# block 1

block_1/layer_met3.png
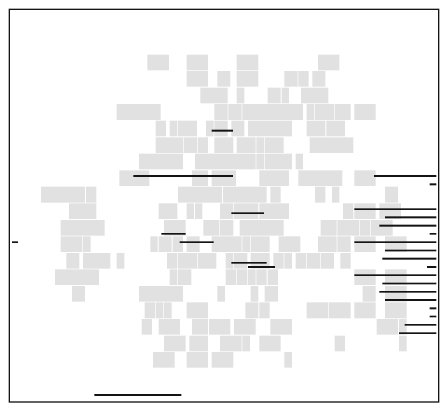
block_1/clocks.png
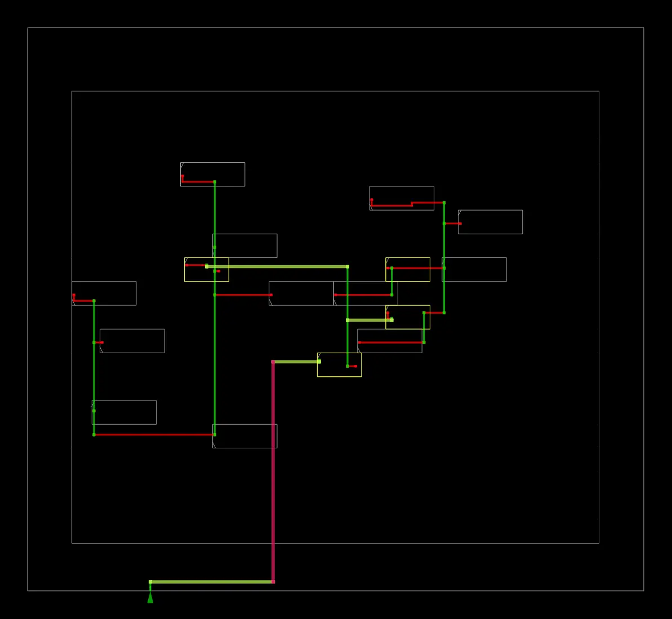
`src/rtl/wash_session_ctrl_if.sv`:
```
//------------------------------------------------------------------------------
// Module  : wash_session_ctrl_if
// Brief   : Control/status bundle between wash_session_ctrl and its environment.
// Revision: 1.0 - initial release
//------------------------------------------------------------------------------
`default_nettype none

interface wash_session_ctrl_if;
    logic        CoinPulse;
    logic [3:0]  ModeSel;
    logic        StartBtn;
    logic        PauseBtn;
    logic [11:0] PresentTime;
    logic [3:0]  CounterInput;
    logic        CounterEnable;
    logic        CounterClr;
    logic [3:0]  Credits;
    logic        Busy;
    logic        Done;
    logic        Fault;
    logic [2:0]  State;

    modport slave (
        input  CoinPulse, ModeSel, StartBtn, PauseBtn, PresentTime,
        output CounterInput, CounterEnable, CounterClr, Credits, Busy, Done, Fault, State
    );

    modport master (
        output CoinPulse, ModeSel, StartBtn, PauseBtn, PresentTime,
        input  CounterInput, CounterEnable, CounterClr, Credits, Busy, Done, Fault, State
    );
endinterface

`default_nettype wire

```
`src/rtl/wash_session_ctrl.sv`:
```
//------------------------------------------------------------------------------
// Module  : wash_session_ctrl
// Brief   : Coin-operated wash session controller driving a BCD countdown timer.
// Revision: 1.0 - initial release
//------------------------------------------------------------------------------
`default_nettype none

module wash_session_ctrl #(
    parameter int COIN_PRICE = 2,
    parameter int DONE_HOLD  = 8,
    parameter int CREDIT_MAX = 15
) (
    input  wire logic          Clk,
    input  wire logic          Reset,
    wash_session_ctrl_if.slave bus
);

    localparam logic [2:0] c_IDLE  = 3'd0;
    localparam logic [2:0] c_READY = 3'd1;
    localparam logic [2:0] c_LOAD  = 3'd2;
    localparam logic [2:0] c_RUN   = 3'd3;
    localparam logic [2:0] c_PAUSE = 3'd4;
    localparam logic [2:0] c_DONE  = 3'd5;
    localparam logic [2:0] c_FAULT = 3'd6;

    localparam int                    c_HOLD_W    = (DONE_HOLD > 1) ? $clog2(DONE_HOLD) : 1;
    localparam logic [c_HOLD_W-1:0]   c_HOLD_LAST = c_HOLD_W'(DONE_HOLD - 1);
    localparam logic [4:0]            c_PRICE5    = 5'(COIN_PRICE);
    localparam logic [4:0]            c_CMAX5     = 5'(CREDIT_MAX);

    logic [2:0]          r_state;
    logic [3:0]          r_credits;
    logic [3:0]          r_counterInput;
    logic                r_seenNz;
    logic [c_HOLD_W-1:0] r_holdCnt;

    logic [2:0] w_stateNext;
    logic [4:0] w_creditSum;
    logic [3:0] w_creditNext;
    logic       w_timeBad;
    logic       w_timeZero;
    logic       w_creditOk;
    logic       w_modeOk;

    // A digit above 9 means the timer word is corrupt.
    assign w_timeBad  = (bus.PresentTime[11:8] > 4'd9) ||
                        (bus.PresentTime[7:4]  > 4'd9) ||
                        (bus.PresentTime[3:0]  > 4'd9);
    assign w_timeZero = (bus.PresentTime == 12'h000);
    assign w_creditOk = ({1'b0, r_credits} >= c_PRICE5);
    assign w_modeOk   = (bus.ModeSel == 4'd1) || (bus.ModeSel == 4'd2);

    // Credits can never fall below the price while in LOAD, so the subtraction cannot wrap.
    always_comb begin
        w_creditSum = {1'b0, r_credits};
        if (bus.CoinPulse && (r_state != c_FAULT)) begin
            w_creditSum = w_creditSum + 5'd1;
        end
        if (r_state == c_LOAD) begin
            w_creditSum = w_creditSum - c_PRICE5;
        end
        w_creditNext = (w_creditSum > c_CMAX5) ? c_CMAX5[3:0] : w_creditSum[3:0];
    end

    always_comb begin
        w_stateNext = r_state;
        case (r_state)
            c_IDLE: begin
                if (w_creditOk) w_stateNext = c_READY;
            end
            c_READY: begin
                if (bus.StartBtn && w_modeOk) w_stateNext = c_LOAD;
            end
            c_LOAD: begin
                w_stateNext = c_RUN;
            end
            c_RUN: begin
                if (w_timeBad)                   w_stateNext = c_FAULT;
                else if (w_timeZero && r_seenNz) w_stateNext = c_DONE;
                else if (bus.PauseBtn)           w_stateNext = c_PAUSE;
            end
            c_PAUSE: begin
                if (w_timeBad)         w_stateNext = c_FAULT;
                else if (bus.PauseBtn) w_stateNext = c_RUN;
            end
            c_DONE: begin
                if (r_holdCnt == c_HOLD_LAST) w_stateNext = w_creditOk ? c_READY : c_IDLE;
            end
            c_FAULT: begin
                w_stateNext = c_FAULT;
            end
            default: begin
                w_stateNext = c_IDLE;
            end
        endcase
    end

    always_ff @(posedge Clk) begin
        if (Reset) begin
            r_state        <= c_IDLE;
            r_credits      <= 4'd0;
            r_counterInput <= 4'd9;
            r_seenNz       <= 1'b0;
            r_holdCnt      <= '0;
        end else begin
            r_state   <= w_stateNext;
            r_credits <= w_creditNext;

            if ((r_state == c_READY) && bus.StartBtn && w_modeOk) begin
                r_counterInput <= (bus.ModeSel == 4'd1) ? 4'd1 : 4'd9;
            end

            // Zero only counts as expiry once the timer has shown a non-zero value.
            if (r_state == c_LOAD) begin
                r_seenNz <= 1'b0;
            end else if ((r_state == c_RUN) && !w_timeZero) begin
                r_seenNz <= 1'b1;
            end

            if (r_state == c_DONE) r_holdCnt <= r_holdCnt + 1'b1;
            else                   r_holdCnt <= '0;
        end
    end

    assign bus.State         = r_state;
    assign bus.Credits       = r_credits;
    assign bus.CounterInput  = r_counterInput;
    assign bus.CounterClr    = (r_state == c_LOAD);
    assign bus.CounterEnable = (r_state == c_RUN);
    assign bus.Busy          = (r_state == c_LOAD) || (r_state == c_RUN) || (r_state == c_PAUSE);
    assign bus.Done          = (r_state == c_DONE);
    assign bus.Fault         = (r_state == c_FAULT);

endmodule

`default_nettype wire
```
`src/flat_wrapper.sv`:
```
// flat-port wrapper written by rule: the top's interface ports become plain ports
module wash_session_ctrl_flat 
#(
    parameter int COIN_PRICE = 2,
    parameter int DONE_HOLD  = 8,
    parameter int CREDIT_MAX = 15
)
  (Clk, Reset, bus_CoinPulse, bus_ModeSel, bus_StartBtn, bus_PauseBtn, bus_PresentTime, bus_CounterInput, bus_CounterEnable, bus_CounterClr, bus_Credits, bus_Busy, bus_Done, bus_Fault, bus_State);
  wash_session_ctrl_if bus_i ();
  input  wire logic Clk;
  input  wire logic Reset;
  input wire logic [$bits(bus_i.CoinPulse)-1:0] bus_CoinPulse;
  input wire logic [$bits(bus_i.ModeSel)-1:0] bus_ModeSel;
  input wire logic [$bits(bus_i.StartBtn)-1:0] bus_StartBtn;
  input wire logic [$bits(bus_i.PauseBtn)-1:0] bus_PauseBtn;
  input wire logic [$bits(bus_i.PresentTime)-1:0] bus_PresentTime;
  output wire logic [$bits(bus_i.CounterInput)-1:0] bus_CounterInput;
  output wire logic [$bits(bus_i.CounterEnable)-1:0] bus_CounterEnable;
  output wire logic [$bits(bus_i.CounterClr)-1:0] bus_CounterClr;
  output wire logic [$bits(bus_i.Credits)-1:0] bus_Credits;
  output wire logic [$bits(bus_i.Busy)-1:0] bus_Busy;
  output wire logic [$bits(bus_i.Done)-1:0] bus_Done;
  output wire logic [$bits(bus_i.Fault)-1:0] bus_Fault;
  output wire logic [$bits(bus_i.State)-1:0] bus_State;
  assign bus_i.CoinPulse = bus_CoinPulse;
  assign bus_i.ModeSel = bus_ModeSel;
  assign bus_i.StartBtn = bus_StartBtn;
  assign bus_i.PauseBtn = bus_PauseBtn;
  assign bus_i.PresentTime = bus_PresentTime;
  assign bus_CounterInput = bus_i.CounterInput;
  assign bus_CounterEnable = bus_i.CounterEnable;
  assign bus_CounterClr = bus_i.CounterClr;
  assign bus_Credits = bus_i.Credits;
  assign bus_Busy = bus_i.Busy;
  assign bus_Done = bus_i.Done;
  assign bus_Fault = bus_i.Fault;
  assign bus_State = bus_i.State;
  wash_session_ctrl #(.COIN_PRICE(COIN_PRICE), .DONE_HOLD(DONE_HOLD), .CREDIT_MAX(CREDIT_MAX)) u_core (.Clk(Clk), .Reset(Reset), .bus(bus_i));
endmodule
```
`config.mk`:
```
export PLATFORM = sky130hd
export DESIGN_NAME = wash_session_ctrl_flat
export DESIGN_NICKNAME = d
export VERILOG_FILES = /design/src/rtl/wash_session_ctrl_if.sv /design/src/rtl/wash_session_ctrl.sv /design/src/flat_wrapper.sv
export SDC_FILE = /design/constraint.sdc
export NUM_CORES = 1
export LEC_CHECK = 0
export CAP_MARGIN = 25
export CORE_ASPECT_RATIO = 0.9
export CORE_MARGIN = 5
export CORE_UTILIZATION = 30
export DETAILED_ROUTE_END_ITERATION = 16
export PLACE_DENSITY = 0.57
export SETUP_SLACK_MARGIN = 0.1
export SYNTH_ARGS = -nofsm -noshare
export SYNTH_HDL_FRONTEND = slang
export SYNTH_SLANG_ARGS = --single-unit
```
`constraint.sdc`:
```
create_clock -name Clk -period 2.9 [get_ports Clk]
set_input_delay 0.435 -clock Clk [delete_from_list [all_inputs] [get_ports Clk]]
set_output_delay 0.435 -clock Clk [all_outputs]
set_load 0.01 [all_outputs]
```
==> changes_impl.md <==
### Changed

* Fin nets at 180
* Slowest stage delay, CP at 590 ps
* Top non-seq family: simple AND/OR/NAND/NOR gates
* Routed wire length at 2680 microns
* Synth warn at 0
* Ys flop type: dfxtp_1
* Min-delay worst type: register to register
* Initial drt markers at 23
* Slew margin rel. at 66.4%
* # Max-Cap Violations at 0
* DIE AREA at 4530 sq um
* Sink Count at 12
* Ys cells at 122
* Outcome: complete, no violations
* CP max-delay cell: dfxtp_1
* Core ar. at 3110 sq um
* Core Util, Final at 44.2%
* Well-Tap Cells at 42
* Drt pass-1 iters at 4
* FILL cells at 311
* Vias in the first global route at approximately 950
* Worst path required time at 2470 ps
* Capture point of the worst path: bus_Fault
* Routed Antenna Nets at 0
* Peak Freq at about 0.43 GHz
* Fin crit share at approximately four fifths
* Hold endpoint: u_core.r_holdCnt[0]
* CTS Buffer Depth at 2
* CP Launch Type: register
About block_1/layer_met3.png:
wire length on this layer: 183 microns
nets with wire on the layer: 25
longest straight run: 16.1 microns
share of all routed wire: 6.8%
main direction: horizontal

About block_1/clocks.png:
P_clk: 183 uW
Clock Skew: 0.602 ps
number of clock buffers in the layout: 4
CTS Buf Count: 3
Latency at later pin: 240 ps

==> kinds of logic (layout without fill, tap and decap cells) <==
logic type               count (synthesis)  count (layout)
AND-OR/OR-AND                           30              30
AND/OR/NAND/NOR                         51              51
multiplexers                             1               1
adder cells (fa/ha/maj)                  5               5
XOR/XNOR                                 6               6
other                                    2               3
flip-flops                              12              12
buffers and inverters                   15              45

# block 2

--- src/rtl/alu_issue_arbiter.sv ---
// Two-slot issue arbiter in front of one shared combinational ALU.
// It grants one slot per cycle (round-robin on conflict) and keeps the result in a single registered output entry.
module alu_issue_arbiter #(
    parameter int TAG_W = 4
) (
    input  logic             clk,
    input  logic             rst,

    input  logic             req0_valid,
    output logic             req0_ready,
    input  logic [31:0]      req0_x,
    input  logic [31:0]      req0_y,
    input  logic [3:0]       req0_op,
    input  logic [TAG_W-1:0] req0_tag,

    input  logic             req1_valid,
    output logic             req1_ready,
    input  logic [31:0]      req1_x,
    input  logic [31:0]      req1_y,
    input  logic [3:0]       req1_op,
    input  logic [TAG_W-1:0] req1_tag,

    output logic [31:0]      alu_x,
    output logic [31:0]      alu_y,
    output logic [3:0]       alu_op,
    input  logic [31:0]      alu_res,
    input  logic             alu_ovf,

    output logic             rsp_valid,
    input  logic             rsp_ready,
    output logic [31:0]      rsp_res,
    output logic             rsp_ovf,
    output logic             rsp_src,
    output logic [TAG_W-1:0] rsp_tag,

    output logic [15:0]      conflict_cnt
);

    logic             r_rsp_valid;
    logic [31:0]      r_rsp_res;
    logic             r_rsp_ovf;
    logic             r_rsp_src;
    logic [TAG_W-1:0] r_rsp_tag;
    logic             r_rr_last;
    logic [15:0]      r_conflict_cnt;

    logic             w_free;
    logic             w_any_valid;
    logic             w_both_valid;
    logic             w_gnt_idx;
    logic             w_accept;
    logic [TAG_W-1:0] w_gnt_tag;

    assign w_free       = !r_rsp_valid || rsp_ready;
    assign w_any_valid  = req0_valid || req1_valid;
    assign w_both_valid = req0_valid && req1_valid;
    assign w_accept     = w_free && w_any_valid;

    // Round-robin only matters on a conflict; a lone requester always wins.
    always_comb begin
        // NOTE: every signal written here is given a default first, so no path can infer a latch.
        w_gnt_idx = 1'b0;
        if (w_both_valid) begin
            w_gnt_idx = ~r_rr_last;
        end else if (req1_valid) begin
            w_gnt_idx = 1'b1;
        end
    end

    // Ready is gated by rst so nothing is offered while the result register is held in reset.
    assign req0_ready = !rst && w_accept && (w_gnt_idx == 1'b0);
    assign req1_ready = !rst && w_accept && (w_gnt_idx == 1'b1);

    always_comb begin
        alu_x     = '0;
        alu_y     = '0;
        alu_op    = '0;
        w_gnt_tag = '0;
        if (w_any_valid) begin
            if (w_gnt_idx) begin
                alu_x     = req1_x;
                alu_y     = req1_y;
                alu_op    = req1_op;
                w_gnt_tag = req1_tag;
            end else begin
                alu_x     = req0_x;
                alu_y     = req0_y;
                alu_op    = req0_op;
                w_gnt_tag = req0_tag;
            end
        end
    end

    // Output entry: a new acceptance wins over a drain, which gives 1 op/cycle back-to-back.
    always_ff @(posedge clk or posedge rst) begin
        // NOTE: sequential state uses non-blocking assignments so every register samples pre-edge values.
        if (rst) begin
            r_rsp_valid <= 1'b0;
            r_rsp_res   <= '0;
            r_rsp_ovf   <= 1'b0;
            r_rsp_src   <= 1'b0;
            r_rsp_tag   <= '0;
            r_rr_last   <= 1'b1;
        end else begin
            if (w_accept) begin
                r_rsp_valid <= 1'b1;
                r_rsp_res   <= alu_res;
                r_rsp_ovf   <= alu_ovf;
                r_rsp_src   <= w_gnt_idx;
                r_rsp_tag   <= w_gnt_tag;
                r_rr_last   <= w_gnt_idx;
            end else if (rsp_ready) begin
                r_rsp_valid <= 1'b0;
            end
        end
    end

    always_ff @(posedge clk or posedge rst) begin
        if (rst) begin
            r_conflict_cnt <= '0;
        end else if (w_both_valid && (r_conflict_cnt != 16'hFFFF)) begin
            r_conflict_cnt <= r_conflict_cnt + 16'd1;
        end
    end

    assign rsp_valid    = r_rsp_valid;
    assign rsp_res      = r_rsp_res;
    assign rsp_ovf      = r_rsp_ovf;
    assign rsp_src      = r_rsp_src;
    assign rsp_tag      = r_rsp_tag;
    assign conflict_cnt = r_conflict_cnt;

    a_one_ready: assert property (@(posedge clk) disable iff (rst)
        !(req0_ready && req1_ready));

    a_ready_needs_valid: assert property (@(posedge clk) disable iff (rst)
        (!req0_ready || req0_valid) && (!req1_ready || req1_valid));

    a_rsp_hold: assert property (@(posedge clk) disable iff (rst)
        (rsp_valid && !rsp_ready) |=> (rsp_valid && $stable({rsp_res, rsp_ovf, rsp_src, rsp_tag})));

    a_cnt_saturates: assert property (@(posedge clk) disable iff (rst)
        (conflict_cnt == 16'hFFFF) |=> (conflict_cnt == 16'hFFFF));

endmodule

--- config.mk ---
export PLATFORM = sky130hd
export DESIGN_NAME = alu_issue_arbiter
export DESIGN_NICKNAME = d
export VERILOG_FILES = /design/src/rtl/alu_issue_arbiter.sv
export SDC_FILE = /design/constraint.sdc
export NUM_CORES = 1
export LEC_CHECK = 0
export CORE_AREA = 2 2 119 121
export CTS_CLUSTER_DIAMETER = 150
export DETAILED_ROUTE_END_ITERATION = 16
export DIE_AREA = 0 0 121 123
export PLACE_DENSITY = 0.67
export SYNTH_ARGS = -nofsm -noshare
export SYNTH_HDL_FRONTEND = slang
export SYNTH_SLANG_ARGS = --single-unit
export TNS_END_PERCENT = 1
--- constraint.sdc ---
create_clock -name clk -period 1.74 [get_ports clk]
set_input_delay 0.261 -clock clk [delete_from_list [all_inputs] [get_ports clk]]
set_output_delay 0.261 -clock clk [all_outputs]
set_load 0.02 [all_outputs]
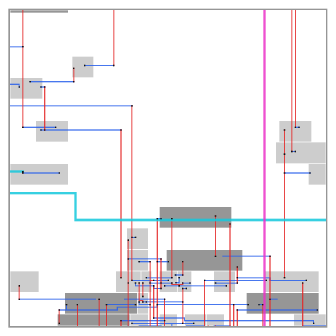
block_2/detail.png
Region (40, 42) to (80, 82) microns. Cells in grey, sequential cells in the stronger grey; small squares are vias.
| colour | layer |
|---|---|
| red | metal 2 |
| magenta | metal 4 |
| cyan | metal 3 |
| blue | metal 1 |
most frequent: buf_4 (5), dfrtp_1 (4), buf_12 (3)
cells with their middle in the window: 26
netlist names of flops here include: conflict_cnt (3)
sequential cells in the window: 5

==> changes_impl.md <==
### Changed

* CTS root buffer: clkbuf_16
* Routed wire length at 14800 microns
* CP max-delay cell: dfstp_2
* # hold bufs at CTS at 0
* Failing checks: setup timing
* Vias per cell at ~4.6
* Final setup fails at 68
* Switch Pwr at 1.82 mW
* Combinational cell power at 2.51 mW
* Tool Warnings at 28
* Outcome: finished with violations
* First-pass GRT wire length at 21500 microns
* Pwr Density at 745 nW/um^2
* Final setup margin at -130 ps
* Simple share at 23.0%
* Top non-seq family: simple AND/OR/NAND/NOR gates
* Commonest Layout Cell: clkdlybuf4s50_1
* Reg-to-reg startpoint: conflict_cnt[1]
* Post-synth ARST share at 100%
cell type report:
cell class              instances  area (sq um)
clock inverters                 2          13.8
inverters                       2          7.51
well taps                     180           225
clock buffers                   6           129
diodes                          2          5.00
repair buffers                339          3310
multi-input cells             318          1880
fillers                      1287          6640
flip-flops and latches         56          1400
routing by layer:
metal | vias to the layer above | GRT usage [%] | part of all wire, %
met5 | - | 0 | 0
met4 | 0 | 5.16 | 2.3
met3 | 16 | 6.04 | 9.4
met2 | 201 | 32.6 | 51
met1 | 1951 | 20.7 | 38
li1 | 1999 | - | -

# block 3

## config.mk

```make
export PLATFORM = sky130hd
export DESIGN_NAME = dff_skid_slice
export DESIGN_NICKNAME = d
export VERILOG_FILES = /design/src/rtl/dff_skid_slice.sv
export SDC_FILE = /design/constraint.sdc
export NUM_CORES = 1
export LEC_CHECK = 0
export CORE_AREA = 2 2 39 41
export DETAILED_ROUTE_END_ITERATION = 10
export DIE_AREA = 0 0 41 43
export GPL_TIMING_DRIVEN = 0
export PLACE_DENSITY = 0.5
export RECOVER_POWER = 25
export SYNTH_ARGS = -nofsm -noshare
export SYNTH_HDL_FRONTEND = slang
export SYNTH_SLANG_ARGS = --single-unit
```

## constraint.sdc

```tcl
create_clock -name clk -period 2.8 [get_ports clk]
set_input_delay 0.56 -clock clk [delete_from_list [all_inputs] [get_ports clk]]
set_output_delay 0.56 -clock clk [all_outputs]
set_load 0.03 [all_outputs]
```

## src/rtl/dff_skid_slice.sv

```systemverilog
// Two-entry valid/ready register slice: main_q feeds out_data, skid_q absorbs the word that
// arrives while downstream stalls. Latency 1 cycle; in_ready drops only when both entries are full.
module dff_skid_slice #(
  parameter int WIDTH = 1
) (
  input  logic             clk,
  input  logic             reset_n,
  input  logic             flush,
  input  logic             in_valid,
  input  logic [WIDTH-1:0] in_data,
  output logic             in_ready,
  output logic             out_valid,
  output logic [WIDTH-1:0] out_data,
  input  logic             out_ready,
  output logic [1:0]       count
);

  typedef enum logic [1:0] {
    EMPTY = 2'd0,
    BUSY  = 2'd1,
    FULL  = 2'd2
  } state_t;

  state_t           r_state;
  state_t           w_state_nxt;
  logic [WIDTH-1:0] r_main;
  logic [WIDTH-1:0] r_skid;
  logic [WIDTH-1:0] w_main_nxt;
  logic [WIDTH-1:0] w_skid_nxt;
  logic             w_in_fire;
  logic             w_out_fire;

  // Handshake outputs decode the state flops only, so no input reaches an output combinationally.
  assign in_ready   = (r_state != FULL);
  assign out_valid  = (r_state != EMPTY);
  assign out_data   = r_main;
  assign count      = r_state;

  assign w_in_fire  = in_valid & in_ready;
  assign w_out_fire = out_valid & out_ready;

  always_comb begin
    w_state_nxt = r_state;
    w_main_nxt  = r_main;
    w_skid_nxt  = r_skid;
    if (flush) begin
      w_state_nxt = EMPTY;
    end else begin
      case (r_state)
        EMPTY: begin
          if (w_in_fire) begin
            w_main_nxt  = in_data;
            w_state_nxt = BUSY;
          end
        end
        BUSY: begin
          if (w_in_fire && w_out_fire) begin
            w_main_nxt = in_data;
          end else if (w_in_fire) begin
            w_skid_nxt  = in_data;
            w_state_nxt = FULL;
          end else if (w_out_fire) begin
            w_state_nxt = EMPTY;
          end
        end
        FULL: begin
          if (w_out_fire) begin
            w_main_nxt  = r_skid;
            w_state_nxt = BUSY;
          end
        end
        default: w_state_nxt = EMPTY;
      endcase
    end
  end

  always_ff @(posedge clk or negedge reset_n) begin
    if (!reset_n) begin
      r_state <= EMPTY;
      r_main  <= '0;
      r_skid  <= '0;
    end else begin
      r_state <= w_state_nxt;
      r_main  <= w_main_nxt;
      r_skid  <= w_skid_nxt;
    end
  end

endmodule

```

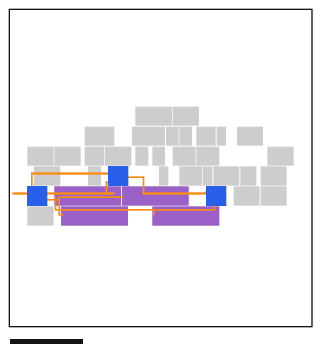
block_3/clk_routes.png
Scale bar: 10 microns.
[blue] clock drivers | count: 3
[purple] flip-flops | count: 4
[orange] clock wires | length: 84.7 microns
routed clock nets: 4

==> changes_impl.md <==
### Changed

* Post-route cell area at 384 sq um
* Tool Warnings at 26
* CTS tree: yes
* CP Launch Type: register
* Gate Area at 138 sq um
* Data buffer area share at 26.1%
* Post-synthesis compound-gate area fraction at roughly 18%
* Met1 WL at roughly 250 microns
* Post-synthesis average cell area at 10.5 sq um
* Main area contributors: dfrtp_1, a21oi_1, nand2b_4, nor3b_2, mux2_1
* CTS Buf Count at 3
* Worst-case reg-to-reg path depth at 3
* Global Route Usage Sum at 6.57%
* Simple share at 30.1%
* Final setup fails at 0
* Hold endpoint: r_skid
* Clock Skew at roughly 6.8 ps
* Met1 usage in global routing at 10.2%
* Static Leak at 0.158 nW
* Reg-to-reg startpoint: count[1]
* Top Layout Cells: clkdlybuf4s50_1, dfrtp_1, a21oi_1, clkbuf_4
* Most frequent cells after synthesis: dfrtp_1, a21oi_1
* Outcome: complete, no violations
* Adder Area Share at 0%
* Flop-to-flop setup slack at between 1500 and 2000 ps
* Max Transition Viols Final at 0
* Well-Tap Cells at 16
* Top non-seq family: simple AND/OR/NAND/NOR gates
* Slew margin rel. at between 70% and 80%
* Post-synth ARST share at 100%
* Reg2reg end: r_skid
-- cells by family after synthesis --
group	count (synthesis)
and+or+nand+nor	9
AOI/OAI and AO/OA	7
DFF	4
muxes	2
buffers and inverters	1
-- flip-flops by register name, indices dropped and copies added (netlist names) --
name      flops
out_data      1
r_skid        1
count         2
-- power by group --
part	total (mW)	switching (mW)	internal [mW]
registers	0.0730	0.00657	0.0664
logic	0.0527	0.0255	0.0272
clock network	0.0739	0.0258	0.0481
-- worst max-delay path, delay by kind of cell (launching register included) --
kind	cells	cell delay (ps)
AND/OR/NAND/NOR	1	270
flip-flops	1	450
buffers and inverters	2	710

# block 4

**config.mk**
```make
export PLATFORM = sky130hd
export DESIGN_NAME = fetch_stage
export DESIGN_NICKNAME = d
export VERILOG_FILES = /design/src/rtl/lc3b_types.sv /design/src/rtl/fetch_skid_buffer.sv /design/src/rtl/fetch_stage.sv
export SDC_FILE = /design/constraint.sdc
export NUM_CORES = 1
export LEC_CHECK = 0
export CORE_ASPECT_RATIO = 1.2
export CORE_MARGIN = 3
export CORE_UTILIZATION = 56
export CTS_BUF_LIST = sky130_fd_sc_hd__clkbuf_16
export DETAILED_ROUTE_END_ITERATION = 16
export PLACE_DENSITY = 0.88
export SYNTH_ARGS = -nofsm -noshare
export SYNTH_HDL_FRONTEND = slang
export SYNTH_SLANG_ARGS = --single-unit
```
**constraint.sdc**
```tcl
create_clock -name clk -period 12.2 [get_ports clk]
set_clock_uncertainty 0.2 [all_clocks]
set_input_delay 3.66 -clock clk [delete_from_list [all_inputs] [get_ports clk]]
set_output_delay 3.66 -clock clk [all_outputs]
set_load 0.1 [all_outputs]
```
**src/rtl/lc3b_types.sv**
```systemverilog
// Shared LC-3b types: machine word, opcode field and the fetch-stage state encoding.
package lc3b_types;

  typedef logic [15:0] lc3b_word;
  typedef logic [3:0]  lc3b_opcode;

  typedef enum logic [1:0] {
    FETCH_REQ   = 2'd0,
    FETCH_HOLD  = 2'd1,
    FETCH_DRAIN = 2'd2
  } fetch_state_e;

  localparam lc3b_word RESET_PC = 16'h0000;
  localparam lc3b_word PC_STEP  = 16'h0002;

  // Sequential instruction address; relies on 16-bit wrap from 0xFFFE to 0x0000.
  function automatic lc3b_word next_pc(input lc3b_word pc);
    return pc + PC_STEP;
  endfunction

endpackage

```
**src/rtl/fetch_skid_buffer.sv**
```systemverilog
// One-entry holding register for a fetched instruction that arrived while the
// output slot was stalled. clear beats load, load beats unload.
module fetch_skid_buffer
  import lc3b_types::*;
(
  input  logic     clk,
  input  logic     reset,
  input  logic     load,
  input  logic     unload,
  input  logic     clear,
  input  lc3b_word d_ir,
  input  lc3b_word d_pc,
  output lc3b_word buf_ir,
  output lc3b_word buf_pc,
  output logic     buf_valid
);

  lc3b_word buf_ir_q, buf_ir_d;
  lc3b_word buf_pc_q, buf_pc_d;
  logic     buf_valid_q, buf_valid_d;

  always_comb begin
    buf_ir_d    = buf_ir_q;
    buf_pc_d    = buf_pc_q;
    buf_valid_d = buf_valid_q;
    if (clear) begin
      buf_valid_d = 1'b0;
    end else if (load) begin
      buf_ir_d    = d_ir;
      buf_pc_d    = d_pc;
      buf_valid_d = 1'b1;
    end else if (unload) begin
      buf_valid_d = 1'b0;
    end
  end

  always_ff @(posedge clk or posedge reset) begin
    if (reset) begin
      buf_ir_q    <= '0;
      buf_pc_q    <= '0;
      buf_valid_q <= 1'b0;
    end else begin
      buf_ir_q    <= buf_ir_d;
      buf_pc_q    <= buf_pc_d;
      buf_valid_q <= buf_valid_d;
    end
  end

  assign buf_ir    = buf_ir_q;
  assign buf_pc    = buf_pc_q;
  assign buf_valid = buf_valid_q;

endmodule

```
**src/rtl/fetch_stage.sv**
```systemverilog
// LC-3b instruction fetch: PC, one-entry output slot backed by a skid buffer,
// and a DRAIN state that swallows the response to a request abandoned by flush.
module fetch_stage
  import lc3b_types::*;
(
  input  logic       clk,
  input  logic       reset,
  output logic       imem_read,
  output lc3b_word   imem_address,
  input  logic       imem_resp,
  input  lc3b_word   imem_rdata,
  input  logic       stall,
  input  logic       flush,
  input  lc3b_word   redirect_pc,
  output logic       valid,
  output lc3b_word   ir,
  output lc3b_word   pc_next,
  output lc3b_opcode opcode,
  output logic       ir5,
  output logic       ir11
);

  fetch_state_e state_q, state_d;
  lc3b_word     pc_q, pc_d;
  lc3b_word     drain_addr_q, drain_addr_d;
  lc3b_word     ir_q, ir_d;
  lc3b_word     pc_next_q, pc_next_d;
  logic         valid_q, valid_d;

  lc3b_word buf_ir, buf_pc;
  logic     buf_valid;
  lc3b_word pc_inc;
  logic     slot_free, consume;
  logic     accept, to_out, to_skid, from_skid;

  assign pc_inc    = next_pc(pc_q);
  assign slot_free = !valid_q || !stall;
  assign consume   = valid_q && !stall;

  always_ff @(posedge clk or posedge reset) begin
    if (reset) state_q <= FETCH_REQ;
    else       state_q <= state_d;
  end

  always_comb begin
    state_d = state_q;
    unique case (state_q)
      FETCH_REQ: begin
        if (flush)                         state_d = imem_resp ? FETCH_REQ : FETCH_DRAIN;
        else if (imem_resp && !slot_free)  state_d = FETCH_HOLD;
      end
      FETCH_HOLD:  if (flush || !stall) state_d = FETCH_REQ;
      FETCH_DRAIN: if (imem_resp)       state_d = FETCH_REQ;
      default:     state_d = FETCH_REQ;
    endcase
  end

  always_comb begin
    imem_read    = 1'b0;
    imem_address = pc_q;
    accept       = 1'b0;
    to_out       = 1'b0;
    to_skid      = 1'b0;
    from_skid    = 1'b0;
    unique case (state_q)
      FETCH_REQ: begin
        imem_read = 1'b1;
        accept    = imem_resp && !flush;
        to_out    = accept && slot_free;
        to_skid   = accept && !slot_free;
      end
      FETCH_HOLD: from_skid = buf_valid && !flush && !stall;
      FETCH_DRAIN: begin
        imem_read    = 1'b1;
        imem_address = drain_addr_q;
      end
      default: ;
    endcase
    // The request line must drop the moment reset rises, not at the next edge.
    if (reset) imem_read = 1'b0;
  end

  always_comb begin
    pc_d         = pc_q;
    drain_addr_d = drain_addr_q;
    ir_d         = ir_q;
    pc_next_d    = pc_next_q;
    valid_d      = valid_q;
    if (flush) begin
      pc_d    = redirect_pc;
      valid_d = 1'b0;
      if (state_q == FETCH_REQ && !imem_resp) drain_addr_d = pc_q;
    end else begin
      if (accept) pc_d = pc_inc;
      if (to_out) begin
        ir_d      = imem_rdata;
        pc_next_d = pc_inc;
        valid_d   = 1'b1;
      end else if (from_skid) begin
        ir_d      = buf_ir;
        pc_next_d = buf_pc;
        valid_d   = 1'b1;
      end else if (consume) begin
        valid_d = 1'b0;
      end
    end
  end

  always_ff @(posedge clk or posedge reset) begin
    if (reset) begin
      pc_q         <= RESET_PC;
      drain_addr_q <= '0;
      ir_q         <= '0;
      pc_next_q    <= '0;
      valid_q      <= 1'b0;
    end else begin
      pc_q         <= pc_d;
      drain_addr_q <= drain_addr_d;
      ir_q         <= ir_d;
      pc_next_q    <= pc_next_d;
      valid_q      <= valid_d;
    end
  end

  fetch_skid_buffer u_skid (
    .clk       (clk),
    .reset     (reset),
    .load      (to_skid),
    .unload    (from_skid),
    .clear     (flush),
    .d_ir      (imem_rdata),
    .d_pc      (pc_inc),
    .buf_ir    (buf_ir),
    .buf_pc    (buf_pc),
    .buf_valid (buf_valid)
  );

  assign valid   = valid_q;
  assign ir      = ir_q;
  assign pc_next = pc_next_q;
  assign opcode  = ir_q[15:12];
  assign ir5     = ir_q[5];
  assign ir11    = ir_q[11];

endmodule

```
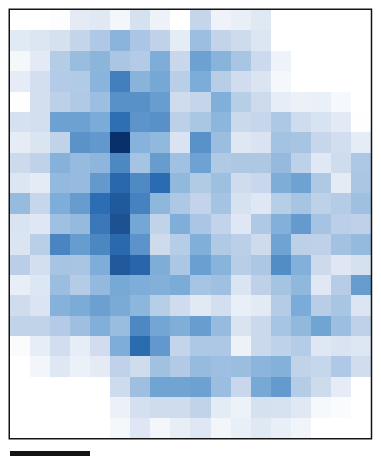
block_4/metal_density.png
Scale bar: 20 microns. 18 x 21 tiles, from white (low) to dark blue (high), scaled to the fullest tile. Values are wire area over tile area, all layers added.
densest ninth of the die: middle left
tiles over half the peak: 15%
mean over tiles: 0.17
emptiest ninth of the die: upper right

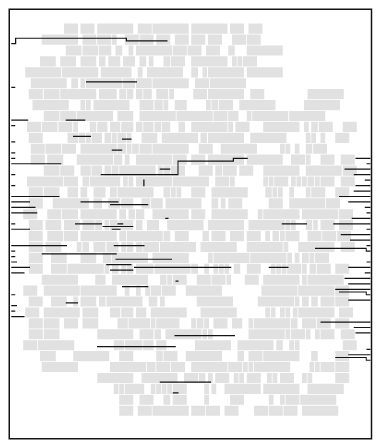
block_4/layer_met3.png
nets with wire on the layer: 79
longest straight run: 27.6 microns
wire length on this layer: 525 microns
share of all routed wire: 5.1%

==> changes_impl.md <==
### Changed

* Adder Area Share at 0.265%
* Outcome: complete, no violations
* CTS H-tree depth at 3
* CP arrival at 5380 ps
* Largest net degree at the start of global routing at a little over 80
* Routed length on met2 at a little over 5000 microns
* Most frequent cells after synthesis: dfrtp_1, nand2_1, mux2i_1, o21ai_0, mux2_2
* DR vias at 3534
* Yosys xor share at under 10%
* Sequential fraction of design power at 36.9%
* Non-clock inverters at 7
* First-pass GRT wire length at 17600 microns
* Flops at approximately 100
* Post-CTS Resized at 0
* Synth flops at 100
* Top Metal Used: met4
* Seq area share at 42.4%
* Post-synthesis compound-gate area fraction at between 7 and 8%
* Top Layout Cells: dfrtp_1, nand2_1, clkdlybuf4s50_1
* P_int at 676 uW
* CP max-delay cell: clkdlybuf4s50_1
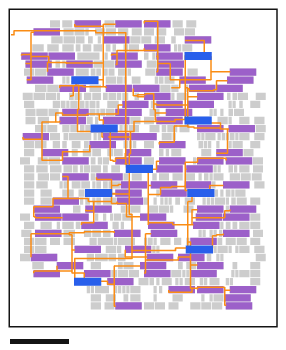
block_4/clk_routes.png
Scale bar: 20 microns.
[purple] flip-flops | count: 100
[blue] clock drivers | count: 9
[orange] clock wires | length: 1190 microns
routed clock nets: 10
flops lie: widely spread
P_clk: 256 uW
Latency at later pin: 340 ps
Clock power frac: 20.6%

==> cell families after synthesis <==
group	count (synthesis)
muxes	76
AOI/OAI and AO/OA	65
and+or+nand+nor	143
buffers and inverters	40
xor gates and xnor gates	16
adders and majority gates	1
DFF	100
==> worst paths after layout <==
| check | to | slack [ps] | depth (start not counted) |
|---|---|---|---|
| max | imem_read | 2960 | 3 |
| min | u_skid.buf_pc[2] | 280 | 2 |
| max reg2reg | pc_next[10] | 9540 | 4 |
| min reg2reg | u_skid.buf_pc[2] | 280 | 2 |
| max in group asynchronous | state_q[0] | 7090 | 3 |
| min in group asynchronous | ir[12] | 3440 | 2 |

# block 5

block_5/layer_met3.png
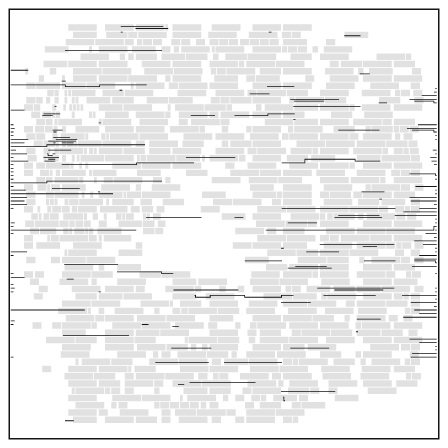
block_5/clk_routes.png
Scale bar: 50 microns.
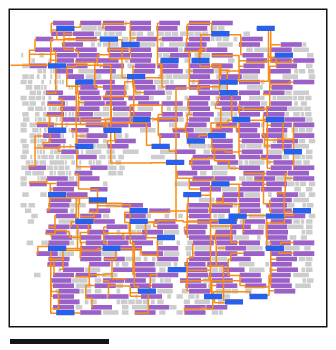
==> src/rtl/fetch_queue.sv <==
// fetch_queue -- instruction prefetch buffer feeding the dual-issue decode stage.
//
// Fetches 64-bit two-instruction bundles from a synchronous-read instruction
// RAM, buffers up to DEPTH of them and presents the head bundle downstream
// with valid/ready. A redirect flushes every buffered and in-flight bundle
// and restarts fetch at the new PC.
//
// Parameters:
//   DEPTH    bundle entries (power of two, 2..16)
//   PC_W     PC width in 32-bit instruction units
//   RESET_PC fetch PC after reset (bit 0 forced to 0)
//
// Ports:
//   clk, rst_n                 clock (rising edge), asynchronous active-low reset
//   redirect_valid/redirect_pc flush and restart fetch at redirect_pc (bit 0 ignored)
//   mem_en/mem_addr            instruction RAM read strobe and bundle index
//   mem_rdata                  bundle returned the cycle after mem_en
//                              ([63:32] slot 1 = lower address, [31:0] slot 2)
//   out_valid/out_ready        downstream handshake
//   out_bundle/out_pc          head bundle and PC of its slot 1 (0 while empty)
//   count                      buffered bundles, excluding the in-flight read
//
// Optional feature (macro FETCHQ_STATS_EN):
//   stat_bundles  saturating count of accepted downstream handshakes
//   stat_kills    saturating count of discarded in-flight responses plus
//                 buffered bundles dropped by a flush
module fetch_queue #(
   parameter int              DEPTH    = 4,
   parameter int              PC_W     = 10,
   parameter logic [PC_W-1:0] RESET_PC = '0
) (
   input  logic                         clk,
   input  logic                         rst_n,
   input  logic                         redirect_valid,
   input  logic [PC_W-1:0]              redirect_pc,
   output logic                         mem_en,
   output logic [PC_W-2:0]              mem_addr,
   input  logic [63:0]                  mem_rdata,
   output logic                         out_valid,
   input  logic                         out_ready,
   output logic [63:0]                  out_bundle,
   output logic [PC_W-1:0]              out_pc,
   output logic [$clog2(DEPTH+1)-1:0]   count
`ifdef FETCHQ_STATS_EN
   ,
   output logic [15:0]                  stat_bundles,
   output logic [15:0]                  stat_kills
`endif
);

   localparam int PTR_W = (DEPTH > 1) ? $clog2(DEPTH) : 1;
   localparam int CNT_W = $clog2(DEPTH + 1);
   localparam logic [PC_W-1:0] EVEN_MASK = {{(PC_W-1){1'b1}}, 1'b0};

   // Control state
   logic              run_reg;          // low until the first edge after reset release
   logic [PC_W-1:0]   fetch_pc_reg;
   logic [PTR_W-1:0]  rd_ptr_reg;
   logic [PTR_W-1:0]  wr_ptr_reg;
   logic [CNT_W-1:0]  count_reg;
   logic              inflight_reg;     // a read was issued last cycle
   logic [PC_W-1:0]   inflight_pc_reg;

   // Bundle storage
   logic [63:0]       fifo_data [DEPTH];
   logic [PC_W-1:0]   fifo_pc   [DEPTH];

   logic issue;
   logic push;
   logic pop;

   // The in-flight read is reserved a slot up front, so a captured response
   // always has room. A pop in the same cycle is deliberately not credited,
   // which keeps mem_en independent of out_ready.
   assign issue = run_reg && !redirect_valid &&
                  ((int'(count_reg) + int'(inflight_reg)) < DEPTH);

   // A response arriving in a redirect cycle belongs to the old stream; the
   // flush and the discard happen at the same edge, so no separate kill
   // bookkeeping is needed beyond suppressing the push.
   assign push = inflight_reg && !redirect_valid;
   assign pop  = out_valid && out_ready;

   assign mem_en     = issue;
   assign mem_addr   = fetch_pc_reg[PC_W-1:1];
   assign out_valid  = (count_reg != '0);
   // Gated so the head reads as zero while empty (including during reset)
   // without having to reset the storage array.
   assign out_bundle = out_valid ? fifo_data[rd_ptr_reg] : 64'd0;
   assign out_pc     = out_valid ? fifo_pc[rd_ptr_reg]   : '0;
   assign count      = count_reg;

   always_ff @(posedge clk or negedge rst_n) begin
      if (!rst_n) begin
         run_reg         <= 1'b0;
         fetch_pc_reg    <= RESET_PC & EVEN_MASK;
         rd_ptr_reg      <= '0;
         wr_ptr_reg      <= '0;
         count_reg       <= '0;
         inflight_reg    <= 1'b0;
         inflight_pc_reg <= '0;
      end else begin
         run_reg <= 1'b1;
         if (redirect_valid) begin
            fetch_pc_reg <= redirect_pc & EVEN_MASK;
            rd_ptr_reg   <= '0;
            wr_ptr_reg   <= '0;
            count_reg    <= '0;
            inflight_reg <= 1'b0;
         end else begin
            inflight_reg <= issue;
            if (issue) begin
               fetch_pc_reg    <= fetch_pc_reg + PC_W'(2);
               inflight_pc_reg <= fetch_pc_reg;
            end
            // DEPTH is a power of two, so the pointers wrap naturally.
            if (push)
               wr_ptr_reg <= wr_ptr_reg + PTR_W'(1);
            if (pop)
               rd_ptr_reg <= rd_ptr_reg + PTR_W'(1);
            if (push && !pop)
               count_reg <= count_reg + CNT_W'(1);
            else if (pop && !push)
               count_reg <= count_reg - CNT_W'(1);
         end
      end
   end

   always_ff @(posedge clk) begin
      if (push) begin
         fifo_data[wr_ptr_reg] <= mem_rdata;
         fifo_pc[wr_ptr_reg]   <= inflight_pc_reg;
      end
   end

`ifdef FETCHQ_STATS_EN
   logic [15:0]      stat_bundles_reg;
   logic [15:0]      stat_kills_reg;
   logic [CNT_W:0]   kill_inc;
   logic [16:0]      bundles_sum;
   logic [16:0]      kills_sum;

   // A bundle popped in the redirect cycle is a completed transfer, not a
   // flushed one; pop implies count_reg >= 1 so this never underflows.
   assign kill_inc    = {1'b0, count_reg} - {{CNT_W{1'b0}}, pop}
                      + {{CNT_W{1'b0}}, inflight_reg};
   assign bundles_sum = {1'b0, stat_bundles_reg} + {16'd0, pop};
   assign kills_sum   = {1'b0, stat_kills_reg} + {{(16-CNT_W){1'b0}}, kill_inc};

   always_ff @(posedge clk or negedge rst_n) begin
      if (!rst_n) begin
         stat_bundles_reg <= '0;
         stat_kills_reg   <= '0;
      end else begin
         if (pop)
            stat_bundles_reg <= bundles_sum[16] ? 16'hFFFF : bundles_sum[15:0];
         if (redirect_valid)
            stat_kills_reg <= kills_sum[16] ? 16'hFFFF : kills_sum[15:0];
      end
   end

   assign stat_bundles = stat_bundles_reg;
   assign stat_kills   = stat_kills_reg;
`endif

endmodule

==> config.mk <==
export PLATFORM = sky130hd
export DESIGN_NAME = fetch_queue
export DESIGN_NICKNAME = d
export VERILOG_FILES = /design/src/rtl/fetch_queue.sv
export SDC_FILE = /design/constraint.sdc
export NUM_CORES = 1
export LEC_CHECK = 0
export CORE_MARGIN = 5
export CORE_UTILIZATION = 55
export CTS_CLUSTER_SIZE = 8
export DETAILED_ROUTE_END_ITERATION = 7
export MAX_ROUTING_LAYER = met4
export PLACE_DENSITY = 0.8
export SETUP_SLACK_MARGIN = 0.4
export SYNTH_ARGS = -nofsm -noshare
export SYNTH_HDL_FRONTEND = slang
export SYNTH_SLANG_ARGS = --single-unit
==> constraint.sdc <==
create_clock -name clk -period 4.1 [get_ports clk]
set_input_delay 0.82 -clock clk [delete_from_list [all_inputs] [get_ports clk]]
set_output_delay 0.82 -clock clk [all_outputs]
set_load 0.01 [all_outputs]
==> changes_impl.md <==
### Changed

* Outcome: complete, no violations
* Top Layout Cells: edfxtp_1, clkdlybuf4s50_1, and2_1
* Reg2reg end: fifo_pc[2][4]
* Seq pwr at 3.96 mW
* Ys flop type: edfxtp_1
* Critical Path Source: rd_ptr_reg[0]
* Fin nets at 889
* Worst path required time at 3280 ps
* Number of clock buffers in the layout at 65
* Hold path startpoint: inflight_pc_reg[3]
* Post-Syn Nets at 692
* Initial Util at 55.4%
* Ys cells at between 600 and 700
* Pwr top: sequential cells
* Worst-case reg-to-reg path depth at 3
* Most frequent cell after synthesis: edfxtp_1
* # diodes at 2
* Hold Path Depth at 0
* WHS at 515 ps
* Peak Freq at 0.284 GHz
Notes on block_5/layer_met3.png above:
nets with wire on the layer: 142
wire length on this layer: 1630 microns
DR vias: 6296
routed wire length: 24500 microns

Notes on block_5/clk_routes.png above:
[purple] flip-flops | count: 319
[blue] clock drivers | count: 45
[orange] clock wires | length: 3540 microns
routed clock nets: 46
flops lie: widely spread

==> timing repair <==
item | CTS | global route
gates resized | 1 | 0
endpoints found under the setup margin | 53 | 0
buffers inserted | 1 | 0
==> kinds of logic (layout without fill, tap and decap cells) <==
logic type / count (synthesis) / in the layout / synth area share (%)
AOI/OAI and AO/OA: 24 / 24 / 1.45
xor gates and xnor gates: 6 / 6 / 0.423
adders and majority gates: 6 / 6 / 0.665
buffers and inverters: 39 / 255 / 1.71
DFF: 319 / 319 / 76.0
muxes: 75 / 75 / 13.4
other: 2 / 4 / 0.0605
and+or+nand+nor: 137 / 137 / 6.25

# block 6

block_6/clocks.png
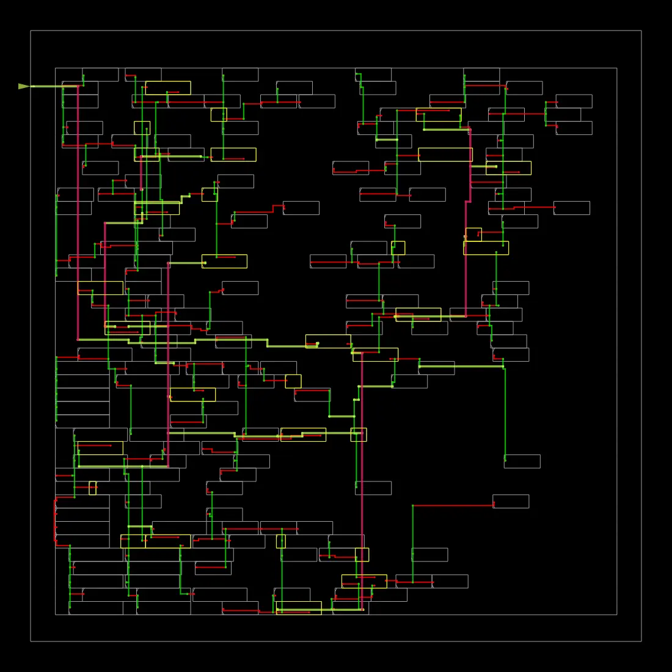
block_6/metal_density.png
Scale bar: 20 microns. 25 x 25 tiles, from white (low) to dark blue (high), scaled to the fullest tile. Values are wire area over tile area, all layers added.
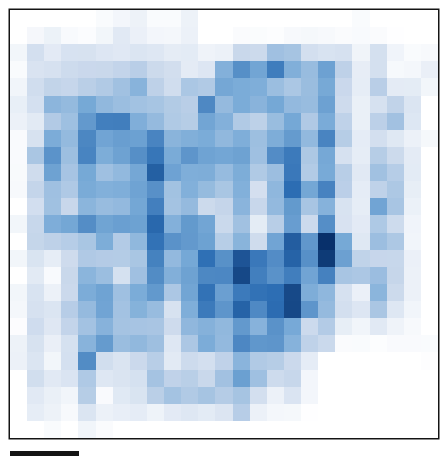
block_6/clk_routes.png
Scale bar: 20 microns.
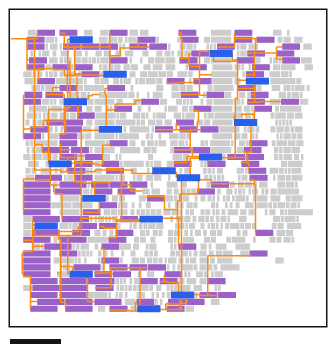
===== src/rtl/voice_allocator.sv =====
// Polyphonic voice allocator: command FIFO, scan/commit slot table, sample-rate dispatch.
// Define VOICE_STEAL_EN to steal the oldest slot when the table is full (default: drop).
module voice_allocator #(
    parameter int NVOICES    = 10,
    parameter int FIFO_DEPTH = 4
) (
    input  logic        clk,
    input  logic        reset,
    input  logic        clk_en,
    input  logic        i_valid,
    input  logic [15:0] i_data,
    output logic        o_ready,
    output logic [6:0]  o_midi,
    output logic [3:0]  o_slot,
    output logic        o_valid,
    output logic [4:0]  o_active,
    output logic        o_drop
);

    localparam int          AW        = (FIFO_DEPTH > 1) ? $clog2(FIFO_DEPTH) : 1;
    localparam logic [AW:0] FULL_CNT  = (AW + 1)'(FIFO_DEPTH);
    localparam logic [3:0]  LAST_SLOT = 4'(NVOICES - 1);

    typedef enum logic [1:0] {
        S_IDLE   = 2'd0,
        S_SCAN   = 2'd1,
        S_COMMIT = 2'd2
    } state_t;

    logic [7:0]    fifo_mem_q [FIFO_DEPTH];
    logic [AW-1:0] wr_ptr_q, rd_ptr_q;
    logic [AW:0]   count_q;
    logic          push_s, pop_s;
    logic          unused_data_s;

    state_t        state_q, state_d;
    logic [3:0]    scan_idx_q, scan_idx_d;
    logic          cmd_on_q, cmd_on_d;
    logic [6:0]    cmd_note_q, cmd_note_d;
    logic          match_hit_q, match_hit_d, empty_hit_q, empty_hit_d, old_hit_q, old_hit_d;
    logic [3:0]    match_idx_q, match_idx_d, empty_idx_q, empty_idx_d, old_idx_q, old_idx_d;
    logic [7:0]    old_age_q, old_age_d;

    logic [6:0]    note_q [NVOICES];
    logic [6:0]    note_d [NVOICES];
    logic [7:0]    age_q  [NVOICES];
    logic [7:0]    age_d  [NVOICES];
    logic          place_s;
    logic [3:0]    tgt_s;
    logic          drop_q, drop_d;
    logic [4:0]    active_q, active_d;

    logic [3:0]    disp_idx_q;
    logic [6:0]    midi_q;
    logic [3:0]    slot_q;
    logic          valid_q;

    assign unused_data_s = ^i_data[7:0];
    assign o_ready  = (count_q != FULL_CNT);
    assign push_s   = i_valid && o_ready;
    assign pop_s    = (state_q == S_IDLE) && (count_q != {(AW + 1){1'b0}});
    assign o_midi   = midi_q;
    assign o_slot   = slot_q;
    assign o_valid  = valid_q;
    assign o_active = active_q;
    assign o_drop   = drop_q;

    // FIFO storage; only the on/off flag and the note are kept
    always_ff @(posedge clk) begin
        if (push_s) begin
            fifo_mem_q[wr_ptr_q] <= {i_data[15], i_data[14:8]};
        end
    end

    // FIFO pointers and occupancy
    always_ff @(posedge clk) begin
        if (reset) begin
            wr_ptr_q <= {AW{1'b0}};
            rd_ptr_q <= {AW{1'b0}};
            count_q  <= {(AW + 1){1'b0}};
        end else begin
            if (push_s) wr_ptr_q <= wr_ptr_q + AW'(1);
            if (pop_s)  rd_ptr_q <= rd_ptr_q + AW'(1);
            case ({push_s, pop_s})
                2'b10:   count_q <= count_q + (AW + 1)'(1);
                2'b01:   count_q <= count_q - (AW + 1)'(1);
                default: count_q <= count_q;
            endcase
        end
    end

    // Next-state, scan bookkeeping and table update applied in COMMIT
    always_comb begin
        state_d     = state_q;
        scan_idx_d  = scan_idx_q;
        cmd_on_d    = cmd_on_q;
        cmd_note_d  = cmd_note_q;
        match_hit_d = match_hit_q;
        match_idx_d = match_idx_q;
        empty_hit_d = empty_hit_q;
        empty_idx_d = empty_idx_q;
        old_hit_d   = old_hit_q;
        old_idx_d   = old_idx_q;
        old_age_d   = old_age_q;
        note_d      = note_q;
        age_d       = age_q;
        place_s     = 1'b0;
        tgt_s       = 4'd0;
        drop_d      = 1'b0;
        active_d    = 5'd0;

        case (state_q)
            S_IDLE: begin
                if (pop_s) begin
                    cmd_on_d    = fifo_mem_q[rd_ptr_q][7];
                    cmd_note_d  = fifo_mem_q[rd_ptr_q][6:0];
                    scan_idx_d  = 4'd0;
                    match_hit_d = 1'b0;
                    empty_hit_d = 1'b0;
                    old_hit_d   = 1'b0;
                    state_d     = S_SCAN;
                end else begin
                    state_d = S_IDLE;
                end
            end
            S_SCAN: begin
                if (!match_hit_q && note_q[scan_idx_q] == cmd_note_q) begin
                    match_hit_d = 1'b1;
                    match_idx_d = scan_idx_q;
                end
                if (!empty_hit_q && note_q[scan_idx_q] == 7'd0) begin
                    empty_hit_d = 1'b1;
                    empty_idx_d = scan_idx_q;
                end
                // strict compare keeps the lowest index on equal ages
                if (note_q[scan_idx_q] != 7'd0 && (!old_hit_q || age_q[scan_idx_q] > old_age_q)) begin
                    old_hit_d = 1'b1;
                    old_idx_d = scan_idx_q;
                    old_age_d = age_q[scan_idx_q];
                end
                if (scan_idx_q == LAST_SLOT) begin
                    state_d = S_COMMIT;
                end else begin
                    scan_idx_d = scan_idx_q + 4'd1;
                end
            end
            S_COMMIT: begin
                state_d = S_IDLE;
                if (cmd_on_q) begin
                    if (cmd_note_q == 7'd0) begin
                        place_s = 1'b0;
                    end else if (match_hit_q) begin
                        place_s = 1'b1;
                        tgt_s   = match_idx_q;
                    end else if (empty_hit_q) begin
                        place_s = 1'b1;
                        tgt_s   = empty_idx_q;
                    end else begin
`ifdef VOICE_STEAL_EN
                        place_s = 1'b1;
                        tgt_s   = old_idx_q;
`else
                        drop_d  = 1'b1;
`endif
                    end
                    for (int i = 0; i < NVOICES; i++) begin
                        if (place_s && 4'(i) == tgt_s) begin
                            note_d[i] = cmd_note_q;
                            age_d[i]  = 8'd0;
                        end else if (place_s && note_q[i] != 7'd0 && age_q[i] != 8'hFF) begin
                            age_d[i] = age_q[i] + 8'd1;
                        end else begin
                            age_d[i] = age_q[i];
                        end
                    end
                end else if (cmd_note_q == 7'h7F) begin
                    for (int i = 0; i < NVOICES; i++) begin
                        note_d[i] = 7'd0;
                        age_d[i]  = 8'd0;
                    end
                end else if (match_hit_q && cmd_note_q != 7'd0) begin
                    note_d[match_idx_q] = 7'd0;
                    age_d[match_idx_q]  = 8'd0;
                end else begin
                    place_s = 1'b0;
                end
            end
            default: state_d = S_IDLE;
        endcase

        for (int i = 0; i < NVOICES; i++) begin
            if (note_d[i] != 7'd0) active_d = active_d + 5'd1;
        end
    end

    // FSM, scan results and command holding register
    always_ff @(posedge clk) begin
        if (reset) begin
            state_q     <= S_IDLE;
            scan_idx_q  <= 4'd0;
            cmd_on_q    <= 1'b0;
            cmd_note_q  <= 7'd0;
            match_hit_q <= 1'b0;
            match_idx_q <= 4'd0;
            empty_hit_q <= 1'b0;
            empty_idx_q <= 4'd0;
            old_hit_q   <= 1'b0;
            old_idx_q   <= 4'd0;
            old_age_q   <= 8'd0;
        end else begin
            state_q     <= state_d;
            scan_idx_q  <= scan_idx_d;
            cmd_on_q    <= cmd_on_d;
            cmd_note_q  <= cmd_note_d;
            match_hit_q <= match_hit_d;
            match_idx_q <= match_idx_d;
            empty_hit_q <= empty_hit_d;
            empty_idx_q <= empty_idx_d;
            old_hit_q   <= old_hit_d;
            old_idx_q   <= old_idx_d;
            old_age_q   <= old_age_d;
        end
    end

    // Slot table, active count and drop pulse
    always_ff @(posedge clk) begin
        if (reset) begin
            for (int i = 0; i < NVOICES; i++) begin
                note_q[i] <= 7'd0;
                age_q[i]  <= 8'd0;
            end
            active_q <= 5'd0;
            drop_q   <= 1'b0;
        end else begin
            note_q   <= note_d;
            age_q    <= age_d;
            active_q <= active_d;
            drop_q   <= drop_d;
        end
    end

    // Dispatch samples the pre-commit table at the sample strobe
    always_ff @(posedge clk) begin
        if (reset) begin
            disp_idx_q <= 4'd0;
            midi_q     <= 7'd0;
            slot_q     <= 4'd0;
            valid_q    <= 1'b0;
        end else if (clk_en) begin
            midi_q     <= note_q[disp_idx_q];
            slot_q     <= disp_idx_q;
            valid_q    <= (note_q[disp_idx_q] != 7'd0);
            disp_idx_q <= (disp_idx_q == LAST_SLOT) ? 4'd0 : disp_idx_q + 4'd1;
        end
    end

endmodule


===== config.mk =====
export PLATFORM = sky130hd
export DESIGN_NAME = voice_allocator
export DESIGN_NICKNAME = d
export VERILOG_FILES = /design/src/rtl/voice_allocator.sv
export SDC_FILE = /design/constraint.sdc
export NUM_CORES = 1
export LEC_CHECK = 0
export CAP_MARGIN = 10
export CORE_MARGIN = 5
export CORE_UTILIZATION = 66
export DETAILED_ROUTE_END_ITERATION = 12
export GPL_TIMING_DRIVEN = 1
export PLACE_DENSITY = 0.86
export SYNTH_ARGS = -nofsm -noshare
export SYNTH_HDL_FRONTEND = slang
export SYNTH_SLANG_ARGS = --single-unit

===== constraint.sdc =====
create_clock -name clk -period 11.7 [get_ports clk]
set_clock_uncertainty 0.1 [all_clocks]
set_input_delay 1.17 -clock clk [delete_from_list [all_inputs] [get_ports clk]]
set_output_delay 1.17 -clock clk [all_outputs]
set_load 0.05 [all_outputs]

==> changes_impl.md <==
### Changed

* Outcome: complete, no violations
* Reg with most FFs: note_q
* Synth Cell Area at 8670 sq um
* Pwr top: sequential cells
* # Post-CTS Setup Buffers at 0
* # hold bufs at CTS at 0
* Unique cell types at 88
* Met2 Resource Use GR at 53.3%
* CTS Buffer Depth at 2
* Critical Path Source: cmd_on_q
* CP Launch Type: register
* # diodes at 0
* Adder Area Share at 2.54%
* Slew at the pin closest to its max-slew limit at between 1000 and 1500 ps
* Area leader, netlist: dfxtp_1
* Top non-seq family: simple AND/OR/NAND/NOR gates
* WP depth at 32
* Synth warn at 0
* Synth Instances at 910
* Initial drt markers at 1001
* Vias in the first global route at approximately 7.5k
* Capture point of the worst path: o_active[4]
* Largest regs: note_q x70, fifo_mem_q x32
* Setup TNS at 0 ps
* DR WL/cell at ~22 microns
* Sequential fraction of design power at 43.3%
* Worst setup EP type: register
* Tool Warnings at slightly above 40
* Die extent in x at 125 microns
* Dpl hpwl at between 15000 and 20000 microns
* Drt pass-1 iters at 7
* Hold endpoint: o_slot[0]
* GP Congestion at 1.03
* CP max-delay cell: a21oi_1
* Min Tclk post-route at 8290 ps
About block_6/clocks.png:
Flops: 155
CTS Buf Count: 17
Latency at later pin: 430 ps

About block_6/metal_density.png:
tiles over half the peak: 19%
fullest tile: 0.98
densest ninth of the die: centre
mean over tiles: 0.27
nearly empty tiles: 16%
emptiest ninth of the die: lower right
DR vias: 7643
Global Route Usage Sum: 30.9%
routed wire length: 24300 microns

About block_6/clk_routes.png:
[blue] clock drivers | count: 17
[purple] flip-flops | count: 155
[orange] clock wires | length: 1770 microns
routed clock nets: 18
flops lie: widely spread
P_clk: 544 uW
Clock power frac: 33.8%

==> stage by stage <==
stage | hold WS (ps) | instance area (sq um) | instances | utilization (%)
after CTS | 381 | 9570 | 1088 | 74.9
after global placement | 361 | 8990 | 1057 | 70.4
after floorplan | 353 | 8670 | 910 | -
final | 380 | 9570 | 1088 | 74.9
after detailed placement | 367 | 8990 | 1057 | 70.4
after global routing | 397 | 9570 | 1088 | 74.9
==> worst register-to-register path, delay by kind of cell (launching register included) <==
kind            cells  cell delay [ps]
compound gates     10             2860
fa+ha+maj           8             2280
buf+inv             2              160
flops               1              600
mux                 1              180
simple gates       11             1980

# block 7

`config.mk`:
```
export PLATFORM = sky130hd
export DESIGN_NAME = mem_stage
export DESIGN_NICKNAME = d
export VERILOG_FILES = /design/src/rtl/mem_stage.sv
export SDC_FILE = /design/constraint.sdc
export NUM_CORES = 1
export LEC_CHECK = 0
export ABC_CLOCK_PERIOD_IN_PS = 2750
export CORE_MARGIN = 5
export CORE_UTILIZATION = 45
export CTS_BUF_LIST = sky130_fd_sc_hd__clkbuf_4
export DETAILED_ROUTE_END_ITERATION = 7
export GPL_TIMING_DRIVEN = 1
export HOLD_SLACK_MARGIN = 0.06
export MAX_ROUTING_LAYER = met4
export PLACE_DENSITY = 0.81
export SLEW_MARGIN = 10
export SYNTH_ARGS = -nofsm -noshare
export SYNTH_HDL_FRONTEND = slang
export SYNTH_SLANG_ARGS = --single-unit
export TNS_END_PERCENT = 1
```
`constraint.sdc`:
```
create_clock -name clk -period 2.75 [get_ports clk]
set_input_delay 0.275 -clock clk [delete_from_list [all_inputs] [get_ports clk]]
set_output_delay 0.275 -clock clk [all_outputs]
set_load 0.02 [all_outputs]
```
`src/rtl/mem_stage.sv`:
```
// mem_stage: memory-access pipeline stage. Consumes the EX/MEM latch, runs
// single-outstanding loads/stores on the req/ack data bus, stalls upstream
// while a transfer is in flight, and produces the MEM/WB latch.
module mem_stage #(
   parameter int TIMEOUT = 16
) (
   input  logic        clk,
   input  logic        reset,
   input  logic        ex_mem_valid,
   input  logic [31:0] ex_mem_ir,
   input  logic [31:0] ex_mem_cond,
   input  logic [31:0] ex_mem_alu,
   input  logic [31:0] ex_mem_b,
   output logic        stall,
   output logic        branch_taken,
   output logic        dmem_req,
   output logic        dmem_we,
   output logic [31:0] dmem_addr,
   output logic [31:0] dmem_wdata,
   output logic [3:0]  dmem_be,
   input  logic        dmem_ack,
   input  logic [31:0] dmem_rdata,
   output logic        mem_wb_valid,
   output logic [31:0] mem_wb_ir,
   output logic [31:0] mem_wb_alu,
   output logic [31:0] mem_wb_lmd,
   output logic        mem_wb_fault
);

   localparam logic [6:0] OP_LOAD   = 7'b0000011;
   localparam logic [6:0] OP_STORE  = 7'b0100011;
   localparam logic [6:0] OP_BRANCH = 7'b1100011;
   localparam int         CW        = $clog2(TIMEOUT);
   localparam logic [CW-1:0] LAST   = CW'(TIMEOUT - 1);

   typedef enum logic {IDLE, REQ} state_t;

   state_t        state, state_nx;
   logic [CW-1:0] cnt;
   logic [2:0]    funct3;
   logic          is_load, is_store, is_mem, misaligned;
   logic [3:0]    be_fmt;
   logic [31:0]   wdata_fmt, lane_data, load_data, lmd_nx;
   logic          launch, retire, fault_nx, cnt_inc, req_drop;
   logic          unused_bits;

   assign unused_bits  = ^{ex_mem_cond[31:1], ex_mem_ir[31:15], ex_mem_ir[11:7], lane_data[31:16]};
   assign branch_taken = ex_mem_valid & ex_mem_cond[0] & (ex_mem_ir[6:0] == OP_BRANCH);

   // Decode, alignment check and store-lane formatting of the EX/MEM instruction
   always_comb begin
      funct3     = ex_mem_ir[14:12];
      is_load    = (ex_mem_ir[6:0] == OP_LOAD);
      is_store   = (ex_mem_ir[6:0] == OP_STORE);
      is_mem     = is_load | is_store;
      misaligned = 1'b0;
      be_fmt     = '0;
      wdata_fmt  = '0;
      case (funct3)
         3'b000: begin
            be_fmt    = 4'b0001 << ex_mem_alu[1:0];
            wdata_fmt = {4{ex_mem_b[7:0]}};
         end
         3'b001: begin
            misaligned = ex_mem_alu[0];
            be_fmt     = 4'b0011 << ex_mem_alu[1:0];
            wdata_fmt  = {2{ex_mem_b[15:0]}};
         end
         3'b010: begin
            misaligned = |ex_mem_alu[1:0];
            be_fmt     = 4'hF;
            wdata_fmt  = ex_mem_b;
         end
         3'b100:  misaligned = is_store;
         3'b101:  misaligned = is_store | ex_mem_alu[0];
         default: misaligned = 1'b1;
      endcase
      if (!is_store) begin
         be_fmt    = '0;
         wdata_fmt = '0;
      end
   end

   // Load data lane selection and sign/zero extension
   always_comb begin
      lane_data = dmem_rdata >> {ex_mem_alu[1:0], 3'b000};
      case (funct3)
         3'b000:  load_data = {{24{lane_data[7]}}, lane_data[7:0]};
         3'b001:  load_data = {{16{lane_data[15]}}, lane_data[15:0]};
         3'b010:  load_data = dmem_rdata;
         3'b100:  load_data = {24'b0, lane_data[7:0]};
         3'b101:  load_data = {16'b0, lane_data[15:0]};
         default: load_data = '0;
      endcase
   end

   // FSM state register
   always_ff @(posedge clk) begin
      if (reset) state <= IDLE;
      else       state <= state_nx;
   end

   // FSM next state, stall and datapath control
   always_comb begin
      state_nx = state;
      stall    = 1'b0;
      launch   = 1'b0;
      retire   = 1'b0;
      fault_nx = 1'b0;
      lmd_nx   = '0;
      cnt_inc  = 1'b0;
      req_drop = 1'b0;
      case (state)
         IDLE: begin
            if (ex_mem_valid) begin
               if (is_mem && !misaligned) begin
                  stall    = 1'b1;
                  launch   = 1'b1;
                  state_nx = REQ;
               end else begin
                  retire   = 1'b1;
                  fault_nx = is_mem;
               end
            end
         end
         REQ: begin
            // ack wins over timeout when both land on the last REQ cycle
            if (dmem_ack) begin
               retire   = 1'b1;
               lmd_nx   = is_load ? load_data : '0;
               req_drop = 1'b1;
               state_nx = IDLE;
            end else if (cnt == LAST) begin
               retire   = 1'b1;
               fault_nx = 1'b1;
               req_drop = 1'b1;
               state_nx = IDLE;
            end else begin
               stall   = 1'b1;
               cnt_inc = 1'b1;
            end
         end
         default: state_nx = IDLE;
      endcase
   end

   // Bus request registers, wait counter and MEM/WB latch
   always_ff @(posedge clk) begin
      if (reset) begin
         cnt          <= '0;
         dmem_req     <= 1'b0;
         dmem_we      <= 1'b0;
         dmem_addr    <= '0;
         dmem_wdata   <= '0;
         dmem_be      <= '0;
         mem_wb_valid <= 1'b0;
         mem_wb_ir    <= '0;
         mem_wb_alu   <= '0;
         mem_wb_lmd   <= '0;
         mem_wb_fault <= 1'b0;
      end else begin
         if (launch) begin
            cnt        <= '0;
            dmem_req   <= 1'b1;
            dmem_we    <= is_store;
            dmem_addr  <= ex_mem_alu;
            dmem_wdata <= wdata_fmt;
            dmem_be    <= be_fmt;
         end
         if (cnt_inc)  cnt      <= cnt + CW'(1);
         if (req_drop) dmem_req <= 1'b0;
         mem_wb_valid <= retire;
         if (retire) begin
            mem_wb_ir    <= ex_mem_ir;
            mem_wb_alu   <= ex_mem_alu;
            mem_wb_lmd   <= lmd_nx;
            mem_wb_fault <= fault_nx;
         end
      end
   end

endmodule

```
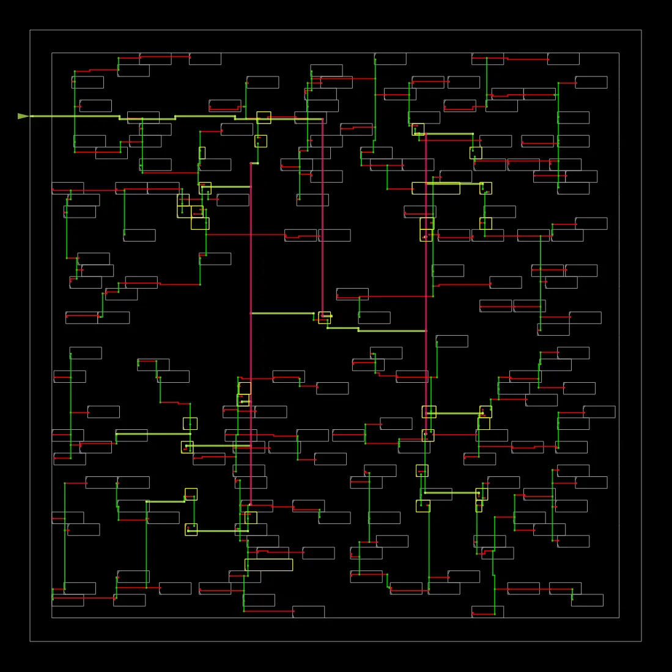
block_7/clocks.png
Flops: 173
Latency at later pin: 560 ps
P_clk: 1.49 mW
CTS Buf Count: 17

==> changes_impl.md <==
### Changed

* Top non-seq family: simple AND/OR/NAND/NOR gates
* Multi-In Gates at 570
* Top Layout Cells: clkdlybuf4s50_1, dfxtp_1, nand2b_1
* Hold endpoint: dmem_wdata[23]
* Outcome: complete, no violations
* CTS H-tree depth at 4
* Die extent in x at 141 microns
* Top area contributor share at between 40 and 50%
* Register Area at roughly 3500 sq um
* Dpl hpwl at 17000 microns
* Final setup fails at 0
* Switch Pwr at approximately 1.4 mW
* CP top delay family: simple AND/OR/NAND/NOR gates
* Min-delay worst type: input port to register
* Peak Freq at 0.412 GHz
* Largest net degree at the start of global routing at 112
* DR vias at 6982
* Buffers excl. clock at 324
* Chip Height at 141 microns
* Sequential fraction of design power at a little over half
* CP Cell Sequence: ha_1 -> and3_1 -> or2_2 -> nand2_1 -> dlygate4sd2_1
* Ys flop type: dfxtp_1
* Final setup margin at roughly 320 ps
* Yosys xor share at 0.113%
* CP arrival at 2150 ps
* DR WL/cell at 17.6 microns
* Fin nets at between 1k and 1.5k
* CTS tree: yes
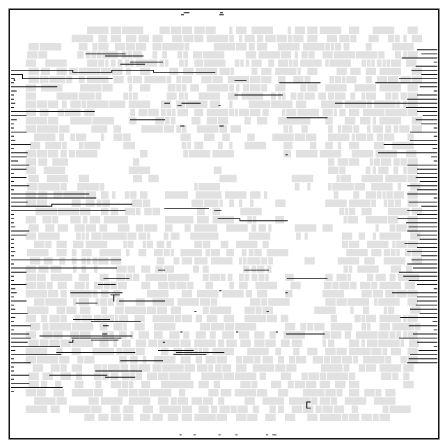
block_7/layer_met3.png
main direction: horizontal
share of all routed wire: 7.0%
longest straight run: 37.5 microns
wire length on this layer: 1620 microns

power groups by stage:
stage	combinational, mW	sequential [mW]	clock, mW
after floorplan	0.327	2.73	0
after global placement	0.814	2.65	0
after detailed placement	0.822	2.65	0
after CTS	0.826	2.60	1.56
after global routing	0.878	2.61	1.67
final	0.821	2.60	1.49
flip-flops by register name, summed over array words and instances, names as in the netlist:
signal	count
dmem_we	1
mem_wb_valid	1
state	1
mem_wb_ir	32
mem_wb_alu	32
dmem_be	4
cnt	4
dmem_req	1
dmem_addr	32
dmem_wdata	32
mem_wb_lmd	32
mem_wb_fault	1

# block 8

block_8/clocks.png
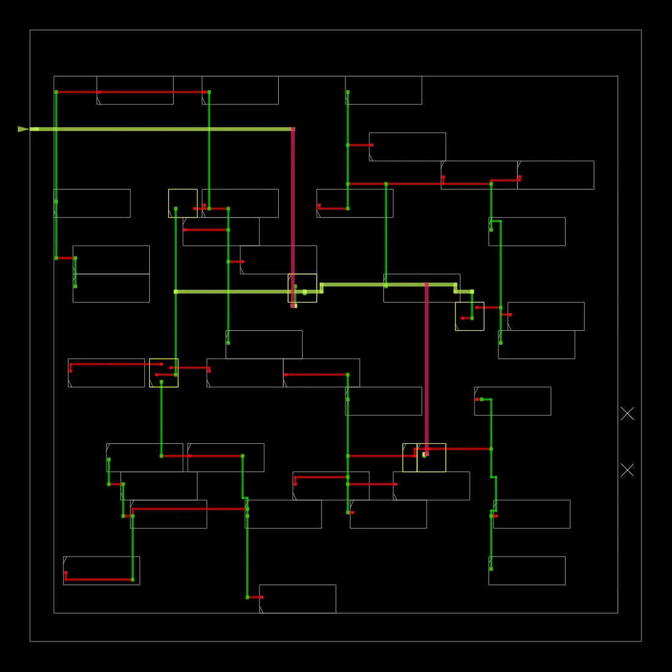
block_8/metal_density.png
Scale bar: 20 microns. 12 x 12 tiles, from white (low) to dark blue (high), scaled to the fullest tile. Values are wire area over tile area, all layers added.
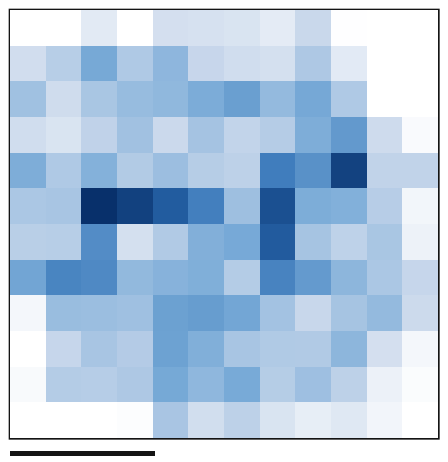
## config.mk

```make
export PLATFORM = sky130hd
export DESIGN_NAME = uart_alu_intf
export DESIGN_NICKNAME = d
export VERILOG_FILES = /design/src/rtl/uart_alu_pkg.sv /design/src/rtl/intf_timeout.sv /design/src/rtl/uart_alu_intf.sv
export SDC_FILE = /design/constraint.sdc
export NUM_CORES = 1
export LEC_CHECK = 0
export CAP_MARGIN = 40
export CORE_MARGIN = 2
export CORE_UTILIZATION = 47
export CTS_CLUSTER_DIAMETER = 30
export DETAILED_ROUTE_END_ITERATION = 10
export MAX_ROUTING_LAYER = met4
export PLACE_DENSITY_LB_ADDON = 0.2
export SETUP_SLACK_MARGIN = 0.15
export SLEW_MARGIN = 20
export SYNTH_ARGS = -nofsm -noshare
export SYNTH_HDL_FRONTEND = slang
export SYNTH_SLANG_ARGS = --single-unit
```

## constraint.sdc

```tcl
create_clock -name i_clock -period 3.25 [get_ports i_clock]
set_clock_uncertainty 0.2 [all_clocks]
set_input_delay 0.4875 -clock i_clock [delete_from_list [all_inputs] [get_ports i_clock]]
set_output_delay 0.4875 -clock i_clock [all_outputs]
set_load 0.02 [all_outputs]
```

## src/rtl/uart_alu_pkg.sv

```systemverilog
// uart_alu_pkg: shared definitions for the UART <-> ALU glue stage.
//   - NB_DATA_DEF / NB_OP_DEF : default operand and opcode widths
//   - OP_* localparams        : ALU opcodes accepted from the UART stream
//   - state_t                 : frame-collection / transmit FSM encoding
//   - opcode_valid()          : checks a raw received byte against the opcode set
package uart_alu_pkg;

  localparam int NB_DATA_DEF = 8;
  localparam int NB_OP_DEF   = 6;

  localparam logic [5:0] OP_ADD = 6'h20;
  localparam logic [5:0] OP_SUB = 6'h22;
  localparam logic [5:0] OP_AND = 6'h24;
  localparam logic [5:0] OP_OR  = 6'h25;
  localparam logic [5:0] OP_XOR = 6'h26;
  localparam logic [5:0] OP_NOR = 6'h27;
  localparam logic [5:0] OP_SRA = 6'h03;
  localparam logic [5:0] OP_SRL = 6'h02;

  typedef enum logic [2:0] {
    WAIT_A,
    WAIT_B,
    WAIT_OP,
    EXEC,
    SEND,
    WAIT_TX
  } state_t;

  // The two top bits of the opcode byte must be zero; the low six bits
  // must name one of the supported ALU operations.
  function automatic logic opcode_valid(input logic [7:0] rx_byte);
    logic ok;
    ok = 1'b0;
    if (rx_byte[7:6] == 2'b00) begin
      case (rx_byte[5:0])
        OP_ADD, OP_SUB, OP_AND, OP_OR,
        OP_XOR, OP_NOR, OP_SRA, OP_SRL: ok = 1'b1;
        default:                        ok = 1'b0;
      endcase
    end
    return ok;
  endfunction

endpackage

```

## src/rtl/intf_timeout.sv

```systemverilog
// intf_timeout: idle-cycle watchdog for a partially received frame.
// Only compiled when UART_ALU_INTF_TIMEOUT_EN is defined; in the default
// build this file contributes no module.
//   i_clock   : system clock
//   i_reset   : synchronous active-high reset
//   i_clear   : restart the count (a byte arrived)
//   i_enable  : count only while high; low also holds the count at zero
//   o_expire  : combinational pulse in the TICKS-th consecutive idle cycle
`ifdef UART_ALU_INTF_TIMEOUT_EN
module intf_timeout #(
  parameter int TICKS = 50_000_000
) (
  input  logic i_clock,
  input  logic i_reset,
  input  logic i_clear,
  input  logic i_enable,
  output logic o_expire
);

  localparam int CNT_W = (TICKS > 1) ? $clog2(TICKS) : 1;
  localparam logic [CNT_W-1:0] LAST = CNT_W'(TICKS - 1);

  logic [CNT_W-1:0] cnt_q;

  // Dropping out of the enabled states zeroes the count, so every entry
  // into a counting state starts from zero.
  always_ff @(posedge i_clock) begin
    if (i_reset || !i_enable || i_clear) begin
      cnt_q <= '0;
    end else if (!o_expire) begin
      cnt_q <= cnt_q + 1'b1;
    end
  end

  assign o_expire = i_enable && !i_clear && (cnt_q == LAST);

endmodule
`endif

```

## src/rtl/uart_alu_intf.sv

```systemverilog
// uart_alu_intf: glue between UART RX/TX and a combinational ALU.
// Collects operand A, operand B and opcode bytes, drives the ALU, samples
// its result and hands it to UART TX with a one-cycle start pulse, then
// waits for TX completion before accepting the next frame.
// Optional: UART_ALU_INTF_TIMEOUT_EN adds an idle watchdog that discards a
// partial frame after TIMEOUT_TICKS cycles in WAIT_B/WAIT_OP.
// Ports:
//   i_clock, i_reset     : clock, synchronous active-high reset
//   i_rx_done, i_rx_data : received-byte strobe and byte
//   i_tx_done            : UART TX finished the stop bit
//   i_alu_result         : combinational ALU output
//   o_alu_a/b/op         : registered ALU operands and opcode
//   o_tx_start/o_tx_data : transmit request pulse and byte
//   o_err                : invalid opcode / timeout pulse, frame discarded
module uart_alu_intf
  import uart_alu_pkg::*;
#(
  parameter int NB_DATA       = NB_DATA_DEF,
  parameter int NB_OP         = NB_OP_DEF,
  parameter int TIMEOUT_TICKS = 50_000_000
) (
  input  logic               i_clock,
  input  logic               i_reset,
  input  logic               i_rx_done,
  input  logic [NB_DATA-1:0] i_rx_data,
  input  logic               i_tx_done,
  input  logic [NB_DATA-1:0] i_alu_result,
  output logic [NB_DATA-1:0] o_alu_a,
  output logic [NB_DATA-1:0] o_alu_b,
  output logic [NB_OP-1:0]   o_alu_op,
  output logic               o_tx_start,
  output logic [NB_DATA-1:0] o_tx_data,
  output logic               o_err
);

  state_t             state_q, state_d;
  logic [NB_DATA-1:0] alu_a_d, alu_b_d, tx_data_d;
  logic [NB_OP-1:0]   alu_op_d;
  logic               tx_start_d, err_d;
  logic               tmo_expire;

`ifdef UART_ALU_INTF_TIMEOUT_EN
  intf_timeout #(
    .TICKS    (TIMEOUT_TICKS)
  ) u_timeout (
    .i_clock  (i_clock),
    .i_reset  (i_reset),
    .i_clear  (i_rx_done),
    .i_enable ((state_q == WAIT_B) || (state_q == WAIT_OP)),
    .o_expire (tmo_expire)
  );
`else
  // Keeps the parameter referenced in builds without the watchdog.
  logic unused_timeout_cfg;
  assign unused_timeout_cfg = (TIMEOUT_TICKS != 0);
  assign tmo_expire = 1'b0;
`endif

  always_comb begin
    state_d   = state_q;
    alu_a_d   = o_alu_a;
    alu_b_d   = o_alu_b;
    alu_op_d  = o_alu_op;
    tx_data_d = o_tx_data;
    err_d     = 1'b0;
    case (state_q)
      WAIT_A: begin
        if (i_rx_done) begin
          alu_a_d = i_rx_data;
          state_d = WAIT_B;
        end
      end
      WAIT_B: begin
        if (i_rx_done) begin
          alu_b_d = i_rx_data;
          state_d = WAIT_OP;
        end else if (tmo_expire) begin
          err_d   = 1'b1;
          state_d = WAIT_A;
        end
      end
      WAIT_OP: begin
        if (i_rx_done) begin
          if (opcode_valid(i_rx_data[7:0])) begin
            alu_op_d = i_rx_data[NB_OP-1:0];
            state_d  = EXEC;
          end else begin
            err_d   = 1'b1;
            state_d = WAIT_A;
          end
        end else if (tmo_expire) begin
          err_d   = 1'b1;
          state_d = WAIT_A;
        end
      end
      // ALU inputs have been stable for a full cycle here; capture result.
      EXEC: begin
        tx_data_d = i_alu_result;
        state_d   = SEND;
      end
      SEND:    state_d = WAIT_TX;
      WAIT_TX: if (i_tx_done) state_d = WAIT_A;
      default: state_d = WAIT_A;
    endcase
    // Start is registered from the next state so it is high exactly while in SEND.
    tx_start_d = (state_d == SEND);
  end

  // ---- register stage: FSM state and all outputs ----
  always_ff @(posedge i_clock) begin
    if (i_reset) begin
      state_q    <= WAIT_A;
      o_alu_a    <= '0;
      o_alu_b    <= '0;
      o_alu_op   <= '0;
      o_tx_data  <= '0;
      o_tx_start <= 1'b0;
      o_err      <= 1'b0;
    end else begin
      state_q    <= state_d;
      o_alu_a    <= alu_a_d;
      o_alu_b    <= alu_b_d;
      o_alu_op   <= alu_op_d;
      o_tx_data  <= tx_data_d;
      o_tx_start <= tx_start_d;
      o_err      <= err_d;
    end
  end

endmodule

```

==> changes_impl.md <==
### Changed

* Outcome: finished with violations
* Failing checks: DRC
* Pwr Density at 401 nW/um^2
* Vias per cell at roughly 5.4
* Fin nets at 209
* DRC viols at 2
* FP Rows at 19
* Top Layout Cells: clkdlybuf4s50_1, dfxtp_1, mux2i_1
* CP Launch Type: register
* CP max-delay cell: clkdlybuf4s50_1
* Main area contributors: dfxtp_1, mux2i_1, nand2_1, nor2_1, nand2b_1
* Post-Syn Nets at 157
* Slowest stage delay, CP at 630 ps
* Setup TNS at 0 ps
* Tool Warnings at 26
* Post-synthesis average cell area at 10.3 sq um
* Synth Cell Area at ~1400 sq um
* Area growth from synthesis to final layout at 40.2%
* Sequential fraction of design power at 57.6%
* # Post-CTS Setup Buffers at 0
* Yosys xor share at 0%
* Slew at the pin closest to its max-slew limit at 571 ps
* CTS Buffer Depth at 2
* Hold path startpoint: o_alu_a[7]
* Min Tclk post-route at approximately 2000 ps
* P_clk at 203 uW
* Data buffer area share at 27.1%
* # diodes at 0
* Unique cell types at 27
* Global route total overflow at 0
* Combinational cell power at 134 uW
* Routed length on met2 at 1680 microns
* Dpl hpwl at 2340 microns
* Post-synth ARST share at 0%
* Post-synthesis compound-gate area fraction at 8.05%
* Register Area at 701 sq um
* Well-Tap Cells at 31
* Hold Path Depth at 2
* Max Transition Viols Final at 0
* Flop-to-flop setup slack at 1350 ps
* Max rail drop VDD at 0.000289 V
* Yosys stat area at 1410 sq um
## Picture notes: block_8/clocks.png
number of clock buffers in the layout: 6
Sink Count: 35

## Picture notes: block_8/metal_density.png
mean over tiles: 0.15
nearly empty tiles: 11%
fullest tile: 0.45
tiles over half the peak: 17%
Global Route Usage Sum: 20.7%
routed wire length: 3200 microns
DR WL/cell: 14.6 microns
DR vias: 1180

## stage by stage
stage / cells / setup WS [ps] / cell area [sq um] / utilization (%) / power (mW)
floorplan: 137 / 1730 / 1410 / - / 0.535
global placement: 212 / 1040 / 1930 / 68.8 / 0.596
detailed placement: 212 / 976 / 1930 / 68.8 / 0.600
CTS: 218 / 1260 / 1970 / 70.2 / 0.802
global route: 219 / 1200 / 1980 / 70.7 / 0.830
finish: 219 / 1270 / 1980 / 70.7 / 0.795
## registers in the layout (all words and copies together), names as in the netlist
signal,count
o_tx_data,8
o_err,1
o_tx_start,1
o_alu_op,6
o_alu_b,8
o_alu_a,8
state_q,3

# block 9

block_9/layer_met3.png
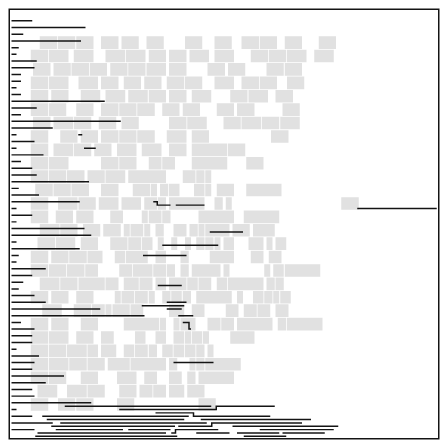
block_9/clk_routes.png
Scale bar: 20 microns.
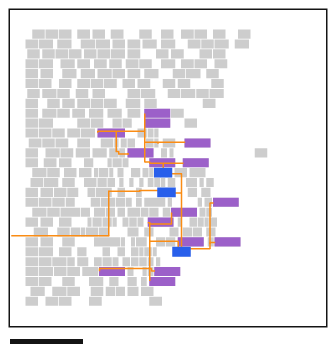
--- config.mk ---
export PLATFORM = sky130hd
export DESIGN_NAME = wbuart_arbiter_flat
export DESIGN_NICKNAME = d
export VERILOG_FILES = /design/src/rtl/wbuart_arbiter_pkg.sv /design/src/rtl/wbuart_arbiter_if.sv /design/src/rtl/wbuart_arbiter_rr_pick.sv /design/src/rtl/wbuart_arbiter.sv /design/src/flat_wrapper.sv
export SDC_FILE = /design/constraint.sdc
export NUM_CORES = 1
export LEC_CHECK = 0
export CORE_MARGIN = 4
export CORE_UTILIZATION = 27
export CTS_CLUSTER_SIZE = 8
export DETAILED_ROUTE_END_ITERATION = 16
export PLACE_DENSITY = 0.82
export REMOVE_ABC_BUFFERS = 1
export SLEW_MARGIN = 5
export SYNTH_ARGS = -nofsm -noshare
export SYNTH_HDL_FRONTEND = slang
export SYNTH_SLANG_ARGS = --single-unit
--- constraint.sdc ---
create_clock -name i_clk -period 2.59 [get_ports i_clk]
set_input_delay 0.518 -clock i_clk [delete_from_list [all_inputs] [get_ports i_clk]]
set_output_delay 0.518 -clock i_clk [all_outputs]
set_load 0.02 [all_outputs]
--- src/rtl/wbuart_arbiter_pkg.sv ---
// Shared types and width helper for the wbuart round-robin arbiter.
// Latency: n/a (types only).
// Backpressure: n/a.
package wbuart_arb_pkg;

  typedef enum logic [1:0] {
    S_IDLE  = 2'd0,
    S_OWN   = 2'd1,
    S_ABORT = 2'd2,
    S_DRAIN = 2'd3
  } arb_state_t;

  // Bits needed to hold 0..v-1, never less than one.
  function automatic int clog2(input int v);
    int r;
    r = 0;
    for (int k = 0; k < 32; k++) begin
      if ((1 << r) < v) r = r + 1;
    end
    return (r < 1) ? 1 : r;
  endfunction

endpackage

--- src/rtl/wbuart_arbiter_if.sv ---
// Wishbone bundle between NM masters, the arbiter and the single wbuart slave.
// Latency: n/a (wires only).
// Backpressure: stall per master on the master side, single stall on the slave side.
interface wbuart_arbiter_if #(
  parameter int NM = 2,
  parameter int AW = 2,
  parameter int DW = 32
);
  // Master side, packed per master
  logic [NM-1:0]        i_m_cyc;
  logic [NM-1:0]        i_m_stb;
  logic [NM-1:0]        i_m_we;
  logic [NM*AW-1:0]     i_m_addr;
  logic [NM*DW-1:0]     i_m_data;
  logic [NM*DW/8-1:0]   i_m_sel;
  logic [NM-1:0]        o_m_stall;
  logic [NM-1:0]        o_m_ack;
  logic [NM-1:0]        o_m_err;
  logic [DW-1:0]        o_m_data;

  // Slave side, towards wbuart
  logic                 o_s_cyc;
  logic                 o_s_stb;
  logic                 o_s_we;
  logic [AW-1:0]        o_s_addr;
  logic [DW-1:0]        o_s_data;
  logic [DW/8-1:0]      o_s_sel;
  logic                 i_s_stall;
  logic                 i_s_ack;
  logic [DW-1:0]        i_s_data;

  // Arbiter acting as the slave seen by the bus masters
  modport slave (
    input  i_m_cyc, i_m_stb, i_m_we, i_m_addr, i_m_data, i_m_sel,
    output o_m_stall, o_m_ack, o_m_err, o_m_data
  );

  // Arbiter acting as the master seen by wbuart
  modport master (
    output o_s_cyc, o_s_stb, o_s_we, o_s_addr, o_s_data, o_s_sel,
    input  i_s_stall, i_s_ack, i_s_data
  );
endinterface

--- src/rtl/wbuart_arbiter_rr_pick.sv ---
// Round-robin picker: first requester at or after the pointer, wrapping mod NM.
// Latency: purely combinational.
// Backpressure: none; caller decides when to register the pick.
module rr_pick #(
  parameter int NM = 2,
  parameter int IW = 1
) (
  input  logic [NM-1:0] i_req,
  input  logic [IW-1:0] i_ptr,
  output logic [NM-1:0] o_grant,
  output logic [IW-1:0] o_idx,
  output logic          o_any
);

  logic [IW:0]   w_sum;
  logic [IW-1:0] w_idx;

  // Scan NM candidates starting at the pointer; keep the first hit.
  always_comb begin
    o_grant = '0;
    o_idx   = '0;
    o_any   = 1'b0;
    w_sum   = '0;
    w_idx   = '0;
    for (int k = 0; k < NM; k++) begin
      w_sum = {1'b0, i_ptr} + (IW+1)'(k);
      w_idx = (w_sum >= (IW+1)'(NM)) ? IW'(w_sum - (IW+1)'(NM)) : w_sum[IW-1:0];
      if (!o_any && i_req[w_idx]) begin
        o_any          = 1'b1;
        o_idx          = w_idx;
        o_grant[w_idx] = 1'b1;
      end
    end
  end

endmodule

--- src/rtl/wbuart_arbiter.sv ---
// Round-robin Wishbone arbiter sharing one wbuart port, with per-tenancy watchdog.
// Latency: grant one cycle after request in IDLE; zero added latency on stb/stall/ack/data.
// Backpressure: owner sees slave stall (plus outstanding-limit stall); non-owners always stalled.
module wbuart_arbiter
  import wbuart_arb_pkg::*;
#(
  parameter int NM      = 2,
  parameter int AW      = 2,
  parameter int DW      = 32,
  parameter int LGOUT   = 3,
  parameter int TIMEOUT = 64
) (
  input  logic              i_clk,
  input  logic              i_reset_n,
  wbuart_arbiter_if.slave   io_m,
  wbuart_arbiter_if.master  io_s,
  output logic [NM-1:0]     o_grant,
  output logic              o_timeout
);

  localparam int IW = clog2(NM);
  localparam int WW = clog2(TIMEOUT);
  localparam logic [LGOUT-1:0] OUT_MAX = '1;
  localparam logic [WW-1:0]    WD_LAST = WW'(TIMEOUT - 1);

  arb_state_t        r_state, w_state_nxt;
  logic [IW-1:0]     r_owner, r_rr_ptr, w_ptr_nxt, w_pick_idx;
  logic [NM-1:0]     r_grant, w_pick_grant;
  logic [LGOUT-1:0]  r_outst;
  logic [WW-1:0]     r_wd;
  logic              w_pick_any, w_own_cyc, w_own_stb, w_sat, w_stb;
  logic              w_accept, w_busy, w_release;

  rr_pick #(.NM(NM), .IW(IW)) u_pick (
    .i_req   (io_m.i_m_cyc),
    .i_ptr   (r_rr_ptr),
    .o_grant (w_pick_grant),
    .o_idx   (w_pick_idx),
    .o_any   (w_pick_any)
  );

  assign o_grant   = r_grant;
  assign w_ptr_nxt = (r_owner == IW'(NM - 1)) ? '0 : r_owner + 1'b1;

  // State register; reset forces IDLE from any state.
  always_ff @(posedge i_clk) begin
    if (!i_reset_n) r_state <= S_IDLE;
    else            r_state <= w_state_nxt;
  end

  // Next state plus all bus muxing; owner's signals pass straight through while owning.
  always_comb begin
    w_own_cyc      = io_m.i_m_cyc[r_owner];
    w_own_stb      = io_m.i_m_stb[r_owner];
    w_sat          = (r_outst == OUT_MAX);
    w_stb          = 1'b0;
    w_accept       = 1'b0;
    w_busy         = 1'b0;
    w_release      = 1'b0;
    w_state_nxt    = r_state;
    io_m.o_m_stall = '1;
    io_m.o_m_ack   = '0;
    io_m.o_m_err   = '0;
    io_m.o_m_data  = io_s.i_s_data;
    io_s.o_s_cyc   = 1'b0;
    io_s.o_s_we    = io_m.i_m_we[r_owner];
    io_s.o_s_addr  = io_m.i_m_addr[r_owner*AW +: AW];
    io_s.o_s_data  = io_m.i_m_data[r_owner*DW +: DW];
    io_s.o_s_sel   = io_m.i_m_sel[r_owner*(DW/8) +: DW/8];
    o_timeout      = 1'b0;
    case (r_state)
      S_IDLE: begin
        if (w_pick_any) w_state_nxt = S_OWN;
      end
      S_OWN: begin
        // Hold stb off the slave at the outstanding limit so it can't accept.
        w_stb                   = w_own_cyc & w_own_stb & ~w_sat;
        io_s.o_s_cyc            = w_own_cyc;
        io_m.o_m_stall[r_owner] = io_s.i_s_stall | w_sat;
        io_m.o_m_ack[r_owner]   = io_s.i_s_ack & w_own_cyc;
        w_accept                = w_stb & ~io_s.i_s_stall;
        w_busy                  = (r_outst != '0) | (w_stb & io_s.i_s_stall);
        if (!w_own_cyc) begin
          w_release   = 1'b1;
          w_state_nxt = S_IDLE;
        end else if ((r_wd == WD_LAST) && !io_s.i_s_ack && w_busy) begin
          w_state_nxt = S_ABORT;
        end
      end
      S_ABORT: begin
        io_m.o_m_err[r_owner] = 1'b1;
        o_timeout             = 1'b1;
        w_state_nxt           = S_DRAIN;
      end
      S_DRAIN: begin
        // Late acks from the slave are swallowed here.
        if (!w_own_cyc) begin
          w_release   = 1'b1;
          w_state_nxt = S_IDLE;
        end
      end
      default: w_state_nxt = S_IDLE;
    endcase
    io_s.o_s_stb = w_stb;
  end

  // Owner, grant, pointer, outstanding count and watchdog.
  always_ff @(posedge i_clk) begin
    if (!i_reset_n) begin
      r_owner  <= '0;
      r_grant  <= '0;
      r_rr_ptr <= '0;
      r_outst  <= '0;
      r_wd     <= '0;
    end else begin
      case (r_state)
        S_IDLE: begin
          r_outst <= '0;
          r_wd    <= '0;
          if (w_pick_any) begin
            r_owner <= w_pick_idx;
            r_grant <= w_pick_grant;
          end
        end
        S_OWN: begin
          if (w_release) begin
            r_grant  <= '0;
            r_rr_ptr <= w_ptr_nxt;
            r_outst  <= '0;
            r_wd     <= '0;
          end else begin
            if (w_accept && !io_s.i_s_ack)
              r_outst <= r_outst + 1'b1;
            else if (!w_accept && io_s.i_s_ack && (r_outst != '0))
              r_outst <= r_outst - 1'b1;
            if (w_accept || io_s.i_s_ack) r_wd <= '0;
            else if (w_busy)              r_wd <= r_wd + 1'b1;
          end
        end
        S_ABORT: begin
          r_outst <= '0;
          r_wd    <= '0;
        end
        S_DRAIN: begin
          if (w_release) begin
            r_grant  <= '0;
            r_rr_ptr <= w_ptr_nxt;
          end
        end
        default: ;
      endcase
    end
  end

endmodule

--- src/flat_wrapper.sv ---
// flat-port wrapper written by rule: the top's interface ports become plain ports
module wbuart_arbiter_flat import wbuart_arb_pkg::*;
#(
  parameter int NM      = 2,
  parameter int AW      = 2,
  parameter int DW      = 32,
  parameter int LGOUT   = 3,
  parameter int TIMEOUT = 64
)
  (i_clk, i_reset_n, o_grant, o_timeout, io_m_i_m_cyc, io_m_i_m_stb, io_m_i_m_we, io_m_i_m_addr, io_m_i_m_data, io_m_i_m_sel, io_m_o_m_stall, io_m_o_m_ack, io_m_o_m_err, io_m_o_m_data, io_s_o_s_cyc, io_s_o_s_stb, io_s_o_s_we, io_s_o_s_addr, io_s_o_s_data, io_s_o_s_sel, io_s_i_s_stall, io_s_i_s_ack, io_s_i_s_data);
  wbuart_arbiter_if #(.NM(NM), .AW(AW), .DW(DW)) io_m_i ();
  wbuart_arbiter_if #(.NM(NM), .AW(AW), .DW(DW)) io_s_i ();
  input  logic i_clk;
  input  logic i_reset_n;
  output logic [NM-1:0] o_grant;
  output logic o_timeout;
  input wire logic [$bits(io_m_i.i_m_cyc)-1:0] io_m_i_m_cyc;
  input wire logic [$bits(io_m_i.i_m_stb)-1:0] io_m_i_m_stb;
  input wire logic [$bits(io_m_i.i_m_we)-1:0] io_m_i_m_we;
  input wire logic [$bits(io_m_i.i_m_addr)-1:0] io_m_i_m_addr;
  input wire logic [$bits(io_m_i.i_m_data)-1:0] io_m_i_m_data;
  input wire logic [$bits(io_m_i.i_m_sel)-1:0] io_m_i_m_sel;
  output wire logic [$bits(io_m_i.o_m_stall)-1:0] io_m_o_m_stall;
  output wire logic [$bits(io_m_i.o_m_ack)-1:0] io_m_o_m_ack;
  output wire logic [$bits(io_m_i.o_m_err)-1:0] io_m_o_m_err;
  output wire logic [$bits(io_m_i.o_m_data)-1:0] io_m_o_m_data;
  output wire logic [$bits(io_s_i.o_s_cyc)-1:0] io_s_o_s_cyc;
  output wire logic [$bits(io_s_i.o_s_stb)-1:0] io_s_o_s_stb;
  output wire logic [$bits(io_s_i.o_s_we)-1:0] io_s_o_s_we;
  output wire logic [$bits(io_s_i.o_s_addr)-1:0] io_s_o_s_addr;
  output wire logic [$bits(io_s_i.o_s_data)-1:0] io_s_o_s_data;
  output wire logic [$bits(io_s_i.o_s_sel)-1:0] io_s_o_s_sel;
  input wire logic [$bits(io_s_i.i_s_stall)-1:0] io_s_i_s_stall;
  input wire logic [$bits(io_s_i.i_s_ack)-1:0] io_s_i_s_ack;
  input wire logic [$bits(io_s_i.i_s_data)-1:0] io_s_i_s_data;
  assign io_m_i.i_m_cyc = io_m_i_m_cyc;
  assign io_m_i.i_m_stb = io_m_i_m_stb;
  assign io_m_i.i_m_we = io_m_i_m_we;
  assign io_m_i.i_m_addr = io_m_i_m_addr;
  assign io_m_i.i_m_data = io_m_i_m_data;
  assign io_m_i.i_m_sel = io_m_i_m_sel;
  assign io_m_o_m_stall = io_m_i.o_m_stall;
  assign io_m_o_m_ack = io_m_i.o_m_ack;
  assign io_m_o_m_err = io_m_i.o_m_err;
  assign io_m_o_m_data = io_m_i.o_m_data;
  assign io_s_o_s_cyc = io_s_i.o_s_cyc;
  assign io_s_o_s_stb = io_s_i.o_s_stb;
  assign io_s_o_s_we = io_s_i.o_s_we;
  assign io_s_o_s_addr = io_s_i.o_s_addr;
  assign io_s_o_s_data = io_s_i.o_s_data;
  assign io_s_o_s_sel = io_s_i.o_s_sel;
  assign io_s_i.i_s_stall = io_s_i_s_stall;
  assign io_s_i.i_s_ack = io_s_i_s_ack;
  assign io_s_i.i_s_data = io_s_i_s_data;
  wbuart_arbiter #(.NM(NM), .AW(AW), .DW(DW), .LGOUT(LGOUT), .TIMEOUT(TIMEOUT)) u_core (.i_clk(i_clk), .i_reset_n(i_reset_n), .io_m(io_m_i), .io_s(io_s_i), .o_grant(o_grant), .o_timeout(o_timeout));
endmodule
==> changes_impl.md <==
### Changed

* Fin crit share at 94.9%
* Unique cell types at 40
* Reg2reg end: u_core.r_outst[2]
* DIE AREA at 7540 sq um
* Most frequent cell after synthesis: mux2_2
* Sink Count at 15
* CTS Buffer Depth at 2
* Switching part of the total power at 31.6%
* Post-synthesis average cell area at 8.48 sq um
* Area leader, netlist: mux2_2
* Post-synthesis mux area share at 29.5%
* Post-CTS Resized at 3
* Total Power at 964 uW
* Worst path required time at 2070 ps
* Max rail drop VDD at 0.000140 V
* Gate Area at 1080 sq um
* Tool Warnings at 25
* Latency at later pin at between 200 and 300 ps
* Ys flop type: dfxtp_1
* Pre-CTS WS at -147 ps
* Hold endpoint: u_core.o_grant[1]
* Setup TNS at 0 ps
* Outcome: complete, no violations
* Final setup margin at 133 ps
* Global route total overflow at 0
* Vias in the first global route at 2009
* Clock transition at the registers of the reported paths at 60 ps
* First-pass GRT wire length at slightly above 10000 microns
* Reg-to-reg startpoint: u_core.r_owner
* CTS root buffer: clkbuf_8
About block_9/layer_met3.png:
nets with wire on the layer: 94
main direction: horizontal
share of all routed wire: 12%
wire length on this layer: 854 microns
routed wire length: 6990 microns
DR vias: 1916
GRT met3 Usage: 9.84%

About block_9/clk_routes.png:
[blue] clock drivers | count: 3
[purple] flip-flops | count: 15
[orange] clock wires | length: 226 microns
routed clock nets: 4
P_clk: 191 uW
Clock Skew: 5.89 ps

layer usage:
layer / track usage, % / share of wire (%) / wire length, microns / vias to the layer above
li1: - / - / - / 912
met1: 20.8 / 40 / 2810 / 871
met2: 26.8 / 47 / 3270 / 127
met3: 9.84 / 12 / 854 / 6
met4: 3.40 / 0.79 / 55 / 0
met5: 5.59 / 0 / 0 / -
state kept, by name, summed over array words and instances, names as in the netlist, named ones only:
name	count
u_core.r_rr_ptr	1
u_core.r_owner	1
u_core.r_state	1
u_core.r_outst	3
u_core.r_wd	6
u_core.o_grant	2

# block 10

block_10/layer_met3.png
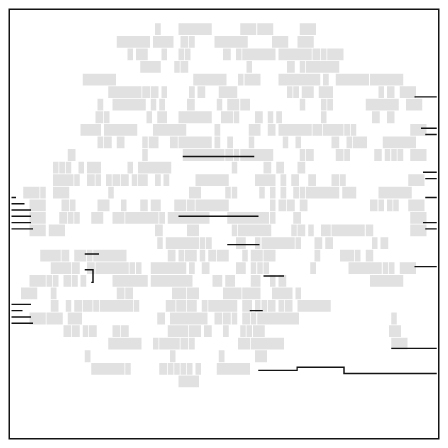
block_10/clocks.png
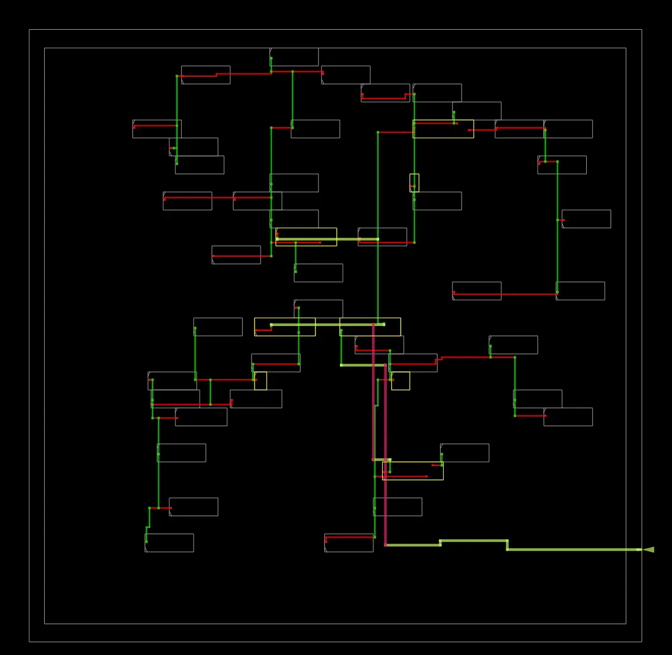
block_10/clk_routes.png
Scale bar: 20 microns.
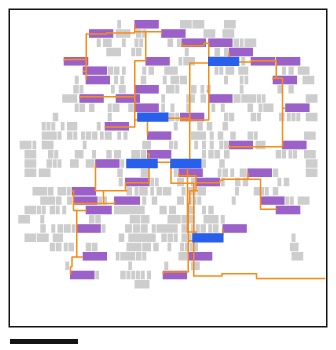
===== src/rtl/signed_seq_divider.sv =====
// Sequential signed divider: sign-magnitude wrapper around a restoring
// shift-subtract core producing one quotient bit per clock.
module signed_seq_divider #(
    parameter int N = 5
) (
    input  logic         clk,
    input  logic         rst,
    input  logic         start,
    input  logic [N-1:0] A,
    input  logic [N-1:0] B,
    output logic [N-1:0] Q,
    output logic [N-1:0] R,
    output logic         busy,
    output logic         done,
    output logic         div_by_zero,
    output logic         overflow
);
    localparam int CW = $clog2(N + 1);

    typedef enum logic [1:0] {IDLE, CALC, FIX} state_t;

    state_t        state_q, state_d;
    logic [CW-1:0] cnt_q, cnt_d;
    logic [N:0]    rem_q, rem_d;
    logic [N-1:0]  dvd_q, dvd_d;
    logic [N-1:0]  bmag_q, bmag_d;
    logic [N-1:0]  a_q, a_d;
    logic [N-1:0]  q_q, q_d;
    logic [N-1:0]  r_q, r_d;
    logic          sa_q, sa_d;
    logic          sb_q, sb_d;
    logic          dz_pend_q, dz_pend_d;
    logic          ov_pend_q, ov_pend_d;
    logic          busy_q, busy_d;
    logic          done_q, done_d;
    logic          dz_q, dz_d;
    logic          ov_q, ov_d;

    logic [N-1:0]  a_abs, b_abs;
    logic [N:0]    shifted;
    logic [N+1:0]  trial;

    // Negating -2^(N-1) wraps to 2^(N-1), which is the correct unsigned magnitude.
    assign a_abs   = A[N-1] ? -A : A;
    assign b_abs   = B[N-1] ? -B : B;
    assign shifted = {rem_q[N-1:0], dvd_q[N-1]};
    assign trial   = {1'b0, shifted} - {2'b00, bmag_q};

    always_comb begin
        state_d   = state_q;
        cnt_d     = cnt_q;
        rem_d     = rem_q;
        dvd_d     = dvd_q;
        bmag_d    = bmag_q;
        a_d       = a_q;
        q_d       = q_q;
        r_d       = r_q;
        sa_d      = sa_q;
        sb_d      = sb_q;
        dz_pend_d = dz_pend_q;
        ov_pend_d = ov_pend_q;
        busy_d    = busy_q;
        done_d    = 1'b0;
        dz_d      = dz_q;
        ov_d      = ov_q;

        case (state_q)
            IDLE: begin
                if (start) begin
                    sa_d      = A[N-1];
                    sb_d      = B[N-1];
                    dvd_d     = a_abs;
                    bmag_d    = b_abs;
                    a_d       = A;
                    dz_pend_d = (B == '0);
                    ov_pend_d = (A == {1'b1, {(N-1){1'b0}}}) && (B == '1);
                    rem_d     = '0;
                    cnt_d     = '0;
                    busy_d    = 1'b1;
                    state_d   = CALC;
                end
            end
            CALC: begin
                // Borrow out of the trial subtraction means the divisor did not fit.
                rem_d = trial[N+1] ? shifted : trial[N:0];
                dvd_d = {dvd_q[N-2:0], ~trial[N+1]};
                cnt_d = CW'(cnt_q + 1'b1);
                if (cnt_q == CW'(N - 1)) begin
                    state_d = FIX;
                end
            end
            FIX: begin
                if (dz_pend_q) begin
                    q_d = '1;
                    r_d = a_q;
                end else begin
                    q_d = (sa_q ^ sb_q) ? -dvd_q : dvd_q;
                    r_d = sa_q ? -rem_q[N-1:0] : rem_q[N-1:0];
                end
                dz_d    = dz_pend_q;
                ov_d    = ov_pend_q;
                done_d  = 1'b1;
                busy_d  = 1'b0;
                state_d = IDLE;
            end
            default: begin
                state_d = IDLE;
            end
        endcase
    end

    always_ff @(posedge clk) begin
        if (rst) begin
            state_q   <= IDLE;
            cnt_q     <= '0;
            rem_q     <= '0;
            dvd_q     <= '0;
            bmag_q    <= '0;
            a_q       <= '0;
            q_q       <= '0;
            r_q       <= '0;
            sa_q      <= 1'b0;
            sb_q      <= 1'b0;
            dz_pend_q <= 1'b0;
            ov_pend_q <= 1'b0;
            busy_q    <= 1'b0;
            done_q    <= 1'b0;
            dz_q      <= 1'b0;
            ov_q      <= 1'b0;
        end else begin
            state_q   <= state_d;
            cnt_q     <= cnt_d;
            rem_q     <= rem_d;
            dvd_q     <= dvd_d;
            bmag_q    <= bmag_d;
            a_q       <= a_d;
            q_q       <= q_d;
            r_q       <= r_d;
            sa_q      <= sa_d;
            sb_q      <= sb_d;
            dz_pend_q <= dz_pend_d;
            ov_pend_q <= ov_pend_d;
            busy_q    <= busy_d;
            done_q    <= done_d;
            dz_q      <= dz_d;
            ov_q      <= ov_d;
        end
    end

    assign Q           = q_q;
    assign R           = r_q;
    assign busy        = busy_q;
    assign done        = done_q;
    assign div_by_zero = dz_q;
    assign overflow    = ov_q;
endmodule


===== config.mk =====
export PLATFORM = sky130hd
export DESIGN_NAME = signed_seq_divider
export DESIGN_NICKNAME = d
export VERILOG_FILES = /design/src/rtl/signed_seq_divider.sv
export SDC_FILE = /design/constraint.sdc
export NUM_CORES = 1
export LEC_CHECK = 0
export ABC_AREA = 1
export CAP_MARGIN = 10
export CELL_PAD_IN_SITES_DETAIL_PLACEMENT = 0
export CELL_PAD_IN_SITES_GLOBAL_PLACEMENT = 2
export CORE_MARGIN = 2
export CORE_UTILIZATION = 28
export CTS_BUF_LIST = sky130_fd_sc_hd__clkbuf_16
export DETAILED_ROUTE_END_ITERATION = 10
export PLACE_DENSITY = 0.84
export SLEW_MARGIN = 5
export SYNTH_ARGS = -nofsm -noshare
export SYNTH_HDL_FRONTEND = slang
export SYNTH_SLANG_ARGS = --single-unit

===== constraint.sdc =====
create_clock -name clk -period 1.7 [get_ports clk]
set_input_delay 0.17 -clock clk [delete_from_list [all_inputs] [get_ports clk]]
set_output_delay 0.17 -clock clk [all_outputs]
set_load 0.02 [all_outputs]

==> changes_impl.md <==
### Changed

* Outcome: complete, no violations
* Final setup fails at 0
* Area leader, netlist: dfxtp_1
* Total Power at approximately 2.5 mW
* CP Cell Sequence: inv_2 -> ha_4 -> inv_4 -> fa_2 -> nand2_2 -> nand2_2 -> nand3_4 -> buf_6 -> buf_4 -> nand3_1 -> a21oi_1
* Reg2reg end: rem_q[4]
* Worst path required time at roughly 1900 ps
* Post-synthesis compound-gate area fraction at 14.5%
* Pwr Density at 868 nW/um^2
* DR vias at 2031
* Combinational cell power at 490 uW
* Flop-to-flop setup slack at 110 ps
* Initial Util at between 20% and 30%
* Static Leak at 1.24 nW
* Final setup margin at 114 ps
* Synth warn at 0
* Clock transition at the registers of the reported paths at around 60 ps
* Tool Warnings at 29
* Max rail drop VDD at 0.000441 V
* Share of cells above drive strength 1 at 12.5%
* Chip Height at 92.6 microns
* Metal3 WL at around 160 microns
* Fin nets at 376
* Area growth from synthesis to final layout at 29.4%
* Register area share after synthesis at a little under two fifths
* Adder Area Share at under 10%
* CTS root buffer: clkbuf_16
* CP Launch Type: register
* Number of synthesized flops with an enable pin at 0
* CP arrival at 1800 ps
* Post-CTS Resized at 1
* CTS Buffer Depth at 2
* Met1 WL at 2820 microns
* Placed Area at 2620 sq um
* Core Util, Final at between 30% and 40%
* Pwr top: sequential cells
* Switching part of the total power at around 28%
* Commonest Layout Cell: nand2_1
* CTS H-tree depth at 2
* Most frequent cells after synthesis: nand2_1, inv_1, dfxtp_1
Notes on block_10/layer_met3.png above:
wire length on this layer: 163 microns
nets with wire on the layer: 25
share of all routed wire: 3.0%
main direction: horizontal

Notes on block_10/clocks.png above:
CTS Buf Count: 5
Latency at later pin: 280 ps
Sink Count: 42

Notes on block_10/clk_routes.png above:
[orange] clock wires | length: 573 microns
[blue] clock drivers | count: 5
[purple] flip-flops | count: 42
routed clock nets: 6
Clock Skew: 3.42 ps
P_clk: 917 uW
Clock power frac: 37.2%

==> cell type report <==
type,instances,area share [%]
clock buffers,5,4.40
well taps,102,4.49
inverters,48,6.43
flip-flops and latches,42,29.7
repair buffers,44,14.0
clock inverters,3,0.572
multi-input cells,209,40.4
==> worst register-to-register path, stage by stage (launching register included) <==
cell,delay (ps)
dfxtp_2,320
inv_2,60
ha_4,130
inv_4,30
fa_2,370
nand2_2,70
nand2_2,70
nand3_4,80
buf_6,110
buf_4,90
nand3_1,70
a21oi_1,110

# block 11

## config.mk

```make
export PLATFORM = sky130hd
export DESIGN_NAME = stepper_move_profiler
export DESIGN_NICKNAME = d
export VERILOG_FILES = /design/src/rtl/stepper_pkg.sv /design/src/rtl/step_interval_timer.sv /design/src/rtl/stepper_move_profiler.sv
export SDC_FILE = /design/constraint.sdc
export NUM_CORES = 1
export LEC_CHECK = 0
export CAP_MARGIN = 10
export CORE_UTILIZATION = 40
export CTS_CLUSTER_DIAMETER = 120
export DETAILED_ROUTE_END_ITERATION = 7
export GPL_ROUTABILITY_DRIVEN = 0
export HOLD_SLACK_MARGIN = 0.12
export PLACE_DENSITY_LB_ADDON = 0.08
export SYNTH_ARGS = -nofsm -noshare
export SYNTH_HDL_FRONTEND = slang
export SYNTH_HIERARCHICAL = 1
export SYNTH_SLANG_ARGS = --single-unit
```

## constraint.sdc

```tcl
create_clock -name clk -period 4.6 [get_ports clk]
set_clock_uncertainty 0.05 [all_clocks]
set_input_delay 0.69 -clock clk [delete_from_list [all_inputs] [get_ports clk]]
set_output_delay 0.69 -clock clk [all_outputs]
set_load 0.01 [all_outputs]
```

## src/rtl/stepper_pkg.sv

```systemverilog
// stepper_pkg: shared definitions for the step/dir motion path.
//   state_t            move profiler FSM states
//   DRV8825_*_MIN_CLKS driver timing floors at 50 MHz (STEP high 1.9 us,
//                      DIR/ENABLE-to-STEP setup 650 ns), rounded up to whole clks
//   STEP_DEFAULT_PERIOD at-rest step interval, also used by the fixed-rate stepper
package stepper_pkg;

    typedef enum logic [1:0] {
        S_IDLE,
        S_SETUP,
        S_HIGH,
        S_LOW
    } state_t;

    localparam int DRV8825_PULSE_MIN_CLKS     = 95;
    localparam int DRV8825_DIR_SETUP_MIN_CLKS = 33;
    localparam int STEP_DEFAULT_PERIOD        = 100000;

endpackage

```

## src/rtl/step_interval_timer.sv

```systemverilog
// step_interval_timer: loadable down-counter used to time the SETUP, HIGH and
// LOW phases of a move.
//   clk, rst_n  clock, synchronous active-low reset
//   load        load load_val this edge (takes priority over counting)
//   load_val    cycles to count after the load edge
//   expire      counter is at zero; a load of N makes expire high in the
//               (N+1)th cycle after the load edge
module step_interval_timer #(
    parameter int PER_W = 20
) (
    input  logic             clk,
    input  logic             rst_n,
    input  logic             load,
    input  logic [PER_W-1:0] load_val,
    output logic             expire
);

    logic [PER_W-1:0] cnt;

    always_ff @(posedge clk) begin
        if (!rst_n)
            cnt <= '0;
        else if (load)
            cnt <= load_val;
        else if (cnt != '0)
            cnt <= cnt - 1'b1;
    end

    assign expire = (cnt == '0);

endmodule

```

## src/rtl/stepper_move_profiler.sv

```systemverilog
// stepper_move_profiler: accepts a move command (step count + direction) and
// emits that many STEP pulses to a DRV8825 with a linear period ramp
// (accelerate, cruise, decelerate), then releases ENABLE.
//   clk, rst_n        clock, synchronous active-low reset
//   cmd_valid/ready   move command handshake; ready only while idle
//   cmd_steps/dir     steps to move (0 = null move), direction (0=CW, 1=CCW)
//   abort             stop the current move immediately (ignored when idle)
//   step/dir/enable_n DRV8825 STEP, DIR, ENABLE (active low)
//   busy              high from accept to move end
//   done              one-cycle pulse at every move end (normal, abort, null)
//   steps_left        steps still to emit
//   position          (only with STEPPER_POS_TRACK_EN defined) signed step
//                     position, +1 per CW rise, -1 per CCW rise, wrapping
module stepper_move_profiler
    import stepper_pkg::*;
#(
    parameter int STEP_W       = 16,
    parameter int PER_W        = 20,
    parameter int START_PERIOD = STEP_DEFAULT_PERIOD,
    parameter int MIN_PERIOD   = 10000,
    parameter int ACCEL_DELTA  = 100,
    parameter int PULSE_W      = 100,
    parameter int DIR_SETUP    = 50
) (
    input  logic              clk,
    input  logic              rst_n,
    input  logic              cmd_valid,
    output logic              cmd_ready,
    input  logic [STEP_W-1:0] cmd_steps,
    input  logic              cmd_dir,
    input  logic              abort,
    output logic              step,
    output logic              dir,
    output logic              enable_n,
    output logic              busy,
    output logic              done,
    output logic [STEP_W-1:0] steps_left
`ifdef STEPPER_POS_TRACK_EN
    ,
    output logic signed [31:0] position
`endif
);

    localparam logic [PER_W:0]   START_X = (PER_W+1)'(START_PERIOD);
    localparam logic [PER_W:0]   ACC_X   = (PER_W+1)'(ACCEL_DELTA);
    localparam logic [PER_W:0]   FLOOR_X = (PER_W+1)'(MIN_PERIOD + ACCEL_DELTA);
    localparam logic [PER_W-1:0] START_P = PER_W'(START_PERIOD);

    state_t state, state_nxt;

    logic [PER_W-1:0]  period;
    logic [STEP_W-1:0] accel_cnt;

    logic              tmr_load, tmr_exp;
    logic [PER_W-1:0]  tmr_val;
    logic              rise, fall, finish;

    step_interval_timer #(.PER_W(PER_W)) u_timer (
        .clk      (clk),
        .rst_n    (rst_n),
        .load     (tmr_load),
        .load_val (tmr_val),
        .expire   (tmr_exp)
    );

    assign cmd_ready = (state == S_IDLE);

    // ---------------------------------------------------------------- FSM
    always_ff @(posedge clk) begin
        if (!rst_n)
            state <= S_IDLE;
        else
            state <= state_nxt;
    end

    always_comb begin
        state_nxt = state;
        tmr_load  = 1'b0;
        tmr_val   = '0;
        rise      = 1'b0;
        fall      = 1'b0;
        finish    = 1'b0;
        case (state)
            S_IDLE: begin
                if (cmd_valid && cmd_steps != '0) begin
                    state_nxt = S_SETUP;
                    tmr_load  = 1'b1;
                    tmr_val   = PER_W'(DIR_SETUP);
                end
            end
            S_SETUP: begin
                if (abort) begin
                    finish    = 1'b1;
                    state_nxt = S_IDLE;
                end else if (tmr_exp) begin
                    rise      = 1'b1;
                    state_nxt = S_HIGH;
                    tmr_load  = 1'b1;
                    tmr_val   = PER_W'(PULSE_W - 1);
                end
            end
            S_HIGH: begin
                if (abort) begin
                    finish    = 1'b1;
                    state_nxt = S_IDLE;
                end else if (tmr_exp) begin
                    fall      = 1'b1;
                    state_nxt = S_LOW;
                    tmr_load  = 1'b1;
                    // Last pulse gets a fixed PULSE_W tail; otherwise the low
                    // time makes rise-to-rise equal the freshly updated period.
                    if (steps_left == '0)
                        tmr_val = PER_W'(PULSE_W - 1);
                    else
                        tmr_val = period - PER_W'(PULSE_W + 1);
                end
            end
            S_LOW: begin
                if (abort) begin
                    finish    = 1'b1;
                    state_nxt = S_IDLE;
                end else if (tmr_exp) begin
                    if (steps_left == '0) begin
                        finish    = 1'b1;
                        state_nxt = S_IDLE;
                    end else begin
                        rise      = 1'b1;
                        state_nxt = S_HIGH;
                        tmr_load  = 1'b1;
                        tmr_val   = PER_W'(PULSE_W - 1);
                    end
                end
            end
            default: state_nxt = S_IDLE;
        endcase
    end

    // ----------------------------------------------------- ramp arithmetic
    // Evaluated with the post-decrement remaining count, so decel starts
    // once the steps left no longer exceed the steps spent accelerating.
    logic [STEP_W-1:0] left_dec, accel_upd;
    logic [PER_W-1:0]  period_upd;
    logic [PER_W:0]    per_up;

    always_comb begin
        left_dec   = steps_left - 1'b1;
        per_up     = {1'b0, period} + ACC_X;
        period_upd = period;
        accel_upd  = accel_cnt;
        if (left_dec <= accel_cnt) begin
            period_upd = (per_up > START_X) ? START_P : per_up[PER_W-1:0];
            accel_upd  = (accel_cnt == '0) ? '0 : accel_cnt - 1'b1;
        end else if ({1'b0, period} >= FLOOR_X) begin
            period_upd = period - PER_W'(ACCEL_DELTA);
            accel_upd  = (accel_cnt == '1) ? accel_cnt : accel_cnt + 1'b1;
        end
    end

    // ------------------------------------------------------------ datapath
    always_ff @(posedge clk) begin
        if (!rst_n) begin
            step       <= 1'b0;
            dir        <= 1'b0;
            enable_n   <= 1'b1;
            busy       <= 1'b0;
            done       <= 1'b0;
            steps_left <= '0;
            period     <= START_P;
            accel_cnt  <= '0;
        end else begin
            done <= 1'b0;
            if (state == S_IDLE && cmd_valid) begin
                if (cmd_steps == '0) begin
                    done <= 1'b1;
                end else begin
                    steps_left <= cmd_steps;
                    dir        <= cmd_dir;
                    enable_n   <= 1'b0;
                    busy       <= 1'b1;
                    // Every move starts from rest, even after an abort.
                    period     <= START_P;
                    accel_cnt  <= '0;
                end
            end
            if (rise) begin
                step       <= 1'b1;
                steps_left <= left_dec;
                period     <= period_upd;
                accel_cnt  <= accel_upd;
            end
            if (fall)
                step <= 1'b0;
            if (finish) begin
                step       <= 1'b0;
                done       <= 1'b1;
                busy       <= 1'b0;
                enable_n   <= 1'b1;
                steps_left <= '0;
            end
        end
    end

`ifdef STEPPER_POS_TRACK_EN
    always_ff @(posedge clk) begin
        if (!rst_n)
            position <= '0;
        else if (rise)
            position <= dir ? position - 32'sd1 : position + 32'sd1;
    end
`endif

endmodule

```

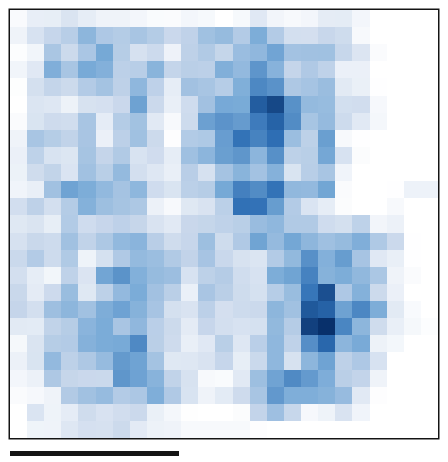
block_11/metal_density.png
Scale bar: 50 microns. 25 x 25 tiles, from white (low) to dark blue (high), scaled to the fullest tile. Values are wire area over tile area, all layers added.
emptiest ninth of the die: upper right
tiles over half the peak: 10%
nearly empty tiles: 15%
mean over tiles: 0.19
fullest tile: 0.75

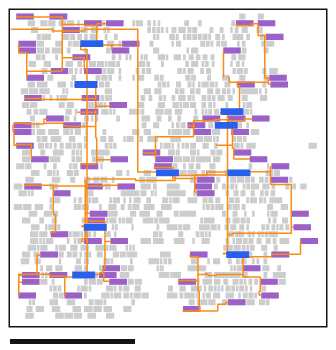
block_11/clk_routes.png
Scale bar: 50 microns.
[blue] clock drivers | count: 9
[orange] clock wires | length: 1250 microns
[purple] flip-flops | count: 77
routed clock nets: 10

==> changes_impl.md <==
### Changed

* Outcome: complete, no violations
* Top Layout Cells: nand2_1, nor2_1, dfxtp_1
* CP max FO at 20
* First-pass GRT wire length at around 30000 microns
* Capture point of the worst path: period[12]
* Post-synthesis average cell area at 7.34 sq um
* Sink Count at 77
* Well-Tap Cells at about 190
* GR peak layer: met2
* Synth Cell Area at 6180 sq um
* Initial Util at 40.8%
* DR WL/cell at 17.6 microns
* Initial antenna violation count at 0
* Fin crit share at 96.4%
* Critical Path Source: steps_left[2]
* Post-CTS Resized at 1
* Unique cell types at 79
* Placed Area at 6800 sq um
* Global route total overflow at 0
* Combinational cell power at 2.73 mW
* Hold path startpoint: dir
* Post-synthesis compound-gate area fraction at 24.2%
* Worst-case reg-to-reg path depth at 15
* CP max-delay cell: or4_4
* Post-synth ARST share at 0%
* Final Hold Vio Count at 0
* Synth Instances at 843
* Max Transition Viols Final at 0
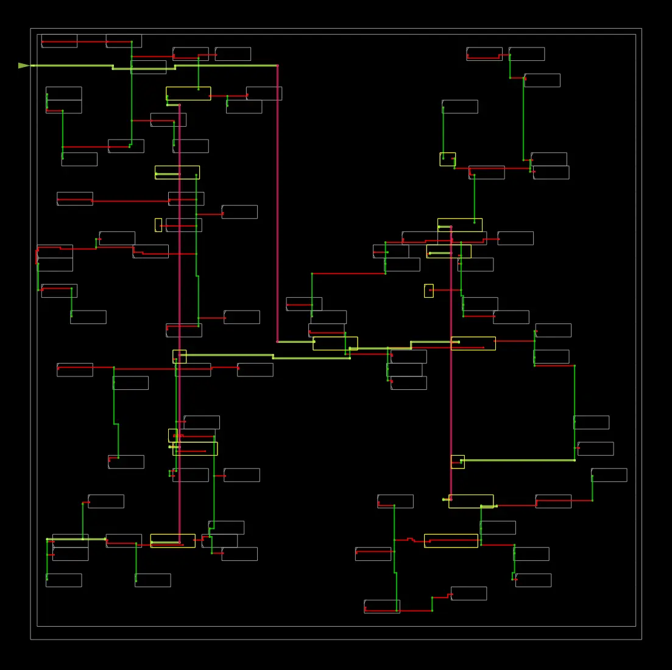
block_11/clocks.png
Flops: 77
CTS Buf Count: 9
Latency at later pin: 350 ps
number of clock buffers in the layout: 10

==> cells in the mapped netlist, types with 7 or more instances <==
cell and count:
a21o_1 7, a21oi_1 41, a311oi_1 13, a31oi_1 13
and2_1 8, and3_1 10, clkbuf_1 45, dfxtp_1 77
ha_1 30, inv_1 30, nand2_1 98, nand2b_1 8
nand3_1 31, nand4_1 20, nor2_1 78, nor2b_1 10
nor3_1 32, nor3b_1 8, nor4_1 30, o21ai_0 49
o21ai_2 10, o31ai_1 14, or3_1 13, or4_1 7
xnor2_1 33, xor2_1 17

# block 12

block_12/detail.png
Region (50, 50) to (90, 90) microns. Cells in grey, sequential cells in the stronger grey; small squares are vias.
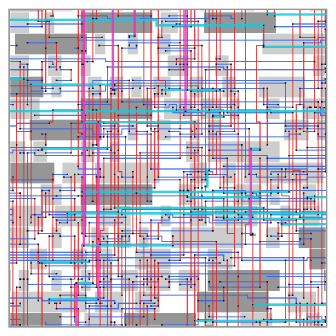
--- config.mk ---
export PLATFORM = sky130hd
export DESIGN_NAME = register_file_p
export DESIGN_NICKNAME = d
export VERILOG_FILES = /design/src/rtl/instr_pack.sv /design/src/rtl/register_file_p_ret_stack.sv /design/src/rtl/register_file_p.sv
export SDC_FILE = /design/constraint.sdc
export NUM_CORES = 1
export LEC_CHECK = 0
export CELL_PAD_IN_SITES_DETAIL_PLACEMENT = 1
export CELL_PAD_IN_SITES_GLOBAL_PLACEMENT = 1
export CORE_MARGIN = 2
export CORE_UTILIZATION = 53
export DETAILED_ROUTE_END_ITERATION = 12
export GPL_ROUTABILITY_DRIVEN = 1
export PLACE_DENSITY_LB_ADDON = 0.12
export REMOVE_ABC_BUFFERS = 1
export SKIP_CTS_REPAIR_TIMING = 1
export SYNTH_ARGS = -nofsm -noshare
export SYNTH_HDL_FRONTEND = slang
export SYNTH_SLANG_ARGS = --single-unit
--- constraint.sdc ---
create_clock -name clk -period 9.5 [get_ports clk]
set_clock_uncertainty 0.2 [all_clocks]
set_input_delay 2.375 -clock clk [delete_from_list [all_inputs] [get_ports clk]]
set_output_delay 2.375 -clock clk [all_outputs]
set_load 0.02 [all_outputs]
--- src/rtl/instr_pack.sv ---
// Shared definitions for the register_file_p slice: operation encoding and
// the index of z, the branch/jump target register.
package instr_pack;

    typedef enum logic [3:0] {
        NOP    = 4'd0,
        MOV    = 4'd1,
        INCR   = 4'd2,
        DECR   = 4'd3,
        LIT_LO = 4'd4,
        LIT_HI = 4'd5,
        BIZ    = 4'd6,
        BNZ    = 4'd7,
        JMP    = 4'd8,
        CALL   = 4'd9,
        RET    = 4'd10
    } reg_op_p_t;

    localparam int NREG_DEF = 16;

    // z is always the highest-numbered register of the file
    function automatic int z_index(input int nreg);
        return nreg - 1;
    endfunction

    localparam int Z_IDX = NREG_DEF - 1;

endpackage

--- src/rtl/register_file_p_ret_stack.sv ---
// Return-address stack for register_file_p: LIFO of program counter values
// with registered full/empty flags; push when full and pop when empty are ignored.
module ret_stack #(
    parameter int STK_D = 4,
    parameter int PC_W  = 10
) (
    input  logic            clk,
    input  logic            rst_n,
    input  logic            push,
    input  logic            pop,
    input  logic [PC_W-1:0] push_data,
    output logic [PC_W-1:0] top,
    output logic            full,
    output logic            empty
);

    localparam int CNT_W = $clog2(STK_D + 1);
    localparam int AW    = (STK_D > 1) ? $clog2(STK_D) : 1;

    logic [PC_W-1:0]  mem_r [STK_D];
    logic [CNT_W-1:0] cnt_r;
    logic [CNT_W-1:0] cnt_next_s;
    logic             full_r;
    logic             empty_r;
    logic [AW-1:0]    wr_ptr_s;
    logic [AW-1:0]    rd_ptr_s;

    assign wr_ptr_s = cnt_r[AW-1:0];
    assign rd_ptr_s = wr_ptr_s - AW'(1'b1);
    assign top      = mem_r[rd_ptr_s];
    assign full     = full_r;
    assign empty    = empty_r;

    // Next occupancy; push and pop are never requested together
    always_comb begin
        cnt_next_s = cnt_r;
        if (push && !full_r) begin
            cnt_next_s = cnt_r + CNT_W'(1'b1);
        end else if (pop && !empty_r) begin
            cnt_next_s = cnt_r - CNT_W'(1'b1);
        end else begin
            cnt_next_s = cnt_r;
        end
    end

    // Stack storage, occupancy and status flags
    always_ff @(posedge clk or negedge rst_n) begin
        if (!rst_n) begin
            for (int i = 0; i < STK_D; i++) begin
                mem_r[i] <= {PC_W{1'b0}};
            end
            cnt_r   <= {CNT_W{1'b0}};
            full_r  <= 1'b0;
            empty_r <= 1'b1;
        end else begin
            if (push && !full_r) begin
                mem_r[wr_ptr_s] <= push_data;
            end
            cnt_r   <= cnt_next_s;
            full_r  <= (cnt_next_s == CNT_W'(STK_D));
            empty_r <= (cnt_next_s == {CNT_W{1'b0}});
        end
    end

endmodule

--- src/rtl/register_file_p.sv ---
// Register file with program counter and return stack for a small sequencer.
// Register 0 reads as zero; the top register z holds branch/jump/literal targets.
module register_file_p
    import instr_pack::*;
#(
    parameter int DATA_W = 8,
    parameter int NREG   = 16,
    parameter int PC_W   = 10,
    parameter int STK_D  = 4
) (
    input  logic                    clk,
    input  logic                    start_n,
    input  logic                    stall,
    input  reg_op_p_t               reg_op,
    input  logic [$clog2(NREG)-1:0] reg_src,
    input  logic [$clog2(NREG)-1:0] reg_dst,
    input  logic [3:0]              instr_o,
    input  logic                    load_en,
    input  logic [DATA_W-1:0]       load_data,
    input  logic                    stor_en,
    output logic [DATA_W-1:0]       stor_data,
    output logic [PC_W-1:0]         rp,
    output logic                    stk_full,
    output logic                    stk_empty,
    output logic                    stk_err
);

    localparam int IDX_W = $clog2(NREG);
    localparam logic [IDX_W-1:0] Z_SEL = IDX_W'(z_index(NREG));

    logic [DATA_W-1:0] regs_r [NREG];
    logic [PC_W-1:0]   rp_r;
    logic              stk_err_r;

    logic [DATA_W-1:0] src_val_s;
    logic [DATA_W-1:0] z_s;
    logic [DATA_W-1:0] step_s;
    logic [DATA_W-1:0] wr_data_s;
    logic [IDX_W-1:0]  wr_idx_s;
    logic              wr_en_s;
    logic [PC_W-1:0]   rp_inc_s;
    logic [PC_W-1:0]   jmp_tgt_s;
    logic [PC_W-1:0]   br_tgt_s;
    logic [PC_W-1:0]   rp_next_s;
    logic [PC_W-1:0]   stk_top_s;
    logic              push_s;
    logic              pop_s;
    logic              err_set_s;

    assign src_val_s = (reg_src == {IDX_W{1'b0}}) ? {DATA_W{1'b0}} : regs_r[reg_src];
    assign z_s       = regs_r[Z_SEL];
    assign step_s    = DATA_W'(instr_o[2:0]) + DATA_W'(1'b1);
    assign rp_inc_s  = rp_r + PC_W'(1'b1);
    assign jmp_tgt_s = PC_W'({instr_o[1:0], z_s});
    assign stor_data = stor_en ? src_val_s : {DATA_W{1'b0}};
    assign rp        = rp_r;
    assign stk_err   = stk_err_r;

    // Conditional branch target: z replaces the low DATA_W bits of rp
    always_comb begin
        br_tgt_s                = rp_r;
        br_tgt_s[DATA_W-1:0]    = z_s;
    end

    // Register write selection; a memory load overrides the op's own write
    always_comb begin
        wr_en_s   = 1'b0;
        wr_idx_s  = reg_dst;
        wr_data_s = {DATA_W{1'b0}};
        if (load_en) begin
            wr_en_s   = 1'b1;
            wr_data_s = load_data;
        end else begin
            case (reg_op)
                MOV: begin
                    wr_en_s   = 1'b1;
                    wr_data_s = (reg_src == reg_dst) ? {DATA_W{1'b0}} : src_val_s;
                end
                INCR: begin
                    wr_en_s   = 1'b1;
                    wr_data_s = src_val_s + step_s;
                end
                DECR: begin
                    wr_en_s   = 1'b1;
                    wr_data_s = src_val_s - step_s;
                end
                LIT_LO: begin
                    wr_en_s        = 1'b1;
                    wr_idx_s       = Z_SEL;
                    wr_data_s      = z_s;
                    wr_data_s[3:0] = instr_o;
                end
                LIT_HI: begin
                    wr_en_s        = 1'b1;
                    wr_idx_s       = Z_SEL;
                    wr_data_s      = z_s;
                    wr_data_s[7:4] = instr_o;
                end
                default: begin
                    wr_en_s = 1'b0;
                end
            endcase
        end
    end

    // Program counter sequencing and return-stack requests
    always_comb begin
        rp_next_s = rp_inc_s;
        push_s    = 1'b0;
        pop_s     = 1'b0;
        err_set_s = 1'b0;
        case (reg_op)
            BIZ:     rp_next_s = (src_val_s == {DATA_W{1'b0}}) ? br_tgt_s : rp_inc_s;
            BNZ:     rp_next_s = (src_val_s != {DATA_W{1'b0}}) ? br_tgt_s : rp_inc_s;
            JMP:     rp_next_s = jmp_tgt_s;
            CALL: begin
                if (!stk_full) begin
                    push_s    = 1'b1;
                    rp_next_s = jmp_tgt_s;
                end else begin
                    err_set_s = 1'b1;
                end
            end
            RET: begin
                if (!stk_empty) begin
                    pop_s     = 1'b1;
                    rp_next_s = stk_top_s;
                end else begin
                    err_set_s = 1'b1;
                end
            end
            default: rp_next_s = rp_inc_s;
        endcase
    end

    // Architectural state; everything holds while stalled
    always_ff @(posedge clk or negedge start_n) begin
        if (!start_n) begin
            for (int i = 0; i < NREG; i++) begin
                regs_r[i] <= {DATA_W{1'b0}};
            end
            rp_r      <= {PC_W{1'b0}};
            stk_err_r <= 1'b0;
        end else if (!stall) begin
            if (wr_en_s && (wr_idx_s != {IDX_W{1'b0}})) begin
                regs_r[wr_idx_s] <= wr_data_s;
            end
            rp_r      <= rp_next_s;
            stk_err_r <= stk_err_r | err_set_s;
        end
    end

    ret_stack #(
        .STK_D (STK_D),
        .PC_W  (PC_W)
    ) u_ret_stack (
        .clk       (clk),
        .rst_n     (start_n),
        .push      (push_s & ~stall),
        .pop       (pop_s & ~stall),
        .push_data (rp_inc_s),
        .top       (stk_top_s),
        .full      (stk_full),
        .empty     (stk_empty)
    );

endmodule
==> changes_impl.md <==
### Changed

* Non-clock inverters at 19
* Seq pwr at 1.17 mW
* Slew margin rel. at 10.2%
* Post-route cell area at 11000 sq um
* Most frequent cells after synthesis: dfrtp_1, nand2_1, mux2_2
* P_clk at around 740 uW
* Hold Path Depth at 0
* Drt pass-1 iters at 5
* DR vias at 7613
* WP depth at 5
* Dpl hpwl at roughly 21000 microns
* CP arrival at 5630 ps
* Outcome: complete, no violations
* Flop-to-flop setup slack at 4870 ps
* Synth flops at 183
* Vias per cell at about 6.6
* Core ar. at 18000 sq um
* Buffers excl. clock at 58
* Worst setup EP type: output pin
* Register area share after synthesis at 46.8%
* Combinational cell power at approximately 810 uW
* Fin crit share at 86.3%
* Largest net degree at the start of global routing at 106
* Post-synthesis compound-gate area fraction at 12.9%
* Post-synthesis average cell area at 10.9 sq um
About block_12/detail.png:
| colour | layer |
|---|---|
| cyan | metal 3 |
| red | metal 2 |
| magenta | metal 4 |
| blue | metal 1 |
sequential cells in the window: 11
netlist names of flops here include: regs_r (8), z_s (2)
most frequent: dfrtp_1 (11), nand2_1 (9), nor2_1 (7)
cells with their middle in the window: 92

-- registers in the layout (all words and copies together), names as in the netlist --
signal and count:
regs_r 119, rp 10, stk_err 1, u_ret_stack.cnt_r 3
u_ret_stack.empty 1, u_ret_stack.full 1, u_ret_stack.mem_r 40, z_s 8
-- metal layers --
metal,up-vias,share of wire (%),track usage [%]
met3,47,5.5,6.39
met5,-,0,0
li1,3325,-,-
met2,263,48,50.4
met4,0,2.0,9.74
met1,3978,45,44.7

# block 13

block_13/clk_routes.png
Scale bar: 20 microns.
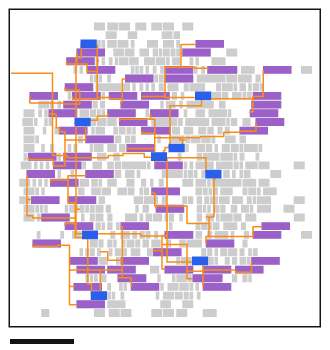
block_13/clocks.png
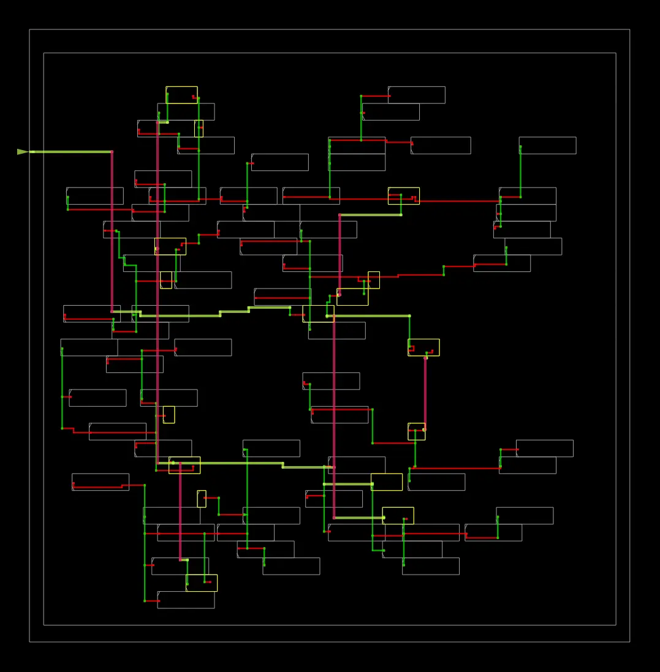
<file path="config.mk">
export PLATFORM = sky130hd
export DESIGN_NAME = uart_tx_frame_controller
export DESIGN_NICKNAME = d
export VERILOG_FILES = /design/src/rtl/uart_tx_frame_controller.sv
export SDC_FILE = /design/constraint.sdc
export NUM_CORES = 1
export LEC_CHECK = 0
export CAP_MARGIN = 0
export CORE_AREA = 2 2 95 97
export DETAILED_ROUTE_END_ITERATION = 12
export DIE_AREA = 0 0 97 99
export GPL_TIMING_DRIVEN = 0
export MAX_ROUTING_LAYER = met4
export PLACE_DENSITY = 0.76
export SYNTH_ARGS = -nofsm -noshare
export SYNTH_HDL_FRONTEND = slang
export SYNTH_SLANG_ARGS = --single-unit
</file>
<file path="constraint.sdc">
create_clock -name clk -period 3.8 [get_ports clk]
set_clock_uncertainty 0.2 [all_clocks]
set_input_delay 1.14 -clock clk [delete_from_list [all_inputs] [get_ports clk]]
set_output_delay 1.14 -clock clk [all_outputs]
set_load 0.05 [all_outputs]
</file>
<file path="src/rtl/uart_tx_frame_controller.sv">
// UART transmit frame sequencer: start, 5-8 data bits LSB first,
// optional parity, 1 or 2 stop bits, with built-in baud tick generation.
module uart_tx_frame_controller #(
    parameter int DATA_WIDTH = 8,
    parameter int DIV_WIDTH  = 16
) (
    input  logic                  clk,
    input  logic                  reset,
    input  logic                  txValid,
    output logic                  txReady,
    input  logic [DATA_WIDTH-1:0] txData,
    input  logic [3:0]            cfgDataWidth,
    input  logic                  cfgParityEnable,
    input  logic                  cfgParityOdd,
    input  logic [1:0]            cfgStopBits,
    input  logic [4:0]            cfgOverSampling,
    input  logic [DIV_WIDTH-1:0]  cfgBaudDivisor,
    input  logic                  cfgParityErrInj,
    input  logic                  cfgFramingErrInj,
    input  logic                  cfgBreakInj,
    output logic                  tx,
    output logic [3:0]            txState,
    output logic                  frameDone,
    output logic                  busy
);

    localparam logic [3:0] S_IDLE  = 4'd0;
    localparam logic [3:0] S_RESET = 4'd1;
    localparam logic [3:0] S_START = 4'd2;
    localparam logic [3:0] S_BIT0  = 4'd3;
    localparam logic [3:0] S_BIT7  = 4'd10;
    localparam logic [3:0] S_PAR   = 4'd11;
    localparam logic [3:0] S_STOP  = 4'd12;
    localparam logic [3:0] S_ISTOP = 4'd13;

    logic [DATA_WIDTH-1:0] data_q;
    logic [3:0]            w_q;
    logic                  pen_q;
    logic                  par_q;
    logic                  stop2_q;
    logic [4:0]            os_last_q;
    logic [DIV_WIDTH-1:0]  div_q;
    logic                  ferr_q;
    logic                  brk_q;
    logic [DIV_WIDTH-1:0]  tick_cnt;
    logic [4:0]            os_cnt;
    logic                  stop_cnt;

    logic       accept;
    logic       tick;
    logic       bit_end;
    logic       in_frame;
    logic [3:0] last_bit;
    logic [3:0] stop_state;
    logic [3:0] nstate;
    logic       stop_nxt;
    logic       done;
    logic       line;
    logic [2:0] bidx;
    logic [3:0] w_in;
    logic       par_in;

    assign accept     = txValid && txReady;
    assign tick       = (tick_cnt == div_q);
    assign bit_end    = tick && (os_cnt == os_last_q);
    assign in_frame   = (txState >= S_START) && (txState <= S_ISTOP);
    assign last_bit   = S_BIT0 + w_q - 4'd1;
    assign stop_state = ferr_q ? S_ISTOP : S_STOP;
    assign bidx       = 3'(nstate - S_BIT0);
    assign w_in       = (cfgDataWidth >= 4'd5 && cfgDataWidth <= 4'd8)
                        ? cfgDataWidth : 4'd8;

    // Parity of the active data bits, folded with odd and error injection
    always_comb begin
        par_in = cfgParityOdd ^ cfgParityErrInj;
        for (int i = 0; i < DATA_WIDTH; i++) begin
            if (i < int'(w_in)) par_in = par_in ^ txData[i];
        end
    end

    // Next-state sequencing, advancing only on bit boundaries
    always_comb begin
        nstate   = txState;
        stop_nxt = stop_cnt;
        done     = 1'b0;
        unique case (1'b1)
            (txState == S_RESET): nstate = S_IDLE;
            (txState == S_IDLE): if (accept) nstate = S_START;
            (txState == S_START): if (bit_end) nstate = S_BIT0;
            (txState >= S_BIT0 && txState <= S_BIT7): begin
                if (bit_end) begin
                    if (txState == last_bit)
                        nstate = pen_q ? S_PAR : stop_state;
                    else
                        nstate = txState + 4'd1;
                end
            end
            (txState == S_PAR): if (bit_end) nstate = stop_state;
            (txState == S_STOP || txState == S_ISTOP): begin
                if (bit_end) begin
                    if (stop2_q && !stop_cnt) begin
                        stop_nxt = 1'b1;
                    end else begin
                        nstate = S_IDLE;
                        done   = 1'b1;
                    end
                end
            end
            default: nstate = S_IDLE;
        endcase
    end

    // Line level for the state being entered; break wins over everything
    always_comb begin
        line = 1'b1;
        unique case (1'b1)
            (nstate == S_START): line = 1'b0;
            (nstate >= S_BIT0 && nstate <= S_BIT7): line = data_q[bidx];
            (nstate == S_PAR): line = par_q;
            (nstate == S_ISTOP): line = 1'b0;
            default: line = 1'b1;
        endcase
        if (brk_q && nstate >= S_START && nstate <= S_ISTOP) line = 1'b0;
    end

    // Registered outputs and state
    always_ff @(posedge clk or negedge reset) begin
        if (!reset) begin
            txState   <= S_RESET;
            tx        <= 1'b1;
            txReady   <= 1'b0;
            frameDone <= 1'b0;
            busy      <= 1'b0;
        end else begin
            txState   <= nstate;
            tx        <= line;
            txReady   <= (nstate == S_IDLE);
            frameDone <= done;
            busy      <= !(nstate == S_IDLE || nstate == S_RESET);
        end
    end

    // Capture byte and frame configuration at handshake
    always_ff @(posedge clk or negedge reset) begin
        if (!reset) begin
            data_q    <= '0;
            w_q       <= 4'd8;
            pen_q     <= 1'b0;
            par_q     <= 1'b0;
            stop2_q   <= 1'b0;
            os_last_q <= 5'd15;
            div_q     <= '0;
            ferr_q    <= 1'b0;
            brk_q     <= 1'b0;
        end else if (accept) begin
            data_q    <= txData;
            w_q       <= w_in;
            pen_q     <= cfgParityEnable;
            par_q     <= par_in;
            stop2_q   <= (cfgStopBits == 2'd2);
            os_last_q <= (cfgOverSampling == 5'd13) ? 5'd12 : 5'd15;
            div_q     <= cfgBaudDivisor;
            ferr_q    <= cfgFramingErrInj;
            brk_q     <= cfgBreakInj;
        end
    end

    // Baud tick, oversample and stop-bit counters
    always_ff @(posedge clk or negedge reset) begin
        if (!reset) begin
            tick_cnt <= '0;
            os_cnt   <= '0;
            stop_cnt <= 1'b0;
        end else if (accept) begin
            tick_cnt <= '0;
            os_cnt   <= '0;
            stop_cnt <= 1'b0;
        end else if (in_frame) begin
            stop_cnt <= stop_nxt;
            if (tick) begin
                tick_cnt <= '0;
                os_cnt   <= (os_cnt == os_last_q) ? 5'd0 : os_cnt + 5'd1;
            end else begin
                tick_cnt <= tick_cnt + 1'b1;
            end
        end
    end

endmodule

</file>
==> changes_impl.md <==
### Changed

* Outcome: complete, no violations
* Pre-CTS WS at -767 ps
* Synth warn at 0
* Post-synth ARST share at 100%
* Simple share at about a quarter
* Initial antenna violation count at 0
* Routed length on met2 at 4640 microns
* Min Tclk post-route at 3640 ps
* # diodes at 0
* Area growth from synthesis to final layout at 22.9%
* CP Launch Type: register
* Met1 usage in global routing at 26.1%
* GP Congestion at 0.888
* Seq area share at 34.6%
* Dpl hpwl at between 6000 and 7000 microns
* WP depth at 10
* Die extent in x at 97 microns
* First-pass GRT wire length at around 16000 microns
* Logic share of the area at 45.8%
* Core ar. at roughly 8600 sq um
* GR peak layer: met2
* I/O Buffers at approximately 50
* Ys cells at 424
* DIE AREA at 9600 sq um
* Non-clock inverters at 7
* Synth Cell Area at 3780 sq um
* P_int at 982 uW
* # Max-Cap Violations at 0
* Flop-to-flop setup slack at 160 ps
About block_13/clk_routes.png:
[blue] clock drivers | count: 9
[orange] clock wires | length: 908 microns
[purple] flip-flops | count: 64
flops lie: widely spread
P_clk: 523 uW
Latency at later pin: 360 ps

About block_13/clocks.png:
number of clock buffers in the layout: 12
CTS Buf Count: 9
Flops: 64

==> metrics by stage <==
| stage | instance area, sq um | util (%) |
|---|---|---|
| 5_1_grt | 4640 | 54.3 |
| 3_3_place_gp | 4410 | 51.6 |
| 2_1_floorplan | 3780 | - |
| 6_report | 4640 | 54.3 |
| 3_5_place_dp | 4410 | 51.6 |
| 4_1_cts | 4610 | 53.9 |
==> repair_timing <==
action | 4_1_cts | 5_1_grt
setup endpoints to repair | 1 | 1
pin swaps | 1 | 3
gates resized | 2 | 9
buffers inserted | 1 | 1

# block 14

[src/rtl/irq_ctrl_if.sv]
// irq_ctrl_if: register-window bus between the CPU bridge and the interrupt
// controller.
//   Addr : word offset (CPU address bits [4:2])
//   We   : write strobe, already decoded for this window
//   WD   : write data
//   RD   : read data, combinational from Addr
// The master modport is the bridge side; the slave modport is the controller.
interface irq_ctrl_if;
  logic [2:0]  Addr;
  logic        We;
  logic [31:0] WD;
  logic [31:0] RD;

  modport master (output Addr, We, WD, input RD);
  modport slave  (input Addr, We, WD, output RD);
endinterface

[src/rtl/irq_ctrl.sv]
// irq_ctrl: memory-mapped interrupt controller feeding the CPU HWInt[7:2]
// inputs. It synchronises six raw device lines, captures them per source as
// level or rising edge, and drives a registered masked-pending vector.
// Ports:
//   clk     : system clock, all state on its rising edge
//   reset   : asynchronous, active-high
//   irq_in  : raw device lines, bit i maps to HWInt[i+2]
//   bus     : register window (Addr/We/WD in, RD out)
//   HWInt   : registered PEND & MASK
//   irq_any : registered OR of HWInt
// Register map: 0 PEND (RO), 1 MASK (RW), 2 MODE (RW, 1 = edge),
// 3 CLR (WO, write-1-to-clear edge bits), 4 CUR (RO, lowest active index or
// all ones), 5..7 read zero.
module irq_ctrl #(
  parameter logic [5:0] RESET_MASK = 6'h3F,
  parameter logic [5:0] RESET_MODE = 6'h00
) (
  input  logic             clk,
  input  logic             reset,
  input  logic [5:0]       irq_in,
  irq_ctrl_if.slave        bus,
  output logic [7:2]       HWInt,
  output logic             irq_any
);

  typedef enum logic [2:0] {
    REG_PEND = 3'd0,
    REG_MASK = 3'd1,
    REG_MODE = 3'd2,
    REG_CLR  = 3'd3,
    REG_CUR  = 3'd4
  } regAddr_e;

  logic [5:0] s1, s2, s3;
  logic [5:0] pend, mask, mode;

  logic [5:0] rise, clr;
  logic [5:0] pendNext, maskNext, modeNext, active;
  logic [2:0] curIdx;
  logic       curValid;

  // Upper write-data bits carry nothing for this block.
  logic unusedBits;
  assign unusedBits = ^bus.WD[31:6];

  // Next-state decode. Mask and mode writes feed the output stage on the
  // same edge, so HWInt sees a mask change without an extra cycle.
  // NOTE: every always_comb output gets a value on every path (defaults or
  // a full if/else); a missing branch would infer a latch.
  always_comb begin
    rise     = s2 & ~s3;
    clr      = (bus.We && bus.Addr == REG_CLR)  ? bus.WD[5:0] : 6'h00;
    maskNext = (bus.We && bus.Addr == REG_MASK) ? bus.WD[5:0] : mask;
    modeNext = (bus.We && bus.Addr == REG_MODE) ? bus.WD[5:0] : mode;
    for (int i = 0; i < 6; i++) begin
      // Edge sources latch a rise until cleared (a rise beats a clear);
      // level sources simply follow the synchronised line.
      if (mode[i]) pendNext[i] = rise[i] | (pend[i] & ~clr[i]);
      else         pendNext[i] = s2[i];
    end
  end

  // Lowest-numbered active source has priority; scan high to low so the
  // last hit is the winner.
  always_comb begin
    active   = pend & mask;
    curIdx   = 3'd0;
    curValid = 1'b0;
    for (int i = 5; i >= 0; i--) begin
      if (active[i]) begin
        curIdx   = 3'(i);
        curValid = 1'b1;
      end
    end
  end

  // Read mux reflects the pre-edge register state.
  always_comb begin
    bus.RD = 32'h0;
    case (bus.Addr)
      REG_PEND: bus.RD = {26'b0, pend};
      REG_MASK: bus.RD = {26'b0, mask};
      REG_MODE: bus.RD = {26'b0, mode};
      REG_CUR:  bus.RD = curValid ? {29'b0, curIdx} : 32'hFFFF_FFFF;
      default:  bus.RD = 32'h0;
    endcase
  end

  // NOTE: sequential state uses non-blocking assignments so every register
  // samples pre-edge values; blocking here would collapse the synchroniser.
  // NOTE: the synchroniser flops are reset along with the rest so that no
  // stale edge is seen right after reset release.
  always_ff @(posedge clk or posedge reset) begin
    if (reset) begin
      s1      <= 6'h00;
      s2      <= 6'h00;
      s3      <= 6'h00;
      pend    <= 6'h00;
      mask    <= RESET_MASK;
      mode    <= RESET_MODE;
      HWInt   <= 6'h00;
      irq_any <= 1'b0;
    end else begin
      s1      <= irq_in;
      s2      <= s1;
      s3      <= s2;
      pend    <= pendNext;
      mask    <= maskNext;
      mode    <= modeNext;
      HWInt   <= pendNext & maskNext;
      irq_any <= |(pendNext & maskNext);
    end
  end

endmodule

[src/flat_wrapper.sv]
// flat-port wrapper written by rule: the top's interface ports become plain ports
module irq_ctrl_flat 
#(
  parameter logic [5:0] RESET_MASK = 6'h3F,
  parameter logic [5:0] RESET_MODE = 6'h00
)
  (clk, reset, irq_in, HWInt, irq_any, bus_Addr, bus_We, bus_WD, bus_RD);
  irq_ctrl_if bus_i ();
  input  logic clk;
  input  logic reset;
  input  logic [5:0] irq_in;
  output logic [7:2] HWInt;
  output logic irq_any;
  input wire logic [$bits(bus_i.Addr)-1:0] bus_Addr;
  input wire logic [$bits(bus_i.We)-1:0] bus_We;
  input wire logic [$bits(bus_i.WD)-1:0] bus_WD;
  output wire logic [$bits(bus_i.RD)-1:0] bus_RD;
  assign bus_i.Addr = bus_Addr;
  assign bus_i.We = bus_We;
  assign bus_i.WD = bus_WD;
  assign bus_RD = bus_i.RD;
  irq_ctrl #(.RESET_MASK(RESET_MASK), .RESET_MODE(RESET_MODE)) u_core (.clk(clk), .reset(reset), .irq_in(irq_in), .bus(bus_i), .HWInt(HWInt), .irq_any(irq_any));
endmodule
[config.mk]
export PLATFORM = sky130hd
export DESIGN_NAME = irq_ctrl_flat
export DESIGN_NICKNAME = d
export VERILOG_FILES = /design/src/rtl/irq_ctrl_if.sv /design/src/rtl/irq_ctrl.sv /design/src/flat_wrapper.sv
export SDC_FILE = /design/constraint.sdc
export NUM_CORES = 1
export LEC_CHECK = 0
export CAP_MARGIN = 20
export CORE_MARGIN = 2
export CORE_UTILIZATION = 42
export CTS_CLUSTER_SIZE = 16
export DETAILED_ROUTE_END_ITERATION = 7
export PLACE_DENSITY_LB_ADDON = 0.2
export SYNTH_ARGS = -nofsm -noshare
export SYNTH_HDL_FRONTEND = slang
export SYNTH_SLANG_ARGS = --single-unit
[constraint.sdc]
create_clock -name clk -period 3.7 [get_ports clk]
set_input_delay 1.11 -clock clk [delete_from_list [all_inputs] [get_ports clk]]
set_output_delay 1.11 -clock clk [all_outputs]
set_load 0.05 [all_outputs]
==> changes_impl.md <==
### Changed

* Ys flop type: dfrtp_1
* Core Util, Final at between 60% and 70%
* Register area share after synthesis at 54.4%
* CTS H-tree depth at 2
* I/O Buffers at around 56
* ClkCell Share at 3.40%
* GP Congestion at 0.864
* Top area contributor share at 46.5%
* Area growth from synthesis to final layout at 51.3%
* Share of cells above drive strength 1 at 41.4%
* Max Transition Viols Final at 0
* Outcome: complete, no violations
* Slowest stage delay, CP at between 200 and 300 ps
* Min-delay worst type: register to register
* Non-clock inverters at 4
* Synth Cell Area at 1990 sq um
* Yosys xor share at 0%
* CP max FO at 6
* Well-Tap Cells at 54
* Final cell count without fillers at 269
* Fin nets at 259
* Adder Area Share at 0%
* Slew margin rel. at 64.6%
* WHS at 354 ps
* Most used cell, CP: buf_12
* Number of clock buffers in the layout at 6
* Logic share of the area at between 20 and 25%
* Register Area at between 1000 and 1500 sq um
* DR WL/cell at 15.9 microns
* Metal3 WL at 256 microns
* DIE AREA at approximately 5300 sq um
* Largest net degree at the start of global routing at 44
* Commonest Layout Cell: dfrtp_1
==> path summary, 6_finish.rpt <==
check	startpoint	end	slack, ps	cells past startpoint
min	u_core.s1[4]	u_core.s2[4]	350	0
min in group asynchronous	reset	u_core.s3[3]	1250	3
min reg2reg	u_core.s1[4]	u_core.s2[4]	350	0
max in group asynchronous	reset	u_core.mask[2]	2080	3
max	bus_Addr[1]	bus_RD[25]	80	8
max reg2reg	u_core.pend[2]	u_core.irq_any	2550	4
==> where the power goes <==
part | internal [mW] | switching [mW]
Sequential | 0.552 | 0.0557
Combinational | 0.252 | 0.303
Clock | 0.198 | 0.147
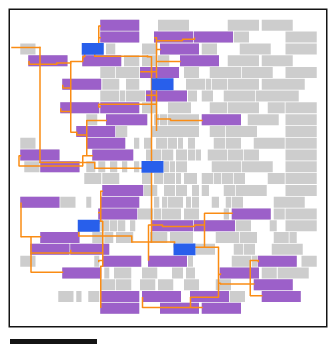
block_14/clk_routes.png
Scale bar: 20 microns.
[purple] flip-flops | count: 43
[blue] clock drivers | count: 5
[orange] clock wires | length: 486 microns
routed clock nets: 6
P_clk: 344 uW
Latency at later pin: 290 ps
Clock Skew: 4.06 ps
Clock power frac: 22.8%

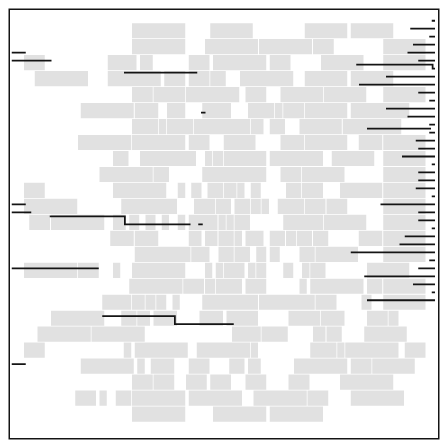
block_14/layer_met3.png
main direction: horizontal
share of all routed wire: 6.0%
nets with wire on the layer: 43
wire length on this layer: 257 microns
DR vias: 1377
routed wire length: 4280 microns
GRT met3 Usage: 5.39%

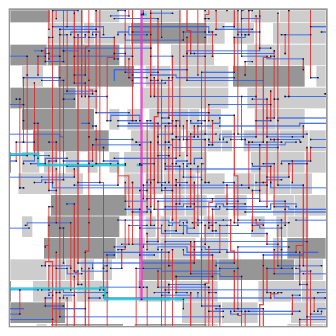
block_14/detail.png
Region (16, 16) to (56, 56) microns. Cells in grey, sequential cells in the stronger grey; small squares are vias.
| colour | layer |
|---|---|
| blue | metal 1 |
| cyan | metal 3 |
| magenta | metal 4 |
| red | metal 2 |
cells with their middle in the window: 116
netlist names of flops here include: u_core.mask (6), u_core.mode (4), u_core.pend (3)
sequential cells in the window: 16
most frequent: nand2_1 (12), dfrtp_1 (10), buf_4 (9)


# block 15

block_15/clk_routes.png
Scale bar: 10 microns.
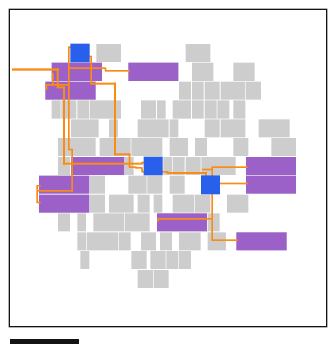
block_15/layer_met3.png
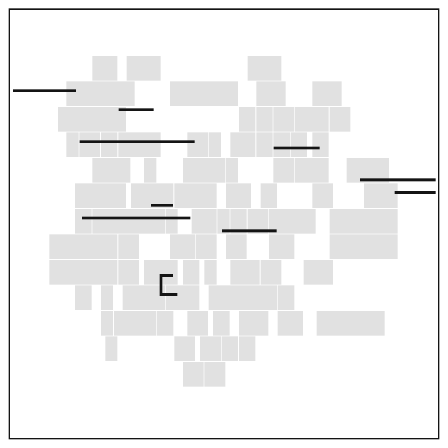
--- src/rtl/pulse_stretcher_pkg.sv ---
// Shared types and default constants for the output pulse stretcher.
package pulse_stretcher_pkg;

    // FSM states: idle, output high window, enforced low gap
    typedef enum logic [1:0] {
        eIDLE = 2'd0,
        eHIGH = 2'd1,
        eLOW  = 2'd2
    } state_e;

    localparam int DEF_HIGH_CYCLES = 16;
    localparam int DEF_LOW_CYCLES  = 10;
    localparam int DEF_MAX_PENDING = 3;

    // Cycle counter width: enough to count the longer of the two windows, never zero
    function automatic int cnt_width(input int high_cycles, input int low_cycles);
        int m;
        int w;
        m = (high_cycles > low_cycles) ? high_cycles : low_cycles;
        w = $clog2(m);
        return (w < 1) ? 1 : w;
    endfunction

endpackage

--- src/rtl/pulse_stretcher.sv ---
// Stretches single-cycle event pulses into a pin-level output with a minimum
// high time and a minimum low gap; events arriving while busy are queued up to
// MAX_PENDING deep, and any beyond that are dropped and flagged.
module pulse_stretcher
    import pulse_stretcher_pkg::*;
#(
    parameter int HIGH_CYCLES = DEF_HIGH_CYCLES,
    parameter int LOW_CYCLES  = DEF_LOW_CYCLES,
    parameter int MAX_PENDING = DEF_MAX_PENDING
) (
    input  logic clk_i,
    input  logic reset_i,
    input  logic data_i,
    output logic data_o,
    output logic busy_o,
    output logic overflow_o
);

    localparam int CW = cnt_width(HIGH_CYCLES, LOW_CYCLES);
    localparam int PW = $clog2(MAX_PENDING + 1);

    localparam logic [CW-1:0] HIGH_LAST = CW'(HIGH_CYCLES - 1);
    localparam logic [CW-1:0] LOW_LAST  = CW'(LOW_CYCLES - 1);
    localparam logic [PW-1:0] PEND_MAX  = PW'(MAX_PENDING);

    state_e        state_q, state_d;
    logic [CW-1:0] cnt_q, cnt_d;
    logic [PW-1:0] pend_q, pend_d;
    logic          data_q, data_d;
    logic          ovf_q, ovf_d;

    logic          last_low;
    logic          can_start;
    logic          have_pend;
    logic          start;

    // Next-state: window sequencing, start arbitration (queue before data_i), queue accounting
    always_comb begin
        state_d = state_q;
        cnt_d   = cnt_q;
        pend_d  = pend_q;
        ovf_d   = 1'b0;

        last_low  = (state_q == eLOW) && (cnt_q == LOW_LAST);
        can_start = (state_q == eIDLE) || last_low;
        have_pend = (pend_q != '0);
        start     = can_start && (have_pend || data_i);

        case (state_q)
            eHIGH: begin
                if (cnt_q == HIGH_LAST) begin
                    state_d = eLOW;
                    cnt_d   = '0;
                end else begin
                    cnt_d = cnt_q + 1'b1;
                end
            end
            eLOW: begin
                if (cnt_q == LOW_LAST) begin
                    state_d = eIDLE;
                    cnt_d   = '0;
                end else begin
                    cnt_d = cnt_q + 1'b1;
                end
            end
            eIDLE: ;
            default: begin
                state_d = eIDLE;
                cnt_d   = '0;
            end
        endcase

        // A start seamlessly chains the next window with no idle cycle in between
        if (start) begin
            state_d = eHIGH;
            cnt_d   = '0;
        end

        // Queue: a start drains one entry first; data_i not consumed by a start is queued or dropped
        if (start && have_pend) begin
            if (!data_i) begin
                pend_d = pend_q - 1'b1;
            end
        end else if (data_i && !start) begin
            if (pend_q != PEND_MAX) begin
                pend_d = pend_q + 1'b1;
            end else begin
                ovf_d = 1'b1;
            end
        end

        data_d = (state_d == eHIGH);
    end

    // All state and registered outputs; reset wins and clears the queue at once
    always_ff @(posedge clk_i) begin
        if (reset_i) begin
            state_q <= eIDLE;
            cnt_q   <= '0;
            pend_q  <= '0;
            data_q  <= 1'b0;
            ovf_q   <= 1'b0;
        end else begin
            state_q <= state_d;
            cnt_q   <= cnt_d;
            pend_q  <= pend_d;
            data_q  <= data_d;
            ovf_q   <= ovf_d;
        end
    end

    assign data_o     = data_q;
    assign overflow_o = ovf_q;
    assign busy_o     = (state_q != eIDLE) || (pend_q != '0);

endmodule
--- config.mk ---
export PLATFORM = sky130hd
export DESIGN_NAME = pulse_stretcher
export DESIGN_NICKNAME = d
export VERILOG_FILES = /design/src/rtl/pulse_stretcher_pkg.sv /design/src/rtl/pulse_stretcher.sv
export SDC_FILE = /design/constraint.sdc
export NUM_CORES = 1
export LEC_CHECK = 0
export CORE_MARGIN = 4
export CORE_UTILIZATION = 45
export CTS_CLUSTER_SIZE = 20
export DETAILED_ROUTE_END_ITERATION = 10
export PLACE_DENSITY = 0.65
export SYNTH_ARGS = -nofsm -noshare
export SYNTH_HDL_FRONTEND = slang
export SYNTH_SLANG_ARGS = --single-unit
--- constraint.sdc ---
create_clock -name clk_i -period 2.05 [get_ports clk_i]
set_input_delay 0.3075 -clock clk_i [delete_from_list [all_inputs] [get_ports clk_i]]
set_output_delay 0.3075 -clock clk_i [all_outputs]
set_load 0.005 [all_outputs]
==> changes_impl.md <==
### Changed

* Outcome: complete, no violations
* I/O Pins at 6
* Register area share after synthesis at 31.4%
* CP top delay family: AND-OR/OR-AND gates
* Pwr Density at 681 nW/um^2
* FILL cells at 125
* Final cell count without fillers at 98
* Register Area at 201 sq um
* Global route total overflow at 0
* P_clk at 177 uW
* WHS at 507 ps
* Hold endpoint: cnt_q[1]
* Switch Pwr at 137 uW
* CP Launch Type: register
* P_int at between 300 and 400 uW
* Non-clock inverters at 4
* Met1 usage in global routing at 18.1%
* Data buffer area share at 8.08%
* DIE AREA at 2080 sq um
* FP Rows at 13
* Main area contributors: dfxtp_1, ha_1, a21oi_1, nor2b_1, nand2_1
* Combinational cell power at roughly 120 uW
* Die extent in x at 45.7 microns
* CP max-delay cell: a2111o_1
* Fin nets at roughly 93
* Post-synthesis average cell area at 8.51 sq um
* Seq pwr at 213 uW
Notes on block_15/clk_routes.png above:
[blue] clock drivers | count: 3
[orange] clock wires | length: 150 microns
[purple] flip-flops | count: 10
routed clock nets: 4

Notes on block_15/layer_met3.png above:
wire length on this layer: 62.0 microns
share of all routed wire: 5.0%

[flip-flops by register name (all words and copies together) (netlist names)]
| name | count |
|---|---|
| pend_q | 2 |
| data_o | 1 |
| state_q | 2 |
| overflow_o | 1 |
| cnt_q | 4 |
[synth_stat cells (all sizes together) (2+ instances only)]
cell / n
nor3: 3
nand2: 5
or2: 2
or3: 3
o21ai: 3
a21oi: 10
nor2b: 4
and3b: 2
inv: 4
dfxtp: 10
ha: 6
nand2b: 3

# block 16

block_16/detail.png
Region (91, 64) to (131, 104) microns. Cells in grey, sequential cells in the stronger grey; small squares are vias.
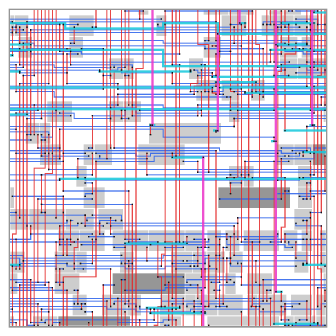
==> config.mk <==
export PLATFORM = sky130hd
export DESIGN_NAME = muldiv_hilo_unit
export DESIGN_NICKNAME = d
export VERILOG_FILES = /design/src/rtl/muldiv_hilo_unit.sv
export SDC_FILE = /design/constraint.sdc
export NUM_CORES = 1
export LEC_CHECK = 0
export CAP_MARGIN = 20
export CORE_ASPECT_RATIO = 0.75
export CORE_MARGIN = 5
export CORE_UTILIZATION = 48
export CTS_CLUSTER_DIAMETER = 200
export DETAILED_ROUTE_END_ITERATION = 8
export MAX_ROUTING_LAYER = met4
export PLACE_DENSITY_LB_ADDON = 0.25
export RECOVER_POWER = 25
export SLEW_MARGIN = 10
export SYNTH_ARGS = -nofsm -noshare
export SYNTH_HDL_FRONTEND = slang
export SYNTH_SLANG_ARGS = --single-unit
==> constraint.sdc <==
create_clock -name i_clk -period 14.3 [get_ports i_clk]
set_clock_uncertainty 0.1 [all_clocks]
set_input_delay 2.145 -clock i_clk [delete_from_list [all_inputs] [get_ports i_clk]]
set_output_delay 2.145 -clock i_clk [all_outputs]
set_load 0.05 [all_outputs]
==> src/rtl/muldiv_hilo_unit.sv <==
// Iterative MIPS mul/div sequencer with architectural HI/LO and hazard stall.
// Define MULDIV_FAST_MUL_EN for a single-cycle combinational multiplier.
module muldiv_hilo_unit #(
    parameter int WIDTH = 32
) (
    input  logic             i_clk,
    input  logic             i_reset,
    input  logic             i_start,
    input  logic [3:0]       i_op,
    input  logic [WIDTH-1:0] i_src_a,
    input  logic [WIDTH-1:0] i_src_b,
    input  logic             i_mthi,
    input  logic             i_mtlo,
    input  logic             i_hilo_read,
    input  logic             i_flush,
    output logic [WIDTH-1:0] o_hi,
    output logic [WIDTH-1:0] o_lo,
    output logic             o_busy,
    output logic             o_stall
);
    localparam int CW = $clog2(WIDTH);

    typedef enum logic [1:0] {
        S_IDLE,
        S_RUN,
        S_FIX
    } state_t;

    state_t r_state, w_next;

    logic [WIDTH-1:0]   r_hi, r_lo;
    logic [WIDTH-1:0]   r_a, r_b;
    logic [2*WIDTH-1:0] r_acc;
    logic [CW-1:0]      r_cnt;
    logic               r_mul, r_qsign, r_rsign, r_dz;

    logic               w_op_valid, w_is_mul, w_is_signed;
    logic               w_go, w_go_slow, w_dz;
    logic [WIDTH-1:0]   w_abs_a, w_abs_b;
    logic [WIDTH:0]     w_sum, w_rem_sh;
    logic [WIDTH-1:0]   w_diff;
    logic               w_ge;
    logic [2*WIDTH-1:0] w_mul_next, w_div_next, w_res;

    assign w_op_valid  = (i_op[3:2] == 2'b10);
    assign w_is_mul    = i_op[1];
    assign w_is_signed = ~i_op[0];
    assign w_go        = (r_state == S_IDLE) & i_start & w_op_valid & ~i_flush;
    assign w_dz        = ~w_is_mul & (i_src_b == '0);

    assign w_abs_a = (w_is_signed && i_src_a[WIDTH-1]) ? -i_src_a : i_src_a;
    assign w_abs_b = (w_is_signed && i_src_b[WIDTH-1]) ? -i_src_b : i_src_b;

`ifdef MULDIV_FAST_MUL_EN
    logic                      w_go_fast;
    logic signed [2*WIDTH-1:0] w_fast_s;
    logic [2*WIDTH-1:0]        w_fast;

    assign w_fast_s  = $signed(i_src_a) * $signed(i_src_b);
    assign w_fast    = w_is_signed ? w_fast_s : i_src_a * i_src_b;
    assign w_go_fast = w_go & w_is_mul;
    assign w_go_slow = w_go & ~w_is_mul;
`else
    assign w_go_slow = w_go;
`endif

    // Shift-add step: add multiplicand into the upper half, then shift right.
    assign w_sum      = {1'b0, r_acc[2*WIDTH-1:WIDTH]} + {1'b0, r_a};
    assign w_mul_next = r_b[0] ? {w_sum, r_acc[WIDTH-1:1]}
                               : {1'b0, r_acc[2*WIDTH-1:1]};

    // Restoring step: the shifted remainder needs one extra bit.
    assign w_rem_sh   = r_acc[2*WIDTH-1:WIDTH-1];
    assign w_ge       = (w_rem_sh >= {1'b0, r_b});
    assign w_diff     = w_rem_sh[WIDTH-1:0] - r_b;
    assign w_div_next = w_ge ? {w_diff, r_acc[WIDTH-2:0], 1'b1}
                             : {w_rem_sh[WIDTH-1:0], r_acc[WIDTH-2:0], 1'b0};

    always_comb begin
        w_res = r_acc;
        if (r_mul) begin
            if (r_qsign) w_res = -r_acc;
        end else if (!r_dz) begin
            w_res[2*WIDTH-1:WIDTH] = r_rsign ? -r_acc[2*WIDTH-1:WIDTH]
                                             : r_acc[2*WIDTH-1:WIDTH];
            w_res[WIDTH-1:0]       = r_qsign ? -r_acc[WIDTH-1:0]
                                             : r_acc[WIDTH-1:0];
        end
    end

    always_comb begin
        w_next = r_state;
        unique case (r_state)
            S_IDLE: if (w_go_slow) w_next = w_dz ? S_FIX : S_RUN;
            S_RUN:  if (r_cnt == '0) w_next = S_FIX;
            S_FIX:  w_next = S_IDLE;
            default: w_next = S_IDLE;
        endcase
        if (i_flush) w_next = S_IDLE;
    end

    always_ff @(posedge i_clk or posedge i_reset) begin
        if (i_reset) r_state <= S_IDLE;
        else         r_state <= w_next;
    end

    always_ff @(posedge i_clk or posedge i_reset) begin
        if (i_reset) begin
            r_a     <= '0;
            r_b     <= '0;
            r_acc   <= '0;
            r_cnt   <= '0;
            r_mul   <= 1'b0;
            r_qsign <= 1'b0;
            r_rsign <= 1'b0;
            r_dz    <= 1'b0;
        end else if (w_go_slow) begin
            r_a     <= w_abs_a;
            r_b     <= w_abs_b;
            r_cnt   <= CW'(WIDTH - 1);
            r_mul   <= w_is_mul;
            r_qsign <= w_is_signed & (i_src_a[WIDTH-1] ^ i_src_b[WIDTH-1]);
            r_rsign <= w_is_signed & i_src_a[WIDTH-1];
            r_dz    <= w_dz;
            // Divide-by-zero result is staged directly for FIX.
            if (w_dz)          r_acc <= {i_src_a, {WIDTH{1'b1}}};
            else if (w_is_mul) r_acc <= '0;
            else               r_acc <= {{WIDTH{1'b0}}, w_abs_a};
        end else if (r_state == S_RUN) begin
            r_acc <= r_mul ? w_mul_next : w_div_next;
            r_b   <= r_mul ? (r_b >> 1) : r_b;
            r_cnt <= r_cnt - 1'b1;
        end
    end

    always_ff @(posedge i_clk or posedge i_reset) begin
        if (i_reset) begin
            r_hi <= '0;
            r_lo <= '0;
        end else if (!i_flush) begin
            if (r_state == S_FIX) begin
                r_hi <= w_res[2*WIDTH-1:WIDTH];
                r_lo <= w_res[WIDTH-1:0];
            end else if (r_state == S_IDLE && !w_go) begin
                if (i_mthi) r_hi <= i_src_a;
                if (i_mtlo) r_lo <= i_src_a;
            end
`ifdef MULDIV_FAST_MUL_EN
            if (w_go_fast) begin
                r_hi <= w_fast[2*WIDTH-1:WIDTH];
                r_lo <= w_fast[WIDTH-1:0];
            end
`endif
        end
    end

    assign o_hi    = r_hi;
    assign o_lo    = r_lo;
    assign o_busy  = (r_state != S_IDLE);
    assign o_stall = o_busy & (i_start | i_mthi | i_mtlo | i_hilo_read);

endmodule

==> changes_impl.md <==
### Changed

* Hold Path Depth at 2
* Slew margin rel. at -288%
* Outcome: finished with violations
* Global Route Usage Sum at 29.5%
* Fin nets at 2294
* CP Cell Sequence: dlygate4sd3_1 -> clkinvlp_2
* Capture point of the worst path: r_b[23]
* Vias in the first global route at 15.1k
* Worst path required time at 13780 ps
* Flop-to-flop setup slack at 9650 ps
* Crit Path Category: input port to asynchronous set/reset pin
* Post-Syn Nets at 2229
* Core ar. at 33400 sq um
* Final setup fails at 0
* Global route total overflow at 0
* Seq area share at 27.3%
* Die extent in x at 222 microns
* # Max-Cap Violations at 1
* Max Transition Viols Final at 126
* Yosys stat area at 16200 sq um
* Failing checks: capacitance limit, slew limit
* Final Hold Vio Count at 0
* Initial antenna violation count at 0
* Core Util, Final at 55.7%
* GP Congestion at just under 1
* CTS Buf Count at 23
* WP depth at 2
* Unique cell types at 81
* Number of clock buffers in the layout at 31
* Critical Path Source: i_reset
Notes on block_16/detail.png above:
| colour | layer |
|---|---|
| cyan | metal 3 |
| magenta | metal 4 |
| blue | metal 1 |
| red | metal 2 |
netlist names of flops here include: r_a (1), r_acc (1)
sequential cells in the window: 2
cells with their middle in the window: 81
most frequent: a21oi_1 (10), nand2_1 (7), o21ai_0 (7)

==> report_power, final <==
group,internal (mW),switching [mW]
Combinational,0.947,1.33
Sequential,0.754,0.307
Clock,0.324,0.258
Total,2.03,1.89
==> state kept, by name, indices dropped and copies added (netlist names), 2 cells and up <==
signal	flops
r_a	32
r_b	32
r_state	2
o_hi	32
r_acc	64
o_lo	32
r_cnt	5
==> routing by layer <==
layer	part of all wire (%)	track usage [%]	up-vias	wire, microns
li1	-	-	7552	-
met1	46	43.2	7704	25800
met2	43	42.9	681	23900
met3	8.4	5.36	97	4680
met4	2.3	6.21	0	1280
met5	0	-	-	0

# block 17

block_17/metal_density.png
Scale bar: 10 microns. 10 x 10 tiles, from white (low) to dark blue (high), scaled to the fullest tile. Values are wire area over tile area, all layers added.
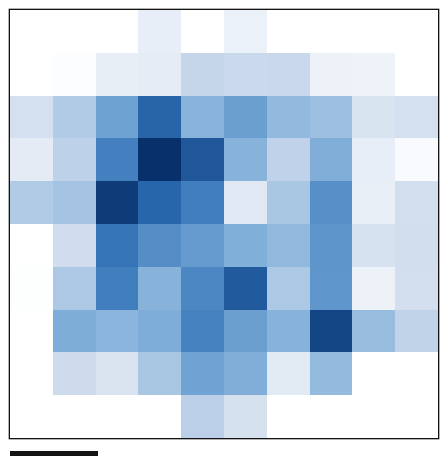
block_17/clk_routes.png
Scale bar: 10 microns.
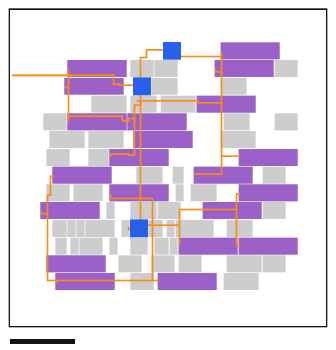
block_17/clocks.png
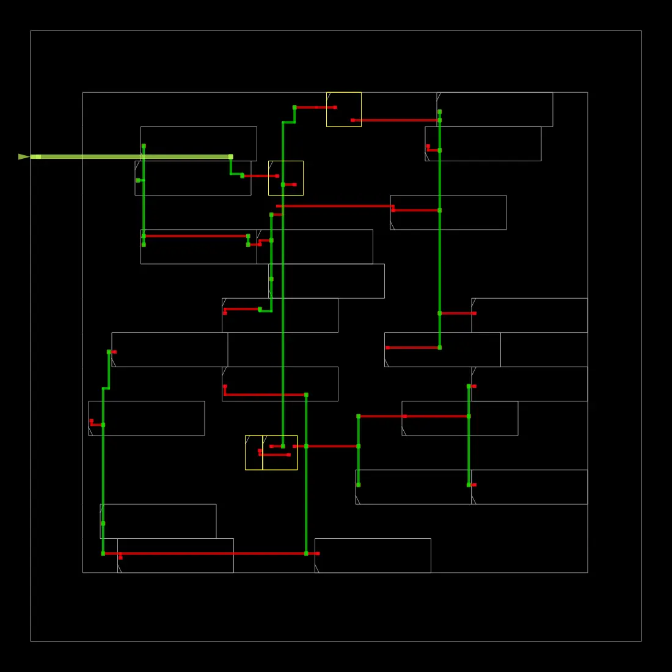
<file path="config.mk">
export PLATFORM = sky130hd
export DESIGN_NAME = serial_receiver_flat
export DESIGN_NICKNAME = d
export VERILOG_FILES = /design/src/rtl/serial_pkg.sv /design/src/rtl/serial_receiver_if.sv /design/src/rtl/serial_shift_in.sv /design/src/rtl/serial_receiver.sv /design/src/flat_wrapper.sv
export SDC_FILE = /design/constraint.sdc
export NUM_CORES = 1
export LEC_CHECK = 0
export CAP_MARGIN = 20
export CORE_MARGIN = 4
export CORE_UTILIZATION = 53
export CTS_CLUSTER_SIZE = 25
export DETAILED_ROUTE_END_ITERATION = 8
export PLACE_DENSITY = 0.8
export SETUP_SLACK_MARGIN = 0.3
export SLEW_MARGIN = 20
export SYNTH_ARGS = -nofsm -noshare
export SYNTH_HDL_FRONTEND = slang
export SYNTH_HIERARCHICAL = 1
export SYNTH_SLANG_ARGS = --single-unit
</file>
<file path="constraint.sdc">
create_clock -name Clk -period 2.79 [get_ports Clk]
set_input_delay 0.4185 -clock Clk [delete_from_list [all_inputs] [get_ports Clk]]
set_output_delay 0.4185 -clock Clk [all_outputs]
set_load 0.05 [all_outputs]
</file>
<file path="src/rtl/serial_pkg.sv">
// Shared definitions for the serial link (transmitter and receiver).
// Frame: start bit '1', then DATA_W data bits MSB first, no stop bit.
package serial_pkg;

  localparam int DATA_W_DEF = 8;
  localparam int FRAME_LEN  = DATA_W_DEF + 1;

  localparam logic [0:0] ST_IDLE  = 1'b0;
  localparam logic [0:0] ST_SHIFT = 1'b1;

  localparam logic START_BIT = 1'b1;

  // Bit counter width; never below one bit so narrow frames still elaborate.
  function automatic int cnt_width(input int w);
    return (w > 1) ? $clog2(w) : 1;
  endfunction

endpackage

</file>
<file path="src/rtl/serial_receiver_if.sv">
// Receiver-side link bundle: serial input, parallel output and the Full/Ack handshake.
// Handshake: Full=1 means PDout holds an unconsumed word; Ack=1 takes it (Ack is ignored while Full=0).
interface serial_receiver_if
  import serial_pkg::*;
#(
  parameter int DATA_W = DATA_W_DEF
);

  logic              SDin;
  logic [DATA_W-1:0] PDout;
  logic              Full;
  logic              Ack;
  logic              Busy;
  logic              Overrun;
  logic [0:0]        dbg_state;

  modport slave (
    input  SDin, Ack,
    output PDout, Full, Busy, Overrun, dbg_state
  );

  modport master (
    output SDin, Ack,
    input  PDout, Full, Busy, Overrun, dbg_state
  );

endinterface

</file>
<file path="src/rtl/serial_shift_in.sv">
// MSB-first shift-in register with enable and asynchronous clear.
module serial_shift_in #(
  parameter int W = 8
) (
  input  logic         clk_i,
  input  logic         rst_ni,
  input  logic         en_i,
  input  logic         din_i,
  output logic [W-1:0] q_o
);

  logic [W-1:0] q_q;

  always_ff @(posedge clk_i or negedge rst_ni) begin
    if (!rst_ni) begin
      q_q <= '0;
    end else if (en_i) begin
      q_q <= {q_q[W-2:0], din_i};
    end
  end

  assign q_o = q_q;

endmodule

</file>
<file path="src/rtl/serial_receiver.sv">
// Serial link deserialiser: detects the start bit, shifts in DATA_W bits and
// holds the finished word behind a Full/Ack handshake with sticky overrun.
module serial_receiver
  import serial_pkg::*;
#(
  parameter int DATA_W = DATA_W_DEF
) (
  input  logic            Clk,
  input  logic            Reset_n,
  serial_receiver_if.slave bus
);

  localparam int              CNT_W    = cnt_width(DATA_W);
  localparam logic [CNT_W-1:0] CNT_LAST = CNT_W'(DATA_W - 1);

  logic [0:0]        state_q, state_d;
  logic [CNT_W-1:0]  cnt_q, cnt_d;
  logic [DATA_W-1:0] pdout_q, pdout_d;
  logic              full_q, full_d;
  logic              ovr_q, ovr_d;
  logic [DATA_W-1:0] sr_q;
  logic [DATA_W-1:0] word;
  logic              shifting;
  logic              complete;
  logic              accept;
  logic              sr_unused_msb;

  assign shifting = (state_q == ST_SHIFT);
  assign complete = shifting && (cnt_q == CNT_LAST);
  assign accept   = !full_q || bus.Ack;

  // The last data bit is taken straight from the line, so the register MSB is never needed.
  assign word          = {sr_q[DATA_W-2:0], bus.SDin};
  assign sr_unused_msb = sr_q[DATA_W-1];

  serial_shift_in #(
    .W(DATA_W)
  ) u_shift_in (
    .clk_i  (Clk),
    .rst_ni (Reset_n),
    .en_i   (shifting),
    .din_i  (bus.SDin),
    .q_o    (sr_q)
  );

  always_comb begin
    state_d = state_q;
    cnt_d   = cnt_q;
    pdout_d = pdout_q;
    full_d  = full_q;
    ovr_d   = ovr_q;

    if (state_q == ST_IDLE) begin
      if (bus.SDin == START_BIT) begin
        state_d = ST_SHIFT;
        cnt_d   = '0;
      end
    end else begin
      cnt_d = cnt_q + 1'b1;
      if (complete) begin
        state_d = ST_IDLE;
        cnt_d   = '0;
      end
    end

    if (complete && accept) begin
      pdout_d = word;
      full_d  = 1'b1;
    end else if (bus.Ack && full_q) begin
      full_d = 1'b0;
    end

    // A drop on this edge outranks an Ack clearing the flag.
    if (complete && !accept) begin
      ovr_d = 1'b1;
    end else if (bus.Ack) begin
      ovr_d = 1'b0;
    end
  end

  always_ff @(posedge Clk or negedge Reset_n) begin
    if (!Reset_n) begin
      state_q <= ST_IDLE;
      cnt_q   <= '0;
      pdout_q <= '0;
      full_q  <= 1'b0;
      ovr_q   <= 1'b0;
    end else begin
      state_q <= state_d;
      cnt_q   <= cnt_d;
      pdout_q <= pdout_d;
      full_q  <= full_d;
      ovr_q   <= ovr_d;
    end
  end

  assign bus.PDout     = pdout_q;
  assign bus.Full      = full_q;
  assign bus.Overrun   = ovr_q;
  assign bus.Busy      = shifting;
  assign bus.dbg_state = state_q;

endmodule
</file>
<file path="src/flat_wrapper.sv">
// flat-port wrapper written by rule: the top's interface ports become plain ports
module serial_receiver_flat import serial_pkg::*;
#(
  parameter int DATA_W = DATA_W_DEF
)
  (Clk, Reset_n, bus_SDin, bus_Ack, bus_PDout, bus_Full, bus_Busy, bus_Overrun, bus_dbg_state);
  serial_receiver_if #(.DATA_W(DATA_W)) bus_i ();
  input  logic Clk;
  input  logic Reset_n;
  input wire logic [$bits(bus_i.SDin)-1:0] bus_SDin;
  input wire logic [$bits(bus_i.Ack)-1:0] bus_Ack;
  output wire logic [$bits(bus_i.PDout)-1:0] bus_PDout;
  output wire logic [$bits(bus_i.Full)-1:0] bus_Full;
  output wire logic [$bits(bus_i.Busy)-1:0] bus_Busy;
  output wire logic [$bits(bus_i.Overrun)-1:0] bus_Overrun;
  output wire logic [$bits(bus_i.dbg_state)-1:0] bus_dbg_state;
  assign bus_i.SDin = bus_SDin;
  assign bus_i.Ack = bus_Ack;
  assign bus_PDout = bus_i.PDout;
  assign bus_Full = bus_i.Full;
  assign bus_Busy = bus_i.Busy;
  assign bus_Overrun = bus_i.Overrun;
  assign bus_dbg_state = bus_i.dbg_state;
  serial_receiver #(.DATA_W(DATA_W)) u_core (.Clk(Clk), .Reset_n(Reset_n), .bus(bus_i));
endmodule
</file>
==> changes_impl.md <==
### Changed

* Hold endpoint: u_core/bus.PDout[6]
* Pre-CTS WS at between 1000 and 1500 ps
* # hold bufs at CTS at 0
* Outcome: complete, no violations
* RSZ-0062 raised after global routing: false
* Vias per cell at ~5.4
* Crit Path Category: register to output pin
* Peak Freq at 0.498 GHz
* Slowest stage delay, CP at 840 ps
* Vias in the first global route at 533
* Hold Path Depth at 1
* Sink Count at 21
* Min Tclk post-route at 2010 ps
* ClkCell Share at 2.52%
## Picture notes: block_17/metal_density.png
fullest tile: 0.30
densest ninth of the die: centre
tiles over half the peak: 22%
nearly empty tiles: 25%
DR vias: 489
Global Route Usage Sum: 12.9%
DR WL/cell: 14.9 microns
routed wire length: 1340 microns

## Picture notes: block_17/clk_routes.png
[blue] clock drivers | count: 3
[purple] flip-flops | count: 21
[orange] clock wires | length: 220 microns
routed clock nets: 4

## Picture notes: block_17/clocks.png
number of clock buffers in the layout: 4
Latency at later pin: 290 ps

-- stage by stage --
step	area, sq um	hold WS [ps]	util (%)
6_report	1040	500	68.5
5_1_grt	1040	528	68.5
3_3_place_gp	1020	469	66.7
3_5_place_dp	1020	482	66.7
4_1_cts	1040	507	68.5
2_1_floorplan	866	123	-
-- metal layers --
layer	track usage [%]	routed length, microns	vias to the layer above
met5	0	0	-
met1	17.2	624	251
met3	3.07	51	0
li1	-	-	229
met4	5.53	0	0
met2	19.8	665	9

# block 18

block_18/detail.png
Region (15, 15) to (55, 55) microns. Cells in grey, sequential cells in the stronger grey; small squares are vias.
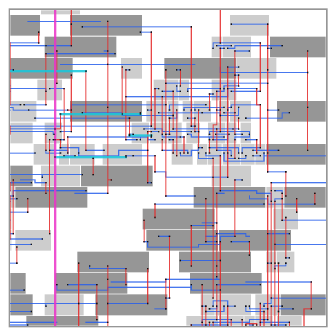
block_18/layer_met3.png
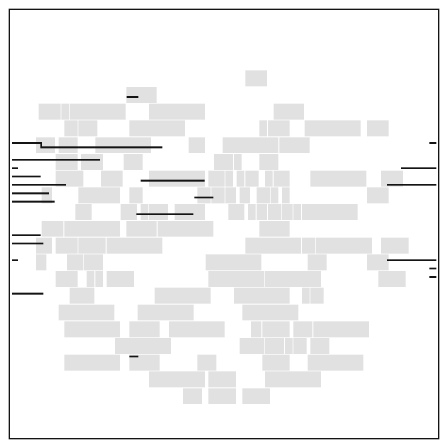
### src/rtl/fft_ctrl_pkg.sv
// Shared constants and state encoding for the 2-D FFT sequencer.
// PipeLatDefault comes from the datapath team so both sides agree on the latency.
package fft_ctrl_pkg;

    localparam int unsigned N              = 64;
    localparam int unsigned IdxW           = 6;
    localparam int unsigned PipeLatDefault = 12;

    localparam logic [IdxW-1:0] LastIdx = IdxW'(N - 1);

    typedef enum logic [2:0] {
        StIdle,
        StRowIssue,
        StRowDrain,
        StColIssue,
        StColDrain,
        StDone
    } state_e;

endpackage

### src/rtl/fft_valid_tracker.sv
// Follows issued vectors through the fixed-latency datapath and numbers the results.
// Results leave in issue order, so a plain counter supplies the write index.
module fft_valid_tracker
    import fft_ctrl_pkg::*;
#(
    parameter int unsigned PipeLat = PipeLatDefault
) (
    input  logic            clk_i,
    input  logic            reset_i,
    input  logic            issue_i,
    output logic            wr_en_o,
    output logic [IdxW-1:0] wr_idx_o
);

    logic [PipeLat-1:0] valid_q, valid_d;
    logic [IdxW-1:0]    wr_idx_q, wr_idx_d;

    always_comb begin
        valid_d    = valid_q << 1;
        valid_d[0] = issue_i;
        wr_idx_d   = wr_idx_q;
        if (wr_en_o) begin
            wr_idx_d = wr_idx_q + IdxW'(1);
        end
    end

    always_ff @(posedge clk_i or posedge reset_i) begin
        if (reset_i) begin
            valid_q  <= '0;
            wr_idx_q <= '0;
        end else begin
            valid_q  <= valid_d;
            wr_idx_q <= wr_idx_d;
        end
    end

    assign wr_en_o  = valid_q[PipeLat-1];
    assign wr_idx_o = wr_idx_q;

endmodule

### src/rtl/fft_2d_controller.sv
// Sequences a 64x64 2-D FFT as a row pass then a column pass through one 64-point datapath.
// Each pass is fully drained before the next starts, so columns only see finished rows.
module fft_2d_controller
    import fft_ctrl_pkg::*;
#(
    parameter int unsigned PipeLat = PipeLatDefault
) (
    input  logic            clk_i,
    input  logic            reset_i,
    input  logic            start_i,
    input  logic            hold_i,
    output logic            busy_o,
    output logic            done_o,
    output logic            rd_en_o,
    output logic [IdxW-1:0] rd_idx_o,
    output logic            fft_valid_in_o,
    output logic            pass_col_o,
    output logic            wr_en_o,
    output logic [IdxW-1:0] wr_idx_o
);

    state_e          state_q, state_d;
    logic [IdxW-1:0] rd_idx_q, rd_idx_d;
    logic            pass_col_q, pass_col_d;
    logic            busy_q, busy_d;
    logic            done_q, done_d;
    logic            issue;
    logic            wr_en;
    logic [IdxW-1:0] wr_idx;
    logic            last_wr;

    assign last_wr = wr_en && (wr_idx == LastIdx);

    always_comb begin
        state_d    = state_q;
        rd_idx_d   = rd_idx_q;
        pass_col_d = pass_col_q;
        issue      = 1'b0;

        unique case (state_q)
            StIdle: begin
                pass_col_d = 1'b0;
                if (start_i) begin
                    state_d = StRowIssue;
                end
            end
            StRowIssue: begin
                if (!hold_i) begin
                    issue    = 1'b1;
                    rd_idx_d = rd_idx_q + IdxW'(1);
                    if (rd_idx_q == LastIdx) begin
                        state_d = StRowDrain;
                    end
                end
            end
            StRowDrain: begin
                if (last_wr) begin
                    state_d    = StColIssue;
                    pass_col_d = 1'b1;
                end
            end
            StColIssue: begin
                if (!hold_i) begin
                    issue    = 1'b1;
                    rd_idx_d = rd_idx_q + IdxW'(1);
                    if (rd_idx_q == LastIdx) begin
                        state_d = StColDrain;
                    end
                end
            end
            StColDrain: begin
                if (last_wr) begin
                    state_d = StDone;
                end
            end
            StDone: begin
                state_d    = StIdle;
                pass_col_d = 1'b0;
            end
            default: begin
                state_d    = StIdle;
                pass_col_d = 1'b0;
            end
        endcase

        // Registered flags: busy drops and done pulses together, the cycle after StDone.
        busy_d = (state_d != StIdle);
        done_d = (state_q == StDone);
    end

    always_ff @(posedge clk_i or posedge reset_i) begin
        if (reset_i) begin
            state_q    <= StIdle;
            rd_idx_q   <= '0;
            pass_col_q <= 1'b0;
            busy_q     <= 1'b0;
            done_q     <= 1'b0;
        end else begin
            state_q    <= state_d;
            rd_idx_q   <= rd_idx_d;
            pass_col_q <= pass_col_d;
            busy_q     <= busy_d;
            done_q     <= done_d;
        end
    end

    fft_valid_tracker #(
        .PipeLat (PipeLat)
    ) u_tracker (
        .clk_i    (clk_i),
        .reset_i  (reset_i),
        .issue_i  (issue),
        .wr_en_o  (wr_en),
        .wr_idx_o (wr_idx)
    );

    assign busy_o         = busy_q;
    assign done_o         = done_q;
    assign rd_en_o        = issue;
    assign fft_valid_in_o = issue;
    assign rd_idx_o       = rd_idx_q;
    assign pass_col_o     = pass_col_q;
    assign wr_en_o        = wr_en;
    assign wr_idx_o       = wr_idx;

endmodule

### config.mk
export PLATFORM = sky130hd
export DESIGN_NAME = fft_2d_controller
export DESIGN_NICKNAME = d
export VERILOG_FILES = /design/src/rtl/fft_ctrl_pkg.sv /design/src/rtl/fft_valid_tracker.sv /design/src/rtl/fft_2d_controller.sv
export SDC_FILE = /design/constraint.sdc
export NUM_CORES = 1
export LEC_CHECK = 0
export CAP_MARGIN = 20
export CORE_MARGIN = 4
export CORE_UTILIZATION = 30
export CTS_CLUSTER_SIZE = 25
export DETAILED_ROUTE_END_ITERATION = 16
export SETUP_SLACK_MARGIN = 0.3
export SLEW_MARGIN = 20
export SYNTH_ARGS = -nofsm -noshare
export SYNTH_HDL_FRONTEND = slang
export SYNTH_HIERARCHICAL = 1
export SYNTH_SLANG_ARGS = --single-unit
### constraint.sdc
create_clock -name clk_i -period 2.1 [get_ports clk_i]
set_input_delay 0.42 -clock clk_i [delete_from_list [all_inputs] [get_ports clk_i]]
set_output_delay 0.42 -clock clk_i [all_outputs]
set_load 0.02 [all_outputs]
==> changes_impl.md <==
### Changed

* Total Power at 2.09 mW
* Static Leak at 0.735 nW
* Post-synthesis compound-gate area fraction at 3.19%
* Global Route Usage Sum at 9.44%
* Buf/Inv on CP at 2
* Tool Warnings at 27
* Comb pwr share at 31.2%
* Die extent in x at roughly 70 microns
* Share of cells above drive strength 1 at between 20% and 30%
* FILL cells at 341
* Slowest stage delay, CP at 470 ps
* Pwr Density at 1350 nW/um^2
* Main area contributors: dfrtp_1, xnor2_1, xor2_1, nand2_1, ha_1
* Outcome: complete, no violations
* Top area contributor share at 66.0%
* Buffers excl. clock at 27
* WHS at 344 ps
* Slew margin rel. at between 50% and 60%
* P_int at 1.39 mW
* Slew at the pin closest to its max-slew limit at 655 ps
* CTS H-tree depth at 2
* Sink Count at 30
* Metal3 WL at approximately 130 microns
## Picture notes: block_18/detail.png
| colour | layer |
|---|---|
| magenta | metal 4 |
| blue | metal 1 |
| cyan | metal 3 |
| red | metal 2 |
netlist names of flops here include: u_tracker/valid_q (8), rd_idx_o (4), state_q (3)
sequential cells in the window: 21
cells with their middle in the window: 66
most frequent: dfrtp_1 (21), clkbuf_8 (6)

## Picture notes: block_18/layer_met3.png
main direction: horizontal
longest straight run: 19.5 microns
DR vias: 724
GRT met3 Usage: 3.77%

## power by group through the flow
| stage | combinational, mW | sequential, mW | clock [mW] |
|---|---|---|---|
| 2_1_floorplan | 0.228 | 1.03 | 0 |
| 3_3_place_gp | 0.671 | 0.903 | 0 |
| 5_1_grt | 0.706 | 0.927 | 0.584 |
| 3_5_place_dp | 0.678 | 0.916 | 0 |
| 6_report | 0.652 | 0.903 | 0.537 |
| 4_1_cts | 0.669 | 0.909 | 0.554 |
## worst register-to-register path, stage by stage (launching register included)
cell	delay, ps
dfrtp_1	420
nor3b_4	230
buf_4	140
buf_4	120
nand4_2	140
nor2_2	140
xor2_1	140

# block 19

block_19/detail.png
Region (16, 16) to (56, 56) microns. Cells in grey, sequential cells in the stronger grey; small squares are vias.
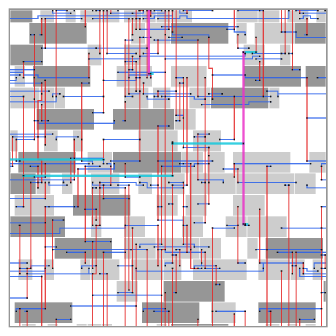
block_19/metal_density.png
Scale bar: 20 microns. 14 x 14 tiles, from white (low) to dark blue (high), scaled to the fullest tile. Values are wire area over tile area, all layers added.
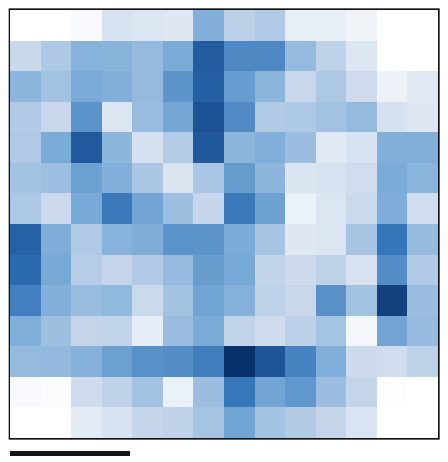
block_19/clocks.png
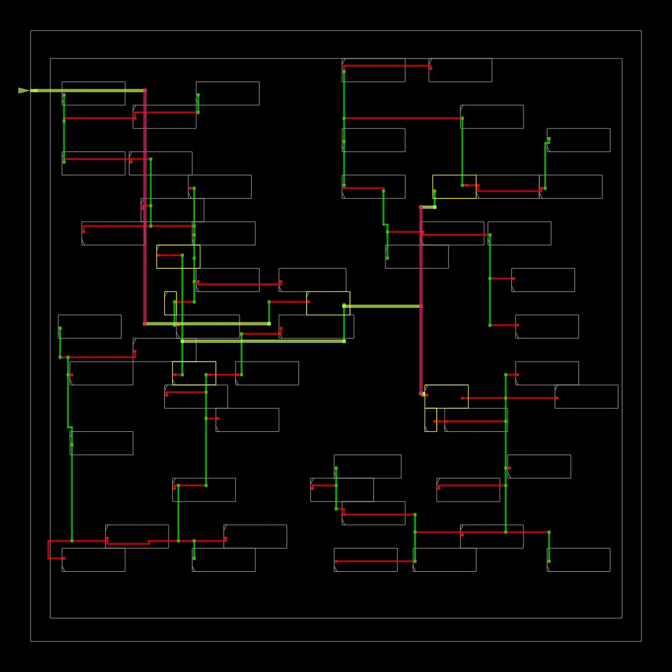
--- config.mk ---
export PLATFORM = sky130hd
export DESIGN_NAME = mic1_microsequencer_flat
export DESIGN_NICKNAME = d
export VERILOG_FILES = /design/src/rtl/mic1_microsequencer_if.sv /design/src/rtl/mic1_microsequencer.sv /design/src/flat_wrapper.sv
export SDC_FILE = /design/constraint.sdc
export NUM_CORES = 1
export LEC_CHECK = 0
export CORE_MARGIN = 2
export CORE_UTILIZATION = 45
export CTS_CLUSTER_DIAMETER = 60
export CTS_CLUSTER_SIZE = 16
export DETAILED_ROUTE_END_ITERATION = 8
export DONT_BUFFER_PORTS = 1
export PLACE_DENSITY_LB_ADDON = 0.08
export SYNTH_ARGS = -nofsm -noshare
export SYNTH_HDL_FRONTEND = slang
export SYNTH_SLANG_ARGS = --single-unit
--- constraint.sdc ---
create_clock -name clk -period 1.5 [get_ports clk]
set_input_delay 0.45 -clock clk [delete_from_list [all_inputs] [get_ports clk]]
set_output_delay 0.45 -clock clk [all_outputs]
set_load 0.005 [all_outputs]
--- src/rtl/mic1_microsequencer_if.sv ---
// Bus between the MIC-1 microsequencer, its control store and the datapath.
// master = sequencer side, slave = control store / datapath side.
interface mic1_microsequencer_if;
   logic [8:0]  cs_addr;
   logic [35:0] cs_data;
   logic        alu_n;
   logic        alu_z;
   logic [7:0]  mbr;
   logic        mem_ready;
   logic        f0, f1, ena, enb, inva, inc;
   logic        sll8, sra1;
   logic [8:0]  c_sel;
   logic [3:0]  b_sel;
   logic        mem_write, mem_read, mem_fetch;
   logic        exec;
   logic        halted;

   modport master (
      output cs_addr, f0, f1, ena, enb, inva, inc, sll8, sra1, c_sel, b_sel,
             mem_write, mem_read, mem_fetch, exec, halted,
      input  cs_data, alu_n, alu_z, mbr, mem_ready
   );

   modport slave (
      input  cs_addr, f0, f1, ena, enb, inva, inc, sll8, sra1, c_sel, b_sel,
             mem_write, mem_read, mem_fetch, exec, halted,
      output cs_data, alu_n, alu_z, mbr, mem_ready
   );
endinterface

--- src/rtl/mic1_microsequencer.sv ---
// MIC-1 microsequencer: MPC/MIR registers, FETCH/EXEC/MEMWAIT/NEXT/HALT control,
// next-address formation from NEXT_ADDRESS, JAMN/JAMZ and JMPC.
module mic1_microsequencer #(
   parameter logic [8:0] RESET_ADDR = 9'h000,
   parameter logic [8:0] HALT_ADDR  = 9'h1FF
) (
   input  logic                         clk,
   input  logic                         rst,
   mic1_microsequencer_if.master        bus
);

   typedef enum logic [2:0] {
      S_FETCH,
      S_EXEC,
      S_MEMWAIT,
      S_NEXT,
      S_HALT
   } state_t;

   state_t      state, state_nxt;
   logic [8:0]  mpc;
   logic [35:0] mir;
   logic        n_q, z_q;
   logic [8:0]  nxt_addr;
   logic [23:0] ctl;
   logic        mem_op;

   // Pure OR composition: flags and MBR only ever set bits, never carry.
   function automatic logic [8:0] next_addr(input logic [35:0] mi, input logic n,
                                            input logic z, input logic [7:0] mbr_byte);
      logic [8:0] a;
      a    = mi[35:27];
      a[8] = a[8] | (mi[25] & n) | (mi[24] & z);
      if (mi[26])
         a[7:0] = a[7:0] | mbr_byte;
      return a;
   endfunction

   assign nxt_addr = next_addr(mir, n_q, z_q, bus.mbr);
   assign mem_op   = mir[6] | mir[5] | mir[4];

   always_ff @(posedge clk) begin
      if (rst) begin
         state <= S_FETCH;
         mpc   <= RESET_ADDR;
         mir   <= '0;
         n_q   <= 1'b0;
         z_q   <= 1'b0;
      end else begin
         state <= state_nxt;
         case (state)
            S_FETCH: mir <= bus.cs_data;
            S_EXEC: begin
               n_q <= bus.alu_n;
               z_q <= bus.alu_z;
            end
            S_NEXT:  mpc <= nxt_addr;
            default: ;
         endcase
      end
   end

   always_comb begin
      state_nxt = state;
      ctl       = '0;
      case (state)
         S_FETCH:   state_nxt = S_EXEC;
         S_EXEC: begin
            ctl       = mir[23:0];
            state_nxt = mem_op ? S_MEMWAIT : S_NEXT;
         end
         S_MEMWAIT: if (bus.mem_ready) state_nxt = S_NEXT;
         S_NEXT:    state_nxt = (nxt_addr == HALT_ADDR) ? S_HALT : S_FETCH;
         S_HALT:    state_nxt = S_HALT;
         default:   state_nxt = S_FETCH;
      endcase
   end

   // MIR[23:0] maps bit-for-bit onto the control outputs, gated to EXEC only.
   assign {bus.sll8, bus.sra1, bus.f0, bus.f1, bus.ena, bus.enb, bus.inva, bus.inc,
           bus.c_sel, bus.mem_write, bus.mem_read, bus.mem_fetch, bus.b_sel} = ctl;

   assign bus.cs_addr = mpc;
   assign bus.exec    = (state == S_EXEC);
   assign bus.halted  = (state == S_HALT);

endmodule

--- src/flat_wrapper.sv ---
// flat-port wrapper written by rule: the top's interface ports become plain ports
module mic1_microsequencer_flat 
#(
   parameter logic [8:0] RESET_ADDR = 9'h000,
   parameter logic [8:0] HALT_ADDR  = 9'h1FF
)
  (clk, rst, bus_cs_addr, bus_f0, bus_f1, bus_ena, bus_enb, bus_inva, bus_inc, bus_sll8, bus_sra1, bus_c_sel, bus_b_sel, bus_mem_write, bus_mem_read, bus_mem_fetch, bus_exec, bus_halted, bus_cs_data, bus_alu_n, bus_alu_z, bus_mbr, bus_mem_ready);
  mic1_microsequencer_if bus_i ();
  input  logic clk;
  input  logic rst;
  output wire logic [$bits(bus_i.cs_addr)-1:0] bus_cs_addr;
  output wire logic [$bits(bus_i.f0)-1:0] bus_f0;
  output wire logic [$bits(bus_i.f1)-1:0] bus_f1;
  output wire logic [$bits(bus_i.ena)-1:0] bus_ena;
  output wire logic [$bits(bus_i.enb)-1:0] bus_enb;
  output wire logic [$bits(bus_i.inva)-1:0] bus_inva;
  output wire logic [$bits(bus_i.inc)-1:0] bus_inc;
  output wire logic [$bits(bus_i.sll8)-1:0] bus_sll8;
  output wire logic [$bits(bus_i.sra1)-1:0] bus_sra1;
  output wire logic [$bits(bus_i.c_sel)-1:0] bus_c_sel;
  output wire logic [$bits(bus_i.b_sel)-1:0] bus_b_sel;
  output wire logic [$bits(bus_i.mem_write)-1:0] bus_mem_write;
  output wire logic [$bits(bus_i.mem_read)-1:0] bus_mem_read;
  output wire logic [$bits(bus_i.mem_fetch)-1:0] bus_mem_fetch;
  output wire logic [$bits(bus_i.exec)-1:0] bus_exec;
  output wire logic [$bits(bus_i.halted)-1:0] bus_halted;
  input wire logic [$bits(bus_i.cs_data)-1:0] bus_cs_data;
  input wire logic [$bits(bus_i.alu_n)-1:0] bus_alu_n;
  input wire logic [$bits(bus_i.alu_z)-1:0] bus_alu_z;
  input wire logic [$bits(bus_i.mbr)-1:0] bus_mbr;
  input wire logic [$bits(bus_i.mem_ready)-1:0] bus_mem_ready;
  assign bus_cs_addr = bus_i.cs_addr;
  assign bus_f0 = bus_i.f0;
  assign bus_f1 = bus_i.f1;
  assign bus_ena = bus_i.ena;
  assign bus_enb = bus_i.enb;
  assign bus_inva = bus_i.inva;
  assign bus_inc = bus_i.inc;
  assign bus_sll8 = bus_i.sll8;
  assign bus_sra1 = bus_i.sra1;
  assign bus_c_sel = bus_i.c_sel;
  assign bus_b_sel = bus_i.b_sel;
  assign bus_mem_write = bus_i.mem_write;
  assign bus_mem_read = bus_i.mem_read;
  assign bus_mem_fetch = bus_i.mem_fetch;
  assign bus_exec = bus_i.exec;
  assign bus_halted = bus_i.halted;
  assign bus_i.cs_data = bus_cs_data;
  assign bus_i.alu_n = bus_alu_n;
  assign bus_i.alu_z = bus_alu_z;
  assign bus_i.mbr = bus_mbr;
  assign bus_i.mem_ready = bus_mem_ready;
  mic1_microsequencer #(.RESET_ADDR(RESET_ADDR), .HALT_ADDR(HALT_ADDR)) u_core (.clk(clk), .rst(rst), .bus(bus_i));
endmodule
==> changes_impl.md <==
### Changed

* Slew at the pin closest to its max-slew limit at 355 ps
* Peak Freq at 0.582 GHz
* Area leader, netlist: dfxtp_1
* RSZ-0062 raised after global routing: true
* Logic share of the area at 43.1%
* Initial drt markers at 67
* Chip Height at 71.3 microns
* Pre-CTS WS at 62.4 ps
* Switch Pwr at 1.01 mW
* Commonest Layout Cell: nand2_1
* Vias in the first global route at between 1.5k and 2k
* Synth Cell Area at around 2000 sq um
* Buffers excl. clock at 20
* Most frequent cells after synthesis: nand2_1, dfxtp_1, a21oi_1
* Outcome: finished with violations
* Most used cell, CP: buf_6
* Register Area at a little over 1000 sq um
* CTS tree: yes
* Number of clock buffers in the layout at 7
* Failing checks: setup timing
* Unique cell types at 30
* Post-synthesis compound-gate area fraction at 17.4%
* Post-synthesis average cell area at 8.08 sq um
* Number of synthesized flops with an enable pin at 0
* Crit Path Category: register to output pin
* I/O Pins at 84
* Worst setup EP type: output pin
* Fin nets at 310
* Post-CTS Resized at 25
* Fin crit share at 115%
* Metal3 WL at around 280 microns
* Global Route Usage Sum at 18.1%
* Simple share at between 20 and 30%
* WHS at ~220 ps
* CP max FO at 6
* CTS H-tree depth at 2
* CP Cell Sequence: nor3b_4 -> buf_6 -> buf_6 -> and2_4
* Min Tclk post-route at 1720 ps
* Final setup fails at 26
* Data buffer area share at 8.22%
* Synth Instances at about 250
* FILL cells at 449
* Final setup margin at -219 ps
* Latency at later pin at 290 ps
Notes on block_19/detail.png above:
| colour | layer |
|---|---|
| red | metal 2 |
| blue | metal 1 |
| magenta | metal 4 |
| cyan | metal 3 |
most frequent: dfxtp_1 (16), buf_4 (13), a21oi_1 (10)
netlist names of flops here include: u_core.mir (10), u_core.bus.cs_addr (4), u_core.state (3)
cells with their middle in the window: 94
sequential cells in the window: 19

Notes on block_19/metal_density.png above:
emptiest ninth of the die: upper right
tiles over half the peak: 22%
nearly empty tiles: 6.6%

Notes on block_19/clocks.png above:
CTS Buf Count: 5
P_clk: 717 uW
Clock Skew: 3.17 ps
Flops: 50

## power by group through the flow
stage	combinational, mW	clock, mW	sequential (mW)
6_report	0.952	0.717	1.65
5_1_grt	1.08	0.793	1.68
4_1_cts	0.945	0.740	1.65
3_5_place_dp	0.806	0	1.69
3_3_place_gp	0.795	0	1.68
2_1_floorplan	0.625	0	1.64
## metrics by stage
stage / util [%] / cell area, sq um
after floorplan: - / 2050
after global placement: 49.3 / 2150
after detailed placement: 49.3 / 2150
after CTS: 53.8 / 2340
after global routing: 54.2 / 2360
final: 54.2 / 2360

# block 20

block_20/metal_density.png
Scale bar: 50 microns. 31 x 33 tiles, from white (low) to dark blue (high), scaled to the fullest tile. Values are wire area over tile area, all layers added.
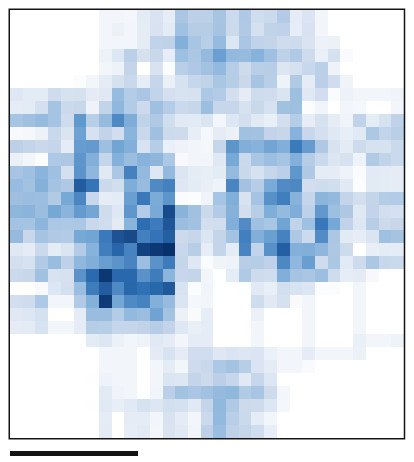
block_20/layer_met3.png
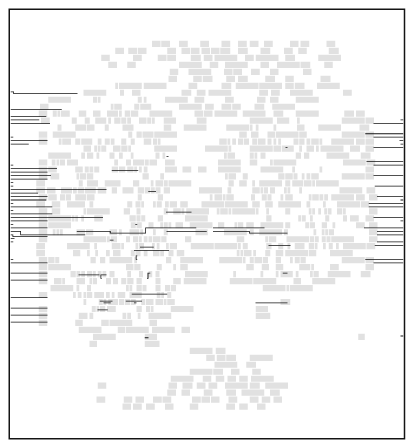
block_20/clk_routes.png
Scale bar: 50 microns.
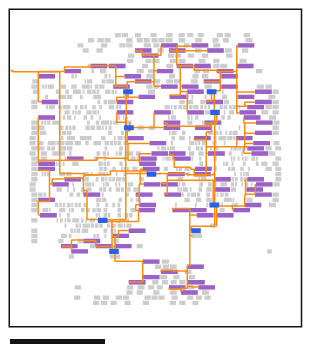
## src/rtl/fetch_sequencer_pkg.sv

```systemverilog
// Shared types for the fetch sequencer: control state encoding and the
// RV32I opcode values the surrounding decode logic cares about.
package fetch_sequencer_pkg;

  typedef enum logic [2:0] {
    ST_IDLE   = 3'd0,
    ST_FETCH  = 3'd1,
    ST_DECODE = 3'd2,
    ST_READ   = 3'd3,
    ST_EXEC   = 3'd4,
    ST_WB     = 3'd5,
    ST_FAULT  = 3'd6
  } fetch_state_e;

  localparam logic [6:0] OPC_BRANCH = 7'b1100011;
  localparam logic [6:0] OPC_OP_IMM = 7'b0010011;
  localparam logic [6:0] OPC_OP     = 7'b0110011;

endpackage

```

## src/rtl/fetch_next_pc.sv

```systemverilog
// Next-PC adder: sequential step or taken branch with a sign-extended
// 13-bit byte offset. Arithmetic wraps silently at 2^PC_WIDTH.
module fetch_next_pc #(
  parameter int unsigned PC_WIDTH = 32,
  parameter int unsigned PC_INC   = 4
) (
  input  logic [PC_WIDTH-1:0] pc_i,
  input  logic                branch_op_i,
  input  logic                branch_taken_i,
  input  logic [12:0]         imm_i,
  output logic [PC_WIDTH-1:0] next_pc_o
);

  logic [PC_WIDTH-1:0] offset;

  // Select the step: branch offset only when the decoder flags a branch and the ALU says taken.
  always_comb begin
    offset = PC_WIDTH'(PC_INC);
    if (branch_op_i && branch_taken_i) begin
      offset = PC_WIDTH'($signed(imm_i));
    end
    next_pc_o = pc_i + offset;
  end

endmodule

```

## src/rtl/fetch_sequencer.sv

```systemverilog
// Multi-cycle fetch/control sequencer feeding the instruction decoder.
// Instruction memory handshake: imem_req_out is held high for the whole
// FETCH state; the transfer completes on the posedge where imem_req_out=1 and
// imem_ack_in=1, and imem_rdata_in is captured on that edge. imem_ack_in seen
// while imem_req_out=0 is ignored.
module fetch_sequencer
  import fetch_sequencer_pkg::*;
#(
  parameter int unsigned         PC_WIDTH       = 32,
  parameter logic [PC_WIDTH-1:0] RESET_PC       = '0,
  parameter int unsigned         PC_INC         = 4,
  parameter int unsigned         TIMEOUT_CYCLES = 16
) (
  input  logic                clock,
  input  logic                peripheral_reset_n,
  input  logic                run_in,
  input  logic                halt_in,
  output logic                imem_req_out,
  output logic [PC_WIDTH-1:0] imem_addr_out,
  input  logic                imem_ack_in,
  input  logic [31:0]         imem_rdata_in,
  output logic [31:0]         inst_out,
  output logic                en_inst_decode_out,
  output logic                decode_out,
  output logic                write_back_out,
  input  logic                branch_op_in,
  input  logic                branch_taken_in,
  input  logic [12:0]         immediate_branch_in,
  output logic [PC_WIDTH-1:0] pc_out,
  output logic                busy_out,
  output logic                fault_out,
  output fetch_state_e        state_dbg_out
);

  // Last FETCH count value tolerated before faulting; unused when timeout is disabled.
  localparam logic [31:0] TMO_LIMIT =
    (TIMEOUT_CYCLES == 0) ? 32'd0 : 32'(TIMEOUT_CYCLES - 1);

  fetch_state_e        state_q, state_d;
  logic [PC_WIDTH-1:0] pc_q, pc_d, next_pc;
  logic [31:0]         inst_q, inst_d;
  logic [31:0]         tmo_q, tmo_d;
  logic                req_q, req_d;
  logic                en_dec_q, en_dec_d;
  logic                dec_q, dec_d;
  logic                wb_q, wb_d;
  logic                busy_q, busy_d;
  logic                fault_q, fault_d;

  fetch_next_pc #(
    .PC_WIDTH (PC_WIDTH),
    .PC_INC   (PC_INC)
  ) u_next_pc (
    .pc_i           (pc_q),
    .branch_op_i    (branch_op_in),
    .branch_taken_i (branch_taken_in),
    .imm_i          (immediate_branch_in),
    .next_pc_o      (next_pc)
  );

  // Next-state, PC, instruction latch and timeout counter; outputs decoded from the next state.
  always_comb begin
    state_d = state_q;
    pc_d    = pc_q;
    inst_d  = inst_q;
    tmo_d   = tmo_q;
    unique case (state_q)
      ST_IDLE: begin
        if (run_in) begin
          state_d = ST_FETCH;
          tmo_d   = '0;
        end
      end
      ST_FETCH: begin
        if (imem_ack_in) begin
          inst_d  = imem_rdata_in;
          state_d = ST_DECODE;
        end else if ((TIMEOUT_CYCLES != 0) && (tmo_q == TMO_LIMIT)) begin
          state_d = ST_FAULT;
        end else begin
          tmo_d = tmo_q + 32'd1;
        end
      end
      ST_DECODE: state_d = ST_READ;
      ST_READ:   state_d = ST_EXEC;
      ST_EXEC:   state_d = ST_WB;
      ST_WB: begin
        pc_d = next_pc;
        if (halt_in) begin
          state_d = ST_IDLE;
        end else begin
          state_d = ST_FETCH;
          tmo_d   = '0;
        end
      end
      ST_FAULT: state_d = ST_FAULT;
      default:  state_d = ST_IDLE;
    endcase
    req_d    = (state_d == ST_FETCH);
    en_dec_d = (state_d == ST_DECODE);
    dec_d    = (state_d == ST_READ);
    wb_d     = (state_d == ST_WB);
    busy_d   = (state_d != ST_IDLE) && (state_d != ST_FAULT);
    fault_d  = (state_d == ST_FAULT);
  end

  // State and registered outputs; reset aborts everything immediately.
  always_ff @(posedge clock or negedge peripheral_reset_n) begin
    if (!peripheral_reset_n) begin
      state_q  <= ST_IDLE;
      pc_q     <= RESET_PC;
      inst_q   <= '0;
      tmo_q    <= '0;
      req_q    <= 1'b0;
      en_dec_q <= 1'b0;
      dec_q    <= 1'b0;
      wb_q     <= 1'b0;
      busy_q   <= 1'b0;
      fault_q  <= 1'b0;
    end else begin
      state_q  <= state_d;
      pc_q     <= pc_d;
      inst_q   <= inst_d;
      tmo_q    <= tmo_d;
      req_q    <= req_d;
      en_dec_q <= en_dec_d;
      dec_q    <= dec_d;
      wb_q     <= wb_d;
      busy_q   <= busy_d;
      fault_q  <= fault_d;
    end
  end

  assign imem_req_out       = req_q;
  assign imem_addr_out      = pc_q;
  assign pc_out             = pc_q;
  assign inst_out           = inst_q;
  assign en_inst_decode_out = en_dec_q;
  assign decode_out         = dec_q;
  assign write_back_out     = wb_q;
  assign busy_out           = busy_q;
  assign fault_out          = fault_q;
  assign state_dbg_out      = state_q;

endmodule

```

## config.mk

```make
export PLATFORM = sky130hd
export DESIGN_NAME = fetch_sequencer
export DESIGN_NICKNAME = d
export VERILOG_FILES = /design/src/rtl/fetch_sequencer_pkg.sv /design/src/rtl/fetch_next_pc.sv /design/src/rtl/fetch_sequencer.sv
export SDC_FILE = /design/constraint.sdc
export NUM_CORES = 1
export LEC_CHECK = 0
export CAP_MARGIN = 20
export CORE_ASPECT_RATIO = 1.1
export CORE_MARGIN = 10
export CORE_UTILIZATION = 30
export CTS_BUF_LIST = sky130_fd_sc_hd__clkbuf_4 sky130_fd_sc_hd__clkbuf_8
export DETAILED_ROUTE_END_ITERATION = 7
export SYNTH_ARGS = -nofsm -noshare
export SYNTH_HDL_FRONTEND = slang
export SYNTH_SLANG_ARGS = --single-unit
```

## constraint.sdc

```tcl
create_clock -name clock -period 5.8 [get_ports clock]
set_clock_uncertainty 0.15 [all_clocks]
set_input_delay 1.16 -clock clock [delete_from_list [all_inputs] [get_ports clock]]
set_output_delay 1.16 -clock clock [all_outputs]
set_load 0.02 [all_outputs]
```

==> changes_impl.md <==
### Changed

* Outcome: complete, no violations
* Worst-case reg-to-reg path depth at 9
* CTS Buffer Depth at 2
* Top Layout Cells: clkdlybuf4s50_1, dfrtp_1, nor2_1
* Data buffer area share at approximately a fifth
* # hold bufs at CTS at 0
* Buffers excl. clock at around 160
* Top non-seq family: simple AND/OR/NAND/NOR gates
* CP max-delay cell: clkdlybuf4s50_1
* Unique cell types at approximately 48
* Chip Height at roughly 170 microns
* Met1 WL at 6860 microns
* DIE AREA at 25600 sq um
* Reg-to-reg startpoint: imem_addr_out[2]
* FILL cells at 1951
* Metal3 WL at around 940 microns
* Area leader, netlist: dfrtp_1
* Setup TNS at 0 ps
* Number of clock buffers in the layout at 9
* Yosys xor share at 9.08%
* Max rail drop VDD at 0.000102 V
* CP arrival at 4420 ps
* Buf/Inv on CP at 1
* Non-clock inverters at 8
* Capture point of the worst path: imem_addr_out[23]
* Critical Path Source: branch_taken_in
* Die extent in x at 154 microns
Notes on block_20/metal_density.png above:
tiles over half the peak: 8.8%
mean over tiles: 0.098
emptiest ninth of the die: lower right
nearly empty tiles: 25%
fullest tile: 0.47

Notes on block_20/layer_met3.png above:
longest straight run: 37.0 microns
main direction: horizontal
share of all routed wire: 5.9%
nets with wire on the layer: 80
DR vias: 4806
routed wire length: 15900 microns
GRT met3 Usage: 3.68%

Notes on block_20/clk_routes.png above:
[orange] clock wires | length: 1560 microns
[purple] flip-flops | count: 105
[blue] clock drivers | count: 9
routed clock nets: 10

synthesized netlist by cell type, types with 5 or more instances:
cell and n:
xor2_1 35, o21ai_0 9, nand2_1 53, and3_1 28
ha_1 14, inv_1 6, nand4_1 12, o31ai_1 5
or3_1 8, xnor2_1 26, o21ai_1 20, nand3_1 28
clkbuf_1 26, nor2_1 67, mux2i_1 5, dfrtp_1 105
buf_4 32, a21oi_1 20, nor4_1 16, mux2_1 32
and4_1 5, nand2b_1 6, nor3_1 15

# block 21

**config.mk**
```make
export PLATFORM = sky130hd
export DESIGN_NAME = mult_seq_flat
export DESIGN_NICKNAME = d
export VERILOG_FILES = /design/src/rtl/mult_seq_if.sv /design/src/rtl/mult_seq.sv /design/src/flat_wrapper.sv
export SDC_FILE = /design/constraint.sdc
export NUM_CORES = 1
export LEC_CHECK = 0
export CORE_MARGIN = 5
export CORE_UTILIZATION = 45
export DETAILED_ROUTE_END_ITERATION = 12
export PLACE_DENSITY = 0.86
export RECOVER_POWER = 25
export SLEW_MARGIN = 20
export SYNTH_ARGS = -nofsm -noshare
export SYNTH_HDL_FRONTEND = slang
export SYNTH_SLANG_ARGS = --single-unit
```
**constraint.sdc**
```tcl
create_clock -name clk -period 3.4 [get_ports clk]
set_clock_uncertainty 0.2 [all_clocks]
set_input_delay 0.68 -clock clk [delete_from_list [all_inputs] [get_ports clk]]
set_output_delay 0.68 -clock clk [all_outputs]
set_load 0.1 [all_outputs]
```
**src/rtl/mult_seq_if.sv**
```systemverilog
// mult_seq_if: request/result bus and shared-adder port of the sequential multiplier.
// The signed_op wire exists only when MULT_SIGNED_EN is defined.
interface mult_seq_if #(
  parameter int WIDTH = 32
);
  // request side
  logic             start;
  logic [WIDTH-1:0] a;
  logic [WIDTH-1:0] b;
`ifdef MULT_SIGNED_EN
  logic             signed_op;
`endif
  // result side
  logic             busy;
  logic             done;
  logic [WIDTH-1:0] hi;
  logic [WIDTH-1:0] lo;
  // external shared Add unit
  logic [WIDTH-1:0] add_in1;
  logic [WIDTH-1:0] add_in2;
  logic [WIDTH-1:0] add_sum;

`ifdef MULT_SIGNED_EN
  modport slave (
    input  start, a, b, signed_op, add_sum,
    output busy, done, hi, lo, add_in1, add_in2
  );
  modport master (
    output start, a, b, signed_op, add_sum,
    input  busy, done, hi, lo, add_in1, add_in2
  );
`else
  modport slave (
    input  start, a, b, add_sum,
    output busy, done, hi, lo, add_in1, add_in2
  );
  modport master (
    output start, a, b, add_sum,
    input  busy, done, hi, lo, add_in1, add_in2
  );
`endif
endinterface

```
**src/rtl/mult_seq.sv**
```systemverilog
// mult_seq: shift-and-add multiplier sequencer (MULT/MULTU) that borrows the
// datapath's 32-bit Add unit. One add per cycle; 32 steps produce {hi,lo}.
// Optional feature macro: MULT_SIGNED_EN (signed_op port, magnitude conversion
// on load, and the NEG_LO/NEG_HI two's-complement fix-up of the product).
module mult_seq #(
  parameter int WIDTH = 32
) (
  input  logic        clk,
  input  logic        reset,
  mult_seq_if.slave   bus
);

  localparam int CW = $clog2(WIDTH);

  typedef enum logic [2:0] {
    IDLE   = 3'd0,
    RUN    = 3'd1,
    NEG_LO = 3'd2,
    NEG_HI = 3'd3,
    FIN    = 3'd4
  } state_t;

  state_t           state_q, state_d;
  logic [WIDTH-1:0] hi_q, hi_d;
  logic [WIDTH-1:0] lo_q, lo_d;
  logic [WIDTH-1:0] mcand_q, mcand_d;
  logic [CW-1:0]    cnt_q, cnt_d;
  logic [WIDTH-1:0] add_in1_c, add_in2_c;
  logic             cout;
  logic [WIDTH-1:0] a_ld, b_ld;

`ifdef MULT_SIGNED_EN
  logic neg_q, neg_d;
  logic carry_q, carry_d;
  logic neg_ld;

  // Operand magnitudes are formed with a local incrementer so the shared
  // adder is free on the accepting edge; -2^31 maps to 0x80000000 unsigned.
  always_comb begin
    a_ld   = (bus.signed_op && bus.a[WIDTH-1]) ? (~bus.a) + WIDTH'(1) : bus.a;
    b_ld   = (bus.signed_op && bus.b[WIDTH-1]) ? (~bus.b) + WIDTH'(1) : bus.b;
    neg_ld = bus.signed_op && (bus.a[WIDTH-1] ^ bus.b[WIDTH-1]);
  end
`else
  // Unsigned-only build: operands load unchanged.
  always_comb begin
    a_ld = bus.a;
    b_ld = bus.b;
  end
`endif

  // State and datapath registers; reset discards any operation in flight.
  always_ff @(posedge clk) begin
    if (reset) begin
      state_q <= IDLE;
      hi_q    <= '0;
      lo_q    <= '0;
      mcand_q <= '0;
      cnt_q   <= '0;
`ifdef MULT_SIGNED_EN
      neg_q   <= 1'b0;
      carry_q <= 1'b0;
`endif
    end else begin
      state_q <= state_d;
      hi_q    <= hi_d;
      lo_q    <= lo_d;
      mcand_q <= mcand_d;
      cnt_q   <= cnt_d;
`ifdef MULT_SIGNED_EN
      neg_q   <= neg_d;
      carry_q <= carry_d;
`endif
    end
  end

  // Next-state, adder operand decode and register updates.
  always_comb begin
    state_d   = state_q;
    hi_d      = hi_q;
    lo_d      = lo_q;
    mcand_d   = mcand_q;
    cnt_d     = cnt_q;
    add_in1_c = '0;
    add_in2_c = '0;
    cout      = 1'b0;
`ifdef MULT_SIGNED_EN
    neg_d     = neg_q;
    carry_d   = carry_q;
`endif
    case (state_q)
      IDLE: begin
        if (bus.start) begin
          state_d = RUN;
          mcand_d = a_ld;
          lo_d    = b_ld;
          hi_d    = '0;
          cnt_d   = '0;
`ifdef MULT_SIGNED_EN
          neg_d   = neg_ld;
`endif
        end
      end
      RUN: begin
        add_in1_c = hi_q;
        add_in2_c = lo_q[0] ? mcand_q : '0;
        // The shared adder drops its carry-out; a wrapped sum is smaller
        // than the operand it started from.
        cout      = (bus.add_sum < hi_q);
        {hi_d, lo_d} = {cout, bus.add_sum, lo_q[WIDTH-1:1]};
        cnt_d     = cnt_q + CW'(1);
        if (cnt_q == CW'(WIDTH - 1)) begin
`ifdef MULT_SIGNED_EN
          state_d = neg_q ? NEG_LO : FIN;
`else
          state_d = FIN;
`endif
        end
      end
`ifdef MULT_SIGNED_EN
      NEG_LO: begin
        add_in1_c = ~lo_q;
        add_in2_c = WIDTH'(1);
        lo_d      = bus.add_sum;
        // ~lo + 1 carries into the high word only when lo was zero.
        carry_d   = (lo_q == '0);
        state_d   = NEG_HI;
      end
      NEG_HI: begin
        add_in1_c = ~hi_q;
        add_in2_c = {{(WIDTH-1){1'b0}}, carry_q};
        hi_d      = bus.add_sum;
        state_d   = FIN;
      end
`endif
      FIN: begin
        state_d = IDLE;
      end
      default: begin
        state_d = IDLE;
      end
    endcase
  end

  assign bus.add_in1 = add_in1_c;
  assign bus.add_in2 = add_in2_c;
  assign bus.hi      = hi_q;
  assign bus.lo      = lo_q;
  assign bus.done    = (state_q == FIN);
  assign bus.busy    = (state_q == RUN) || (state_q == NEG_LO) || (state_q == NEG_HI);

endmodule
```
**src/flat_wrapper.sv**
```systemverilog
// flat-port wrapper written by rule: the top's interface ports become plain ports
module mult_seq_flat 
#(
  parameter int WIDTH = 32
)
  (clk, reset, bus_start, bus_a, bus_b, bus_add_sum, bus_busy, bus_done, bus_hi, bus_lo, bus_add_in1, bus_add_in2);
  mult_seq_if #(.WIDTH(WIDTH)) bus_i ();
  input  logic clk;
  input  logic reset;
  input wire logic [$bits(bus_i.start)-1:0] bus_start;
  input wire logic [$bits(bus_i.a)-1:0] bus_a;
  input wire logic [$bits(bus_i.b)-1:0] bus_b;
  input wire logic [$bits(bus_i.add_sum)-1:0] bus_add_sum;
  output wire logic [$bits(bus_i.busy)-1:0] bus_busy;
  output wire logic [$bits(bus_i.done)-1:0] bus_done;
  output wire logic [$bits(bus_i.hi)-1:0] bus_hi;
  output wire logic [$bits(bus_i.lo)-1:0] bus_lo;
  output wire logic [$bits(bus_i.add_in1)-1:0] bus_add_in1;
  output wire logic [$bits(bus_i.add_in2)-1:0] bus_add_in2;
  assign bus_i.start = bus_start;
  assign bus_i.a = bus_a;
  assign bus_i.b = bus_b;
  assign bus_i.add_sum = bus_add_sum;
  assign bus_busy = bus_i.busy;
  assign bus_done = bus_i.done;
  assign bus_hi = bus_i.hi;
  assign bus_lo = bus_i.lo;
  assign bus_add_in1 = bus_i.add_in1;
  assign bus_add_in2 = bus_i.add_in2;
  mult_seq #(.WIDTH(WIDTH)) u_core (.clk(clk), .reset(reset), .bus(bus_i));
endmodule
```
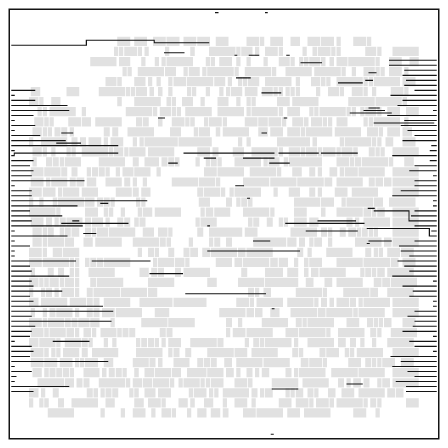
block_21/layer_met3.png
share of all routed wire: 8.9%
main direction: horizontal
longest straight run: 36.6 microns

==> changes_impl.md <==
### Changed

* Final setup fails at 0
* Comb pwr share at 31.3%
* Die extent in x at 116 microns
* Setup TNS at 0 ps
* Synth Instances at 679
* Failing checks: capacitance limit, slew limit
* Most frequent cell after synthesis: nand2_1
* WP depth at 5
* Register area share after synthesis at between 40% and 50%
* Clock power frac at 29.4%
* Static Leak at 3.06 nW
* DIE AREA at 13400 sq um
* Met1 usage in global routing at 29.9%
* CTS Buffer Depth at 2
* I/O Buffers at 228
* Top Metal Used: met4
* CP max FO at 52
* First-pass GRT wire length at 24900 microns
* Area leader, netlist: dfxtp_1
* # Max-Cap Violations at 1
* Initial drt markers at ~430
* Seq area share at 27.2%
* Peak Freq at ~0.33 GHz
* Slowest stage delay, CP at 1210 ps
* Max Transition Viols Final at 47
* Post-synthesis average cell area at 7.44 sq um
* Gate Area at between 2000 and 3000 sq um
* Vias in the first global route at 5047
* I/O Pins at 229
* Worst-case reg-to-reg path depth at 5
* CP top delay family: simple AND/OR/NAND/NOR gates
* Buffers excl. clock at 235
* Outcome: finished with violations
* Final setup margin at roughly 400 ps
* CP arrival at 3040 ps
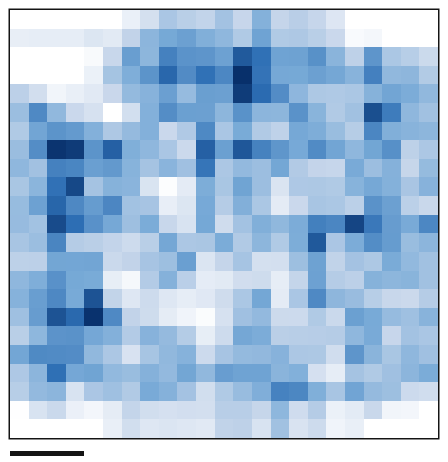
block_21/metal_density.png
Scale bar: 20 microns. 23 x 23 tiles, from white (low) to dark blue (high), scaled to the fullest tile. Values are wire area over tile area, all layers added.
emptiest ninth of the die: upper left
tiles over half the peak: 26%
fullest tile: 0.52
mean over tiles: 0.20
routed wire length: 16000 microns
DR vias: 5386
Global Route Usage Sum: 22.7%
DR WL/cell: 15.8 microns

==> kinds of logic (layout without fill, tap and decap cells) <==
logic type / after synthesis / after routing / share of synthesized area [%]
simple gates: 328 / 328 / 28.0
compound gates: 129 / 129 / 16.1
flops: 103 / 103 / 40.8
buf+inv: 86 / 284 / 6.96
fa+ha+maj: 33 / 33 / 8.17
==> power groups by stage <==
stage	Sequential, mW	Clock, mW	Combinational (mW)
3_3_place_gp	1.37	0	1.10
6_report	1.34	1.00	1.07
2_1_floorplan	1.77	0	0.384
3_5_place_dp	1.37	0	1.11
5_1_grt	1.36	1.08	1.14
4_1_cts	1.35	1.03	1.12

# block 22

block_22/clk_routes.png
Scale bar: 20 microns.
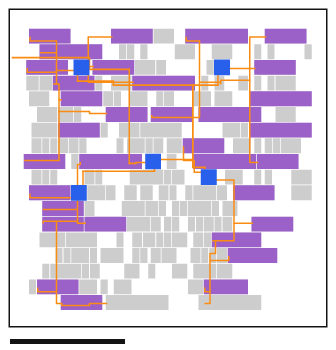
block_22/clocks.png
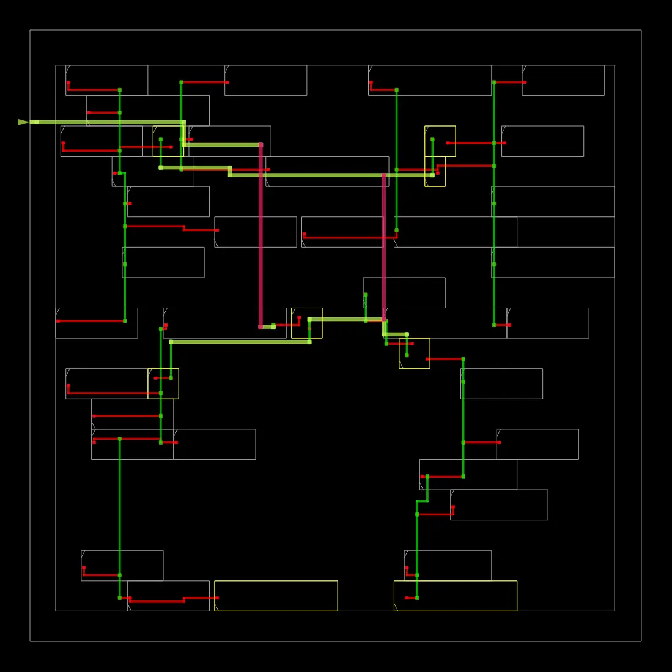
[src/rtl/uart_rx_cfg.sv]
// Parametrised UART receiver with configurable bit period, width, parity and stop bits.
// Define UART_RX_MAJORITY_EN to take each bit as a 2-of-3 vote around the bit centre.
module uart_rx_cfg #(
  parameter int CLK_DIV   = 16,
  parameter int DATA_W    = 8,
  parameter int PARITY    = 0,
  parameter int STOP_BITS = 1
) (
  input  logic              clk,
  input  logic              rst,
  input  logic              rx,
  output logic              en,
  output logic              busy,
  output logic [DATA_W-1:0] data,
  output logic              parity_err,
  output logic              frame_err
);

  localparam int CNT_W = $clog2(CLK_DIV);
  localparam int IDX_W = $clog2(DATA_W);

`ifdef UART_RX_MAJORITY_EN
  localparam int VOTE_DLY = 1;
`else
  localparam int VOTE_DLY = 0;
`endif

  localparam logic [CNT_W-1:0] START_PT  = CNT_W'(CLK_DIV / 2 - 1 + VOTE_DLY);
  localparam logic [CNT_W-1:0] BIT_PT    = CNT_W'(CLK_DIV - 1);
  localparam logic [IDX_W-1:0] LAST_IDX  = IDX_W'(DATA_W - 1);
  localparam logic             STOP_LAST = 1'(STOP_BITS - 1);

  typedef enum logic [2:0] {
    S_IDLE,
    S_START,
    S_DATA,
    S_PAR,
    S_STOP
  } state_t;

  state_t             state;
  state_t             next_state;
  logic               sync_p0;
  logic               sync_p1;
  logic               rx_s;
  logic               smp;
  logic               tick;
  logic               done;
  logic               armed;
  logic [CNT_W-1:0]   cnt;
  logic [IDX_W-1:0]   idx;
  logic               stop_cnt;
  logic               ferr_acc;
  logic [DATA_W-1:0]  shreg;
  logic               par_bit;

  function automatic logic parity_bad(input logic [DATA_W-1:0] d, input logic p);
    logic odd_ones;
    odd_ones = (^d) ^ p;
    if (PARITY == 1) return ~odd_ones;
    else if (PARITY == 2) return odd_ones;
    else return 1'b0;
  endfunction

  assign rx_s = sync_p1;
  assign busy = (state != S_IDLE);

`ifdef UART_RX_MAJORITY_EN
  function automatic logic maj3(input logic a, input logic b, input logic c);
    return (a & b) | (a & c) | (b & c);
  endfunction

  logic hist_p0;
  logic hist_p1;

  // rx_s delayed by one and two cycles, so at mid+1 the vote sees mid-1, mid, mid+1
  always_ff @(posedge clk) begin
    if (rst) begin
      hist_p0 <= 1'b1;
      hist_p1 <= 1'b1;
    end else begin
      hist_p0 <= rx_s;
      hist_p1 <= hist_p0;
    end
  end

  assign smp = maj3(hist_p1, hist_p0, rx_s);
`else
  assign smp = rx_s;
`endif

  always_comb begin
    next_state = state;
    tick       = 1'b0;
    done       = 1'b0;
    unique case (state)
      S_IDLE: begin
        if (!rx_s && armed) next_state = S_START;
      end
      S_START: begin
        tick = (cnt == START_PT);
        if (tick) next_state = smp ? S_IDLE : S_DATA;
      end
      S_DATA: begin
        tick = (cnt == BIT_PT);
        if (tick && (idx == LAST_IDX)) next_state = (PARITY != 0) ? S_PAR : S_STOP;
      end
      S_PAR: begin
        tick = (cnt == BIT_PT);
        if (tick) next_state = S_STOP;
      end
      S_STOP: begin
        tick = (cnt == BIT_PT);
        if (tick && (stop_cnt == STOP_LAST)) begin
          next_state = S_IDLE;
          done       = 1'b1;
        end
      end
      default: next_state = S_IDLE;
    endcase
  end

  // p0/p1: two-flop synchroniser; control state and registered outputs
  always_ff @(posedge clk) begin
    if (rst) begin
      sync_p0    <= 1'b1;
      sync_p1    <= 1'b1;
      state      <= S_IDLE;
      armed      <= 1'b1;
      cnt        <= '0;
      idx        <= '0;
      stop_cnt   <= 1'b0;
      ferr_acc   <= 1'b0;
      en         <= 1'b0;
      data       <= '0;
      parity_err <= 1'b0;
      frame_err  <= 1'b0;
    end else begin
      sync_p0 <= rx;
      sync_p1 <= sync_p0;
      state   <= next_state;
      en      <= done;

      if ((state == S_IDLE) || tick) cnt <= '0;
      else cnt <= cnt + CNT_W'(1);

      if ((state == S_IDLE) && rx_s) armed <= 1'b1;

      if (state == S_START) begin
        idx      <= '0;
        stop_cnt <= 1'b0;
        ferr_acc <= 1'b0;
      end

      if ((state == S_DATA) && tick) idx <= idx + IDX_W'(1);

      if ((state == S_STOP) && tick) begin
        stop_cnt <= stop_cnt + 1'b1;
        if (!smp) ferr_acc <= 1'b1;
      end

      // A low final stop bit is treated as a break: stay disarmed until the line idles high
      if (done) begin
        data       <= shreg;
        parity_err <= parity_bad(shreg, par_bit);
        frame_err  <= ferr_acc | ~smp;
        armed      <= smp;
      end
    end
  end

  // Datapath capture: LSB-first shift and parity bit
  always_ff @(posedge clk) begin
    if ((state == S_DATA) && tick) shreg <= {smp, shreg[DATA_W-1:1]};
    if ((state == S_PAR) && tick) par_bit <= smp;
  end

endmodule
[config.mk]
export PLATFORM = sky130hd
export DESIGN_NAME = uart_rx_cfg
export DESIGN_NICKNAME = d
export VERILOG_FILES = /design/src/rtl/uart_rx_cfg.sv
export SDC_FILE = /design/constraint.sdc
export NUM_CORES = 1
export LEC_CHECK = 0
export ABC_AREA = 1
export CORE_MARGIN = 2
export CORE_UTILIZATION = 54
export DETAILED_ROUTE_END_ITERATION = 6
export MAX_ROUTING_LAYER = met4
export PLACE_DENSITY = 0.77
export SLEW_MARGIN = 20
export SYNTH_ARGS = -nofsm -noshare
export SYNTH_HDL_FRONTEND = slang
export SYNTH_SLANG_ARGS = --single-unit
export TNS_END_PERCENT = 1
[constraint.sdc]
create_clock -name clk -period 1.6 [get_ports clk]
set_input_delay 0.32 -clock clk [delete_from_list [all_inputs] [get_ports clk]]
set_output_delay 0.32 -clock clk [all_outputs]
set_load 0.005 [all_outputs]
==> changes_impl.md <==
### Changed

* Ys cells at 150
* Metal3 WL at 119 microns
* Tool Warnings at 26
* Worst setup EP type: register
* Max Transition Viols Final at 0
* Seq area share at roughly 43%
* Initial Util at ~57%
* Max rail drop VDD at around 0.0013 V
* # Max-Cap Violations at 0
* Outcome: complete, no violations
* WP depth at 6
* Register Area at 749 sq um
* Hold path startpoint: sync_p0
* Global Route Usage Sum at 19.9%
* Comb pwr share at 33.5%
* Initial antenna violation count at 0
* CTS root buffer: clkbuf_4
* Top non-seq family: simple AND/OR/NAND/NOR gates
* Post-synth ARST share at 0%
* Reg2reg end: shreg[0]
* CP max FO at 11
* Post-route cell area at approximately 1700 sq um
* # diodes at 0
* Sequential fraction of design power at 37.2%
* Dpl hpwl at 1790 microns
* DR WL/cell at 11.9 microns
* CP Launch Type: register
* Static Leak at 0.692 nW
* # Post-CTS Setup Buffers at 2
* CP Cell Sequence: ha_2 -> nand2_1 -> nor2_4 -> nand4_1 -> inv_1 -> buf_12
* Adder Area Share at around 2.7%
* RSZ-0062 raised after global routing: false
* Synth flops at 33
* Pwr Density at roughly 1500 nW/um^2
* Worst path required time at 1650 ps
* Share of cells above drive strength 1 at 25.7%
* Synth warn at 0
* Area growth from synthesis to final layout at 23.5%
* Largest class: sequential cells
* Reg-to-reg startpoint: cnt[0]
* CP top delay family: flip-flops
* DR vias at 1033
* Core Util, Final at 70.2%
* Routed wire length at around 2400 microns
Notes on block_22/clk_routes.png above:
[blue] clock drivers | count: 5
[purple] flip-flops | count: 33
[orange] clock wires | length: 369 microns
flops lie: widely spread
Clock power frac: 29.3%
Clock Skew: 10.6 ps
P_clk: 761 uW
Latency at later pin: 330 ps

Notes on block_22/clocks.png above:
Flops: 33
CTS Buf Count: 5
number of clock buffers in the layout: 5
Sink Count: 33

==> placed cells by master (no fill, tap or decap), types with 3 or more instances in the layout <==
master and instances:
nor2_1 28, dfxtp_1 22, nand2_1 18, clkdlybuf4s50_1 12
nand3_1 11, inv_1 10, a21oi_1 8, buf_4 8
edfxtp_1 8, o21ai_2 7, nor2_4 5, clkbuf_4 5
nand2_2 3, o21ai_0 3
==> stage by stage <==
step           hold WS (ps)  power [mW]  cells
2_1_floorplan           389        1.57    150
3_3_place_gp            400        1.77    195
3_5_place_dp            403        1.79    195
4_1_cts                 440        2.60    205
5_1_grt                 447        2.76    205
6_report                436        2.60    205

# block 23

block_23/clk_routes.png
Scale bar: 20 microns.
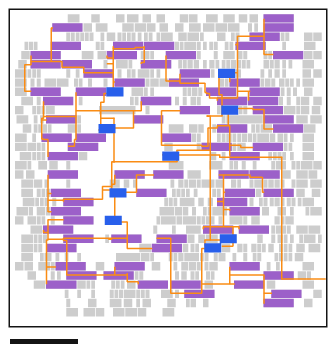
block_23/clocks.png
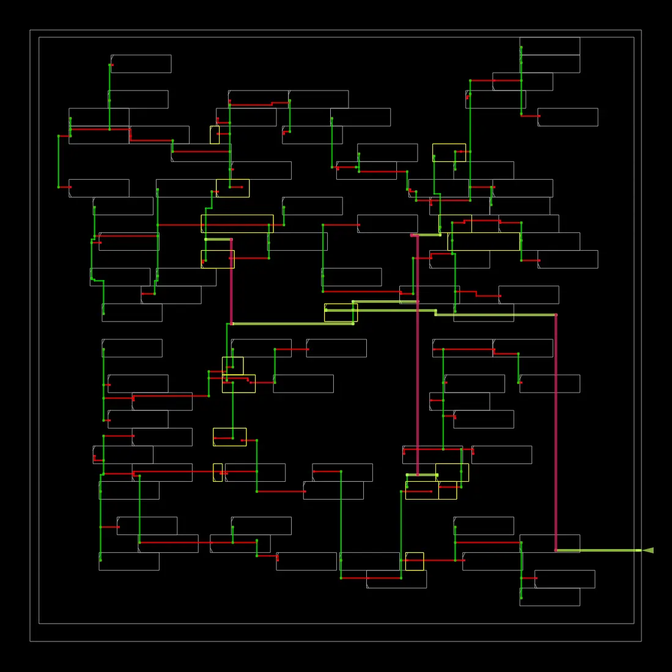
===== src/rtl/reg_master_pkg.sv =====
// Shared types and constants for the regs-interface initiator.
package reg_master_pkg;

  typedef enum logic [1:0] {
    IDLE     = 2'd0,
    REQ      = 2'd1,
    WAIT_ACK = 2'd2,
    RESP     = 2'd3
  } state_e;

  localparam logic RD = 1'b1;
  localparam logic WR = 1'b0;

endpackage


===== src/rtl/reg_master_if.sv =====
// Command/response port plus the regs-side bus of reg_master.
interface reg_master_if #(
  parameter int ADDR_W = 4,
  parameter int DATA_W = 32
);
  logic              cmd_valid;
  logic              cmd_ready;
  logic              cmd_rd_wr;
  logic [ADDR_W-1:0] cmd_addr;
  logic [DATA_W-1:0] cmd_wdata;
  logic              rsp_valid;
  logic              rsp_ready;
  logic              rsp_rd_wr;
  logic [DATA_W-1:0] rsp_rdata;
  logic              rsp_err;
  logic              req;
  logic              rd_wr;
  logic [ADDR_W-1:0] addr;
  logic [DATA_W-1:0] write_val;
  logic              ack;
  logic [DATA_W-1:0] read_val;
  logic              stray_ack;

  modport master (
    input  cmd_valid, cmd_rd_wr, cmd_addr, cmd_wdata, rsp_ready, ack, read_val,
    output cmd_ready, rsp_valid, rsp_rd_wr, rsp_rdata, rsp_err,
           req, rd_wr, addr, write_val, stray_ack
  );

  modport slave (
    output cmd_valid, cmd_rd_wr, cmd_addr, cmd_wdata, rsp_ready, ack, read_val,
    input  cmd_ready, rsp_valid, rsp_rd_wr, rsp_rdata, rsp_err,
           req, rd_wr, addr, write_val, stray_ack
  );
endinterface


===== src/rtl/reg_timeout_cnt.sv =====
// Saturating wait counter; expired_o flags the last permitted ack cycle.
module reg_timeout_cnt
  import reg_master_pkg::*;
#(
  parameter int TIMEOUT = 16
) (
  input  logic clk,
  input  logic rst,
  input  logic clr_i,
  input  logic en_i,
  output logic expired_o
);
  localparam int CW = $clog2(TIMEOUT + 1);

  logic [CW-1:0] cnt_q, cnt_d;

  always_comb begin
    cnt_d = cnt_q;
    if (clr_i)
      cnt_d = '0;
    else if (en_i && (cnt_q != CW'(TIMEOUT)))
      cnt_d = cnt_q + CW'(1);
  end

  always_ff @(posedge clk or posedge rst) begin
    if (rst) cnt_q <= '0;
    else     cnt_q <= cnt_d;
  end

  assign expired_o = (cnt_q == CW'(TIMEOUT - 1));

endmodule


===== src/rtl/reg_master.sv =====
// Single-outstanding initiator: command in, one req pulse to regs, one response out.
module reg_master
  import reg_master_pkg::*;
#(
  parameter int              ADDR_W   = 4,
  parameter int              DATA_W   = 32,
  parameter int              TIMEOUT  = 16,
  parameter logic [DATA_W-1:0] ERR_DATA = 32'hDEAD_BEEF
) (
  input  logic          clk,
  input  logic          reset,
  reg_master_if.master  bus
);
  state_e            state_q, state_d;
  logic              rd_wr_q, rd_wr_d;
  logic [ADDR_W-1:0] addr_q, addr_d;
  logic [DATA_W-1:0] wdata_q, wdata_d;
  logic [DATA_W-1:0] rdata_q, rdata_d;
  logic              err_q, err_d;
  logic              stray_q, stray_d;
  logic              expired;

  reg_timeout_cnt #(.TIMEOUT(TIMEOUT)) u_cnt (
    .clk       (clk),
    .rst       (reset),
    .clr_i     (state_q != WAIT_ACK),
    .en_i      (state_q == WAIT_ACK),
    .expired_o (expired)
  );

  always_comb begin
    state_d = state_q;
    rd_wr_d = rd_wr_q;
    addr_d  = addr_q;
    wdata_d = wdata_q;
    rdata_d = rdata_q;
    err_d   = err_q;
    unique case (state_q)
      IDLE: begin
        if (bus.cmd_valid) begin
          rd_wr_d = bus.cmd_rd_wr;
          addr_d  = bus.cmd_addr;
          wdata_d = (bus.cmd_rd_wr == RD) ? '0 : bus.cmd_wdata;
          state_d = REQ;
        end
      end
      REQ: begin
        if (rd_wr_q == RD) begin
          state_d = WAIT_ACK;
        end else begin
          // writes are posted: respond without waiting for ack
          rdata_d = '0;
          err_d   = 1'b0;
          state_d = RESP;
        end
      end
      WAIT_ACK: begin
        if (bus.ack) begin
          rdata_d = bus.read_val;
          err_d   = 1'b0;
          state_d = RESP;
        end else if (expired) begin
          rdata_d = ERR_DATA;
          err_d   = 1'b1;
          state_d = RESP;
        end
      end
      RESP: begin
        if (bus.rsp_ready) state_d = IDLE;
      end
      default: state_d = IDLE;
    endcase
  end

  assign stray_d = stray_q | (bus.ack && (state_q != WAIT_ACK));

  always_ff @(posedge clk or posedge reset) begin
    if (reset) begin
      state_q <= IDLE;
      rd_wr_q <= 1'b0;
      addr_q  <= '0;
      wdata_q <= '0;
      rdata_q <= '0;
      err_q   <= 1'b0;
      stray_q <= 1'b0;
    end else begin
      state_q <= state_d;
      rd_wr_q <= rd_wr_d;
      addr_q  <= addr_d;
      wdata_q <= wdata_d;
      rdata_q <= rdata_d;
      err_q   <= err_d;
      stray_q <= stray_d;
    end
  end

  assign bus.cmd_ready = (state_q == IDLE);
  assign bus.rsp_valid = (state_q == RESP);
  assign bus.rsp_rd_wr = rd_wr_q;
  assign bus.rsp_rdata = rdata_q;
  assign bus.rsp_err   = err_q;
  assign bus.req       = (state_q == REQ);
  assign bus.rd_wr     = rd_wr_q;
  assign bus.addr      = addr_q;
  assign bus.write_val = wdata_q;
  assign bus.stray_ack = stray_q;

endmodule


===== src/flat_wrapper.sv =====
// flat-port wrapper written by rule: the top's interface ports become plain ports
module reg_master_flat import reg_master_pkg::*;
#(
  parameter int              ADDR_W   = 4,
  parameter int              DATA_W   = 32,
  parameter int              TIMEOUT  = 16,
  parameter logic [DATA_W-1:0] ERR_DATA = 32'hDEAD_BEEF
)
  (clk, reset, bus_cmd_valid, bus_cmd_rd_wr, bus_cmd_addr, bus_cmd_wdata, bus_rsp_ready, bus_ack, bus_read_val, bus_cmd_ready, bus_rsp_valid, bus_rsp_rd_wr, bus_rsp_rdata, bus_rsp_err, bus_req, bus_rd_wr, bus_addr, bus_write_val, bus_stray_ack);
  reg_master_if #(.ADDR_W(ADDR_W), .DATA_W(DATA_W)) bus_i ();
  input  logic clk;
  input  logic reset;
  input wire logic [$bits(bus_i.cmd_valid)-1:0] bus_cmd_valid;
  input wire logic [$bits(bus_i.cmd_rd_wr)-1:0] bus_cmd_rd_wr;
  input wire logic [$bits(bus_i.cmd_addr)-1:0] bus_cmd_addr;
  input wire logic [$bits(bus_i.cmd_wdata)-1:0] bus_cmd_wdata;
  input wire logic [$bits(bus_i.rsp_ready)-1:0] bus_rsp_ready;
  input wire logic [$bits(bus_i.ack)-1:0] bus_ack;
  input wire logic [$bits(bus_i.read_val)-1:0] bus_read_val;
  output wire logic [$bits(bus_i.cmd_ready)-1:0] bus_cmd_ready;
  output wire logic [$bits(bus_i.rsp_valid)-1:0] bus_rsp_valid;
  output wire logic [$bits(bus_i.rsp_rd_wr)-1:0] bus_rsp_rd_wr;
  output wire logic [$bits(bus_i.rsp_rdata)-1:0] bus_rsp_rdata;
  output wire logic [$bits(bus_i.rsp_err)-1:0] bus_rsp_err;
  output wire logic [$bits(bus_i.req)-1:0] bus_req;
  output wire logic [$bits(bus_i.rd_wr)-1:0] bus_rd_wr;
  output wire logic [$bits(bus_i.addr)-1:0] bus_addr;
  output wire logic [$bits(bus_i.write_val)-1:0] bus_write_val;
  output wire logic [$bits(bus_i.stray_ack)-1:0] bus_stray_ack;
  assign bus_i.cmd_valid = bus_cmd_valid;
  assign bus_i.cmd_rd_wr = bus_cmd_rd_wr;
  assign bus_i.cmd_addr = bus_cmd_addr;
  assign bus_i.cmd_wdata = bus_cmd_wdata;
  assign bus_i.rsp_ready = bus_rsp_ready;
  assign bus_i.ack = bus_ack;
  assign bus_i.read_val = bus_read_val;
  assign bus_cmd_ready = bus_i.cmd_ready;
  assign bus_rsp_valid = bus_i.rsp_valid;
  assign bus_rsp_rd_wr = bus_i.rsp_rd_wr;
  assign bus_rsp_rdata = bus_i.rsp_rdata;
  assign bus_rsp_err = bus_i.rsp_err;
  assign bus_req = bus_i.req;
  assign bus_rd_wr = bus_i.rd_wr;
  assign bus_addr = bus_i.addr;
  assign bus_write_val = bus_i.write_val;
  assign bus_stray_ack = bus_i.stray_ack;
  reg_master #(.ADDR_W(ADDR_W), .DATA_W(DATA_W), .TIMEOUT(TIMEOUT), .ERR_DATA(ERR_DATA)) u_core (.clk(clk), .reset(reset), .bus(bus_i));
endmodule

===== config.mk =====
export PLATFORM = sky130hd
export DESIGN_NAME = reg_master_flat
export DESIGN_NICKNAME = d
export VERILOG_FILES = /design/src/rtl/reg_master_pkg.sv /design/src/rtl/reg_master_if.sv /design/src/rtl/reg_timeout_cnt.sv /design/src/rtl/reg_master.sv /design/src/flat_wrapper.sv
export SDC_FILE = /design/constraint.sdc
export NUM_CORES = 1
export LEC_CHECK = 0
export ABC_AREA = 1
export CORE_UTILIZATION = 43
export DETAILED_ROUTE_END_ITERATION = 16
export HOLD_SLACK_MARGIN = 0.1
export PLACE_DENSITY = 0.86
export SYNTH_ARGS = -nofsm -noshare
export SYNTH_HDL_FRONTEND = slang
export SYNTH_HIERARCHICAL = 1
export SYNTH_SLANG_ARGS = --single-unit

===== constraint.sdc =====
create_clock -name clk -period 2.9 [get_ports clk]
set_clock_uncertainty 0.1 [all_clocks]
set_input_delay 0.435 -clock clk [delete_from_list [all_inputs] [get_ports clk]]
set_output_delay 0.435 -clock clk [all_outputs]
set_load 0.1 [all_outputs]

==> changes_impl.md <==
### Changed

* Pre-CTS WS at 801 ps
* Area leader, netlist: dfrtp_1
* # Max-Cap Violations at 0
* Logic share of the area at between 20% and 30%
* Multi-In Gates at 328
* GR peak layer: met2
* Yosys stat area at 3610 sq um
* Min Tclk post-route at 2140 ps
* Dpl hpwl at 6510 microns
* CTS tree: yes
* Worst setup EP type: register
* Most used cell, CP: nand2_1
* Ys cells at 453
* Main area contributors: dfrtp_1, nand2_1, nor2_1, nand3_1, ha_1
* Outcome: complete, no violations
* Final setup margin at 755 ps
## Picture notes: block_23/clk_routes.png
[purple] flip-flops | count: 78
[blue] clock drivers | count: 9
[orange] clock wires | length: 885 microns
flops lie: widely spread
routed clock nets: 10

## Picture notes: block_23/clocks.png
Latency at later pin: 340 ps
number of clock buffers in the layout: 11
CTS Buf Count: 9
Flops: 78
Sink Count: 78

## per-stage QoR
step                      utilization [%]  hold slack, ps  instance area [sq um]  std cells
after global placement               60.5             359                   4950        690
after detailed placement             60.5             364                   4950        690
after floorplan                         -             114                   3610        453
after global routing                 63.1             267                   5160        706
after CTS                            63.1             235                   5160        706
final                                63.1             245                   5160        706
## metal layers
metal  wire (microns)  vias to the layer above
met3              654                        7
met2             4360                      121
met5                0                        -
li1                 -                     1680
met1             3790                     1607
met4               86                        0

# block 24

block_24/detail.png
Region (38, 38) to (78, 78) microns. Cells in grey, sequential cells in the stronger grey; small squares are vias.
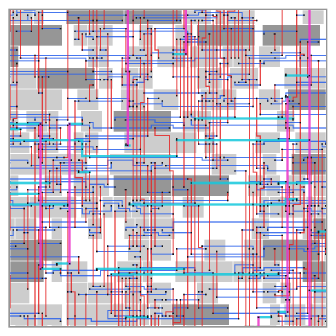
block_24/clk_routes.png
Scale bar: 20 microns.
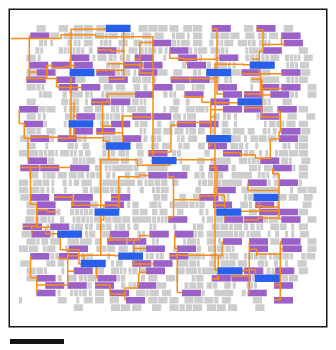
===== config.mk =====
export PLATFORM = sky130hd
export DESIGN_NAME = beta_fetch_stage_ctrl
export DESIGN_NICKNAME = d
export VERILOG_FILES = /design/src/rtl/beta_fetch_stage_ctrl.sv
export SDC_FILE = /design/constraint.sdc
export NUM_CORES = 1
export LEC_CHECK = 0
export CAP_MARGIN = 30
export CORE_MARGIN = 3
export CORE_UTILIZATION = 47
export CTS_CLUSTER_DIAMETER = 80
export DETAILED_ROUTE_END_ITERATION = 6
export PLACE_DENSITY_LB_ADDON = 0.15
export REMOVE_ABC_BUFFERS = 1
export SKIP_CTS_REPAIR_TIMING = 1
export SLEW_MARGIN = 20
export SYNTH_ARGS = -nofsm -noshare
export SYNTH_HDL_FRONTEND = slang
export SYNTH_SLANG_ARGS = --single-unit
export TNS_END_PERCENT = 1

===== constraint.sdc =====
create_clock -name clk_i -period 2.1 [get_ports clk_i]
set_clock_uncertainty 0.05 [all_clocks]
set_input_delay 0.21 -clock clk_i [delete_from_list [all_inputs] [get_ports clk_i]]
set_output_delay 0.21 -clock clk_i [all_outputs]
set_load 0.02 [all_outputs]

===== src/rtl/beta_fetch_stage_ctrl.sv =====
// Instruction-fetch stage controller: owns the PC, runs one imem transaction per fetch,
// honours execution-stage redirects. Optional misaligned-redirect fault: BETA_IFS_MISALIGN_CHECK_EN.
module beta_fetch_stage_ctrl #(
    parameter int unsigned                DataWidth = 32,
    parameter logic [DataWidth-1:0]       BootAddr  = {DataWidth{1'b0}}
) (
    input  logic                  clk_i,
    input  logic                  rstn_i,
    input  logic                  pcu_ifs_fetch_en_i,
    input  logic                  pcu_pip0_stall_i,
    output logic                  pcu_ifs_busy_o,
    output logic                  imem_req_o,
    output logic [DataWidth-1:0]  imem_addr_o,
    input  logic                  imem_gnt_i,
    input  logic                  imem_rvalid_i,
    input  logic [DataWidth-1:0]  imem_rdata_i,
    input  logic                  redirect_valid_i,
    input  logic [DataWidth-1:0]  redirect_addr_i,
    output logic [DataWidth-1:0]  ifs_instr_o,
    output logic [DataWidth-1:0]  ifs_pc_o,
    output logic                  ifs_valid_o,
    output logic                  ifs_fault_o
);

    typedef enum logic [1:0] {
        IDLE = 2'b00,
        REQ  = 2'b01,
        WAIT = 2'b10
    } state_e;

    localparam logic [DataWidth-1:0] NopInstr = DataWidth'(32'h0000_0013);
    localparam logic [DataWidth-1:0] PcInc    = DataWidth'(32'h0000_0004);

    state_e                 state_r;
    logic [DataWidth-1:0]   pc_r;
    logic [DataWidth-1:0]   addr_r;
    logic [DataWidth-1:0]   instr_r;
    logic [DataWidth-1:0]   ifs_pc_r;
    logic                   req_r;
    logic                   busy_r;
    logic                   valid_r;
    logic                   fault_r;
    logic                   killed_r;

    logic [DataWidth-1:0]   redir_addr_s;
    logic                   bad_redirect_s;
    logic                   good_redirect_s;
    logic                   fetch_ok_s;

`ifdef BETA_IFS_MISALIGN_CHECK_EN
    assign redir_addr_s   = redirect_addr_i;
    assign bad_redirect_s = redirect_valid_i & (redirect_addr_i[1:0] != 2'b00);
`else
    assign redir_addr_s   = {redirect_addr_i[DataWidth-1:2], 2'b00};
    assign bad_redirect_s = 1'b0;
`endif

    // A misaligned redirect both faults and blocks a fetch accepted in the same cycle.
    always_comb begin
        good_redirect_s = redirect_valid_i & ~bad_redirect_s;
        fetch_ok_s      = pcu_ifs_fetch_en_i & ~pcu_pip0_stall_i & ~fault_r & ~bad_redirect_s;
    end

    // Fetch FSM, PC and all registered outputs.
    always_ff @(posedge clk_i) begin
        if (!rstn_i) begin
            state_r  <= IDLE;
            pc_r     <= BootAddr;
            addr_r   <= BootAddr;
            instr_r  <= NopInstr;
            ifs_pc_r <= {DataWidth{1'b0}};
            req_r    <= 1'b0;
            busy_r   <= 1'b0;
            valid_r  <= 1'b0;
            fault_r  <= 1'b0;
            killed_r <= 1'b0;
        end else begin
            if (redirect_valid_i) begin
                valid_r <= 1'b0;
            end
            if (good_redirect_s) begin
                pc_r <= redir_addr_s;
            end
            if (bad_redirect_s) begin
                fault_r <= 1'b1;
            end
            case (state_r)
                IDLE: begin
                    killed_r <= 1'b0;
                    if (fetch_ok_s) begin
                        state_r <= REQ;
                        req_r   <= 1'b1;
                        busy_r  <= 1'b1;
                        addr_r  <= good_redirect_s ? redir_addr_s : pc_r;
                    end
                end
                REQ: begin
                    // The request still completes at the old address; its response is dropped.
                    if (redirect_valid_i) begin
                        killed_r <= 1'b1;
                    end
                    if (imem_gnt_i) begin
                        state_r <= WAIT;
                        req_r   <= 1'b0;
                    end
                end
                WAIT: begin
                    if (imem_rvalid_i) begin
                        state_r  <= IDLE;
                        busy_r   <= 1'b0;
                        killed_r <= 1'b0;
                        if (!killed_r && !redirect_valid_i) begin
                            instr_r  <= imem_rdata_i;
                            ifs_pc_r <= pc_r;
                            valid_r  <= 1'b1;
                            pc_r     <= pc_r + PcInc;
                        end
                    end else if (redirect_valid_i) begin
                        killed_r <= 1'b1;
                    end
                end
                default: begin
                    state_r  <= IDLE;
                    req_r    <= 1'b0;
                    busy_r   <= 1'b0;
                    killed_r <= 1'b0;
                end
            endcase
        end
    end

    assign pcu_ifs_busy_o = busy_r;
    assign imem_req_o     = req_r;
    assign imem_addr_o    = addr_r;
    assign ifs_instr_o    = instr_r;
    assign ifs_pc_o       = ifs_pc_r;
    assign ifs_valid_o    = valid_r;
    assign ifs_fault_o    = fault_r;

endmodule

==> changes_impl.md <==
### Changed

* Max Transition Viols Final at 0
* Post-route cell area at 8260 sq um
* Core Util, Final at 70.5%
* CTS Buf Count at 17
* Most frequent cells after synthesis: nand2_1, dfxtp_1, a21oi_1
* Register area share after synthesis at ~46%
* Clock power frac at 40.4%
* CP arrival at approximately 2200 ps
* Met1 WL at 6990 microns
* Latency at later pin at 420 ps
* Top Layout Cells: nand2_1, clkdlybuf4s50_1, dfxtp_1
* Metal3 WL at 891 microns
* Combinational cell power at 1.49 mW
* Post-synth ARST share at 0%
* CTS Buffer Depth at 2
* Simple share at 24.0%
* Global route total overflow at 0
* Drt pass-1 iters at 5
* Largest net degree at the start of global routing at approximately 63
* Multi-In Gates at 495
* Peak Freq at 0.523 GHz
* First-pass GRT wire length at 26600 microns
* Dpl hpwl at 11500 microns
* Die extent in x at 117 microns
* Sink Count at 134
* Comb pwr share at about a fifth
* Largest class: multi-input combinational cells
* Vias in the first global route at 5574
* Outcome: complete, no violations
* Pre-CTS WS at 42.6 ps
* WHS at 180 ps
* Worst path required time at 2340 ps
* Final setup fails at 0
* CTS H-tree depth at 4
* Commonest Layout Cell: nand2_1
* Well-Tap Cells at 143
* Area leader, netlist: dfxtp_1
* Top Metal Used: met4
About block_24/detail.png:
| colour | layer |
|---|---|
| magenta | metal 4 |
| blue | metal 1 |
| red | metal 2 |
| cyan | metal 3 |
most frequent: dfxtp_1 (15), nand2_1 (12), nor2_1 (12)
cells with their middle in the window: 124
netlist names of flops here include: pc_r (11), imem_addr_o (3)
sequential cells in the window: 15

About block_24/clk_routes.png:
[orange] clock wires | length: 1600 microns
[blue] clock drivers | count: 17
[purple] flip-flops | count: 134
flops lie: widely spread

[final timing paths]
kind	startpoint	endpoint	cells past startpoint
worst min-delay path	redirect_valid_i	pc_r[22]	3
worst max-delay path	pc_r[3]	pc_r[22]	5
worst max register to register	pc_r[3]	pc_r[22]	5
worst min register to register	ifs_instr_o[19]	ifs_instr_o[19]	2
[metal layers]
metal	vias to the layer above	GRT usage, %
met2	191	41.0
met3	41	5.55
met1	2673	30.6
met5	-	0
li1	2724	-
met4	0	10.2


==> gallery <==
Met3 routing.
(a)
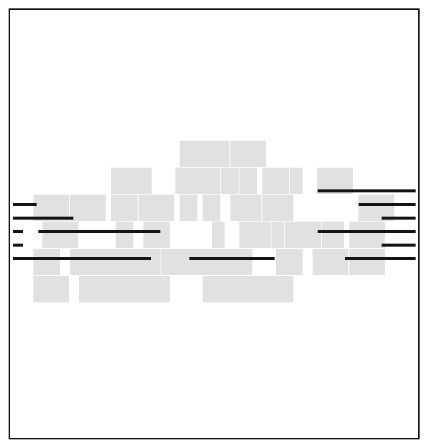
(b)
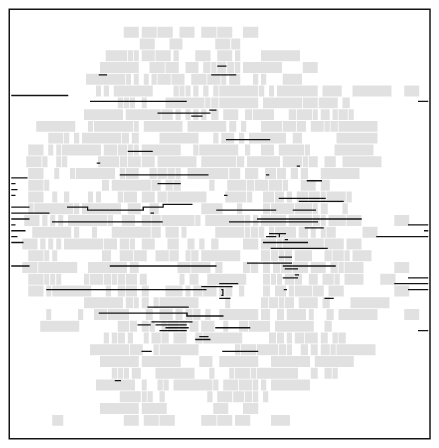
(c)
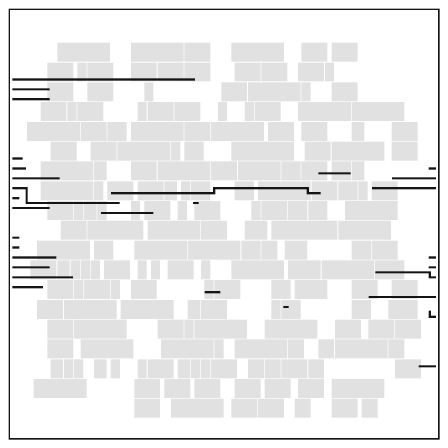
(d)
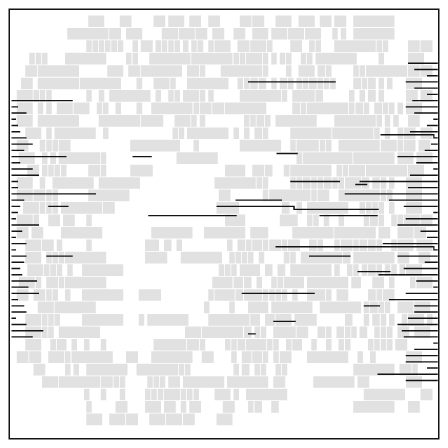
(e)
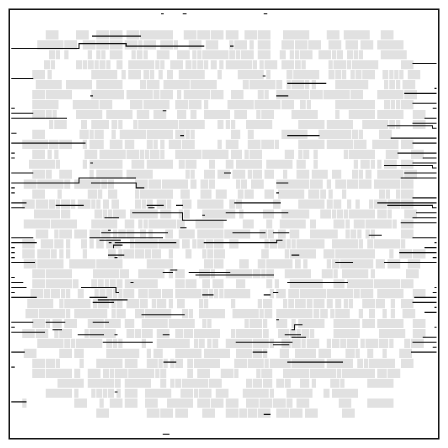
(f)
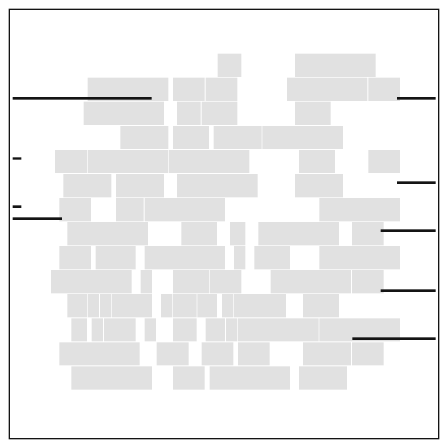
(d) -> block 23
(b) -> block 13
(f) -> block 17
(a) -> block 3
(e) -> block 24
(c) -> block 8


==> notes/layouts.md <==
Pictures saved along the way, in no particular order.

Met3 routing.
picture 1
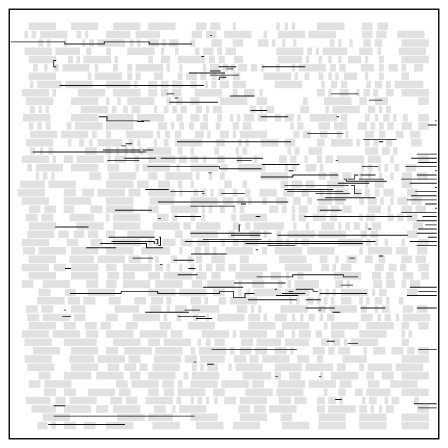
picture 2
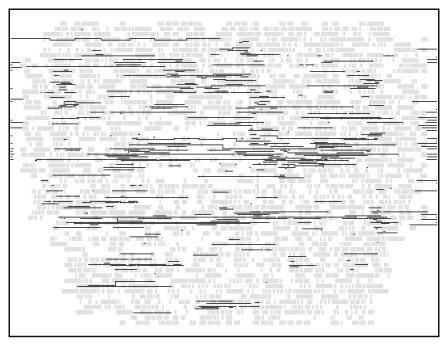
picture 3
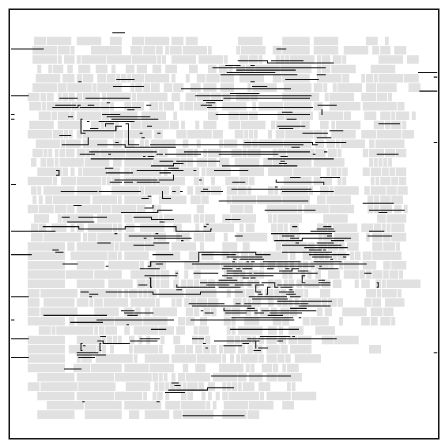
picture 4
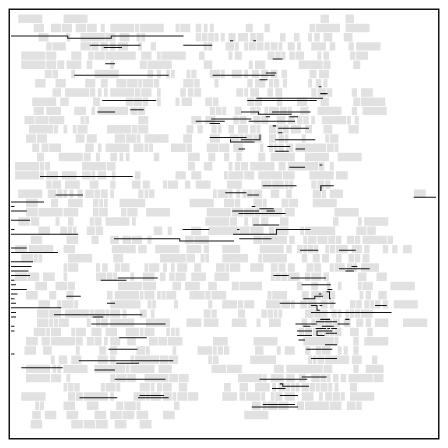
picture 5
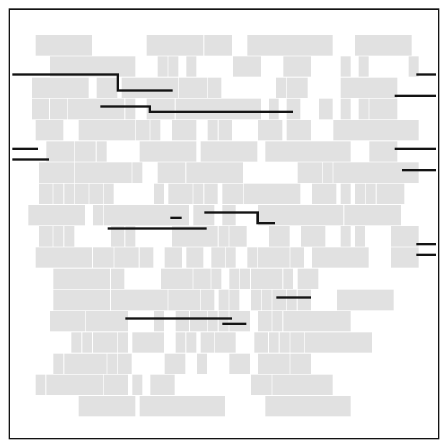
picture 6
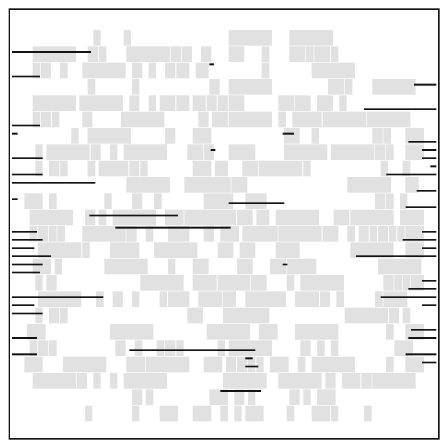
block 6: picture 3
block 12: picture 1
block 22: picture 5
block 19: picture 6
block 16: picture 2
block 11: picture 4

Power and IR drop assume default switching activity.
